# ---- block 1 ----
Block 1, cell placement:
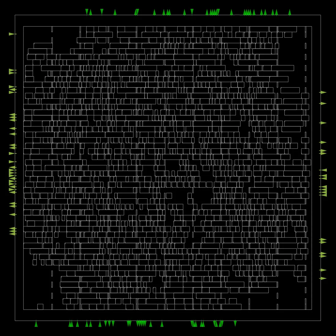

--- src/rtl/jogo_rondas.sv ---
// jogo_rondas: sequential round engine for the N-player pedra/papel/tesoura
// betting game. Keeps per-player balances across rounds, carries the pot on
// ties and splits it among winners with a restoring divider (one quotient bit
// per cycle).
//
// Handshake: inicio is a start request that is accepted only on a cycle where
// ocupado is low (IDLE); ocupado stays high until the round is finished, and
// fim pulses for exactly one cycle when the round's results become visible.
// nova_partida is likewise accepted only while ocupado is low, and takes
// priority over inicio.
module jogo_rondas #(
    parameter int N_JOG     = 4,
    parameter int W_APOSTA  = 7,
    parameter int W_SALDO   = 10,
    parameter int SALDO_INI = 200,
    parameter int W_RONDA   = 8
) (
    input  logic                      clk,
    input  logic                      rst_n,
    input  logic                      inicio,
    input  logic                      nova_partida,
    input  logic [2*N_JOG-1:0]        jogadas,
    input  logic [W_APOSTA*N_JOG-1:0] apostas,
    output logic                      ocupado,
    output logic                      fim,
    output logic [N_JOG-1:0]          vencedores,
    output logic                      empate,
    output logic [W_SALDO*N_JOG-1:0]  saldos,
    output logic [W_SALDO-1:0]        pote,
    output logic [W_RONDA-1:0]        ronda,
    output logic [2:0]                estado
);

    // Winner count and divider remainder never exceed N_JOG.
    localparam int W_K   = $clog2(N_JOG + 1);
    localparam int W_CNT = $clog2(W_SALDO);
    localparam logic [W_SALDO-1:0] INI     = W_SALDO'(SALDO_INI);
    localparam logic [W_CNT-1:0]   CNT_ULT = W_CNT'(W_SALDO - 1);

    typedef enum logic [2:0] {
        IDLE    = 3'd0,
        CAPTURA = 3'd1,
        AVALIA  = 3'd2,
        DIVIDE  = 3'd3,
        PAGA    = 3'd4,
        FIM     = 3'd5
    } estado_t;

    estado_t st, st_nx;

    // Latched round inputs
    logic [2*N_JOG-1:0]        jog_r;
    logic [W_APOSTA*N_JOG-1:0] apo_r;

    // Game state
    logic [W_SALDO-1:0] saldo_r [N_JOG];
    logic [W_SALDO-1:0] pote_r;
    logic [W_RONDA-1:0] ronda_r;
    logic [N_JOG-1:0]   venc_r;
    logic               emp_r;

    // Round evaluation / divider state
    logic [N_JOG-1:0]   mask_r;
    logic [W_K-1:0]     k_r;
    logic [W_SALDO-1:0] dvd_r;   // dividend shifting out, quotient shifting in
    logic [W_K-1:0]     rem_r;
    logic [W_CNT-1:0]   cnt_r;

    // Combinational evaluation of the latched round
    logic [N_JOG-1:0]   part;
    logic [N_JOG-1:0]   mask;
    logic [W_SALDO-1:0] eff [N_JOG];
    logic [W_SALDO-1:0] soma;
    logic [2:0]         simb;
    logic [W_K-1:0]     n_part;
    logic [W_K-1:0]     k_c;
    logic [1:0]         sim_ven;
    logic               dois;
    logic               valida;

    // Divider step
    logic [W_K:0]       rem_sh;
    logic               ge;
    logic [W_K-1:0]     rem_nx;

    // Participants, effective bets, symbol set and winner mask of the latched round
    always_comb begin
        part    = '0;
        mask    = '0;
        soma    = '0;
        simb    = '0;
        n_part  = '0;
        k_c     = '0;
        sim_ven = 2'd0;
        dois    = 1'b0;
        for (int i = 0; i < N_JOG; i++) begin
            eff[i] = '0;
        end
        for (int i = 0; i < N_JOG; i++) begin
            part[i] = (jog_r[2*i +: 2] != 2'd3) && (saldo_r[i] != '0);
            if (part[i]) begin
                // A bet larger than the balance is clipped to the balance.
                if (W_SALDO'(apo_r[W_APOSTA*i +: W_APOSTA]) < saldo_r[i])
                    eff[i] = W_SALDO'(apo_r[W_APOSTA*i +: W_APOSTA]);
                else
                    eff[i] = saldo_r[i];
                simb   = simb | (3'b001 << jog_r[2*i +: 2]);
                n_part = n_part + 1'b1;
                soma   = soma + eff[i];
            end
        end
        // With exactly two symbols the winner is fixed by the game cycle.
        case (simb)
            3'b011: begin sim_ven = 2'd1; dois = 1'b1; end  // papel beats pedra
            3'b110: begin sim_ven = 2'd2; dois = 1'b1; end  // tesoura beats papel
            3'b101: begin sim_ven = 2'd0; dois = 1'b1; end  // pedra beats tesoura
            default: begin sim_ven = 2'd0; dois = 1'b0; end
        endcase
        valida = (n_part >= W_K'(2));
        for (int i = 0; i < N_JOG; i++) begin
            if (part[i] && (jog_r[2*i +: 2] == sim_ven)) begin
                mask[i] = 1'b1;
                k_c     = k_c + 1'b1;
            end
        end
    end

    // One restoring-division step: shift in next dividend bit, subtract if it fits
    always_comb begin
        rem_sh = {rem_r, dvd_r[W_SALDO-1]};
        ge     = (rem_sh >= {1'b0, k_r});
        if (ge)
            rem_nx = W_K'(rem_sh - {1'b0, k_r});
        else
            rem_nx = W_K'(rem_sh);
    end

    // State register
    always_ff @(posedge clk or negedge rst_n) begin
        if (!rst_n)
            st <= IDLE;
        else
            st <= st_nx;
    end

    // Next-state logic
    always_comb begin
        st_nx = st;
        case (st)
            IDLE: begin
                if (!nova_partida && inicio)
                    st_nx = CAPTURA;
            end
            CAPTURA: st_nx = AVALIA;
            AVALIA: begin
                if (valida && dois)
                    st_nx = DIVIDE;
                else
                    st_nx = FIM;
            end
            DIVIDE: begin
                if (cnt_r == CNT_ULT)
                    st_nx = PAGA;
            end
            PAGA:    st_nx = FIM;
            FIM:     st_nx = IDLE;
            default: st_nx = IDLE;
        endcase
    end

    // Datapath: input capture, deductions, division, payout and round count
    always_ff @(posedge clk or negedge rst_n) begin
        if (!rst_n) begin
            jog_r   <= '0;
            apo_r   <= '0;
            for (int i = 0; i < N_JOG; i++) begin
                saldo_r[i] <= INI;
            end
            pote_r  <= '0;
            ronda_r <= '0;
            venc_r  <= '0;
            emp_r   <= 1'b0;
            mask_r  <= '0;
            k_r     <= '0;
            dvd_r   <= '0;
            rem_r   <= '0;
            cnt_r   <= '0;
        end else begin
            case (st)
                IDLE: begin
                    if (nova_partida) begin
                        for (int i = 0; i < N_JOG; i++) begin
                            saldo_r[i] <= INI;
                        end
                        pote_r  <= '0;
                        ronda_r <= '0;
                    end
                end
                CAPTURA: begin
                    jog_r <= jogadas;
                    apo_r <= apostas;
                end
                AVALIA: begin
                    if (valida) begin
                        for (int i = 0; i < N_JOG; i++) begin
                            saldo_r[i] <= saldo_r[i] - eff[i];
                        end
                        pote_r <= pote_r + soma;
                    end
                    if (valida && dois) begin
                        mask_r <= mask;
                        k_r    <= k_c;
                        dvd_r  <= pote_r + soma;
                        rem_r  <= '0;
                        cnt_r  <= '0;
                    end else begin
                        // Void round or tie: results are known now.
                        venc_r <= '0;
                        emp_r  <= 1'b1;
                    end
                end
                DIVIDE: begin
                    rem_r <= rem_nx;
                    dvd_r <= {dvd_r[W_SALDO-2:0], ge};
                    cnt_r <= cnt_r + 1'b1;
                end
                PAGA: begin
                    for (int i = 0; i < N_JOG; i++) begin
                        if (mask_r[i])
                            saldo_r[i] <= saldo_r[i] + dvd_r;
                    end
                    pote_r <= W_SALDO'(rem_r);
                    venc_r <= mask_r;
                    emp_r  <= 1'b0;
                end
                FIM: begin
                    ronda_r <= ronda_r + 1'b1;
                end
                default: ;
            endcase
        end
    end

    // Output packing
    always_comb begin
        saldos = '0;
        for (int i = 0; i < N_JOG; i++) begin
            saldos[W_SALDO*i +: W_SALDO] = saldo_r[i];
        end
        ocupado    = (st != IDLE);
        fim        = (st == FIM);
        vencedores = venc_r;
        empate     = emp_r;
        pote       = pote_r;
        ronda      = ronda_r;
        estado     = st;
    end

endmodule
--- config.mk ---
export PLATFORM = sky130hd
export DESIGN_NAME = jogo_rondas
export DESIGN_NICKNAME = d
export VERILOG_FILES = /design/src/rtl/jogo_rondas.sv
export SDC_FILE = /design/constraint.sdc
export NUM_CORES = 1
export LEC_CHECK = 0
export CAP_MARGIN = 15
export CORE_MARGIN = 4
export CORE_UTILIZATION = 55
export DETAILED_ROUTE_END_ITERATION = 16
export PLACE_DENSITY = 0.79
export SKIP_LAST_GASP = 1
export SLEW_MARGIN = 10
export SYNTH_ARGS = -nofsm -noshare
export SYNTH_HDL_FRONTEND = slang
export SYNTH_SLANG_ARGS = --single-unit
export TNS_END_PERCENT = 50
--- constraint.sdc ---
create_clock -name clk -period 9.23 [get_ports clk]
set_clock_uncertainty 0.05 [all_clocks]
set_input_delay 1.3845 -clock clk [delete_from_list [all_inputs] [get_ports clk]]
set_output_delay 1.3845 -clock clk [all_outputs]
set_load 0.005 [all_outputs]
# ---- block 2 ----
--- config.mk ---
export PLATFORM = sky130hd
export DESIGN_NAME = serial_deserializer
export DESIGN_NICKNAME = d
export VERILOG_FILES = /design/src/rtl/serial_deserializer.sv
export SDC_FILE = /design/constraint.sdc
export NUM_CORES = 1
export LEC_CHECK = 0
export ABC_AREA = 1
export CORE_ASPECT_RATIO = 1.5
export CORE_MARGIN = 8
export CORE_UTILIZATION = 53
export DETAILED_ROUTE_END_ITERATION = 10
export PLACE_DENSITY = 0.82
export SLEW_MARGIN = 25
export SYNTH_ARGS = -nofsm -noshare
export SYNTH_HDL_FRONTEND = slang
export SYNTH_SLANG_ARGS = --single-unit
--- constraint.sdc ---
create_clock -name clk -period 2.9 [get_ports clk]
set_clock_uncertainty 0.15 [all_clocks]
set_input_delay 0.58 -clock clk [delete_from_list [all_inputs] [get_ports clk]]
set_output_delay 0.58 -clock clk [all_outputs]
set_load 0.02 [all_outputs]
--- src/rtl/serial_deserializer.sv ---
// Purpose: serial-in, parallel-out frame receiver (MSB- or LSB-first) with a valid/ready word register.
// Latency: p_valid rises 1 cycle after the N-th bit is sampled; back-to-back frames need no gap.
// Backpressure: a word completing while p_valid & !p_ready is dropped and sets sticky overrun.
//
// Ports:
//   clk, rst       clock; synchronous active-low reset
//   s_in/s_valid   serial bit and its qualifier
//   s_start        marks bit 0 of a new frame
//   dir            0 = MSB-first, 1 = LSB-first (sampled with the start bit)
//   p_out/p_valid  completed word and its valid flag
//   p_ready        consumer accepts p_out when p_valid & p_ready
//   busy, bit_cnt  frame in progress and bits captured so far
//   overrun        sticky: a completed word was dropped
//   frame_err      sticky: s_start arrived mid-frame
//   clr_err        clears both sticky flags (a simultaneous set wins)
module serial_deserializer #(
  parameter  int N  = 8,
  localparam int CW = $clog2(N + 1)
) (
  input  logic          clk,
  input  logic          rst,
  input  logic          s_in,
  input  logic          s_valid,
  input  logic          s_start,
  input  logic          dir,
  output logic [N-1:0]  p_out,
  output logic          p_valid,
  input  logic          p_ready,
  output logic          busy,
  output logic [CW-1:0] bit_cnt,
  output logic          overrun,
  output logic          frame_err,
  input  logic          clr_err
);

  typedef enum logic {IDLE, SHIFT} state_t;

  state_t         state;
  state_t         state_nxt;
  logic [N-1:0]   shift_reg;
  logic [N-1:0]   shift_base;
  logic [N-1:0]   shift_nxt;
  logic           dir_l;
  logic           dir_eff;
  logic           accept_start;
  logic           accept_bit;
  logic           complete;
  logic           ferr_set;
  logic           ovr_set;

  // A start bit is honoured in any state; a mid-frame start restarts the frame.
  assign accept_start = s_valid & s_start;
  assign accept_bit   = s_valid & ~s_start & (state == SHIFT);
  assign complete     = accept_bit & (bit_cnt == CW'(N - 1));
  assign ferr_set     = accept_start & (state == SHIFT);
  assign ovr_set      = complete & p_valid & ~p_ready;

  // The start bit uses the freshly sampled dir and discards any partial word.
  assign dir_eff    = accept_start ? dir : dir_l;
  assign shift_base = accept_start ? '0 : shift_reg;
  assign shift_nxt  = dir_eff ? {s_in, shift_base[N-1:1]}
                              : {shift_base[N-2:0], s_in};

  // State register
  always_ff @(posedge clk) begin
    if (!rst) state <= IDLE;
    else      state <= state_nxt;
  end

  // Next-state logic
  always_comb begin
    state_nxt = state;
    if (accept_start)  state_nxt = SHIFT;
    else if (complete) state_nxt = IDLE;
  end

  // Output logic (decoded from the state register, so still glitch-free registered timing)
  always_comb begin
    busy = (state == SHIFT);
  end

  // Datapath: shift register, bit counter, latched direction
  always_ff @(posedge clk) begin
    if (!rst) begin
      shift_reg <= '0;
      bit_cnt   <= '0;
      dir_l     <= 1'b0;
    end else begin
      if (accept_start) dir_l <= dir;
      if (accept_start || accept_bit) shift_reg <= shift_nxt;
      if (accept_start)    bit_cnt <= CW'(1);
      else if (complete)   bit_cnt <= '0;
      else if (accept_bit) bit_cnt <= bit_cnt + CW'(1);
    end
  end

  // Output word register
  always_ff @(posedge clk) begin
    if (!rst) begin
      p_out   <= '0;
      p_valid <= 1'b0;
    end else if (complete && (!p_valid || p_ready)) begin
      p_out   <= shift_nxt;
      p_valid <= 1'b1;
    end else if (p_valid && p_ready) begin
      p_valid <= 1'b0;
    end
  end

  // Sticky flags: set has priority over clear
  always_ff @(posedge clk) begin
    if (!rst) begin
      overrun   <= 1'b0;
      frame_err <= 1'b0;
    end else begin
      if (ovr_set)      overrun <= 1'b1;
      else if (clr_err) overrun <= 1'b0;
      if (ferr_set)     frame_err <= 1'b1;
      else if (clr_err) frame_err <= 1'b0;
    end
  end

endmodule

# ---- block 3 ----
File: src/rtl/demo_sequencer.sv
// Frame-level demo scheduler: part index, frame-in-part, fade level and beat
// envelope, all advanced by un-paused frame ticks.
module demo_sequencer #(
    parameter int PF_W      = 7,
    parameter int NUM_PARTS = 8
) (
    input  logic            clk,
    input  logic            rst_n,
    input  logic            frame_tick,
    input  logic            pause,
    input  logic            skip,
    output logic [2:0]      part,
    output logic [PF_W-1:0] part_frame,
    output logic [2:0]      fade,
    output logic [4:0]      env,
    output logic            accent,
    output logic            beat_hit,
    output logic            part_start,
    output logic [11:0]     frame_count
);

    typedef enum logic [1:0] {FADE_IN, RUN, FADE_OUT} state_t;

    localparam int              FPP         = 1 << PF_W;
    localparam logic [PF_W-1:0] PF_FADE_OUT = PF_W'(FPP - 8);
    localparam logic [PF_W-1:0] PF_LAST     = PF_W'(FPP - 1);
    localparam logic [2:0]      PART_LAST   = 3'(NUM_PARTS - 1);

    state_t          state_q, state_d;
    logic [2:0]      part_q, part_d;
    logic [PF_W-1:0] pf_q, pf_d;
    logic [2:0]      fade_q, fade_d;
    logic [4:0]      beat_q, beat_d;
    logic            beat_hit_q, beat_hit_d;
    logic            part_start_q, part_start_d;
    logic [11:0]     fc_q, fc_d;

    logic            step;
    logic            skip_ok;
    logic [PF_W-1:0] pf_next;
    logic [4:0]      beat_next;

    // Envelope decays 31, 27, ..., 3 across each 8-frame beat.
    function automatic logic [4:0] env_of(input logic [2:0] b);
        return 5'd31 - {b, 2'b00};
    endfunction

    always_ff @(posedge clk or negedge rst_n) begin
        if (!rst_n) begin
            state_q      <= FADE_IN;
            part_q       <= '0;
            pf_q         <= '0;
            fade_q       <= '0;
            beat_q       <= '0;
            beat_hit_q   <= 1'b0;
            part_start_q <= 1'b0;
            fc_q         <= '0;
        end else begin
            state_q      <= state_d;
            part_q       <= part_d;
            pf_q         <= pf_d;
            fade_q       <= fade_d;
            beat_q       <= beat_d;
            beat_hit_q   <= beat_hit_d;
            part_start_q <= part_start_d;
            fc_q         <= fc_d;
        end
    end

    always_comb begin
        state_d      = state_q;
        part_d       = part_q;
        pf_d         = pf_q;
        fade_d       = fade_q;
        beat_d       = beat_q;
        beat_hit_d   = 1'b0;
        part_start_d = 1'b0;
        fc_d         = fc_q;

        step      = frame_tick & ~pause;
        skip_ok   = skip & ~pause & (state_q != FADE_OUT);
        pf_next   = pf_q + PF_W'(1);
        beat_next = beat_q + 5'd1;

        // Skip takes priority over a coincident step: the step is dropped.
        if (skip_ok) begin
            pf_d    = PF_FADE_OUT;
            fade_d  = 3'd7;
            state_d = FADE_OUT;
        end else if (step) begin
            fc_d       = fc_q + 12'd1;
            pf_d       = pf_next;
            beat_d     = beat_next;
            beat_hit_d = (beat_next[2:0] == 3'd0);
            case (state_q)
                FADE_IN: begin
                    fade_d = fade_q + 3'd1;
                    if (fade_q == 3'd6) state_d = RUN;
                end
                RUN: begin
                    if (pf_next == PF_FADE_OUT) state_d = FADE_OUT;
                end
                FADE_OUT: begin
                    if (pf_q == PF_LAST) begin
                        part_d       = (part_q == PART_LAST) ? 3'd0 : part_q + 3'd1;
                        fade_d       = 3'd0;
                        beat_d       = 5'd0;
                        beat_hit_d   = 1'b0;
                        part_start_d = 1'b1;
                        state_d      = FADE_IN;
                    end else begin
                        fade_d = fade_q - 3'd1;
                    end
                end
                default: state_d = FADE_IN;
            endcase
        end
    end

    assign part        = part_q;
    assign part_frame  = pf_q;
    assign fade        = fade_q;
    assign env         = env_of(beat_q[2:0]);
    assign accent      = (beat_q[4:3] == 2'b10);
    assign beat_hit    = beat_hit_q;
    assign part_start  = part_start_q;
    assign frame_count = fc_q;

endmodule
File: config.mk
export PLATFORM = sky130hd
export DESIGN_NAME = demo_sequencer
export DESIGN_NICKNAME = d
export VERILOG_FILES = /design/src/rtl/demo_sequencer.sv
export SDC_FILE = /design/constraint.sdc
export NUM_CORES = 1
export LEC_CHECK = 0
export CAP_MARGIN = 10
export CORE_UTILIZATION = 40
export DETAILED_ROUTE_END_ITERATION = 8
export PLACE_DENSITY = 0.65
export SYNTH_ARGS = -nofsm -noshare
export SYNTH_HDL_FRONTEND = slang
export SYNTH_SLANG_ARGS = --single-unit
File: constraint.sdc
create_clock -name clk -period 3.3 [get_ports clk]
set_input_delay 0.66 -clock clk [delete_from_list [all_inputs] [get_ports clk]]
set_output_delay 0.66 -clock clk [all_outputs]
set_load 0.02 [all_outputs]
Block 3, clock wires, drivers and flops:
The bar under the picture is 20 µm long.
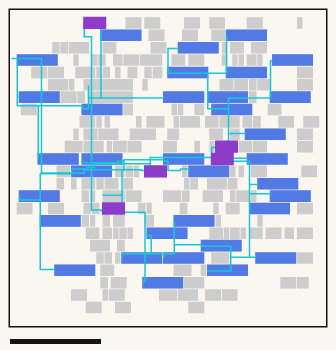
- clock wires: cyan (length 490 µm)
- clock drivers: purple (count 5)
- flip-flops: blue (count 34)
- routed clock nets: 6
- flops lie: widely spread

Block 3, pin placement:
Pins as bars across the die edge, other pins in gray.
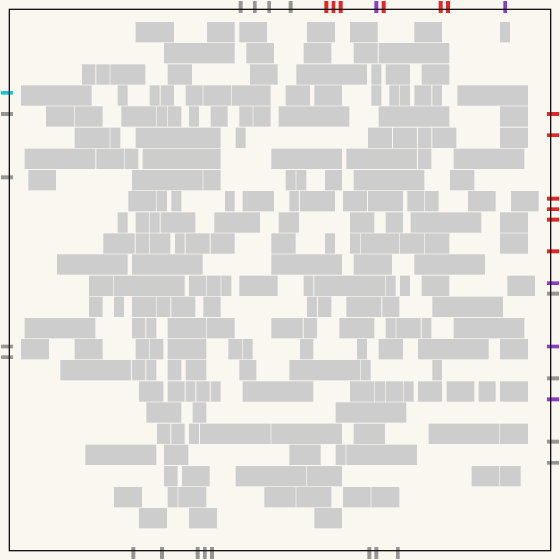
- frame_count: red (pins 12; direction output; edge 6 north, 6 east)
- clk: cyan (pins 1; direction input; edge west)
- env: purple (pins 5; direction output; edge 3 east, 2 north)
- all pins by edge: 13 east, 12 north, 8 south, 5 west

==> run summary, block 3 <==
impl run done, here's what came out: logic share of the area=39.1%, Late-Pin Clk Latency=290 ps, M1 GR Usage=19.6%, drt initial violations=53, Startpoint Class=flop, #MultiIn Comb=between 100 and 150, Clock Tree Root=clkbuf_8, Top cell area share=46.7%, status=finished clean, Non-Clock Buffer Count=37, Largest register FFs=12, highest clock rate=0.480 GHz, Max Cap Violations=0, Basic Gates by Area=between 10% and 20%, worst setup path startpoint=part_frame[4]$_DFFE_PN0N_, final setup margin=1220 ps, Adder Area Share=6.18%, FFs w/ async S/R, synth=100%, biggest area consumer among synthesized cells=dfrtp_1, crit path capture=part_frame[4]
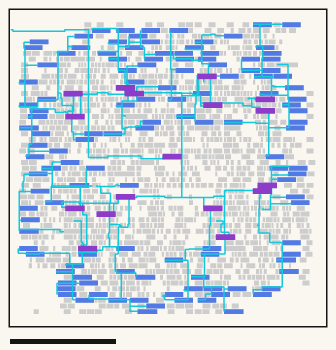
Block 1: clock wires, drivers and flops
The bar under the picture is 50 µm long.
- clock wires: cyan (length 2130 µm)
- flip-flops: blue (count 126)
- clock drivers: purple (count 17)
- routed clock nets: 18
- flops lie: widely spread

## Picture notes: 'cell placement' of block 1
flip-flop and latch count: 126
flop share of the area: 24.4%
Fill cells: 1625
Core ar.: 0.0196 mm²
final std cells w/o fill: 1686

==> run summary, block 1 <==
impl run done, here's what came out: port buffer count=107, status=finished clean, Setup Fix Bufs, Post-CTS=0, via count=between 10000 and 15000, area fraction in compound gates=a little over a fifth, pin count of the biggest net entering global routing=77, Synth area leaders=dfrtp_1, ha_1, mux2_2, Worst R2R Path Depth=31, wire length on met3=between 2000 and 3000 µm, Hold Crit Start=k_r[2]$_DFFE_PN0P_, Basic Gates by Area=17.6%, DRT antenna net count=0, DR DRC count=0, kind of critical path=flop to flop, placed cell areas=0.0124 mm², ys cells=1309, Netlist cell types=85, final hold violation count=0, maximum clock path buffer count=2, gr usage total=29.0%, hold path endpoint=k_r[2]$_DFFE_PN0P_
Block 2, metal 3:
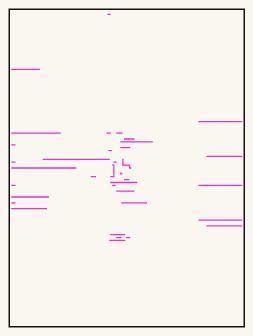
- share of all routed wire: 5.8%
- wire length on this layer: 162 µm
- longest straight run: 15.4 µm
- nets with wire on the layer: 27
- main direction: horizontal

==> run summary, block 2 <==
impl run done, here's what came out: Setup Fix Bufs, Post-CTS=0, placed cell areas=0.00142 mm², Non-Clock Buffer Count=23, r2r setup slk=1430 ps, area taken by multi-input logic gates=536 µm², Critical Path, Cell by Cell=clkdlybuf4s50_1, worst setup path startpoint=busy$_SDFFE_PN0P_, final setup margin=772 ps, main kind of combinational logic by area=simple AND/OR/NAND/NOR gates, Reg clk slew, reported paths=130 ps, vias per cell=5.11, first-pass GRT wire length=4890 µm, crit path capture=busy, via count=1149, pin count of the biggest net entering global routing=18, vias in the first global route=approximately 1200, met3 Use GR=about 3.4%, Startpoint Class=flop, tapcell count=23, Netlist cell types=18, Mapped Cells=179, kind of critical path=flop to output port, slew at the pin closest to its max-slew limit=just over 600 ps, crit path time final=2130 ps, worst r2r src=bit_cnt[0]$_SDFFE_PN0P_, RSZ-0062 raised after global routing=no, wire length on met1=1120 µm, period utilisation layout=between 70 and 80%, highest clock rate=0.470 GHz, Top class by area=combinational gates, status=finished clean, Late-Pin Clk Latency=320 ps, n_diodes=0, most frequent logic cell in the layout=nand2_1, drt initial violations=36, die height=74.1 µm, wire length on met3=161 µm, Die ar.=0.00406 mm², ys cells=179, register area=500 µm²

# ---- block 4 ----
$ cat src/rtl/mem_arbiter_pkg.sv
// Shared types for the CPU/debug RAM arbiter: FSM states and grant owner encoding.
package MemArbPkg;

   typedef enum logic {ArbIdle, ArbDbgBurst} arb_state_e;

   typedef enum logic [1:0] {OwnNone, OwnCpu, OwnDbg} arb_owner_e;

endpackage

$ cat src/rtl/mem_arbiter.sv
// Arbitrates the unified RAM between the CPU and the debug/loader port.
// CPU wins by default; debug gets locked bursts and a starvation-forced grant.
module mem_arbiter
   import MemArbPkg::*;
#(
   parameter int unsigned MAX_BURST    = 8,
   parameter int unsigned STARVE_LIMIT = 4
) (
   input  logic        clk,
   input  logic        reset,
   input  logic        cpu_req,
   input  logic        cpu_we,
   input  logic [31:0] cpu_addr,
   input  logic [31:0] cpu_wdata,
   output logic        cpu_gnt,
   output logic        cpu_rvalid,
   output logic [31:0] cpu_rdata,
   input  logic        dbg_req,
   input  logic        dbg_we,
   input  logic [31:0] dbg_addr,
   input  logic [31:0] dbg_wdata,
   input  logic        dbg_last,
   output logic        dbg_gnt,
   output logic        dbg_rvalid,
   output logic [31:0] dbg_rdata,
   output logic [31:0] mem_addr,
   output logic [31:0] mem_wdata,
   output logic        mem_we,
   input  logic [31:0] mem_rdata
);

   localparam int BW = $clog2(MAX_BURST + 1);
   localparam int SW = $clog2(STARVE_LIMIT + 1);

   arb_state_e  state_q, state_d;
   logic [BW-1:0] burst_cnt_q, burst_cnt_d;
   logic [SW-1:0] starve_cnt_q, starve_cnt_d;
   arb_owner_e  owner;
   arb_owner_e  rd_owner_q, rd_owner_d;
   logic [31:0] cpu_rdata_q, dbg_rdata_q;

   // Grant decision; forced to nobody while reset is held so no RAM write slips through.
   always_comb begin
      owner = OwnNone;
      if (!reset) begin
         case (state_q)
            ArbIdle: begin
               if (dbg_req && starve_cnt_q == SW'(STARVE_LIMIT)) owner = OwnDbg;
               else if (cpu_req)                                 owner = OwnCpu;
               else if (dbg_req)                                 owner = OwnDbg;
            end
            ArbDbgBurst: begin
               if (dbg_req)      owner = OwnDbg;
               else if (cpu_req) owner = OwnCpu;
            end
            default: owner = OwnNone;
         endcase
      end
   end

   assign cpu_gnt = (owner == OwnCpu);
   assign dbg_gnt = (owner == OwnDbg);

   always_comb begin
      mem_addr  = '0;
      mem_wdata = '0;
      mem_we    = 1'b0;
      case (owner)
         OwnCpu: begin
            mem_addr  = cpu_addr;
            mem_wdata = cpu_wdata;
            mem_we    = cpu_we;
         end
         OwnDbg: begin
            mem_addr  = dbg_addr;
            mem_wdata = dbg_wdata;
            mem_we    = dbg_we;
         end
         default: ;
      endcase
   end

   always_comb begin
      state_d     = state_q;
      burst_cnt_d = burst_cnt_q;
      case (state_q)
         ArbIdle: begin
            if (dbg_gnt && !dbg_last && MAX_BURST > 1) begin
               state_d     = ArbDbgBurst;
               burst_cnt_d = BW'(1);
            end
         end
         ArbDbgBurst: begin
            // Lock ends on last beat, on the beat cap, or when the debug side lets go.
            if (!dbg_req || dbg_last || burst_cnt_q == BW'(MAX_BURST - 1)) begin
               state_d     = ArbIdle;
               burst_cnt_d = '0;
            end else begin
               burst_cnt_d = burst_cnt_q + 1'b1;
            end
         end
         default: begin
            state_d     = ArbIdle;
            burst_cnt_d = '0;
         end
      endcase
   end

   always_comb begin
      starve_cnt_d = starve_cnt_q;
      if (!dbg_req || dbg_gnt)
         starve_cnt_d = '0;
      else if (cpu_gnt && starve_cnt_q != SW'(STARVE_LIMIT))
         starve_cnt_d = starve_cnt_q + 1'b1;
   end

   assign rd_owner_d = (owner != OwnNone && !mem_we) ? owner : OwnNone;

   always_ff @(posedge clk or posedge reset) begin
      if (reset) begin
         state_q      <= ArbIdle;
         burst_cnt_q  <= '0;
         starve_cnt_q <= '0;
         rd_owner_q   <= OwnNone;
         cpu_rdata_q  <= '0;
         dbg_rdata_q  <= '0;
      end else begin
         state_q      <= state_d;
         burst_cnt_q  <= burst_cnt_d;
         starve_cnt_q <= starve_cnt_d;
         rd_owner_q   <= rd_owner_d;
         if (rd_owner_d == OwnCpu) cpu_rdata_q <= mem_rdata;
         if (rd_owner_d == OwnDbg) dbg_rdata_q <= mem_rdata;
      end
   end

   assign cpu_rvalid = (rd_owner_q == OwnCpu);
   assign dbg_rvalid = (rd_owner_q == OwnDbg);
   assign cpu_rdata  = cpu_rdata_q;
   assign dbg_rdata  = dbg_rdata_q;

endmodule
$ cat config.mk
export PLATFORM = sky130hd
export DESIGN_NAME = mem_arbiter
export DESIGN_NICKNAME = d
export VERILOG_FILES = /design/src/rtl/mem_arbiter_pkg.sv /design/src/rtl/mem_arbiter.sv
export SDC_FILE = /design/constraint.sdc
export NUM_CORES = 1
export LEC_CHECK = 0
export CORE_AREA = 2 2 116 118
export CTS_CLUSTER_DIAMETER = 40
export DETAILED_ROUTE_END_ITERATION = 16
export DIE_AREA = 0 0 118 120
export PLACE_DENSITY = 0.75
export SLEW_MARGIN = 20
export SYNTH_ARGS = -nofsm -noshare
export SYNTH_HDL_FRONTEND = slang
export SYNTH_SLANG_ARGS = --single-unit
$ cat constraint.sdc
create_clock -name clk -period 9.8 [get_ports clk]
set_clock_uncertainty 0.05 [all_clocks]
set_input_delay 0.98 -clock clk [delete_from_list [all_inputs] [get_ports clk]]
set_output_delay 0.98 -clock clk [all_outputs]
set_load 0.1 [all_outputs]
# ---- block 5 ----
File: config.mk
export PLATFORM = sky130hd
export DESIGN_NAME = secuenciador_instrucciones
export DESIGN_NICKNAME = d
export VERILOG_FILES = /design/src/rtl/secuenciador_instrucciones.sv
export SDC_FILE = /design/constraint.sdc
export NUM_CORES = 1
export LEC_CHECK = 0
export CAP_MARGIN = 30
export CELL_PAD_IN_SITES_DETAIL_PLACEMENT = 0
export CELL_PAD_IN_SITES_GLOBAL_PLACEMENT = 1
export CORE_AREA = 2 2 253 193
export CTS_BUF_LIST = sky130_fd_sc_hd__clkbuf_4 sky130_fd_sc_hd__clkbuf_8
export DETAILED_ROUTE_END_ITERATION = 10
export DIE_AREA = 0 0 255 195
export GPL_TIMING_DRIVEN = 0
export PLACE_DENSITY = 0.84
export SLEW_MARGIN = 15
export SYNTH_ARGS = -nofsm -noshare
export SYNTH_HDL_FRONTEND = slang
export SYNTH_SLANG_ARGS = --single-unit
File: constraint.sdc
create_clock -name i_clk -period 4.6 [get_ports i_clk]
set_input_delay 1.15 -clock i_clk [delete_from_list [all_inputs] [get_ports i_clk]]
set_output_delay 1.15 -clock i_clk [all_outputs]
set_load 0.01 [all_outputs]
File: src/rtl/secuenciador_instrucciones.sv
// ---------------------------------------------------------------------------
// secuenciador_instrucciones
//
// Instruction issuer for the register-file / ALU / result-memory datapath.
// A small program memory is loaded while the issuer is idle. A start request
// replays the first `longitud` words, one per cycle, from address 0. A
// one-cycle `fin` pulse marks completion. Whenever nothing is issued (idle,
// stalled or finishing), the all-zero NOP word is presented, so neither
// datapath write-enable is asserted.
//
// Ports
//   i_clk          clock, all state changes on the rising edge
//   i_rst          synchronous reset, active-high
//   i_prog_we      program-memory write strobe (honoured only in IDLE)
//   i_prog_dir     program write address
//   i_prog_dato    program word (datapath instruction layout)
//   i_inicio       start request (sampled only in IDLE)
//   i_longitud     words to issue, 1..PROF (larger values saturate to PROF)
//   i_pausa        stall request while running
//   o_instruccion  registered instruction word to the datapath
//   o_valido       o_instruccion holds a real program word
//   o_ocupado      high in RUN and FIN
//   o_fin          one-cycle completion pulse
//   o_pc           address of the next word to issue
// ---------------------------------------------------------------------------
// state  | meaning
// S_IDLE | waiting; program writes and start requests accepted
// S_RUN  | issuing one word per unstalled cycle until the count runs out
// S_FIN  | one NOP cycle that raises fin and returns to idle
// ---------------------------------------------------------------------------
module secuenciador_instrucciones #(
    parameter int PROF = 32,
    parameter int AW   = 5
) (
    input  logic          i_clk,
    input  logic          i_rst,
    input  logic          i_prog_we,
    input  logic [AW-1:0] i_prog_dir,
    input  logic [19:0]   i_prog_dato,
    input  logic          i_inicio,
    input  logic [AW:0]   i_longitud,
    input  logic          i_pausa,
    output logic [19:0]   o_instruccion,
    output logic          o_valido,
    output logic          o_ocupado,
    output logic          o_fin,
    output logic [AW-1:0] o_pc
);

    typedef enum logic [1:0] {
        S_IDLE = 2'd0,
        S_RUN  = 2'd1,
        S_FIN  = 2'd2
    } estado_t;

    localparam logic [AW:0] PROF_W = (AW+1)'(PROF);
    localparam logic [AW:0] UNO_W  = (AW+1)'(1);

    estado_t       r_estado;
    estado_t       w_estado_sig;

    logic [19:0]   r_mem [PROF];

    logic [AW-1:0] r_pc;
    logic [AW-1:0] w_pc_sig;
    logic [AW:0]   r_cnt;
    logic [AW:0]   w_cnt_sig;
    logic [19:0]   r_instr;
    logic [19:0]   w_instr_sig;
    logic          r_valido;
    logic          w_valido_sig;
    logic          r_fin;
    logic          w_fin_sig;

    logic [AW:0]   w_long_sat;
    logic          w_arranque;
    logic          w_escritura;

    // Over-length requests replay the whole memory exactly once.
    assign w_long_sat  = (i_longitud > PROF_W) ? PROF_W : i_longitud;

    // A zero-length start is dropped silently: no run, no fin pulse.
    assign w_arranque  = (r_estado == S_IDLE) && i_inicio && (i_longitud != '0);

    // The program is frozen while a run is in progress.
    assign w_escritura = (r_estado == S_IDLE) && i_prog_we && !i_rst;

    // Next-state and next-output logic. Every non-issuing cycle drives NOP.
    always_comb begin
        w_estado_sig = r_estado;
        w_pc_sig     = r_pc;
        w_cnt_sig    = r_cnt;
        w_instr_sig  = '0;
        w_valido_sig = 1'b0;
        w_fin_sig    = 1'b0;

        unique case (r_estado)
            S_IDLE: begin
                if (w_arranque) begin
                    w_estado_sig = S_RUN;
                    w_pc_sig     = '0;
                    w_cnt_sig    = w_long_sat;
                end
            end

            S_RUN: begin
                if (!i_pausa) begin
                    w_instr_sig  = r_mem[r_pc];
                    w_valido_sig = 1'b1;
                    // Natural AW-bit wrap; a full-length run ends back at 0.
                    w_pc_sig     = r_pc + 1'b1;
                    w_cnt_sig    = r_cnt - 1'b1;
                    if (r_cnt == UNO_W) begin
                        w_estado_sig = S_FIN;
                    end
                end
            end

            S_FIN: begin
                w_fin_sig    = 1'b1;
                w_pc_sig     = '0;
                w_estado_sig = S_IDLE;
            end

            default: begin
                w_estado_sig = S_IDLE;
                w_pc_sig     = '0;
                w_cnt_sig    = '0;
            end
        endcase
    end

    always_ff @(posedge i_clk) begin
        if (i_rst) begin
            r_estado <= S_IDLE;
            r_pc     <= '0;
            r_cnt    <= '0;
            r_instr  <= '0;
            r_valido <= 1'b0;
            r_fin    <= 1'b0;
        end else begin
            r_estado <= w_estado_sig;
            r_pc     <= w_pc_sig;
            r_cnt    <= w_cnt_sig;
            r_instr  <= w_instr_sig;
            r_valido <= w_valido_sig;
            r_fin    <= w_fin_sig;
        end
    end

    // Program storage is deliberately outside reset so a reset mid-run keeps
    // the loaded program intact.
    always_ff @(posedge i_clk) begin
        if (w_escritura) begin
            r_mem[i_prog_dir] <= i_prog_dato;
        end
    end

    assign o_instruccion = r_instr;
    assign o_valido      = r_valido;
    assign o_ocupado     = (r_estado != S_IDLE);
    assign o_fin         = r_fin;
    assign o_pc          = r_pc;

endmodule
# ---- block 6 ----
**src/rtl/sc_pkg.sv**
```systemverilog
// Shared definitions for the SC polar decoder processing-element array:
// operation codes and the symmetric LLR saturation bound.
package sc_pkg;

  typedef enum logic [1:0] {
    OP_F    = 2'b00,
    OP_G    = 2'b01,
    OP_PASS = 2'b10,
    OP_RSV  = 2'b11
  } op_e;

  // Largest representable LLR magnitude, 2^(w-1)-1
  function automatic int unsigned llr_max(input int unsigned w);
    return (32'd1 << (w - 32'd1)) - 32'd1;
  endfunction

endpackage

```
**src/rtl/sc_pe_lane.sv**
```systemverilog
// One lane of the PE array: stage-1 logic (saturating abs, signs, wide sum)
// and stage-2 logic (op select and clamp); the registers live in the top.
module sc_pe_lane import sc_pkg::*; #(
  parameter int LLR_W = 19
) (
  input  logic [LLR_W-1:0] a_i,
  input  logic [LLR_W-1:0] b_i,
  input  logic             u_i,
  output logic [LLR_W-2:0] abs_a_o,
  output logic [LLR_W-2:0] abs_b_o,
  output logic [3:0]       flags_o,
  output logic [LLR_W:0]   sum_o,
  input  op_e              op_i,
  input  logic [LLR_W-2:0] s1_abs_a_i,
  input  logic [LLR_W-2:0] s1_abs_b_i,
  input  logic [3:0]       s1_flags_i,
  input  logic [LLR_W:0]   s1_sum_i,
  output logic [LLR_W-1:0] res_o,
  output logic             sat_o
);
  localparam logic [LLR_W-1:0]        ONE   = {{(LLR_W-1){1'b0}}, 1'b1};
  localparam logic [LLR_W-1:0]        MAX_V = LLR_W'(llr_max(LLR_W));
  localparam logic signed [LLR_W:0]   MAX_X = (LLR_W+1)'(llr_max(LLR_W));
  localparam logic signed [LLR_W:0]   MIN_X = -MAX_X;

  // MSB of the result flags that the most-negative input had to be saturated
  function automatic logic [LLR_W-1:0] sat_abs(input logic [LLR_W-1:0] x);
    logic [LLR_W-1:0] m;
    m = x[LLR_W-1] ? (~x + ONE) : x;
    return m[LLR_W-1] ? {1'b1, MAX_V[LLR_W-2:0]} : m;
  endfunction

  logic [LLR_W-1:0] abs_a_s, abs_b_s;
  logic [LLR_W-2:0] mag_s;
  logic             f_neg_s;

  // Stage 1: magnitudes, signs, abs-saturation flags and the g sum/difference
  always_comb begin
    abs_a_s = sat_abs(a_i);
    abs_b_s = sat_abs(b_i);
    abs_a_o = abs_a_s[LLR_W-2:0];
    abs_b_o = abs_b_s[LLR_W-2:0];
    flags_o = {a_i[LLR_W-1], b_i[LLR_W-1], abs_a_s[LLR_W-1], abs_b_s[LLR_W-1]};
    sum_o   = u_i ? ({b_i[LLR_W-1], b_i} - {a_i[LLR_W-1], a_i})
                  : ({b_i[LLR_W-1], b_i} + {a_i[LLR_W-1], a_i});
  end

  // Stage 2: select the op result and clamp it into [-MAX, +MAX]
  always_comb begin
    mag_s   = (s1_abs_a_i < s1_abs_b_i) ? s1_abs_a_i : s1_abs_b_i;
    f_neg_s = (s1_flags_i[3] ^ s1_flags_i[2]) && (mag_s != '0);
    res_o   = '0;
    sat_o   = 1'b0;
    case (op_i)
      OP_F: begin
        res_o = f_neg_s ? (~{1'b0, mag_s} + ONE) : {1'b0, mag_s};
        sat_o = s1_flags_i[1] | s1_flags_i[0];
      end
      OP_G: begin
        if ($signed(s1_sum_i) > MAX_X) begin
          res_o = MAX_V;
          sat_o = 1'b1;
        end else if ($signed(s1_sum_i) < MIN_X) begin
          res_o = ~MAX_V + ONE;
          sat_o = 1'b1;
        end else begin
          res_o = s1_sum_i[LLR_W-1:0];
          sat_o = 1'b0;
        end
      end
      OP_PASS: begin
        res_o = s1_flags_i[3] ? (~{1'b0, s1_abs_a_i} + ONE) : {1'b0, s1_abs_a_i};
        sat_o = s1_flags_i[1];
      end
      default: begin
        res_o = '0;
        sat_o = 1'b0;
      end
    endcase
  end

endmodule

```
**src/rtl/sc_pe_array.sv**
```systemverilog
// LANES-wide two-stage PE array with valid/ready flow control on both sides;
// per-lane arithmetic is in sc_pe_lane, this module owns the pipeline registers.
module sc_pe_array import sc_pkg::*; #(
  parameter int LANES = 8,
  parameter int LLR_W = 19
) (
  input  logic                   clk,
  input  logic                   rst_n,
  input  logic                   in_valid,
  output logic                   in_ready,
  input  logic [1:0]             in_op,
  input  logic [LANES*LLR_W-1:0] in_llr_a,
  input  logic [LANES*LLR_W-1:0] in_llr_b,
  input  logic [LANES-1:0]       in_u,
  output logic                   out_valid,
  input  logic                   out_ready,
  output logic [LANES*LLR_W-1:0] out_llr,
  output logic [LANES-1:0]       out_hd,
  output logic                   out_sat
);
  logic                        s1_adv_s, s2_adv_s, s1_load_s, s2_load_s;
  logic                        s1_valid_q, s1_valid_d, out_valid_q, out_valid_d;
  op_e                         s1_op_q, s1_op_d;
  logic [LANES-1:0][LLR_W-2:0] abs_a_s, abs_b_s;
  logic [LANES-1:0][LLR_W-2:0] s1_abs_a_q, s1_abs_a_d, s1_abs_b_q, s1_abs_b_d;
  logic [LANES-1:0][3:0]       flags_s, s1_flags_q, s1_flags_d;
  logic [LANES-1:0][LLR_W:0]   sum_s, s1_sum_q, s1_sum_d;
  logic [LANES-1:0][LLR_W-1:0] res_s;
  logic [LANES-1:0]            res_sat_s;
  logic [LANES*LLR_W-1:0]      out_llr_q, out_llr_d;
  logic [LANES-1:0]            out_hd_q, out_hd_d;
  logic                        out_sat_q, out_sat_d;

  for (genvar i = 0; i < LANES; i++) begin : g_lane
    sc_pe_lane #(.LLR_W(LLR_W)) u_lane (
      .a_i        (in_llr_a[i*LLR_W +: LLR_W]),
      .b_i        (in_llr_b[i*LLR_W +: LLR_W]),
      .u_i        (in_u[i]),
      .abs_a_o    (abs_a_s[i]),
      .abs_b_o    (abs_b_s[i]),
      .flags_o    (flags_s[i]),
      .sum_o      (sum_s[i]),
      .op_i       (s1_op_q),
      .s1_abs_a_i (s1_abs_a_q[i]),
      .s1_abs_b_i (s1_abs_b_q[i]),
      .s1_flags_i (s1_flags_q[i]),
      .s1_sum_i   (s1_sum_q[i]),
      .res_o      (res_s[i]),
      .sat_o      (res_sat_s[i])
    );
  end

  // Stall control and next-state for both pipeline stages
  always_comb begin
    s2_adv_s     = !out_valid_q || out_ready;
    s1_adv_s     = !s1_valid_q || s2_adv_s;
    s1_load_s    = s1_adv_s && in_valid;
    s2_load_s    = s2_adv_s && s1_valid_q;
    s1_valid_d   = s1_adv_s ? in_valid : s1_valid_q;
    s1_op_d      = s1_load_s ? op_e'(in_op) : s1_op_q;
    s1_abs_a_d   = s1_load_s ? abs_a_s : s1_abs_a_q;
    s1_abs_b_d   = s1_load_s ? abs_b_s : s1_abs_b_q;
    s1_flags_d   = s1_load_s ? flags_s : s1_flags_q;
    s1_sum_d     = s1_load_s ? sum_s : s1_sum_q;
    out_valid_d  = s2_adv_s ? s1_valid_q : out_valid_q;
    out_llr_d    = s2_load_s ? res_s : out_llr_q;
    out_sat_d    = s2_load_s ? (|res_sat_s) : out_sat_q;
    out_hd_d     = out_hd_q;
    for (int i = 0; i < LANES; i++) begin
      out_hd_d[i] = s2_load_s ? res_s[i][LLR_W-1] : out_hd_q[i];
    end
  end

  // Pipeline registers; reset discards every in-flight beat
  always_ff @(posedge clk or negedge rst_n) begin
    if (!rst_n) begin
      s1_valid_q  <= 1'b0;
      s1_op_q     <= OP_F;
      s1_abs_a_q  <= '0;
      s1_abs_b_q  <= '0;
      s1_flags_q  <= '0;
      s1_sum_q    <= '0;
      out_valid_q <= 1'b0;
      out_llr_q   <= '0;
      out_hd_q    <= '0;
      out_sat_q   <= 1'b0;
    end else begin
      s1_valid_q  <= s1_valid_d;
      s1_op_q     <= s1_op_d;
      s1_abs_a_q  <= s1_abs_a_d;
      s1_abs_b_q  <= s1_abs_b_d;
      s1_flags_q  <= s1_flags_d;
      s1_sum_q    <= s1_sum_d;
      out_valid_q <= out_valid_d;
      out_llr_q   <= out_llr_d;
      out_hd_q    <= out_hd_d;
      out_sat_q   <= out_sat_d;
    end
  end

  assign in_ready  = s1_adv_s;
  assign out_valid = out_valid_q;
  assign out_llr   = out_llr_q;
  assign out_hd    = out_hd_q;
  assign out_sat   = out_sat_q;

endmodule
```
**config.mk**
```make
export PLATFORM = sky130hd
export DESIGN_NAME = sc_pe_array
export DESIGN_NICKNAME = d
export VERILOG_FILES = /design/src/rtl/sc_pkg.sv /design/src/rtl/sc_pe_lane.sv /design/src/rtl/sc_pe_array.sv
export SDC_FILE = /design/constraint.sdc
export NUM_CORES = 2
export LEC_CHECK = 0
export CORE_ASPECT_RATIO = 0.75
export CORE_MARGIN = 8
export CORE_UTILIZATION = 40
export DETAILED_ROUTE_END_ITERATION = 10
export PLACE_DENSITY_LB_ADDON = 0.3
export SLEW_MARGIN = 15
export SYNTH_ARGS = -nofsm -noshare
export SYNTH_HDL_FRONTEND = slang
export SYNTH_SLANG_ARGS = --single-unit
```
**constraint.sdc**
```tcl
create_clock -name clk -period 12.1 [get_ports clk]
set_input_delay 2.42 -clock clk [delete_from_list [all_inputs] [get_ports clk]]
set_output_delay 2.42 -clock clk [all_outputs]
set_load 0.005 [all_outputs]
```
# ---- block 7 ----
**src/rtl/ram_port_arbiter_if.sv**
```systemverilog
`default_nettype none
// ============================================================================
// Module      : ram_port_arbiter_if
// Description : Requester-side bundle for ram_port_arbiter. Carries two
//               request/acknowledge channels and the shared read-data return.
// Revision    : 1.0  initial release
// ============================================================================
interface ram_port_arbiter_if #(
    parameter int DATA_WIDTH = 8,
    parameter int ADDR_WIDTH = 6
);
    // requester 0 channel
    logic                  req0;
    logic                  we0;
    logic [ADDR_WIDTH-1:0] addr0;
    logic [DATA_WIDTH-1:0] wdata0;
    logic                  ack0;

    // requester 1 channel
    logic                  req1;
    logic                  we1;
    logic [ADDR_WIDTH-1:0] addr1;
    logic [DATA_WIDTH-1:0] wdata1;
    logic                  ack1;

    // shared return path
    logic [DATA_WIDTH-1:0] rdata;
    logic                  busy;

    // requester side
    modport master (
        output req0, we0, addr0, wdata0,
        output req1, we1, addr1, wdata1,
        input  ack0, ack1, rdata, busy
    );

    // arbiter side
    modport slave (
        input  req0, we0, addr0, wdata0,
        input  req1, we1, addr1, wdata1,
        output ack0, ack1, rdata, busy
    );
endinterface
`default_nettype wire

```
**src/rtl/ram_port_arbiter.sv**
```systemverilog
`default_nettype none
// ============================================================================
// Module      : ram_port_arbiter
// Description : Round-robin arbiter/sequencer sharing one single-port RAM
//               (combinational read, clocked write) between two requesters.
//               Each access takes IDLE -> GRANTx -> ACK; read data is
//               registered at the end of the GRANT cycle.
// Revision    : 1.0  initial release
// ============================================================================
module ram_port_arbiter #(
    parameter int DATA_WIDTH = 8,
    parameter int ADDR_WIDTH = 6
) (
    input  wire logic                  clk,
    input  wire logic                  reset,
    ram_port_arbiter_if.slave          bus,
    output logic      [ADDR_WIDTH-1:0] ram_addr,
    output logic      [DATA_WIDTH-1:0] ram_data,
    output logic                       ram_we,
    input  wire logic [DATA_WIDTH-1:0] ram_q
);

    localparam logic [1:0] S_IDLE   = 2'd0;
    localparam logic [1:0] S_GRANT0 = 2'd1;
    localparam logic [1:0] S_GRANT1 = 2'd2;
    localparam logic [1:0] S_ACK    = 2'd3;

    logic [1:0]            r_state;
    logic [1:0]            w_next_state;
    // 1 = requester 1 was served last, so requester 0 wins the next tie
    logic                  r_last_served;
    logic                  r_ack0;
    logic                  r_ack1;
    logic [DATA_WIDTH-1:0] r_rdata;

    logic                  w_in_grant;
    logic                  w_sel;
    logic                  w_we_sel;
    logic [ADDR_WIDTH-1:0] w_addr_sel;
    logic [DATA_WIDTH-1:0] w_wdata_sel;

    assign w_in_grant = (r_state == S_GRANT0) || (r_state == S_GRANT1);
    assign w_sel      = (r_state == S_GRANT1);

    // Winner's access fields, selected by which grant state is active
    always_comb begin
        w_we_sel    = bus.we0;
        w_addr_sel  = bus.addr0;
        w_wdata_sel = bus.wdata0;
        if (w_sel) begin
            w_we_sel    = bus.we1;
            w_addr_sel  = bus.addr1;
            w_wdata_sel = bus.wdata1;
        end
    end

    // Next-state logic: round-robin pick in IDLE, fixed GRANT -> ACK -> IDLE
    always_comb begin
        w_next_state = r_state;
        case (r_state)
            S_IDLE: begin
                if (bus.req0 && bus.req1) begin
                    w_next_state = r_last_served ? S_GRANT0 : S_GRANT1;
                end else if (bus.req0) begin
                    w_next_state = S_GRANT0;
                end else if (bus.req1) begin
                    w_next_state = S_GRANT1;
                end else begin
                    w_next_state = S_IDLE;
                end
            end
            S_GRANT0: w_next_state = S_ACK;
            S_GRANT1: w_next_state = S_ACK;
            S_ACK:    w_next_state = S_IDLE;
            default:  w_next_state = S_IDLE;
        endcase
    end

    // State register; reset aborts any access in flight
    always_ff @(posedge clk) begin
        if (reset) begin
            r_state <= S_IDLE;
        end else begin
            r_state <= w_next_state;
        end
    end

    // Remember who owned the port last, updated as a grant closes
    always_ff @(posedge clk) begin
        if (reset) begin
            r_last_served <= 1'b1;
        end else if (w_in_grant) begin
            r_last_served <= w_sel;
        end
    end

    // Acks are set by the closing grant edge, so they are high only in ACK
    always_ff @(posedge clk) begin
        if (reset) begin
            r_ack0 <= 1'b0;
            r_ack1 <= 1'b0;
        end else begin
            r_ack0 <= (r_state == S_GRANT0);
            r_ack1 <= (r_state == S_GRANT1);
        end
    end

    // Capture RAM output at the end of a read grant; writes leave it alone
    always_ff @(posedge clk) begin
        if (reset) begin
            r_rdata <= '0;
        end else if (w_in_grant && !w_we_sel) begin
            r_rdata <= ram_q;
        end
    end

    // RAM pins are driven only during the grant cycle; reset blocks the write
    always_comb begin
        ram_addr = '0;
        ram_data = '0;
        ram_we   = 1'b0;
        if (w_in_grant) begin
            ram_addr = w_addr_sel;
            ram_data = w_wdata_sel;
            ram_we   = w_we_sel & ~reset;
        end
    end

    assign bus.ack0  = r_ack0;
    assign bus.ack1  = r_ack1;
    assign bus.rdata = r_rdata;
    assign bus.busy  = (r_state != S_IDLE);

endmodule
`default_nettype wire

```
**src/flat_wrapper.sv**
```systemverilog
// flat-port wrapper written by rule: the top's interface ports become plain ports
module ram_port_arbiter_flat 
#(
    parameter int DATA_WIDTH = 8,
    parameter int ADDR_WIDTH = 6
)
  (clk, reset, ram_addr, ram_data, ram_we, ram_q, bus_req0, bus_we0, bus_addr0, bus_wdata0, bus_req1, bus_we1, bus_addr1, bus_wdata1, bus_ack0, bus_ack1, bus_rdata, bus_busy);
  ram_port_arbiter_if #(.DATA_WIDTH(DATA_WIDTH), .ADDR_WIDTH(ADDR_WIDTH)) bus_i ();
  input  wire logic clk;
  input  wire logic reset;
  output logic      [ADDR_WIDTH-1:0] ram_addr;
  output logic      [DATA_WIDTH-1:0] ram_data;
  output logic ram_we;
  input  wire logic [DATA_WIDTH-1:0] ram_q;
  input wire logic [$bits(bus_i.req0)-1:0] bus_req0;
  input wire logic [$bits(bus_i.we0)-1:0] bus_we0;
  input wire logic [$bits(bus_i.addr0)-1:0] bus_addr0;
  input wire logic [$bits(bus_i.wdata0)-1:0] bus_wdata0;
  input wire logic [$bits(bus_i.req1)-1:0] bus_req1;
  input wire logic [$bits(bus_i.we1)-1:0] bus_we1;
  input wire logic [$bits(bus_i.addr1)-1:0] bus_addr1;
  input wire logic [$bits(bus_i.wdata1)-1:0] bus_wdata1;
  output wire logic [$bits(bus_i.ack0)-1:0] bus_ack0;
  output wire logic [$bits(bus_i.ack1)-1:0] bus_ack1;
  output wire logic [$bits(bus_i.rdata)-1:0] bus_rdata;
  output wire logic [$bits(bus_i.busy)-1:0] bus_busy;
  assign bus_i.req0 = bus_req0;
  assign bus_i.we0 = bus_we0;
  assign bus_i.addr0 = bus_addr0;
  assign bus_i.wdata0 = bus_wdata0;
  assign bus_i.req1 = bus_req1;
  assign bus_i.we1 = bus_we1;
  assign bus_i.addr1 = bus_addr1;
  assign bus_i.wdata1 = bus_wdata1;
  assign bus_ack0 = bus_i.ack0;
  assign bus_ack1 = bus_i.ack1;
  assign bus_rdata = bus_i.rdata;
  assign bus_busy = bus_i.busy;
  ram_port_arbiter #(.DATA_WIDTH(DATA_WIDTH), .ADDR_WIDTH(ADDR_WIDTH)) u_core (.clk(clk), .reset(reset), .bus(bus_i), .ram_addr(ram_addr), .ram_data(ram_data), .ram_we(ram_we), .ram_q(ram_q));
endmodule
```
**config.mk**
```make
export PLATFORM = sky130hd
export DESIGN_NAME = ram_port_arbiter_flat
export DESIGN_NICKNAME = d
export VERILOG_FILES = /design/src/rtl/ram_port_arbiter_if.sv /design/src/rtl/ram_port_arbiter.sv /design/src/flat_wrapper.sv
export SDC_FILE = /design/constraint.sdc
export NUM_CORES = 1
export LEC_CHECK = 0
export CAP_MARGIN = 40
export CELL_PAD_IN_SITES_DETAIL_PLACEMENT = 0
export CELL_PAD_IN_SITES_GLOBAL_PLACEMENT = 1
export CORE_UTILIZATION = 23
export CTS_BUF_LIST = sky130_fd_sc_hd__clkbuf_8
export DETAILED_ROUTE_END_ITERATION = 12
export GPL_ROUTABILITY_DRIVEN = 0
export GPL_TIMING_DRIVEN = 0
export PLACE_DENSITY_LB_ADDON = 0.1
export SETUP_SLACK_MARGIN = 0.15
export SLEW_MARGIN = 20
export SYNTH_ARGS = -nofsm -noshare
export SYNTH_HDL_FRONTEND = slang
export SYNTH_SLANG_ARGS = --single-unit
export TNS_END_PERCENT = 10
```
**constraint.sdc**
```tcl
create_clock -name clk -period 1.9 [get_ports clk]
set_clock_uncertainty 0.05 [all_clocks]
set_input_delay 0.19 -clock clk [delete_from_list [all_inputs] [get_ports clk]]
set_output_delay 0.19 -clock clk [all_outputs]
set_load 0.02 [all_outputs]
```
Block 4, pin placement:
Pins as bars across the die edge, other pins in gray.
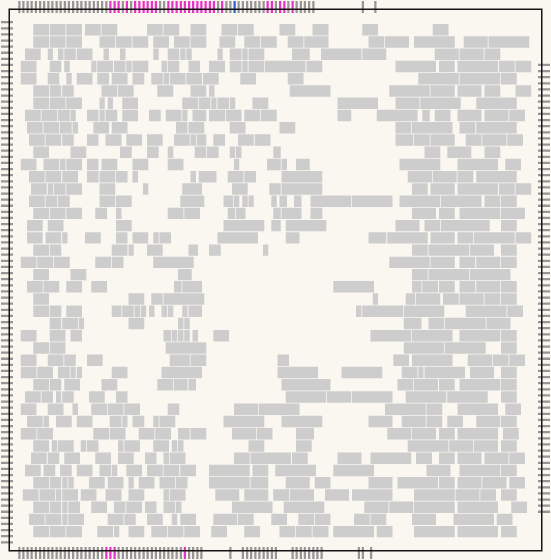
- dbg_last: blue (pins 1; direction input; edge north)
- mem_addr: magenta (pins 32; direction output; edge 28 north, 4 south)
- all pins by edge: 86 west, 74 east, 74 north, 66 south

Block 4, cell placement:
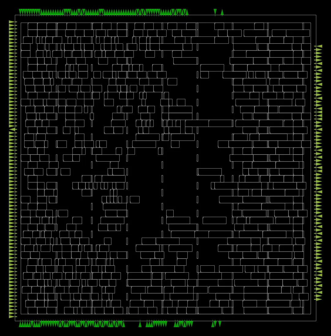
flip-flop and latch count: 74
final std cells w/o fill: 816
Fill cells: 1103

==> run summary, block 4 <==
impl run done, here's what came out: Placed Cells=approximately 800, Synth flops=74, initial antenna violation count=0, Setup-failing EPs final=0, DRT antenna net count=0, maximum clock path buffer count=2, Top cell area share=45.7%, Mapped Cells=351, Setup WS pre-CTS=4480 ps, met2 wire length=between 7000 and 8000 µm, combinational power=0.00104 W, Top pwr grp=combinational logic, Min-Delay Path Class=flop to flop, status=finished clean, synthesized area=just over 0.004 mm², crit path time final=5300 ps, Startpoint Class=input port, Seq power=between 0.0004 and 0.0005 W, most frequent logic cell in the layout=clkdlybuf4s50_1, post-cts sizing count=0, Max Cap Violations=0, Netlist cell types=33, crit end category=output port, ys cells=roughly 350, Worst path top cell family by delay=buffers and inverters, DR DRC count=0, port buffer count=299, clock-net power=0.000347 W, Crit path required time=8770 ps, crit path max fanout=66
Block 6, cell density map:
The die is cut into 22 by 17 equal tiles; white is low, dark blue is high, 0 to 100% covered.
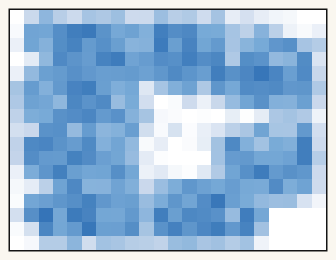
- nearly empty tiles: 7.8%
- mean over tiles: 41%
- fullest tile: 72%
- emptiest ninth of the die: center

==> run summary, block 6 <==
impl run done, here's what came out: part of the power in registers=33.3%, CTS Buf Count=about 77, P&R area growth vs syn=16.8%, arrival time worst endpoint=7090 ps, clock network area share=between 4 and 5%, Seq/Total Area, Yosys=slightly above 30%, Max Cap Violations=0, Reg clk slew, reported paths=60 ps, Critical R2R Capture=out_llr[98]$_DFFE_PN0P_, Final #Nets=approximately 7500, Tot Pwr=0.0102 W, post-synthesis mux area share=2.68%, FFs w/ async S/R, synth=100%, Seq power=0.00340 W, gr usage total=26.3%, Top cell area share=about 30%, Startpoint Class=input port, Non-Clock Buffer Count=537, Late-Pin Clk Latency=700 ps, DRT Pass-1 Iters=6, status=finished clean, Min-Delay Path Class=flop to flop, Basic Gates by Area=19.1%, maximum vdd drop=0.103 mV, port buffer count=480, Netlist cell types=89, Hold Buf Count CTS=0
Block 5, cell placement:
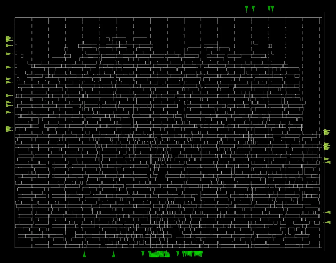
Fill cells: 3175
Core ar.: 0.0471 mm²

==> run summary, block 5 <==
impl run done, here's what came out: status=finished clean, Startpoint Class=flop, Routability Congestion=0.861, Critical Path, Cell by Cell=buf_2 -> clkbuf_1 -> mux4_2 -> a2111oi_0 -> a211oi_1, Non-clk invs=8, M2 GR Usage=34.9%, Setup Fix Bufs, Post-CTS=0, row count=69, tapcell count=between 600 and 700, top cells by count, synth=edfxtp_1, mux4_2, mux2i_1, nor2_1, dfxtp_1, CTS Buf Count=95, #MultiIn Comb=466, RSZ-0062 raised after global routing=no, WP depth=5, Logic pwr share=4.3%, Final Hold Slack=500 ps, maximum clock path buffer count=3, sw power=0.00254 W, max incr delay on CP=950 ps, arrival time worst endpoint=3820 ps, final setup margin=1230 ps, most instantiated logic cells after routing=edfxtp_1, mux4_2, clkbuf_8, Top Usage Layer GRT=met1, PwrDens=405 mW/mm², logic share of the area=a little under a fifth, pin count of the biggest net entering global routing=33, r2r setup slk=1230 ps, max-slew violations=0, Crit path required time=just over 5000 ps, main kind of combinational logic by area=multiplexers, Largest register FFs=roughly 640, Worst R2R Path Depth=5, gr ovfl total=0, via count=between 10000 and 15000, Setup WS pre-CTS=668 ps, layout cells sized above 1=26.9%, Min-Delay Path Class=flop to flop, combinational power=about 0.00051 W, Reg clk slew, reported paths=60 ps, flip-flop and latch count=roughly 680, vias per cell=6.26, IO Count=roughly 64, Adder Area Share=0.146%
Block 7, cell density map:
The die is cut into 6 by 6 equal tiles; white is low, dark blue is high, 0 to 100% covered.
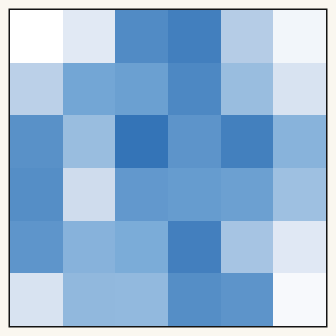
- fullest tile: 73%
- mean over tiles: 44%
- nearly empty tiles: 2.8%

==> run summary, block 7 <==
impl run done, here's what came out: maximum clock path buffer count=2, highest clock rate=0.568 GHz, Core ar.=between 0.003 and 0.004 mm², Worst path top cell family by delay=buffers and inverters, most instantiated library cell after synthesis=nor2b_1, crit path capture=ram_data[0], PwrDens=766 mW/mm², register area=263 µm², Top cell area share=about 30%, WP depth=7, tapcell count=48, Max Cap Violations=0, H-tree depth=1, Seq power=about 0.00033 W, synthesized area=875 µm², clock-net power=approximately 0.00025 W, Mapped Cells=93, ys cells=93, drt initial violations=18, gr usage total=between 10% and 20%, CP max-delay cell=dfxtp_2, area fraction in compound gates=11.0%, placed cell areas=0.00161 mm², status=finished clean, clock buffers=3, Critical R2R Capture=u_core.bus.rdata[3]$_SDFFE_PP0P_, flip-flop and latch count=13, DP HPWL=1920 µm, Setup Fix Bufs, Post-CTS=4, initial antenna violation count=0, Max Used Layer=met4, crit path max fanout=6, Non-clk invs=4, Startpoint Class=flop

==> screenshots <==
Metal 3.
(a)
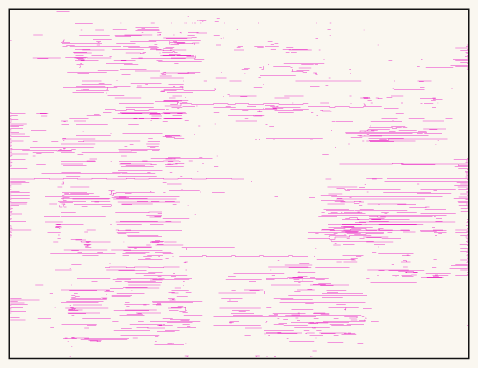
(b)
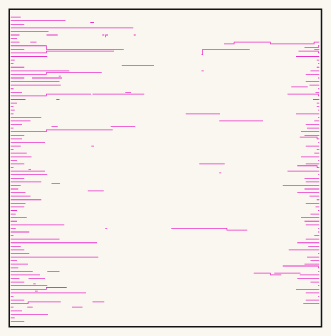
(c)
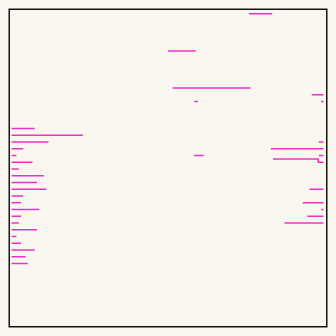
(d)
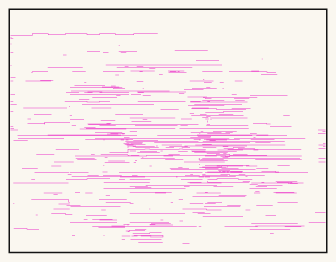
| picture | from |
|---|---|
| (a) | block 6 |
| (c) | block 7 |
| (b) | block 4 |
| (d) | block 5 |

Key to (d):
- share of all routed wire: 12%
- longest straight run: 132 µm


# ---- block 8 ----
Block 8, cell placement:
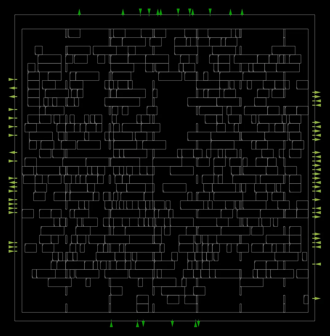

$ cat config.mk
export PLATFORM = sky130hd
export DESIGN_NAME = ramb4_s16_rd_streamer
export DESIGN_NICKNAME = d
export VERILOG_FILES = /design/src/rtl/ramb4_s16_rd_streamer_pkg.sv /design/src/rtl/ramb4_s16_rd_streamer_skid2.sv /design/src/rtl/ramb4_s16_rd_streamer.sv
export SDC_FILE = /design/constraint.sdc
export NUM_CORES = 1
export LEC_CHECK = 0
export CORE_AREA = 2 2 93 95
export CTS_BUF_LIST = sky130_fd_sc_hd__clkbuf_16
export CTS_CLUSTER_SIZE = 30
export DETAILED_ROUTE_END_ITERATION = 10
export DIE_AREA = 0 0 95 97
export GPL_TIMING_DRIVEN = 0
export PLACE_DENSITY = 0.6
export RECOVER_POWER = 25
export REMOVE_ABC_BUFFERS = 1
export SLEW_MARGIN = 15
export SYNTH_ARGS = -nofsm -noshare
export SYNTH_HDL_FRONTEND = slang
export SYNTH_SLANG_ARGS = --single-unit
export TNS_END_PERCENT = 5
$ cat constraint.sdc
create_clock -name CLK -period 4.9 [get_ports CLK]
set_input_delay 0.735 -clock CLK [delete_from_list [all_inputs] [get_ports CLK]]
set_output_delay 0.735 -clock CLK [all_outputs]
set_load 0.01 [all_outputs]
$ cat src/rtl/ramb4_s16_rd_streamer_pkg.sv
// Shared definitions for the RAMB4_S16 read streamer.
// Holds the controller state encoding and the default widths of the RAM
// 16-bit read port (word address width and data width).
// Optional feature macro used elsewhere in this slice: RDSTREAM_ABORT_EN.
package ramb4_s16_rd_streamer_pkg;

  localparam int ADDR_W_DEF = 8;
  localparam int DATA_W_DEF = 16;

  typedef enum logic [1:0] {
    IDLE  = 2'd0,
    RUN   = 2'd1,
    DRAIN = 2'd2
  } state_t;

endpackage

$ cat src/rtl/ramb4_s16_rd_streamer_skid2.sv
// rdstream_skid2: two-entry FIFO that holds RAM words until the downstream
// consumer accepts them.
// Ports:
//   clk, rst       clock, synchronous active-high reset (clears data too)
//   flush          drop all held words (data registers keep their values)
//   push/push_data write one word
//   pop            remove the head word
//   head_data      current head word (stable until popped)
//   full/empty     occupancy flags
//   count          occupancy, 0..2
// Entry 0 is always the head, so the output never moves unless popped.
module rdstream_skid2
  import ramb4_s16_rd_streamer_pkg::*;
#(
  parameter int DATA_W = DATA_W_DEF
) (
  input  logic              clk,
  input  logic              rst,
  input  logic              flush,
  input  logic              push,
  input  logic [DATA_W-1:0] push_data,
  input  logic              pop,
  output logic [DATA_W-1:0] head_data,
  output logic              full,
  output logic              empty,
  output logic [1:0]        count
);

  logic [DATA_W-1:0] mem0;
  logic [DATA_W-1:0] mem1;
  logic [1:0]        cnt;

  always_ff @(posedge clk) begin
    if (rst) begin
      mem0 <= '0;
      mem1 <= '0;
      cnt  <= 2'd0;
    end else if (flush) begin
      cnt <= 2'd0;
    end else begin
      case (cnt)
        2'd0: begin
          if (push) begin
            mem0 <= push_data;
            cnt  <= 2'd1;
          end
        end
        2'd1: begin
          if (push && pop) begin
            mem0 <= push_data;
          end else if (push) begin
            mem1 <= push_data;
            cnt  <= 2'd2;
          end else if (pop) begin
            cnt <= 2'd0;
          end
        end
        default: begin
          // Full: a pop shifts entry 1 into the head; a simultaneous push
          // refills entry 1.
          if (pop) begin
            mem0 <= mem1;
            if (push) mem1 <= push_data;
            else      cnt  <= 2'd1;
          end
        end
      endcase
    end
  end

  assign head_data = mem0;
  assign full      = (cnt == 2'd2);
  assign empty     = (cnt == 2'd0);
  assign count     = cnt;

endmodule

$ cat src/rtl/ramb4_s16_rd_streamer.sv
// ramb4_s16_rd_streamer: reads LEN consecutive words from a RAMB4_S16 read
// port starting at START_ADDR and presents them as a valid/ready stream.
// Ports:
//   CLK, RST            clock (also clocks the RAM port), sync active-high reset
//   START/START_ADDR/LEN command; accepted only while BUSY=0
//   BUSY, DONE          command in progress / one-cycle completion pulse
//   ADDRB, ENB, WEB, RSTB, DOB   RAM read port (WEB/RSTB tied 0)
//   DOUT, DOUT_VALID, DOUT_READY stream output
//   ABORT               only when RDSTREAM_ABORT_EN is defined
// Handshake: a word transfers on every cycle where DOUT_VALID and DOUT_READY
// are both 1; DOUT_VALID never drops and DOUT never changes until that happens.
// ENB is combinational from the registered state so a read can issue in the
// same cycle a pop frees space, which sustains one word per cycle. A read is
// issued only if the word will have a buffer slot: held words + the word on
// DOB - this cycle's pop must be below 2.
module ramb4_s16_rd_streamer
  import ramb4_s16_rd_streamer_pkg::*;
#(
  parameter int ADDR_W = ADDR_W_DEF,
  parameter int DATA_W = DATA_W_DEF
) (
  input  logic              CLK,
  input  logic              RST,
  input  logic              START,
  input  logic [ADDR_W-1:0] START_ADDR,
  input  logic [ADDR_W:0]   LEN,
  output logic              BUSY,
  output logic              DONE,
  output logic [ADDR_W-1:0] ADDRB,
  output logic              ENB,
  output logic              WEB,
  output logic              RSTB,
  input  logic [DATA_W-1:0] DOB,
  output logic [DATA_W-1:0] DOUT,
  output logic              DOUT_VALID,
  input  logic              DOUT_READY
`ifdef RDSTREAM_ABORT_EN
  ,
  input  logic              ABORT
`endif
);

  state_t            state_q, state_d;
  logic [ADDR_W-1:0] addr_q, addr_d;
  logic [ADDR_W:0]   remain_q, remain_d;
  logic [ADDR_W-1:0] addrb_q;
  logic              dob_pend_q;
  logic              done_q, done_d;
  logic              issue;
  logic              pop;
  logic              push;
  logic              room;
  logic              abort_now;
  logic [1:0]        occ;
  logic              buf_full;
  logic              buf_empty;

`ifdef RDSTREAM_ABORT_EN
  assign abort_now = ABORT && (state_q != IDLE);
`else
  assign abort_now = 1'b0;
`endif

  assign pop  = DOUT_VALID && DOUT_READY;
  assign room = ({1'b0, occ} + {2'b00, dob_pend_q}) < (3'd2 + {2'b00, pop});
  // The full guard never fires given the issue rule; it keeps a held word
  // from being overwritten if that rule were ever violated.
  assign push = dob_pend_q && (!buf_full || pop);

  always_comb begin
    state_d  = state_q;
    addr_d   = addr_q;
    remain_d = remain_q;
    done_d   = 1'b0;
    issue    = 1'b0;
    if (abort_now) begin
      state_d = IDLE;
      done_d  = 1'b1;
    end else begin
      case (state_q)
        IDLE: begin
          if (START) begin
            if (LEN == '0) begin
              done_d = 1'b1;
            end else begin
              state_d  = RUN;
              addr_d   = START_ADDR;
              remain_d = LEN;
            end
          end
        end
        RUN: begin
          if (room && (remain_q != '0)) begin
            issue    = 1'b1;
            addr_d   = addr_q + 1'b1;
            remain_d = remain_q - 1'b1;
            if (remain_q == (ADDR_W+1)'(1)) state_d = DRAIN;
          end
        end
        DRAIN: begin
          // Final word: it is the only one held and nothing is on DOB.
          if (pop && (occ == 2'd1) && !dob_pend_q) begin
            state_d = IDLE;
            done_d  = 1'b1;
          end
        end
        default: state_d = IDLE;
      endcase
    end
  end

  always_ff @(posedge CLK) begin
    if (RST) begin
      state_q    <= IDLE;
      addr_q     <= '0;
      remain_q   <= '0;
      addrb_q    <= '0;
      dob_pend_q <= 1'b0;
      done_q     <= 1'b0;
    end else begin
      state_q    <= state_d;
      addr_q     <= addr_d;
      remain_q   <= remain_d;
      done_q     <= done_d;
      dob_pend_q <= issue;
      if (issue) addrb_q <= addr_q;
    end
  end

  rdstream_skid2 #(
    .DATA_W (DATA_W)
  ) u_skid (
    .clk       (CLK),
    .rst       (RST),
    .flush     (abort_now),
    .push      (push),
    .push_data (DOB),
    .pop       (pop),
    .head_data (DOUT),
    .full      (buf_full),
    .empty     (buf_empty),
    .count     (occ)
  );

  assign ENB        = issue;
  assign ADDRB      = issue ? addr_q : addrb_q;
  assign BUSY       = (state_q != IDLE);
  assign DONE       = done_q;
  assign WEB        = 1'b0;
  assign RSTB       = 1'b0;
  assign DOUT_VALID = !buf_empty;

endmodule

# ---- block 9 ----
==> src/rtl/oam_dma_ctl.sv <==
// Sprite-DMA bus master for the 2A03 CPU bus: stalls the core on a trigger write,
// then copies one 256-byte page to the PPU OAM data port as GET/PUT pairs.
module oam_dma_ctl #(
  parameter logic [15:0] P_TRIG_ADDR = 16'h4014,
  parameter logic [15:0] P_DEST_ADDR = 16'h2004
) (
  input  logic        I_clock,
  input  logic        I_reset,
  input  logic        I_step,
  input  logic [15:0] I_cpu_addr,
  input  logic [7:0]  I_cpu_wr_data,
  input  logic        I_cpu_rdwr,
  output logic        O_cpu_ready,
  input  logic [7:0]  I_rd_data,
  output logic [15:0] O_addr,
  output logic [7:0]  O_wr_data,
  output logic        O_rdwr,
  output logic        O_busy
);

  typedef enum logic [2:0] {
    ST_IDLE  = 3'd0,
    ST_HALT  = 3'd1,
    ST_ALIGN = 3'd2,
    ST_READ  = 3'd3,
    ST_WRITE = 3'd4
  } state_t;

  state_t     state_r, state_s;
  logic [7:0] page_r, page_s;
  logic [7:0] cnt_r, cnt_s;
  logic [7:0] data_r, data_s;
  logic       parity_r;
  logic       trig_s;

  assign trig_s = (I_cpu_addr == P_TRIG_ADDR) && (I_cpu_rdwr == 1'b0);

  // Next-state and datapath updates; everything holds on clocks without I_step.
  always_comb begin
    state_s = state_r;
    page_s  = page_r;
    cnt_s   = cnt_r;
    data_s  = data_r;
    if (I_step) begin
      case (state_r)
        ST_IDLE: begin
          if (trig_s) begin
            page_s  = I_cpu_wr_data;
            cnt_s   = 8'h00;
            state_s = ST_HALT;
          end else begin
            state_s = ST_IDLE;
          end
        end
        ST_HALT: begin
          // Halt on the first CPU read; a PUT halt cycle means the next one is a GET.
          if (I_cpu_rdwr) begin
            if (parity_r) begin
              state_s = ST_READ;
            end else begin
              state_s = ST_ALIGN;
            end
          end else begin
            state_s = ST_HALT;
          end
        end
        ST_ALIGN: begin
          state_s = ST_READ;
        end
        ST_READ: begin
          data_s  = I_rd_data;
          state_s = ST_WRITE;
        end
        ST_WRITE: begin
          cnt_s = cnt_r + 8'h01;
          if (cnt_r == 8'hFF) begin
            state_s = ST_IDLE;
          end else begin
            state_s = ST_READ;
          end
        end
        default: begin
          state_s = ST_IDLE;
        end
      endcase
    end else begin
      state_s = state_r;
    end
  end

  // Bus mux and core ready, combinational so an async reset restores passthrough at once.
  always_comb begin
    O_addr      = I_cpu_addr;
    O_wr_data   = I_cpu_wr_data;
    O_rdwr      = I_cpu_rdwr;
    O_cpu_ready = 1'b1;
    O_busy      = 1'b1;
    case (state_r)
      ST_IDLE: begin
        O_busy = 1'b0;
      end
      ST_HALT: begin
        O_cpu_ready = ~I_cpu_rdwr;
      end
      ST_ALIGN: begin
        O_cpu_ready = 1'b0;
      end
      ST_READ: begin
        O_addr      = {page_r, cnt_r};
        O_rdwr      = 1'b1;
        O_cpu_ready = 1'b0;
      end
      ST_WRITE: begin
        O_addr      = P_DEST_ADDR;
        O_wr_data   = data_r;
        O_rdwr      = 1'b0;
        O_cpu_ready = 1'b0;
      end
      default: begin
        O_busy = 1'b0;
      end
    endcase
  end

  // State register.
  always_ff @(posedge I_clock or negedge I_reset) begin
    if (!I_reset) begin
      state_r <= ST_IDLE;
      page_r  <= 8'h00;
      cnt_r   <= 8'h00;
      data_r  <= 8'h00;
    end else begin
      state_r <= state_s;
      page_r  <= page_s;
      cnt_r   <= cnt_s;
      data_r  <= data_s;
    end
  end

  // GET/PUT parity runs free across all states.
  always_ff @(posedge I_clock or negedge I_reset) begin
    if (!I_reset) begin
      parity_r <= 1'b0;
    end else if (I_step) begin
      parity_r <= ~parity_r;
    end else begin
      parity_r <= parity_r;
    end
  end

endmodule

==> config.mk <==
export PLATFORM = sky130hd
export DESIGN_NAME = oam_dma_ctl
export DESIGN_NICKNAME = d
export VERILOG_FILES = /design/src/rtl/oam_dma_ctl.sv
export SDC_FILE = /design/constraint.sdc
export NUM_CORES = 1
export LEC_CHECK = 0
export ABC_AREA = 1
export CORE_MARGIN = 3
export CORE_UTILIZATION = 40
export CTS_BUF_LIST = sky130_fd_sc_hd__clkbuf_8
export DETAILED_ROUTE_END_ITERATION = 8
export PLACE_DENSITY = 0.76
export SLEW_MARGIN = 40
export SYNTH_ARGS = -nofsm -noshare
export SYNTH_HDL_FRONTEND = slang
export SYNTH_SLANG_ARGS = --single-unit
==> constraint.sdc <==
create_clock -name I_clock -period 1.2 [get_ports I_clock]
set_input_delay 0.12 -clock I_clock [delete_from_list [all_inputs] [get_ports I_clock]]
set_output_delay 0.12 -clock I_clock [all_outputs]
set_load 0.01 [all_outputs]
Block 8, clock wires, drivers and flops:
The bar under the picture is 20 µm long.
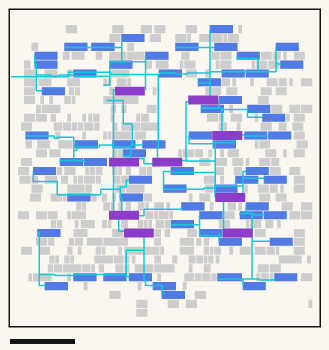
- clock wires: cyan (length 853 µm)
- flip-flops: blue (count 63)
- clock drivers: purple (count 9)
- routed clock nets: 10
- flops lie: widely spread

## Picture notes: 'cell placement' of block 8
tapcell count: 105
flip-flop and latch count: 63

==> run summary, block 8 <==
impl run done, here's what came out: vias per cell=approximately 5.3, Routability Congestion=roughly 0.80, arrival time worst endpoint=roughly 3100 ps, part of the power in registers=31.1%, Clock Tree Root=clkbuf_16, row count=33, post-cts sizing count=0, Pint=0.00157 W, M1 GR Usage=22.9%, Setup WS pre-CTS=1300 ps, highest clock rate=0.261 GHz, clock-net power=about 0.00067 W, pin count of the biggest net entering global routing=40, Die X-Extent=95 µm, Logic pwr share=42.1%, Crit path required time=4160 ps, Yosys Warn Count=0, drt initial violations=about 94, Tool Warnings=27, syn avg cell area=9.16 µm², Netlist cell types=52, CTS tree=done, Top Usage Layer GRT=met2, final setup margin=1060 ps, most instantiated logic cells after routing=dfxtp_1, nor2_1, clkdlybuf4s50_1, ys cells=348, Sw Ratio=37.3%, Worst Skew=4.92 ps, Synth area leaders=dfxtp_1, mux2i_1, nor2_1, kind of critical path=input port to output port, Seq power=around 0.0008 W, Hold Path Depth=2, CP max-delay cell=dlygate4sd3_1, status=finished clean, first-pass GRT wire length=12300 µm, Worst path top cell family by delay=buffers and inverters, Late-Pin Clk Latency=around 320 ps, clock buffers=9, most instantiated library cell after synthesis=dfxtp_1
Block 9, clock wires, drivers and flops:
The bar under the picture is 20 µm long.
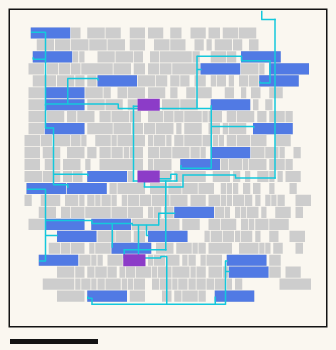
- clock drivers: purple (count 3)
- flip-flops: blue (count 28)
- clock wires: cyan (length 456 µm)
- flops lie: widely spread
- routed clock nets: 4

==> run summary, block 9 <==
impl run done, here's what came out: status=finished with violations, violated checks=setup timing, Fill cells=242, crit end category=output port, RSZ-0062 raised after global routing=yes, sw power=0.00200 W, DR DRC count=0, final setup margin=-640 ps, register area=701 µm², met3 Use GR=4.49%, Hold Buf Count CTS=0, yosys synthesis chip area=0.00174 mm², CP max-delay cell=dfrtp_1, area fraction in compound gates=6.42%, clock network area share=2.16%, Non-clk invs=23, logic share of the area=about two fifths, area taken by multi-input logic gates=0.00127 mm², arrival time worst endpoint=1720 ps, Seq/Total Area, Yosys=40.4%, Tool Warnings=29, Max Used Layer=met4, pin count of the biggest net entering global routing=29, Setup-failing EPs final=~53, most instantiated library cell after synthesis=nand2_1, Tot Pwr=0.00504 W, period utilisation layout=153%, kind of critical path=flop to output port, max-slew violations=0, highest clock rate=0.544 GHz, biggest area consumer among synthesized cells=dfrtp_1, clock-net power=0.000799 W, drt initial violations=215, Setup TNS=-21510 ps, Min-Delay Path Class=input port to asynchronous set/reset pin, slew at the pin closest to its max-slew limit=318 ps, M1 GR Usage=35.1%, clock share of power=between 10% and 20%, DP HPWL=4130 µm

# ---- block 10 ----
Block 10, cell placement:
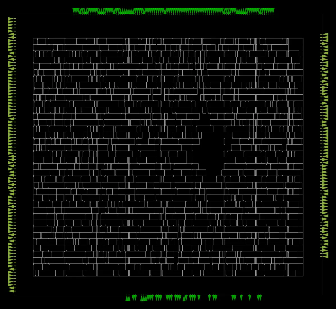

## src/rtl/exu_operand_fwd.sv

```systemverilog
// exu_operand_fwd: operand forwarding/interlock scoreboard feeding the EXU input register
module exu_operand_fwd #(
  parameter int XLEN = 32,
  parameter int NSRC = 2,
  parameter int NSTAGE = 3,
  parameter int LOAD_SLOT = 2,
  parameter int AW = 5
) (
  input  logic                   clk,
  input  logic                   rst,
  input  logic                   in_valid,
  output logic                   in_ready,
  input  logic [NSRC*AW-1:0]     in_rs_addr,
  input  logic [NSRC-1:0]        in_rs_use,
  input  logic [NSRC*XLEN-1:0]   in_rs_data,
  input  logic [AW-1:0]          in_rd,
  input  logic                   in_wen,
  input  logic                   in_is_load,
  input  logic                   adv,
  input  logic                   flush,
  input  logic [NSTAGE*XLEN-1:0] stage_data,
  output logic                   out_valid,
  output logic [NSRC*XLEN-1:0]   out_rs_data,
  output logic [AW-1:0]          out_rd,
  output logic                   out_wen,
  output logic                   out_is_load,
  output logic [31:0]            stall_cnt
);
  logic [NSTAGE-1:1] rv, rw, rl;
  logic [NSTAGE-1:1][AW-1:0] rrd;
  logic [NSTAGE-1:0] sv, sw, sl;
  logic [NSTAGE-1:0][AW-1:0] srd;
  logic [NSRC*XLEN-1:0] fwd;
  logic [NSRC-1:0] hz;
  logic hazard, issue;
  assign sv = {rv, out_valid};
  assign sw = {rw, out_wen};
  assign sl = {rl, out_is_load};
  assign srd = {rrd, out_rd};
  always_comb begin
    fwd = in_rs_data;
    hz = '0;
    for (int i = 0; i < NSRC; i++)
      for (int s = NSTAGE - 1; s >= 0; s--)
        if (in_rs_use[i] && sv[s] && sw[s] && srd[s] == in_rs_addr[i*AW +: AW] && in_rs_addr[i*AW +: AW] != '0) begin
          fwd[i*XLEN +: XLEN] = stage_data[s*XLEN +: XLEN];
          hz[i] = sl[s] && (s < LOAD_SLOT);
        end
  end
  assign hazard = |hz;
  assign in_ready = (!out_valid | adv) & !hazard & !flush;
  assign issue = in_valid & in_ready;
  always_ff @(posedge clk) begin
    if (rst) begin
      out_valid <= 1'b0;
      out_rs_data <= '0;
      out_rd <= '0;
      out_wen <= 1'b0;
      out_is_load <= 1'b0;
      stall_cnt <= '0;
      rv <= '0;
      rw <= '0;
      rl <= '0;
      rrd <= '0;
    end else begin
      if (issue) begin
        out_valid <= 1'b1;
        out_rs_data <= fwd;
        out_rd <= in_rd;
        out_wen <= in_wen;
        out_is_load <= in_is_load;
      end else if (adv | flush) begin
        out_valid <= 1'b0;
      end
      if (adv) begin
        for (int k = NSTAGE - 1; k >= 2; k--) begin
          rv[k] <= rv[k-1];
          rw[k] <= rw[k-1];
          rl[k] <= rl[k-1];
          rrd[k] <= rrd[k-1];
        end
        rv[1] <= out_valid & !flush;
        rw[1] <= out_wen;
        rl[1] <= out_is_load;
        rrd[1] <= out_rd;
      end
      if (in_valid & hazard & !flush & ~&stall_cnt) stall_cnt <= stall_cnt + 32'd1;
    end
  end
endmodule

```

## config.mk

```make
export PLATFORM = sky130hd
export DESIGN_NAME = exu_operand_fwd
export DESIGN_NICKNAME = d
export VERILOG_FILES = /design/src/rtl/exu_operand_fwd.sv
export SDC_FILE = /design/constraint.sdc
export NUM_CORES = 1
export LEC_CHECK = 0
export CAP_MARGIN = 5
export CORE_ASPECT_RATIO = 0.9
export CORE_MARGIN = 8
export CORE_UTILIZATION = 55
export CTS_BUF_LIST = sky130_fd_sc_hd__clkbuf_8 sky130_fd_sc_hd__clkbuf_16
export DETAILED_ROUTE_END_ITERATION = 8
export DONT_BUFFER_PORTS = 1
export GPL_TIMING_DRIVEN = 0
export MAX_ROUTING_LAYER = met4
export PLACE_DENSITY = 0.81
export SYNTH_ARGS = -nofsm -noshare
export SYNTH_HDL_FRONTEND = slang
export SYNTH_SLANG_ARGS = --single-unit
```

## constraint.sdc

```tcl
create_clock -name clk -period 2.5 [get_ports clk]
set_input_delay 0.375 -clock clk [delete_from_list [all_inputs] [get_ports clk]]
set_output_delay 0.375 -clock clk [all_outputs]
set_load 0.05 [all_outputs]
```

# ---- block 11 ----
**src/rtl/instruction_change_queue.sv**
```systemverilog
// Instruction change queue: stability-filters the incoming word, commits changed words into a
// first-word-fall-through FIFO and pulses NOT_EQU once per committed word.
module instruction_change_queue #(
    parameter int unsigned WIDTH         = 32,
    parameter int unsigned DEPTH         = 4,
    parameter int unsigned STABLE_CYCLES = 2,
    parameter bit          ALLOW_REPEAT  = 1'b0
) (
    input  logic                       HF_CLK,
    input  logic                       RST,
    input  logic [WIDTH-1:0]           INSTRUCTION,
    input  logic                       IN_VALID,
    input  logic                       FLUSH,
    input  logic                       OUT_READY,
    output logic                       OUT_VALID,
    output logic [WIDTH-1:0]           OUT_INSTRUCTION,
    output logic                       NOT_EQU,
    output logic [$clog2(DEPTH+1)-1:0] COUNT,
    output logic                       OVERFLOW
);

    localparam int unsigned PtrW = $clog2(DEPTH);
    localparam int unsigned CntW = $clog2(DEPTH + 1);
    localparam int unsigned SW   = $clog2(STABLE_CYCLES + 1);

    localparam logic [CntW-1:0] CntFull = CntW'(DEPTH);
    localparam logic [SW-1:0]   SMax    = SW'(STABLE_CYCLES);
    localparam logic [SW-1:0]   SOne    = SW'(1);

    if (DEPTH < 2 || (DEPTH & (DEPTH - 1)) != 0) begin : g_bad_depth
        $error("DEPTH must be a power of 2 and at least 2");
    end
    if (STABLE_CYCLES < 1) begin : g_bad_stable
        $error("STABLE_CYCLES must be at least 1");
    end

    logic [WIDTH-1:0] cand_q, cand_d;
    logic [SW-1:0]    s_q, s_d;
    logic [WIDTH-1:0] last_q, last_d;
    logic             last_valid_q, last_valid_d;
    logic             not_equ_q, not_equ_d;
    logic             overflow_q, overflow_d;
    logic [PtrW-1:0]  wr_ptr_q, wr_ptr_d;
    logic [PtrW-1:0]  rd_ptr_q, rd_ptr_d;
    logic [CntW-1:0]  count_q, count_d;
    logic [WIDTH-1:0] mem [DEPTH];

    logic accept;
    logic commit;
    logic push;
    logic pop;
    logic full;

    always_comb begin
        cand_d       = cand_q;
        s_d          = s_q;
        last_d       = last_q;
        last_valid_d = last_valid_q;
        not_equ_d    = 1'b0;
        overflow_d   = overflow_q;
        wr_ptr_d     = wr_ptr_q;
        rd_ptr_d     = rd_ptr_q;
        count_d      = count_q;
        accept       = 1'b0;
        commit       = 1'b0;
        push         = 1'b0;
        pop          = 1'b0;
        full         = (count_q == CntFull);

        if (FLUSH) begin
            // CAND is deliberately kept so a held word re-accepts after the flush.
            s_d          = '0;
            last_valid_d = 1'b0;
            overflow_d   = 1'b0;
            wr_ptr_d     = '0;
            rd_ptr_d     = '0;
            count_d      = '0;
        end else begin
            if (!IN_VALID) begin
                s_d = '0;
            end else if (INSTRUCTION != cand_q) begin
                cand_d = INSTRUCTION;
                s_d    = SOne;
                // A new word starts a fresh run, so a single-cycle filter accepts it at once.
                accept = (STABLE_CYCLES == 32'd1);
            end else if (s_q < SMax) begin
                s_d    = s_q + SOne;
                accept = (s_d == SMax);
            end

            commit = accept && (!last_valid_q || (INSTRUCTION != last_q) || ALLOW_REPEAT);

            if (commit) begin
                last_d       = INSTRUCTION;
                last_valid_d = 1'b1;
                not_equ_d    = 1'b1;
            end

            pop  = (count_q != '0) && OUT_READY;
            // A simultaneous pop frees the slot, so a full FIFO can still take the word.
            push = commit && (!full || pop);

            if (commit && full && !pop) begin
                overflow_d = 1'b1;
            end

            if (push) begin
                wr_ptr_d = wr_ptr_q + PtrW'(1);
            end
            if (pop) begin
                rd_ptr_d = rd_ptr_q + PtrW'(1);
            end

            unique case ({push, pop})
                2'b10:   count_d = count_q + CntW'(1);
                2'b01:   count_d = count_q - CntW'(1);
                default: count_d = count_q;
            endcase
        end
    end

    always_ff @(posedge HF_CLK or negedge RST) begin
        if (!RST) begin
            cand_q       <= '0;
            s_q          <= '0;
            last_q       <= '0;
            last_valid_q <= 1'b0;
            not_equ_q    <= 1'b0;
            overflow_q   <= 1'b0;
            wr_ptr_q     <= '0;
            rd_ptr_q     <= '0;
            count_q      <= '0;
        end else begin
            cand_q       <= cand_d;
            s_q          <= s_d;
            last_q       <= last_d;
            last_valid_q <= last_valid_d;
            not_equ_q    <= not_equ_d;
            overflow_q   <= overflow_d;
            wr_ptr_q     <= wr_ptr_d;
            rd_ptr_q     <= rd_ptr_d;
            count_q      <= count_d;
        end
    end

    // Storage needs no reset: the head word is masked whenever the FIFO is empty.
    always_ff @(posedge HF_CLK) begin
        if (push) begin
            mem[wr_ptr_q] <= INSTRUCTION;
        end
    end

    always_comb begin
        OUT_VALID       = (count_q != '0);
        OUT_INSTRUCTION = OUT_VALID ? mem[rd_ptr_q] : '0;
        NOT_EQU         = not_equ_q;
        COUNT           = count_q;
        OVERFLOW        = overflow_q;
    end

endmodule

```
**config.mk**
```make
export PLATFORM = sky130hd
export DESIGN_NAME = instruction_change_queue
export DESIGN_NICKNAME = d
export VERILOG_FILES = /design/src/rtl/instruction_change_queue.sv
export SDC_FILE = /design/constraint.sdc
export NUM_CORES = 1
export LEC_CHECK = 0
export ABC_AREA = 1
export CORE_MARGIN = 2
export CORE_UTILIZATION = 38
export CTS_CLUSTER_DIAMETER = 80
export DETAILED_ROUTE_END_ITERATION = 10
export GPL_TIMING_DRIVEN = 0
export MAX_ROUTING_LAYER = met4
export PLACE_DENSITY = 0.65
export SLEW_MARGIN = 20
export SYNTH_ARGS = -nofsm -noshare
export SYNTH_HDL_FRONTEND = slang
export SYNTH_SLANG_ARGS = --single-unit
```
**constraint.sdc**
```tcl
create_clock -name HF_CLK -period 3.8 [get_ports HF_CLK]
set_input_delay 0.38 -clock HF_CLK [delete_from_list [all_inputs] [get_ports HF_CLK]]
set_output_delay 0.38 -clock HF_CLK [all_outputs]
set_load 0.01 [all_outputs]
```
# ---- block 12 ----
<file path="config.mk">
export PLATFORM = sky130hd
export DESIGN_NAME = hazard_scoreboard_ctrl_flat
export DESIGN_NICKNAME = d
export VERILOG_FILES = /design/src/rtl/hazard_pkg.sv /design/src/rtl/hazard_scoreboard_ctrl_if.sv /design/src/rtl/sb_counter_bank.sv /design/src/rtl/hazard_scoreboard_ctrl.sv /design/src/flat_wrapper.sv
export SDC_FILE = /design/constraint.sdc
export NUM_CORES = 1
export LEC_CHECK = 0
export CAP_MARGIN = 20
export CORE_ASPECT_RATIO = 0.6
export CORE_MARGIN = 10
export CORE_UTILIZATION = 48
export CTS_BUF_LIST = sky130_fd_sc_hd__clkbuf_8
export CTS_CLUSTER_SIZE = 28
export DETAILED_ROUTE_END_ITERATION = 6
export GPL_ROUTABILITY_DRIVEN = 0
export MAX_ROUTING_LAYER = met4
export PLACE_DENSITY = 0.75
export SLEW_MARGIN = 20
export SYNTH_ARGS = -nofsm -noshare
export SYNTH_HDL_FRONTEND = slang
export SYNTH_SLANG_ARGS = --single-unit
</file>
<file path="constraint.sdc">
create_clock -name clk -period 3.05 [get_ports clk]
set_input_delay 0.305 -clock clk [delete_from_list [all_inputs] [get_ports clk]]
set_output_delay 0.305 -clock clk [all_outputs]
set_load 0.03 [all_outputs]
</file>
<file path="src/rtl/hazard_pkg.sv">
// Shared types and sizes for the hazard scoreboard controller.
package hazard_pkg;

    localparam int NREG = 16;
    localparam int RW   = 4;
    localparam int CW   = 2;

    typedef logic [RW-1:0] reg_idx_t;
    typedef logic [2:0]    src_mask_t;

    typedef enum logic {
        RF_SCALAR = 1'b0,
        RF_VECTOR = 1'b1
    } rfile_e;

    // Which of the pipeline-control actions is in effect this cycle.
    typedef enum logic [1:0] {
        CTL_RUN   = 2'd0,
        CTL_STALL = 2'd1,
        CTL_FLUSH = 2'd2,
        CTL_RESET = 2'd3
    } ctl_mode_e;

endpackage

</file>
<file path="src/rtl/hazard_scoreboard_ctrl_if.sv">
// ID/EX/WB side-band bundle and pipeline control outputs of the scoreboard.
//
// Handshake: id_valid says ID holds a real instruction; id_issue is asserted
// in the same cycle exactly when that instruction advances to EX. An
// instruction with id_valid=1 and id_issue=0 must be presented again next
// cycle (IF/ID holds) unless it is flushed by a taken jump.
interface hazard_scoreboard_ctrl_if;
    import hazard_pkg::*;

    logic      id_valid;
    reg_idx_t  id_rs1;
    reg_idx_t  id_rs2;
    reg_idx_t  id_rs3;
    src_mask_t id_use;
    src_mask_t id_src_vec;
    logic      id_regswrite;
    logic      id_regvwrite;
    logic      ex_pc_src;
    logic      wb_regswrite;
    logic      wb_regvwrite;
    reg_idx_t  wb_rd;

    logic      pc_load;
    logic      ifid_hold;
    logic      ifid_flush;
    logic      idex_flush;
    logic      id_issue;

    modport master (
        output id_valid, id_rs1, id_rs2, id_rs3, id_use, id_src_vec,
               id_regswrite, id_regvwrite, ex_pc_src,
               wb_regswrite, wb_regvwrite, wb_rd,
        input  pc_load, ifid_hold, ifid_flush, idex_flush, id_issue
    );

    modport slave (
        input  id_valid, id_rs1, id_rs2, id_rs3, id_use, id_src_vec,
               id_regswrite, id_regvwrite, ex_pc_src,
               wb_regswrite, wb_regvwrite, wb_rd,
        output pc_load, ifid_hold, ifid_flush, idex_flush, id_issue
    );

endinterface

</file>
<file path="src/rtl/sb_counter_bank.sv">
// One register file's pending-write counters with per-source pending lookup.
module sb_counter_bank
    import hazard_pkg::*;
#(
    parameter bit WB_BYPASS = 1'b0
) (
    input  logic               clk,
    input  logic               rst,
    input  logic               inc_i,
    input  reg_idx_t           inc_idx_i,
    input  logic               dec_i,
    input  reg_idx_t           dec_idx_i,
    input  logic [2:0][RW-1:0] rd_idx_i,
    output logic [2:0]         pend_o,
    output logic               ovf_o,
    output logic               unf_o
);

    localparam logic [CW-1:0] CNT_MAX = '1;

    logic [CW-1:0] cnt_q [NREG];
    logic [CW-1:0] cnt_d [NREG];

    // Next counter values; an inc and dec hitting the same entry cancel out.
    always_comb begin
        cnt_d = cnt_q;
        ovf_o = 1'b0;
        unf_o = 1'b0;
        for (int i = 0; i < NREG; i++) begin
            if (inc_i && (inc_idx_i == RW'(i)) && !(dec_i && (dec_idx_i == RW'(i)))) begin
                if (cnt_q[i] == CNT_MAX) begin
                    ovf_o = 1'b1;
                end else begin
                    cnt_d[i] = cnt_q[i] + CW'(1);
                end
            end else if (dec_i && (dec_idx_i == RW'(i)) && !(inc_i && (inc_idx_i == RW'(i)))) begin
                if (cnt_q[i] == '0) begin
                    unf_o = 1'b1;
                end else begin
                    cnt_d[i] = cnt_q[i] - CW'(1);
                end
            end
        end
    end

    // Pending lookup; with write-through, the last write retiring now is not pending.
    always_comb begin
        pend_o = '0;
        for (int k = 0; k < 3; k++) begin
            pend_o[k] = (cnt_q[rd_idx_i[k]] != '0) &&
                        !(WB_BYPASS && dec_i && (dec_idx_i == rd_idx_i[k]) &&
                          (cnt_q[rd_idx_i[k]] == CW'(1)));
        end
    end

    // Counter storage.
    always_ff @(posedge clk) begin
        for (int i = 0; i < NREG; i++) begin
            if (rst) begin
                cnt_q[i] <= '0;
            end else begin
                cnt_q[i] <= cnt_d[i];
            end
        end
    end

endmodule

</file>
<file path="src/rtl/hazard_scoreboard_ctrl.sv">
// Pipeline sequencing controller: RAW stall in ID, taken-jump flush from EX,
// saturating perf counters and sticky scoreboard error flags.
module hazard_scoreboard_ctrl
    import hazard_pkg::*;
#(
    parameter bit WB_BYPASS = 1'b0,
    parameter int PERF_W    = 16
) (
    input  logic                    clk,
    input  logic                    rst,
    hazard_scoreboard_ctrl_if.slave bus,
    output logic [PERF_W-1:0]       stall_cycles,
    output logic [PERF_W-1:0]       flush_count,
    output logic                    err_overflow,
    output logic                    err_underflow,
    output ctl_mode_e               dbg_mode_o
);

    localparam logic [PERF_W-1:0] PERF_MAX = '1;

    logic [2:0]         s_pend;
    logic [2:0]         v_pend;
    logic [2:0]         src_pend;
    logic [2:0][RW-1:0] rd_idx;
    logic               hazard;
    logic               issue;
    logic               s_ovf, s_unf, v_ovf, v_unf;
    ctl_mode_e          mode;

    logic [PERF_W-1:0]  stall_q, stall_d;
    logic [PERF_W-1:0]  flush_q, flush_d;
    logic               err_ovf_q, err_ovf_d;
    logic               err_unf_q, err_unf_d;

    // rs1 doubles as the destination index.
    assign rd_idx = {bus.id_rs3, bus.id_rs2, bus.id_rs1};

    sb_counter_bank #(.WB_BYPASS(WB_BYPASS)) u_scalar (
        .clk       (clk),
        .rst       (rst),
        .inc_i     (issue && bus.id_regswrite),
        .inc_idx_i (bus.id_rs1),
        .dec_i     (bus.wb_regswrite),
        .dec_idx_i (bus.wb_rd),
        .rd_idx_i  (rd_idx),
        .pend_o    (s_pend),
        .ovf_o     (s_ovf),
        .unf_o     (s_unf)
    );

    sb_counter_bank #(.WB_BYPASS(WB_BYPASS)) u_vector (
        .clk       (clk),
        .rst       (rst),
        .inc_i     (issue && bus.id_regvwrite),
        .inc_idx_i (bus.id_rs1),
        .dec_i     (bus.wb_regvwrite),
        .dec_idx_i (bus.wb_rd),
        .rd_idx_i  (rd_idx),
        .pend_o    (v_pend),
        .ovf_o     (v_ovf),
        .unf_o     (v_unf)
    );

    // RAW hazard: any used source whose selected file has a write in flight.
    always_comb begin
        src_pend = '0;
        for (int k = 0; k < 3; k++) begin
            src_pend[k] = (rfile_e'(bus.id_src_vec[k]) == RF_VECTOR) ? v_pend[k] : s_pend[k];
        end
        hazard = bus.id_valid && |(bus.id_use & src_pend);
    end

    // Control mode by priority: reset, taken jump, hazard, run.
    always_comb begin
        mode = CTL_RUN;
        if (rst) begin
            mode = CTL_RESET;
        end else if (bus.ex_pc_src) begin
            mode = CTL_FLUSH;
        end else if (hazard) begin
            mode = CTL_STALL;
        end
    end

    // Pipeline control outputs decoded from the mode.
    always_comb begin
        bus.pc_load    = 1'b1;
        bus.ifid_hold  = 1'b0;
        bus.ifid_flush = 1'b0;
        bus.idex_flush = 1'b0;
        issue          = 1'b0;
        case (mode)
            CTL_RESET: begin
                bus.idex_flush = 1'b1;
            end
            CTL_FLUSH: begin
                bus.ifid_flush = 1'b1;
                bus.idex_flush = 1'b1;
            end
            CTL_STALL: begin
                bus.pc_load    = 1'b0;
                bus.ifid_hold  = 1'b1;
                bus.idex_flush = 1'b1;
            end
            default: begin
                issue = bus.id_valid;
            end
        endcase
        bus.id_issue = issue;
    end

    // Saturating perf counters and sticky error flags.
    always_comb begin
        stall_d   = stall_q;
        flush_d   = flush_q;
        err_ovf_d = err_ovf_q | s_ovf | v_ovf;
        err_unf_d = err_unf_q | s_unf | v_unf;
        if ((mode == CTL_STALL) && (stall_q != PERF_MAX)) begin
            stall_d = stall_q + PERF_W'(1);
        end
        if ((mode == CTL_FLUSH) && (flush_q != PERF_MAX)) begin
            flush_d = flush_q + PERF_W'(1);
        end
    end

    // Status registers.
    always_ff @(posedge clk) begin
        if (rst) begin
            stall_q   <= '0;
            flush_q   <= '0;
            err_ovf_q <= 1'b0;
            err_unf_q <= 1'b0;
        end else begin
            stall_q   <= stall_d;
            flush_q   <= flush_d;
            err_ovf_q <= err_ovf_d;
            err_unf_q <= err_unf_d;
        end
    end

    assign stall_cycles  = stall_q;
    assign flush_count   = flush_q;
    assign err_overflow  = err_ovf_q;
    assign err_underflow = err_unf_q;
    assign dbg_mode_o    = mode;

endmodule
</file>
<file path="src/flat_wrapper.sv">
// flat-port wrapper written by rule: the top's interface ports become plain ports
module hazard_scoreboard_ctrl_flat import hazard_pkg::*;
#(
    parameter bit WB_BYPASS = 1'b0,
    parameter int PERF_W    = 16
)
  (clk, rst, stall_cycles, flush_count, err_overflow, err_underflow, dbg_mode_o, bus_id_valid, bus_id_rs1, bus_id_rs2, bus_id_rs3, bus_id_use, bus_id_src_vec, bus_id_regswrite, bus_id_regvwrite, bus_ex_pc_src, bus_wb_regswrite, bus_wb_regvwrite, bus_wb_rd, bus_pc_load, bus_ifid_hold, bus_ifid_flush, bus_idex_flush, bus_id_issue);
  hazard_scoreboard_ctrl_if bus_i ();
  input  logic clk;
  input  logic rst;
  output logic [PERF_W-1:0] stall_cycles;
  output logic [PERF_W-1:0] flush_count;
  output logic err_overflow;
  output logic err_underflow;
  output ctl_mode_e dbg_mode_o;
  input wire logic [$bits(bus_i.id_valid)-1:0] bus_id_valid;
  input wire logic [$bits(bus_i.id_rs1)-1:0] bus_id_rs1;
  input wire logic [$bits(bus_i.id_rs2)-1:0] bus_id_rs2;
  input wire logic [$bits(bus_i.id_rs3)-1:0] bus_id_rs3;
  input wire logic [$bits(bus_i.id_use)-1:0] bus_id_use;
  input wire logic [$bits(bus_i.id_src_vec)-1:0] bus_id_src_vec;
  input wire logic [$bits(bus_i.id_regswrite)-1:0] bus_id_regswrite;
  input wire logic [$bits(bus_i.id_regvwrite)-1:0] bus_id_regvwrite;
  input wire logic [$bits(bus_i.ex_pc_src)-1:0] bus_ex_pc_src;
  input wire logic [$bits(bus_i.wb_regswrite)-1:0] bus_wb_regswrite;
  input wire logic [$bits(bus_i.wb_regvwrite)-1:0] bus_wb_regvwrite;
  input wire logic [$bits(bus_i.wb_rd)-1:0] bus_wb_rd;
  output wire logic [$bits(bus_i.pc_load)-1:0] bus_pc_load;
  output wire logic [$bits(bus_i.ifid_hold)-1:0] bus_ifid_hold;
  output wire logic [$bits(bus_i.ifid_flush)-1:0] bus_ifid_flush;
  output wire logic [$bits(bus_i.idex_flush)-1:0] bus_idex_flush;
  output wire logic [$bits(bus_i.id_issue)-1:0] bus_id_issue;
  assign bus_i.id_valid = bus_id_valid;
  assign bus_i.id_rs1 = bus_id_rs1;
  assign bus_i.id_rs2 = bus_id_rs2;
  assign bus_i.id_rs3 = bus_id_rs3;
  assign bus_i.id_use = bus_id_use;
  assign bus_i.id_src_vec = bus_id_src_vec;
  assign bus_i.id_regswrite = bus_id_regswrite;
  assign bus_i.id_regvwrite = bus_id_regvwrite;
  assign bus_i.ex_pc_src = bus_ex_pc_src;
  assign bus_i.wb_regswrite = bus_wb_regswrite;
  assign bus_i.wb_regvwrite = bus_wb_regvwrite;
  assign bus_i.wb_rd = bus_wb_rd;
  assign bus_pc_load = bus_i.pc_load;
  assign bus_ifid_hold = bus_i.ifid_hold;
  assign bus_ifid_flush = bus_i.ifid_flush;
  assign bus_idex_flush = bus_i.idex_flush;
  assign bus_id_issue = bus_i.id_issue;
  hazard_scoreboard_ctrl #(.WB_BYPASS(WB_BYPASS), .PERF_W(PERF_W)) u_core (.clk(clk), .rst(rst), .bus(bus_i), .stall_cycles(stall_cycles), .flush_count(flush_count), .err_overflow(err_overflow), .err_underflow(err_underflow), .dbg_mode_o(dbg_mode_o));
endmodule
</file>
Block 12, pin placement:
Pins as bars across the die edge, other pins in gray.
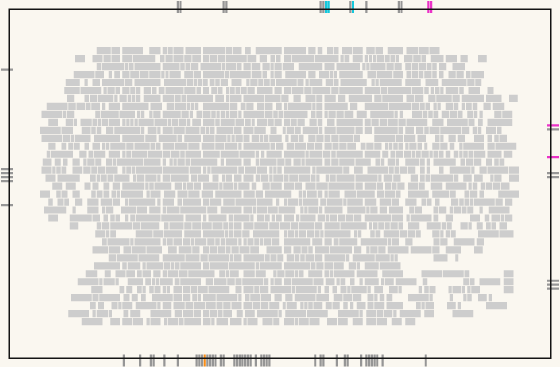
- bus_id_src_vec: cyan (pins 3; direction input; edge north)
- bus_id_rs3: magenta (pins 4; direction input; edge 2 north, 2 east)
- rst: orange (pins 1; direction input; edge south)

==> run summary, block 12 <==
impl run done, here's what came out: Seq power=0.00129 W, most instantiated library cell after synthesis=nor2_1, Basic Gates by Area=about a third, Synth flops=98, CP bufs+invs=3, Synth area leaders=dfxtp_1, ha_1, nor2_1, Hold Path Depth=2, status=finished with violations, crit path max fanout=7, final std cells w/o fill=roughly 1500, DR DRC count=between 300 and 400, part of the power in registers=47.2%, PwrDens=221 mW/mm², Largest regs=u_core.u_scalar.cnt_q (32), u_core.u_vector.cnt_q (32), violated checks=DRC, setup timing, vias per cell=6.83, placed cell areas=~0.01 mm², Setup Fix Bufs, Post-CTS=13, crit path time final=3950 ps, Fill cells=~900, register area=0.00199 mm², Setup-failing EPs final=84, yosys synthesis chip area=0.00778 mm², Util after Layout=79.4%, slew at the pin closest to its max-slew limit=879 ps, Startpoint Class=flop, DRT antenna net count=0, H-tree depth=3, Init Core Util=between 40 and 50%, Final Hold Slack=roughly 210 ps, gr usage total=28.5%, final setup margin=-903 ps, DP HPWL=between 20000 and 25000 µm, flip-flop and latch count=98
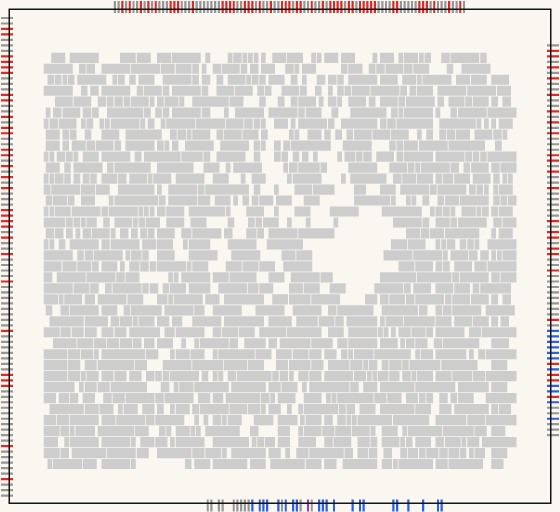
Block 10: pin placement
Pins as bars across the die edge, other pins in gray.
- stage_data: red (pins 96; direction input; edge 44 north, 29 west, 23 east)
- stall_cnt: blue (pins 32; direction output; edge 21 south, 11 east)
- rst: purple (pins 1; direction input; edge south)
- all pins by edge: 95 north, 88 west, 72 east, 34 south

Notes on 'cell placement' of block 10 above:
Fill cells: 658
flip-flop and latch count: 119
Util after Layout: 84.0%
final std cells w/o fill: 1130

==> run summary, block 10 <==
impl run done, here's what came out: status=finished with violations, violated checks=setup timing, Setup-failing EPs final=between 100 and 150, FFs w/ async S/R, synth=0%, most used flip-flop cell=dfxtp_1, Worst R2R Path Depth=11, maximum vdd drop=0.581 mV, number of enable flip-flop cells=0, clock buffers=19, Setup Fix Bufs, Post-CTS=21, sw power=~0.0017 W, logic share of the area=53.5%, final setup margin=-426 ps, #MultiIn Comb=687, Top Usage Layer GRT=met2, ys cells=a little under 900, Top class by area=combinational gates, Max Used Layer=met4, P&R area growth vs syn=48.2%, Hold Crit Start=in_rd[1], Routability Congestion=0.951, Design Area, Final=0.0102 mm², crit path time final=2930 ps, met2 wire length=15300 µm, worst r2r src=out_rd[2]$_SDFFE_PP0P_, most frequent logic cell in the layout=nand2_1, M1 GR Usage=~40%, crit end category=output port, register area=0.00250 mm², biggest area consumer among synthesized cells=dfxtp_1, clock network area share=5.96%
Block 11, pin placement:
Pins as bars across the die edge, other pins in gray.
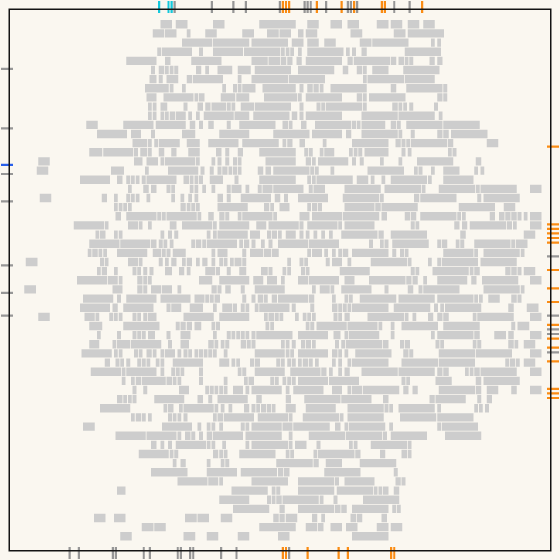
- OUT_INSTRUCTION: orange (pins 32; direction output; edge 16 east, 9 north, 7 south)
- IN_VALID: blue (pins 1; direction input; edge west)
- COUNT: cyan (pins 3; direction output; edge north)
- all pins by edge: 26 north, 21 east, 20 south, 8 west

Block 11, clock wires, drivers and flops:
The bar under the picture is 50 µm long.
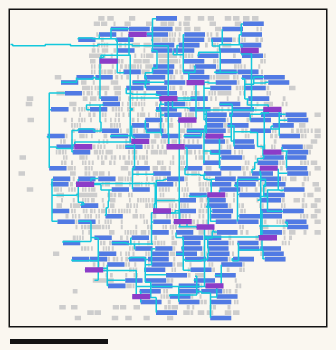
- clock drivers: purple (count 22)
- clock wires: cyan (length 2430 µm)
- flip-flops: blue (count 204)
- routed clock nets: 23

==> run summary, block 11 <==
impl run done, here's what came out: pin count of the biggest net entering global routing=47, Mapped Cells=986, flop share of the area=between 50% and 60%, DRT Pass-1 Iters=5, CP max-delay cell=clkdlybuf4s50_1, Adder Area Share=0.886%, area taken by multi-input logic gates=0.00305 mm², most frequent logic cell in the layout=nor2_1, status=finished clean, clk sinks=roughly 200, Synth area leaders=edfxtp_1, dfrtp_1, nor2_1, layout cells sized above 1=just over 8%, Placed Cells=around 1400, register area=~0.0057 mm², worst r2r src=cand_q[19]$_DFFE_PN0P_, final std cells w/o fill=roughly 1400, max-slew violations=0, most used flip-flop cell=edfxtp_1, crit path max fanout=10

# ---- block 13 ----
File: config.mk
export PLATFORM = sky130hd
export DESIGN_NAME = cpu_multicycle
export DESIGN_NICKNAME = d
export VERILOG_FILES = /design/src/rtl/cpu_pkg.sv /design/src/rtl/regfile_param.sv /design/src/rtl/cpu_multicycle.sv
export SDC_FILE = /design/constraint.sdc
export NUM_CORES = 1
export LEC_CHECK = 0
export ABC_AREA = 1
export CAP_MARGIN = 0
export CORE_ASPECT_RATIO = 0.5
export CORE_MARGIN = 5
export CORE_UTILIZATION = 51
export CTS_CLUSTER_SIZE = 20
export DETAILED_ROUTE_END_ITERATION = 12
export HOLD_SLACK_MARGIN = 0.08
export PLACE_DENSITY = 0.71
export SLEW_MARGIN = 20
export SYNTH_ARGS = -nofsm -noshare
export SYNTH_HDL_FRONTEND = slang
export SYNTH_HIERARCHICAL = 1
export SYNTH_SLANG_ARGS = --single-unit
export TNS_END_PERCENT = 10
File: constraint.sdc
create_clock -name CLK -period 5.8 [get_ports CLK]
set_input_delay 1.74 -clock CLK [delete_from_list [all_inputs] [get_ports CLK]]
set_output_delay 1.74 -clock CLK [all_outputs]
set_load 0.05 [all_outputs]
File: src/rtl/cpu_pkg.sv
// cpu_pkg: opcodes, FSM state encoding and instruction field positions
package cpu_pkg;
  localparam logic [3:0] OP_NOP  = 4'h0;
  localparam logic [3:0] OP_ADD  = 4'h1;
  localparam logic [3:0] OP_SUB  = 4'h2;
  localparam logic [3:0] OP_AND  = 4'h3;
  localparam logic [3:0] OP_OR   = 4'h4;
  localparam logic [3:0] OP_XOR  = 4'h5;
  localparam logic [3:0] OP_MOV  = 4'h6;
  localparam logic [3:0] OP_LDI  = 4'h7;
  localparam logic [3:0] OP_JMP  = 4'h8;
  localparam logic [3:0] OP_BEQZ = 4'h9;
  localparam logic [3:0] OP_BNEZ = 4'hA;
  localparam logic [3:0] OP_HALT = 4'hF;
  localparam logic [2:0] S_FETCH  = 3'd0;
  localparam logic [2:0] S_DECODE = 3'd1;
  localparam logic [2:0] S_EXEC   = 3'd2;
  localparam logic [2:0] S_WB     = 3'd3;
  localparam logic [2:0] S_HALT   = 3'd4;
  localparam int OP_LSB  = 12;
  localparam int RD_LSB  = 8;
  localparam int RS_LSB  = 4;
  localparam int IMM_LSB = 0;
endpackage

File: src/rtl/regfile_param.sv
// regfile_param: 2-read 1-write register file with register 0 fixed at zero
module regfile_param #(
  parameter int DATA_W = 8,
  parameter int REG_AW = 3
) (
  input  logic              clk,
  input  logic              rst,
  input  logic              we,
  input  logic [REG_AW-1:0] waddr,
  input  logic [DATA_W-1:0] wdata,
  input  logic [REG_AW-1:0] raddr_a,
  input  logic [REG_AW-1:0] raddr_b,
  output logic [DATA_W-1:0] rdata_a,
  output logic [DATA_W-1:0] rdata_b
);
  logic [DATA_W-1:0] r_regs [0:2**REG_AW-1];
  always_ff @(posedge clk) begin
    if (rst) r_regs <= '{default: '0};
    else if (we && waddr != '0) r_regs[waddr] <= wdata;
  end
  assign rdata_a = raddr_a == '0 ? '0 : r_regs[raddr_a];
  assign rdata_b = raddr_b == '0 ? '0 : r_regs[raddr_b];
endmodule

File: src/rtl/cpu_multicycle.sv
// cpu_multicycle: FETCH/DECODE/EXEC/WB multicycle CPU with sticky halt and illegal status
module cpu_multicycle
  import cpu_pkg::*;
#(
  parameter int DATA_W = 8,
  parameter int REG_AW = 3,
  parameter int PC_W   = 8
) (
  input  logic              CLK,
  input  logic              RST,
  output logic              imem_req,
  output logic [PC_W-1:0]   imem_addr,
  input  logic              imem_ack,
  input  logic [15:0]       imem_data,
  output logic [PC_W-1:0]   pc,
  output logic              wb_en,
  output logic [REG_AW-1:0] wb_addr,
  output logic [DATA_W-1:0] wb_data,
  output logic              retire,
  output logic              zero_flag,
  output logic              carry_flag,
  output logic              halted,
  output logic              illegal
);
  logic [2:0]        r_state;
  logic [15:0]       r_ir;
  logic [PC_W-1:0]   r_pc;
  logic [DATA_W-1:0] r_a, r_b, r_res;
  logic              r_cy, r_take, r_zero, r_carry, r_halted, r_illegal;
  logic [DATA_W-1:0] w_rd_val, w_rs_val, w_imm_d;
  logic [PC_W-1:0]   w_imm_p, w_npc;
  logic [3:0]        w_op;
  logic [REG_AW-1:0] w_rd, w_rs;
  logic [DATA_W:0]   w_sum, w_dif, w_alu;
  logic              w_alu_op, w_legal, w_take, w_unused_ir;
  assign w_op        = r_ir[OP_LSB +: 4];
  assign w_rd        = r_ir[RD_LSB +: REG_AW];
  assign w_rs        = r_ir[RS_LSB +: REG_AW];
  assign w_imm_d     = DATA_W'(r_ir[IMM_LSB +: 8]);
  assign w_imm_p     = PC_W'(r_ir[IMM_LSB +: 8]);
  assign w_unused_ir = ^r_ir[11:4];
  assign w_alu_op    = w_op >= OP_ADD && w_op <= OP_LDI;
  assign w_legal     = w_op <= OP_BNEZ || w_op == OP_HALT;
  assign w_sum       = {1'b0, r_a} + {1'b0, r_b};
  assign w_dif       = {1'b0, r_a} - {1'b0, r_b};
  always_comb begin
    w_alu  = w_op == OP_ADD ? w_sum :
             w_op == OP_SUB ? w_dif :
             {1'b0, w_op == OP_AND ? r_a & r_b :
                    w_op == OP_OR  ? r_a | r_b :
                    w_op == OP_XOR ? r_a ^ r_b :
                    w_op == OP_MOV ? r_b : w_imm_d};
    w_take = w_op == OP_JMP || (w_op == OP_BEQZ && r_a == '0) || (w_op == OP_BNEZ && r_a != '0);
    w_npc  = r_take ? w_imm_p : r_pc + PC_W'(1);
  end
  regfile_param #(.DATA_W(DATA_W), .REG_AW(REG_AW)) u_rf (
    .clk(CLK), .rst(RST), .we(wb_en), .waddr(w_rd), .wdata(r_res),
    .raddr_a(w_rd), .raddr_b(w_rs), .rdata_a(w_rd_val), .rdata_b(w_rs_val)
  );
  always_ff @(posedge CLK) begin
    if (RST) begin
      r_state   <= S_FETCH;
      r_ir      <= '0;
      r_pc      <= '0;
      r_a       <= '0;
      r_b       <= '0;
      r_res     <= '0;
      r_cy      <= 1'b0;
      r_take    <= 1'b0;
      r_zero    <= 1'b0;
      r_carry   <= 1'b0;
      r_halted  <= 1'b0;
      r_illegal <= 1'b0;
    end else begin
      case (r_state)
        S_FETCH: if (imem_ack) begin
          r_ir    <= imem_data;
          r_state <= S_DECODE;
        end
        S_DECODE: begin
          r_a     <= w_rd_val;
          r_b     <= w_rs_val;
          r_state <= S_EXEC;
        end
        S_EXEC: begin
          {r_cy, r_res} <= w_alu;
          r_take        <= w_take;
          r_state       <= S_WB;
        end
        S_WB: begin
          if (w_alu_op) begin
            r_zero  <= r_res == '0;
            r_carry <= r_cy;
          end
          if (!w_legal) r_illegal <= 1'b1;
          if (w_op == OP_HALT) begin
            r_halted <= 1'b1;
            r_state  <= S_HALT;
          end else begin
            r_pc    <= w_npc;
            r_state <= S_FETCH;
          end
        end
        S_HALT: r_state <= S_HALT;
        default: r_state <= S_FETCH;
      endcase
    end
  end
  assign imem_req   = r_state == S_FETCH && !RST;
  assign imem_addr  = r_pc;
  assign pc         = r_pc;
  assign retire     = r_state == S_WB && !RST;
  assign wb_en      = retire && w_alu_op;
  assign wb_addr    = w_rd;
  assign wb_data    = r_res;
  assign zero_flag  = r_zero;
  assign carry_flag = r_carry;
  assign halted     = r_halted;
  assign illegal    = r_illegal;
endmodule

# ---- block 14 ----
$ cat config.mk
export PLATFORM = sky130hd
export DESIGN_NAME = ttl_irq_encoder
export DESIGN_NICKNAME = d
export VERILOG_FILES = /design/src/rtl/ttl_irq_encoder.sv
export SDC_FILE = /design/constraint.sdc
export NUM_CORES = 1
export LEC_CHECK = 0
export CORE_MARGIN = 3
export CORE_UTILIZATION = 53
export DETAILED_ROUTE_END_ITERATION = 12
export DONT_BUFFER_PORTS = 1
export PLACE_DENSITY = 0.71
export REMOVE_ABC_BUFFERS = 1
export SLEW_MARGIN = 20
export SYNTH_ARGS = -nofsm -noshare
export SYNTH_HDL_FRONTEND = slang
export SYNTH_SLANG_ARGS = --single-unit
$ cat constraint.sdc
create_clock -name clk -period 1.3 [get_ports clk]
set_input_delay 0.195 -clock clk [delete_from_list [all_inputs] [get_ports clk]]
set_output_delay 0.195 -clock clk [all_outputs]
set_load 0.03 [all_outputs]
$ cat src/rtl/ttl_irq_encoder.sv
// Registered 8-line to 3-bit interrupt priority encoder with a request/acknowledge
// handshake; each serviced source stays masked until it releases its line.
module ttl_irq_encoder #(
  parameter int SYNC_STAGES = 2,
  parameter int DELAY_RISE  = 20,
  parameter int DELAY_FALL  = 20
) (
  input  logic       clk,
  input  logic       reset,
  input  logic [7:0] Req_n,
  input  logic       Ack,
  output logic       Irq_n,
  output logic [2:0] Vec,
  output logic       Any_n
);

  localparam logic [1:0] IDLE   = 2'd0;
  localparam logic [1:0] ASSERT = 2'd1;
  localparam logic [1:0] GAP    = 2'd2;

  // The delays describe the board part's output timing only; clocked logic ignores them.
  if (SYNC_STAGES < 2 || SYNC_STAGES > 3 || DELAY_RISE < 0 || DELAY_FALL < 0) begin : g_param_check
    $error("ttl_irq_encoder: illegal parameter value");
  end

  logic [SYNC_STAGES*8-1:0] sync_q, sync_d;
  logic [7:0]               armed_q, armed_d;
  logic [1:0]               state_q, state_d;
  logic                     irq_n_q, irq_n_d;
  logic [2:0]               vec_q, vec_d;
  logic                     any_n_q, any_n_d;

  logic [7:0] sreq;
  logic [7:0] eligible;
  logic [2:0] prio;
  logic       ack_taken;

  assign sync_d   = {sync_q[(SYNC_STAGES-1)*8-1:0], Req_n};
  assign sreq     = ~sync_q[SYNC_STAGES*8-1 -: 8];
  assign eligible = sreq & armed_q;

  always_comb begin
    prio = 3'd0;
    for (int i = 0; i < 8; i++) begin
      if (eligible[i]) prio = 3'(i);
    end
  end

  assign ack_taken = (state_q == ASSERT) && Ack;

  // A released line re-arms its source even in the cycle its acknowledge lands.
  always_comb begin
    armed_d = armed_q;
    if (ack_taken) armed_d[vec_q] = 1'b0;
    armed_d = armed_d | ~sreq;
  end

  always_comb begin
    state_d = state_q;
    irq_n_d = irq_n_q;
    vec_d   = vec_q;
    any_n_d = ~|eligible;
    case (state_q)
      IDLE: begin
        irq_n_d = 1'b1;
        if (eligible != 8'h00) begin
          vec_d   = prio;
          irq_n_d = 1'b0;
          state_d = ASSERT;
        end
      end
      ASSERT: begin
        irq_n_d = 1'b0;
        if (Ack) begin
          irq_n_d = 1'b1;
          state_d = GAP;
        end
      end
      GAP: begin
        irq_n_d = 1'b1;
        state_d = IDLE;
      end
      default: begin
        irq_n_d = 1'b1;
        state_d = IDLE;
      end
    endcase
  end

  always_ff @(posedge clk) begin
    if (reset) begin
      sync_q  <= '1;
      armed_q <= 8'hFF;
      state_q <= IDLE;
      irq_n_q <= 1'b1;
      vec_q   <= 3'b000;
      any_n_q <= 1'b1;
    end else begin
      sync_q  <= sync_d;
      armed_q <= armed_d;
      state_q <= state_d;
      irq_n_q <= irq_n_d;
      vec_q   <= vec_d;
      any_n_q <= any_n_d;
    end
  end

  assign Irq_n = irq_n_q;
  assign Vec   = vec_q;
  assign Any_n = any_n_q;

endmodule

# ---- block 15 ----
`config.mk`:
```
export PLATFORM = sky130hd
export DESIGN_NAME = sb_axil_m_buf
export DESIGN_NICKNAME = d
export VERILOG_FILES = /design/src/rtl/sb_axil_m_buf.sv
export SDC_FILE = /design/constraint.sdc
export NUM_CORES = 1
export LEC_CHECK = 0
export ABC_AREA = 1
export CAP_MARGIN = 10
export CORE_UTILIZATION = 50
export CTS_CLUSTER_DIAMETER = 150
export DETAILED_ROUTE_END_ITERATION = 12
export PLACE_DENSITY = 0.76
export SKIP_CTS_REPAIR_TIMING = 1
export SYNTH_ARGS = -nofsm -noshare
export SYNTH_HDL_FRONTEND = slang
export SYNTH_SLANG_ARGS = --single-unit
```
`constraint.sdc`:
```
create_clock -name clk -period 3.1 [get_ports clk]
set_input_delay 0.465 -clock clk [delete_from_list [all_inputs] [get_ports clk]]
set_output_delay 0.465 -clock clk [all_outputs]
set_load 0.02 [all_outputs]
```
`src/rtl/sb_axil_m_buf.sv`:
```
// Buffered AXI-lite master bridge: per-channel FIFOs between switchboard streams and
// an AXI-lite master port, with outstanding-transaction throttling and error flags.

module sb_axil_m_buf_fifo #(
  parameter int W     = 8,
  parameter int DEPTH = 4
) (
  input  logic         clk,
  input  logic         nreset,
  input  logic         push_i,
  input  logic [W-1:0] din_i,
  input  logic         pop_i,
  output logic [W-1:0] dout_o,
  output logic         full_o,
  output logic         empty_o
);
  localparam int AW = $clog2(DEPTH);

  logic [W-1:0] mem_q [DEPTH];
  logic [AW:0]  wr_ptr_q, rd_ptr_q;

  always_ff @(posedge clk or negedge nreset) begin
    if (!nreset) begin
      wr_ptr_q <= '0;
      rd_ptr_q <= '0;
    end else begin
      if (push_i) wr_ptr_q <= wr_ptr_q + 1'b1;
      if (pop_i)  rd_ptr_q <= rd_ptr_q + 1'b1;
    end
  end

  // Storage is not reset; stale entries are masked by the pointers.
  always_ff @(posedge clk) begin
    if (push_i) mem_q[wr_ptr_q[AW-1:0]] <= din_i;
  end

  assign dout_o  = mem_q[rd_ptr_q[AW-1:0]];
  assign empty_o = (wr_ptr_q == rd_ptr_q);
  assign full_o  = (wr_ptr_q[AW] != rd_ptr_q[AW]) &&
                   (wr_ptr_q[AW-1:0] == rd_ptr_q[AW-1:0]);
endmodule

module sb_axil_m_buf #(
  parameter int DATA_WIDTH = 32,
  parameter int ADDR_WIDTH = 16,
  parameter int STRB_WIDTH = DATA_WIDTH / 8,
  parameter int FIFO_DEPTH = 4,
  parameter int MAX_WR     = 4,
  parameter int MAX_RD     = 4,
  parameter int WRITE_JOIN = 0
) (
  input  logic                             clk,
  input  logic                             nreset,
  input  logic [ADDR_WIDTH+2:0]            aw_in_data,
  input  logic                             aw_in_valid,
  output logic                             aw_in_ready,
  input  logic [DATA_WIDTH+STRB_WIDTH-1:0] w_in_data,
  input  logic                             w_in_valid,
  output logic                             w_in_ready,
  input  logic [ADDR_WIDTH+2:0]            ar_in_data,
  input  logic                             ar_in_valid,
  output logic                             ar_in_ready,
  output logic [1:0]                       b_out_data,
  output logic                             b_out_valid,
  input  logic                             b_out_ready,
  output logic [DATA_WIDTH+1:0]            r_out_data,
  output logic                             r_out_valid,
  input  logic                             r_out_ready,
  output logic [ADDR_WIDTH-1:0]            m_axil_awaddr,
  output logic [2:0]                       m_axil_awprot,
  output logic                             m_axil_awvalid,
  input  logic                             m_axil_awready,
  output logic [DATA_WIDTH-1:0]            m_axil_wdata,
  output logic [STRB_WIDTH-1:0]            m_axil_wstrb,
  output logic                             m_axil_wvalid,
  input  logic                             m_axil_wready,
  input  logic [1:0]                       m_axil_bresp,
  input  logic                             m_axil_bvalid,
  output logic                             m_axil_bready,
  output logic [ADDR_WIDTH-1:0]            m_axil_araddr,
  output logic [2:0]                       m_axil_arprot,
  output logic                             m_axil_arvalid,
  input  logic                             m_axil_arready,
  input  logic [DATA_WIDTH-1:0]            m_axil_rdata,
  input  logic [1:0]                       m_axil_rresp,
  input  logic                             m_axil_rvalid,
  output logic                             m_axil_rready,
  output logic [$clog2(MAX_WR+1)-1:0]      wr_outstanding,
  output logic [$clog2(MAX_RD+1)-1:0]      rd_outstanding,
  output logic                             wr_err,
  output logic                             rd_err
);
  localparam int WCW = $clog2(MAX_WR+1);
  localparam int RCW = $clog2(MAX_RD+1);
  localparam int AWW = ADDR_WIDTH + 3;
  localparam int WW  = DATA_WIDTH + STRB_WIDTH;
  localparam int RW  = DATA_WIDTH + 2;

  // Readies stay low through reset and rise on the first clock after release.
  logic alive_q;
  always_ff @(posedge clk or negedge nreset) begin
    if (!nreset) alive_q <= 1'b0;
    else         alive_q <= 1'b1;
  end

  logic aw_full, aw_empty, w_full, w_empty, ar_full, ar_empty;
  logic b_full, b_empty, r_full, r_empty;
  logic [AWW-1:0] aw_dout, ar_dout;
  logic [WW-1:0]  w_dout;
  logic           aw_hs, w_hs, ar_hs, b_hs, r_hs;
  logic           aw_vld, w_vld;

  assign aw_in_ready   = alive_q && !aw_full;
  assign w_in_ready    = alive_q && !w_full;
  assign ar_in_ready   = alive_q && !ar_full;
  assign m_axil_bready = alive_q && !b_full;
  assign m_axil_rready = alive_q && !r_full;

  assign aw_hs = m_axil_awvalid && m_axil_awready;
  assign w_hs  = m_axil_wvalid  && m_axil_wready;
  assign ar_hs = m_axil_arvalid && m_axil_arready;
  assign b_hs  = m_axil_bvalid  && m_axil_bready;
  assign r_hs  = m_axil_rvalid  && m_axil_rready;

  sb_axil_m_buf_fifo #(.W(AWW), .DEPTH(FIFO_DEPTH)) u_aw_fifo (
    .clk(clk), .nreset(nreset), .push_i(aw_in_valid && aw_in_ready), .din_i(aw_in_data),
    .pop_i(aw_hs), .dout_o(aw_dout), .full_o(aw_full), .empty_o(aw_empty));

  sb_axil_m_buf_fifo #(.W(WW), .DEPTH(FIFO_DEPTH)) u_w_fifo (
    .clk(clk), .nreset(nreset), .push_i(w_in_valid && w_in_ready), .din_i(w_in_data),
    .pop_i(w_hs), .dout_o(w_dout), .full_o(w_full), .empty_o(w_empty));

  sb_axil_m_buf_fifo #(.W(AWW), .DEPTH(FIFO_DEPTH)) u_ar_fifo (
    .clk(clk), .nreset(nreset), .push_i(ar_in_valid && ar_in_ready), .din_i(ar_in_data),
    .pop_i(ar_hs), .dout_o(ar_dout), .full_o(ar_full), .empty_o(ar_empty));

  sb_axil_m_buf_fifo #(.W(2), .DEPTH(FIFO_DEPTH)) u_b_fifo (
    .clk(clk), .nreset(nreset), .push_i(b_hs), .din_i(m_axil_bresp),
    .pop_i(b_out_valid && b_out_ready), .dout_o(b_out_data), .full_o(b_full),
    .empty_o(b_empty));

  sb_axil_m_buf_fifo #(.W(RW), .DEPTH(FIFO_DEPTH)) u_r_fifo (
    .clk(clk), .nreset(nreset), .push_i(r_hs), .din_i({m_axil_rresp, m_axil_rdata}),
    .pop_i(r_out_valid && r_out_ready), .dout_o(r_out_data), .full_o(r_full),
    .empty_o(r_empty));

  assign b_out_valid = !b_empty;
  assign r_out_valid = !r_empty;

  assign {m_axil_awprot, m_axil_awaddr} = aw_dout;
  assign {m_axil_wstrb, m_axil_wdata}   = w_dout;
  assign {m_axil_arprot, m_axil_araddr} = ar_dout;

  logic [WCW-1:0] wr_cnt_q, wr_cnt_d;
  logic [RCW-1:0] rd_cnt_q, rd_cnt_d;
  logic           wr_err_q, wr_err_d, rd_err_q, rd_err_d;
  logic           wr_ok, rd_ok;

  assign wr_ok = (wr_cnt_q < WCW'(MAX_WR));
  assign rd_ok = (rd_cnt_q < RCW'(MAX_RD));

  // Count-gated valids cannot drop early: the count only rises on their own handshake.
  assign m_axil_arvalid = !ar_empty && rd_ok;

  if (WRITE_JOIN != 0) begin : g_join
    typedef enum logic {IDLE, PAIR} state_e;
    state_e state_q;
    logic   aw_pend_q, w_pend_q;

    always_ff @(posedge clk or negedge nreset) begin
      if (!nreset) begin
        state_q   <= IDLE;
        aw_pend_q <= 1'b0;
        w_pend_q  <= 1'b0;
      end else begin
        case (state_q)
          IDLE: begin
            if (!aw_empty && !w_empty && wr_ok) begin
              state_q   <= PAIR;
              aw_pend_q <= 1'b1;
              w_pend_q  <= 1'b1;
            end
          end
          PAIR: begin
            if (aw_hs) aw_pend_q <= 1'b0;
            if (w_hs)  w_pend_q  <= 1'b0;
            if ((aw_hs || !aw_pend_q) && (w_hs || !w_pend_q)) state_q <= IDLE;
          end
        endcase
      end
    end

    assign aw_vld = aw_pend_q;
    assign w_vld  = w_pend_q;
  end else begin : g_indep
    assign aw_vld = !aw_empty && wr_ok;
    assign w_vld  = !w_empty;
  end

  assign m_axil_awvalid = aw_vld;
  assign m_axil_wvalid  = w_vld;

  always_comb begin
    wr_cnt_d = wr_cnt_q;
    if (aw_hs && !b_hs)                        wr_cnt_d = wr_cnt_q + WCW'(1);
    else if (!aw_hs && b_hs && wr_cnt_q != '0) wr_cnt_d = wr_cnt_q - WCW'(1);
    rd_cnt_d = rd_cnt_q;
    if (ar_hs && !r_hs)                        rd_cnt_d = rd_cnt_q + RCW'(1);
    else if (!ar_hs && r_hs && rd_cnt_q != '0) rd_cnt_d = rd_cnt_q - RCW'(1);
    wr_err_d = wr_err_q || (b_hs && wr_cnt_q == '0);
    rd_err_d = rd_err_q || (r_hs && rd_cnt_q == '0);
  end

  always_ff @(posedge clk or negedge nreset) begin
    if (!nreset) begin
      wr_cnt_q <= '0;
      rd_cnt_q <= '0;
      wr_err_q <= 1'b0;
      rd_err_q <= 1'b0;
    end else begin
      wr_cnt_q <= wr_cnt_d;
      rd_cnt_q <= rd_cnt_d;
      wr_err_q <= wr_err_d;
      rd_err_q <= rd_err_d;
    end
  end

  assign wr_outstanding = wr_cnt_q;
  assign rd_outstanding = rd_cnt_q;
  assign wr_err         = wr_err_q;
  assign rd_err         = rd_err_q;
endmodule

```
# ---- block 16 ----
`src/rtl/axi_pkg.sv`:
```
// Shared AXI definitions for the driver/memory boundary slices.
// Holds RRESP encodings and default-width beat/tracking records.
package axi_pkg;

    localparam int AXI_PKG_DATA_W = 64;
    localparam int AXI_PKG_ID_W   = 4;
    localparam int AR_LEN_W       = 8;

    localparam logic [1:0] RRESP_OKAY   = 2'b00;
    localparam logic [1:0] RRESP_EXOKAY = 2'b01;
    localparam logic [1:0] RRESP_SLVERR = 2'b10;
    localparam logic [1:0] RRESP_DECERR = 2'b11;

    typedef struct packed {
        logic [AXI_PKG_DATA_W-1:0] data;
        logic [AXI_PKG_ID_W-1:0]   id;
        logic [1:0]                resp;
        logic                      last;
    } r_beat_t;

    typedef struct packed {
        logic [AXI_PKG_ID_W-1:0] id;
        logic [AR_LEN_W-1:0]     len;
    } ar_track_t;

endpackage

```
`src/rtl/axi_skid_buffer.sv`:
```
// Two-entry skid buffer with a generic payload; ready is taken from the
// registered occupancy only, so it never combinationally follows i_ready.
module axi_skid_buffer #(
    parameter int WIDTH = 8
) (
    input  logic             clk,
    input  logic             rst_n,
    input  logic             i_valid,
    output logic             o_ready,
    input  logic [WIDTH-1:0] i_data,
    output logic             o_valid,
    input  logic             i_ready,
    output logic [WIDTH-1:0] o_data
);

    logic [WIDTH-1:0] r_mem [2];
    logic             r_wr_ptr;
    logic             r_rd_ptr;
    logic [1:0]       r_count;
    logic             w_push;
    logic             w_pop;

    assign o_ready = (r_count != 2'd2);
    assign o_valid = (r_count != 2'd0);
    assign o_data  = r_mem[r_rd_ptr];
    assign w_push  = i_valid & o_ready;
    assign w_pop   = o_valid & i_ready;

    // NOTE: non-blocking everywhere here so pointer, count and entry
    // updates all act on the pre-edge values.
    always_ff @(posedge clk or negedge rst_n) begin
        if (!rst_n) begin
            r_mem[0] <= '0;
            r_mem[1] <= '0;
            r_wr_ptr <= 1'b0;
            r_rd_ptr <= 1'b0;
            r_count  <= 2'd0;
        end else begin
            if (w_push) begin
                r_mem[r_wr_ptr] <= i_data;
                r_wr_ptr        <= ~r_wr_ptr;
            end
            if (w_pop) begin
                r_rd_ptr <= ~r_rd_ptr;
            end
            case ({w_push, w_pop})
                2'b10:   r_count <= r_count + 2'd1;
                2'b01:   r_count <= r_count - 2'd1;
                default: r_count <= r_count;
            endcase
        end
    end

endmodule

```
`src/rtl/axi_r_return.sv`:
```
// R return path: in-order AR tracking, RLAST regeneration from AXLEN,
// protocol error pulses, and a 2-entry skid buffer towards the driver.
module axi_r_return
    import axi_pkg::*;
#(
    parameter int AXI_DATA_WIDTH  = 64,
    parameter int AXI_ID_WIDTH    = 4,
    parameter int MAX_OUTSTANDING = 4
) (
    input  logic                                 clk,
    input  logic                                 rst_n,
    input  logic                                 ar_push,
    input  logic [AXI_ID_WIDTH-1:0]              ar_id,
    input  logic [AR_LEN_W-1:0]                  ar_len,
    output logic                                 ar_allow,
    input  logic [AXI_DATA_WIDTH-1:0]            mr_rdata,
    input  logic [AXI_ID_WIDTH-1:0]              mr_rid,
    input  logic [1:0]                           mr_rresp,
    input  logic                                 mr_rlast,
    input  logic                                 mr_rvalid,
    output logic                                 mr_rready,
    output logic [AXI_DATA_WIDTH-1:0]            dr_rdata,
    output logic [AXI_ID_WIDTH-1:0]              dr_rid,
    output logic [1:0]                           dr_rresp,
    output logic                                 dr_rlast,
    output logic                                 dr_rvalid,
    input  logic                                 dr_rready,
    output logic [$clog2(MAX_OUTSTANDING):0]     outstanding,
    output logic                                 err_id,
    output logic                                 err_last_early,
    output logic                                 err_last_missing,
    output logic                                 err_no_req,
    output logic                                 err_ar_overflow
);

    localparam int PTR_W  = $clog2(MAX_OUTSTANDING);
    localparam int CNT_W  = PTR_W + 1;
    localparam int BEAT_W = AXI_DATA_WIDTH + AXI_ID_WIDTH + 3;

    typedef struct packed {
        logic [AXI_ID_WIDTH-1:0] id;
        logic [AR_LEN_W-1:0]     len;
    } track_t;

    track_t              r_ar_mem [MAX_OUTSTANDING];
    logic [PTR_W-1:0]    r_ar_wr_ptr;
    logic [PTR_W-1:0]    r_ar_rd_ptr;
    logic [CNT_W-1:0]    r_ar_count;
    logic [AR_LEN_W-1:0] r_beat_cnt;

    track_t              w_head;
    logic                w_ar_empty;
    logic                w_ar_push;
    logic                w_ar_pop;
    logic                w_mr_hs;
    logic                w_beat_ok;
    logic                w_is_last;
    logic [BEAT_W-1:0]   w_skid_in;
    logic [BEAT_W-1:0]   w_skid_out;

    assign w_head      = r_ar_mem[r_ar_rd_ptr];
    assign w_ar_empty  = (r_ar_count == '0);
    assign ar_allow    = (r_ar_count != CNT_W'(MAX_OUTSTANDING));
    assign outstanding = r_ar_count;
    assign w_ar_push   = ar_push & ar_allow;

    assign w_mr_hs   = mr_rvalid & mr_rready;
    assign w_beat_ok = w_mr_hs & ~w_ar_empty;
    assign w_is_last = (r_beat_cnt == w_head.len);
    assign w_ar_pop  = w_beat_ok & w_is_last;

    // NOTE: tracking storage is not reset; r_ar_count guards every read,
    // so only pointers and count need clearing.
    always_ff @(posedge clk) begin
        if (w_ar_push) begin
            r_ar_mem[r_ar_wr_ptr] <= {ar_id, ar_len};
        end
    end

    always_ff @(posedge clk or negedge rst_n) begin
        if (!rst_n) begin
            r_ar_wr_ptr <= '0;
            r_ar_rd_ptr <= '0;
            r_ar_count  <= '0;
            r_beat_cnt  <= '0;
        end else begin
            if (w_ar_push) begin
                r_ar_wr_ptr <= r_ar_wr_ptr + PTR_W'(1);
            end
            if (w_ar_pop) begin
                r_ar_rd_ptr <= r_ar_rd_ptr + PTR_W'(1);
            end
            case ({w_ar_push, w_ar_pop})
                2'b10:   r_ar_count <= r_ar_count + CNT_W'(1);
                2'b01:   r_ar_count <= r_ar_count - CNT_W'(1);
                default: r_ar_count <= r_ar_count;
            endcase
            if (w_beat_ok) begin
                r_beat_cnt <= w_is_last ? '0 : r_beat_cnt + AR_LEN_W'(1);
            end
        end
    end

    // Error pulses land one cycle after the offending handshake or push.
    always_ff @(posedge clk or negedge rst_n) begin
        if (!rst_n) begin
            err_id           <= 1'b0;
            err_last_early   <= 1'b0;
            err_last_missing <= 1'b0;
            err_no_req       <= 1'b0;
            err_ar_overflow  <= 1'b0;
        end else begin
            err_id           <= w_beat_ok & (mr_rid != w_head.id);
            err_last_early   <= w_beat_ok & mr_rlast & (r_beat_cnt < w_head.len);
            err_last_missing <= w_beat_ok & w_is_last & ~mr_rlast;
            err_no_req       <= w_mr_hs & w_ar_empty;
            err_ar_overflow  <= ar_push & ~ar_allow;
        end
    end

    // Forward with the tracked ID and regenerated RLAST; RRESP passes through.
    assign w_skid_in = {mr_rdata, w_head.id, mr_rresp, w_is_last};

    axi_skid_buffer #(
        .WIDTH (BEAT_W)
    ) u_skid (
        .clk     (clk),
        .rst_n   (rst_n),
        .i_valid (w_beat_ok),
        .o_ready (mr_rready),
        .i_data  (w_skid_in),
        .o_valid (dr_rvalid),
        .i_ready (dr_rready),
        .o_data  (w_skid_out)
    );

    assign {dr_rdata, dr_rid, dr_rresp, dr_rlast} = w_skid_out;

endmodule

```
`config.mk`:
```
export PLATFORM = sky130hd
export DESIGN_NAME = axi_r_return
export DESIGN_NICKNAME = d
export VERILOG_FILES = /design/src/rtl/axi_pkg.sv /design/src/rtl/axi_skid_buffer.sv /design/src/rtl/axi_r_return.sv
export SDC_FILE = /design/constraint.sdc
export NUM_CORES = 1
export LEC_CHECK = 0
export CAP_MARGIN = 20
export CORE_UTILIZATION = 48
export CTS_BUF_LIST = sky130_fd_sc_hd__clkbuf_16
export DETAILED_ROUTE_END_ITERATION = 10
export MAX_ROUTING_LAYER = met4
export PLACE_DENSITY = 0.8
export REMOVE_ABC_BUFFERS = 1
export SLEW_MARGIN = 20
export SYNTH_ARGS = -nofsm -noshare
export SYNTH_HDL_FRONTEND = slang
export SYNTH_SLANG_ARGS = --single-unit
```
`constraint.sdc`:
```
create_clock -name clk -period 3.3 [get_ports clk]
set_input_delay 0.99 -clock clk [delete_from_list [all_inputs] [get_ports clk]]
set_output_delay 0.99 -clock clk [all_outputs]
set_load 0.1 [all_outputs]
```
Block 14, cell density map:
The die is cut into 10 by 10 equal tiles; white is low, dark blue is high, 0 to 100% covered.
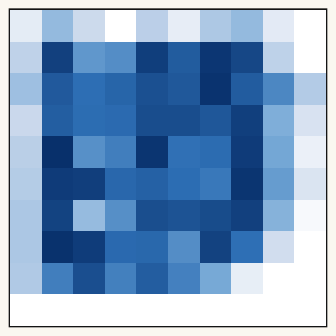
- densest ninth of the die: center
- fullest tile: 100%
- nearly empty tiles: 16%
- emptiest ninth of the die: south-east
- tiles over 75% full: 41%

==> run summary, block 14 <==
impl run done, here's what came out: hold path endpoint=armed_q[0]$_SDFF_PP1_, Critical Path, Cell by Cell=nand2_2 -> or4_4 -> o32ai_2 -> nand2b_1, Max Cap Violations=0, Worst Skew=around 5.6 ps, met2 wire length=1190 µm, Design Area, Final=0.00148 mm², Die X-Extent=between 50 and 60 µm, most frequent logic cell in the layout=dfxtp_1, most instantiated library cell after synthesis=dfxtp_1, Top cell area share=about 55%, Synth area leaders=dfxtp_1, nand2b_1, or2_2, maximum clock path buffer count=2, status=finished clean, Clock Tree Root=clkbuf_4, flip-flop and latch count=31, crit path time final=1300 ps, CP max-delay cell=or4_4, CP bufs+invs=0, final setup margin=approximately 3.5 ps, Init Core Util=56.6%, slew at the pin closest to its max-slew limit=519 ps, clock network area share=4.83%
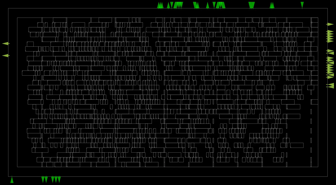
Block 13: cell placement
final std cells w/o fill: 1370
flip-flop and latch count: 120
tapcell count: 198
row count: 31
Fill cells: 1372

Block 13, metal 3:
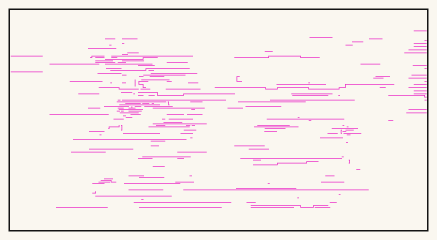
- main direction: horizontal
- longest straight run: 79.8 µm
- wire length on this layer: 1990 µm
- nets with wire on the layer: 130
- share of all routed wire: 8.7%

==> run summary, block 13 <==
impl run done, here's what came out: post-synthesis mux area share=0%, worst r2r src=r_ir[4]$_SDFFE_PP0P_, Signal buf overhead=6.73%, crit path capture=wb_en, Final Hold Slack=449 ps, status=finished clean, ys cells=between 1000 and 1500, Worst path top cell family by delay=buffers and inverters, FFs w/ async S/R, synth=0%, Top cell area share=about a third, first-pass GRT wire length=35300 µm, DP HPWL=15500 µm, Largest register FFs=roughly 64, Rel. slew slack=a little under a third, Max Cap Violations=0
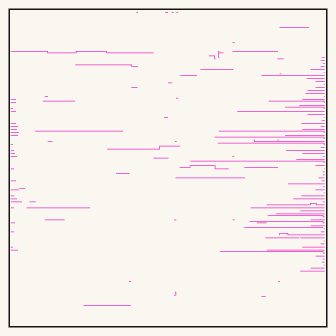
Block 16: metal 3
- nets with wire on the layer: 115
- wire length on this layer: 1390 µm

Block 16, cell density map:
The die is cut into 14 by 14 equal tiles; white is low, dark blue is high, 0 to 100% covered.
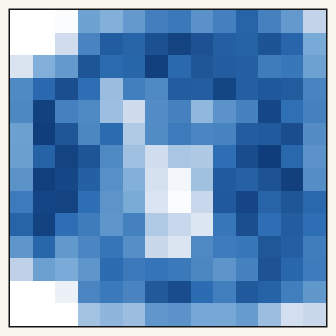
- nearly empty tiles: 5.6%
- tiles over 75% full: 37%
- fullest tile: 95%
- mean over tiles: 62%

==> run summary, block 16 <==
impl run done, here's what came out: wire length on met1=roughly 8800 µm, Min-Delay Path Class=input port to asynchronous set/reset pin, DR DRC count=0, wire length on met3=1390 µm, yosys synthesis chip area=0.00952 mm², Startpoint Class=flop, Setup WS pre-CTS=~260 ps, status=finished clean, flip-flop and latch count=214, Worst path top cell family by delay=simple AND/OR/NAND/NOR gates, Non-Clock Buffer Count=188, Hold Buf Count CTS=0, Max Used Layer=met4, Non-clk invs=15, Netlist cell types=40, Critical R2R Capture=outstanding[2]$_DFFE_PN0P_, clk sinks=214, Signal buf overhead=between 20% and 30%, most instantiated library cell after synthesis=nand2_1, worst r2r src=r_ar_rd_ptr[0]$_DFFE_PN0P_, most frequent logic cell in the layout=nand2_1, slew at the pin closest to its max-slew limit=658 ps, M2 GR Usage=a little over a third, Seq/Total Area, Yosys=58.8%, CP bufs+invs=3, FFs w/ async S/R, synth=between 70% and 80%, crit path capture=outstanding[2]$_DFFE_PN0P_, Adder Area Share=2.18%, n_diodes=0, WL final=~21000 µm, via count=between 6000 and 7000, max-slew violations=0, biggest area consumer among synthesized cells=dfrtp_1, layout cells sized above 1=31.8%, Top class by area=registers, final setup margin=270 ps, Mapped Cells=736, Final Hold Slack=449 ps, gr usage total=22.1%
Block 15, cell placement:
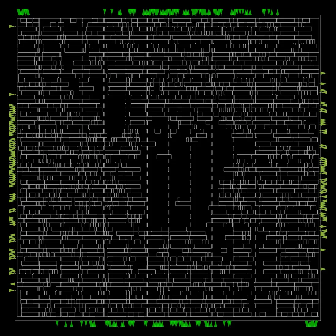
flip-flop and latch count: 479
tapcell count: 468
flop share of the area: 60.6%
row count: 70

==> run summary, block 15 <==
impl run done, here's what came out: Basic Gates by Area=7.92%, kind of critical path=flop to output port, Worst R2R Path Depth=7, Placed Cells=about 2000, vias per cell=5.41, register area=0.0142 mm², Clock Tree Root=clkbuf_16, DR DRC count=0, met2 wire length=~20000 µm, Core ar.=0.0367 mm², CP bufs+invs=3, layout cells sized above 1=8.93%, Top cell area share=70.8%, FFs w/ async S/R, synth=8.14%, wire length on met3=2220 µm, worst r2r src=u_w_fifo.rd_ptr_q[0]$_DFFE_PN0P_, crit end category=output port, area fraction in compound gates=roughly a tenth, status=finished clean, Late-Pin Clk Latency=590 ps, final setup margin=83.3 ps, Largest register FFs=144, M2 GR Usage=35.9%, Fill cells=between 2000 and 3000, crit path max fanout=37, crit path time final=3020 ps, Mapped Cells=1358, via count=11600, final std cells w/o fill=2137

==> screenshots <==
Pin placement.
Pins as bars across the die edge, other pins in gray.
image #1
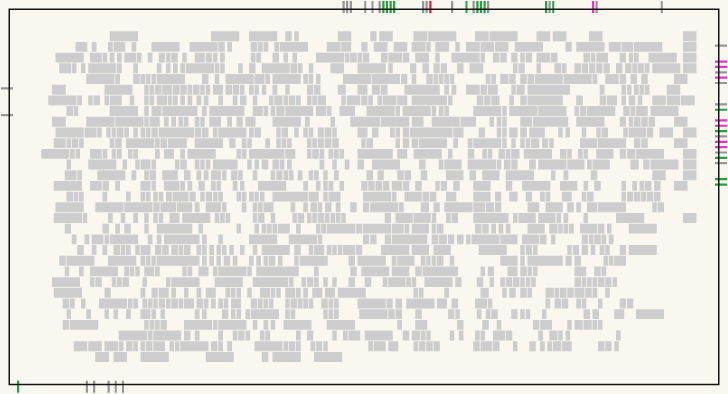
image #2
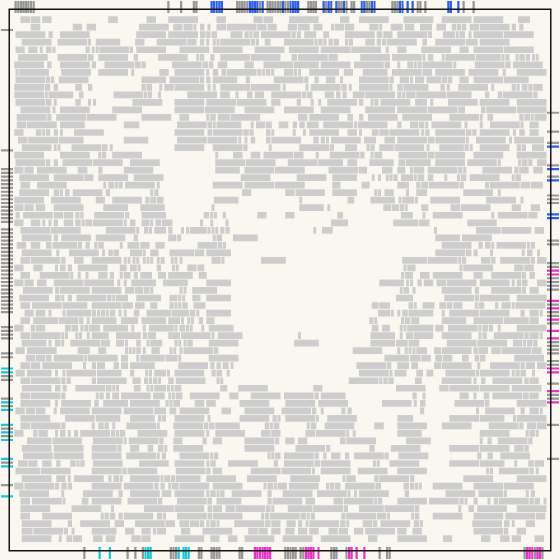
image #3
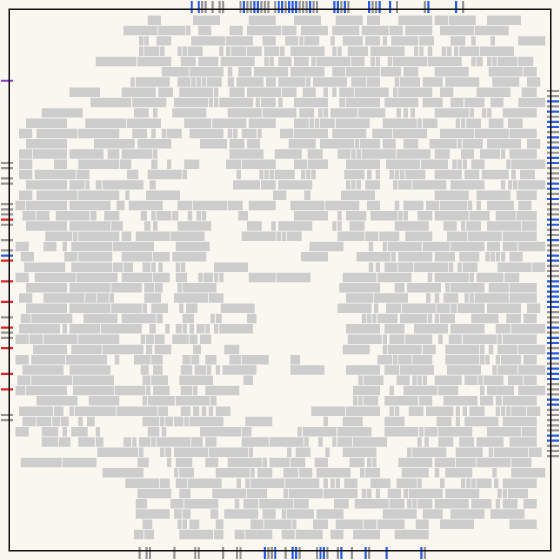
image #4
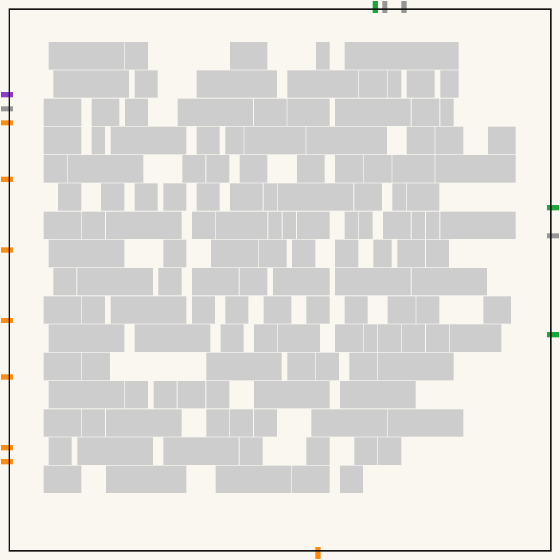
| from | picture |
|---|---|
| block 14 | image #4 |
| block 16 | image #3 |
| block 15 | image #2 |
| block 13 | image #1 |



## Gallery

Cell placement.
panel A
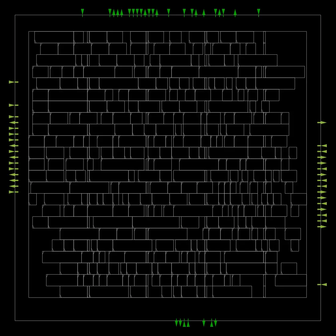
panel B
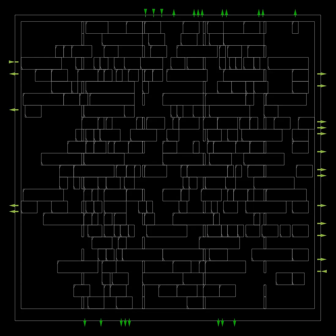
panel C
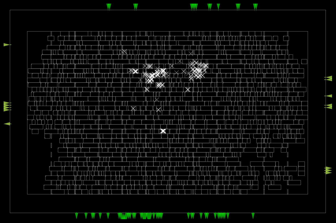
panel D
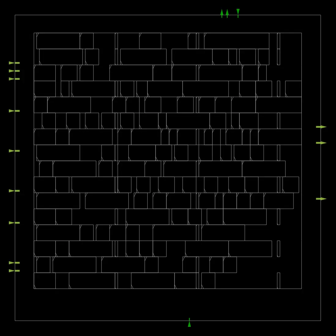
panel E
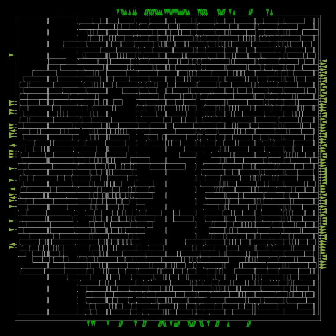
panel F
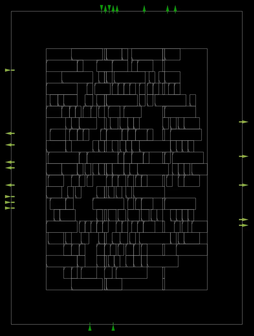
The one with the fewest cells is panel D.
| picture | from |
|---|---|
| panel C | block 12 |
| panel F | block 2 |
| panel B | block 3 |
| panel D | block 14 |
| panel A | block 9 |
| panel E | block 16 |


## Gallery

Metal 3.
picture 1
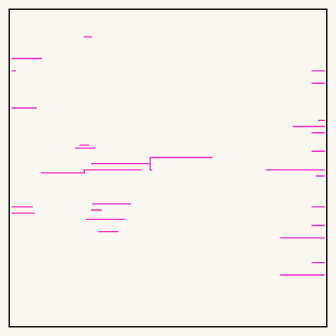
picture 2
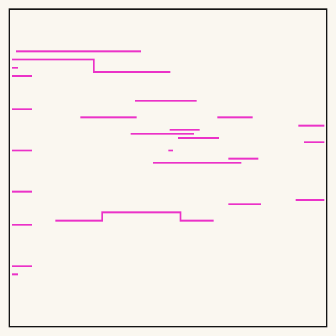
picture 3
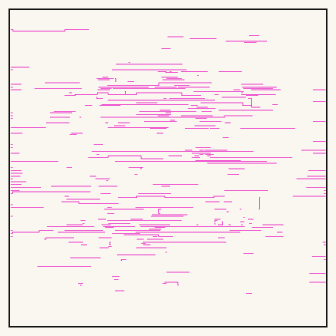
picture 4
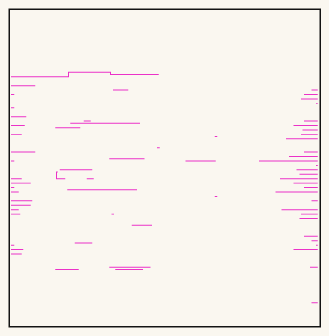
picture 5
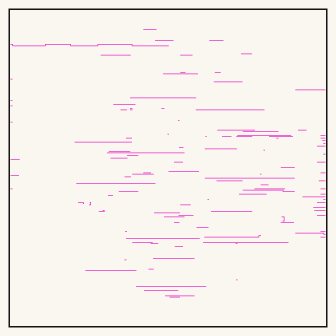
picture 6
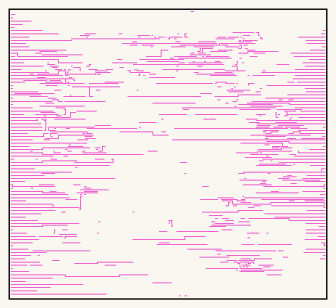
| from | picture |
|---|---|
| block 14 | picture 2 |
| block 3 | picture 1 |
| block 1 | picture 3 |
| block 10 | picture 6 |
| block 11 | picture 5 |
| block 8 | picture 4 |

Power and IR drop assume default switching activity.
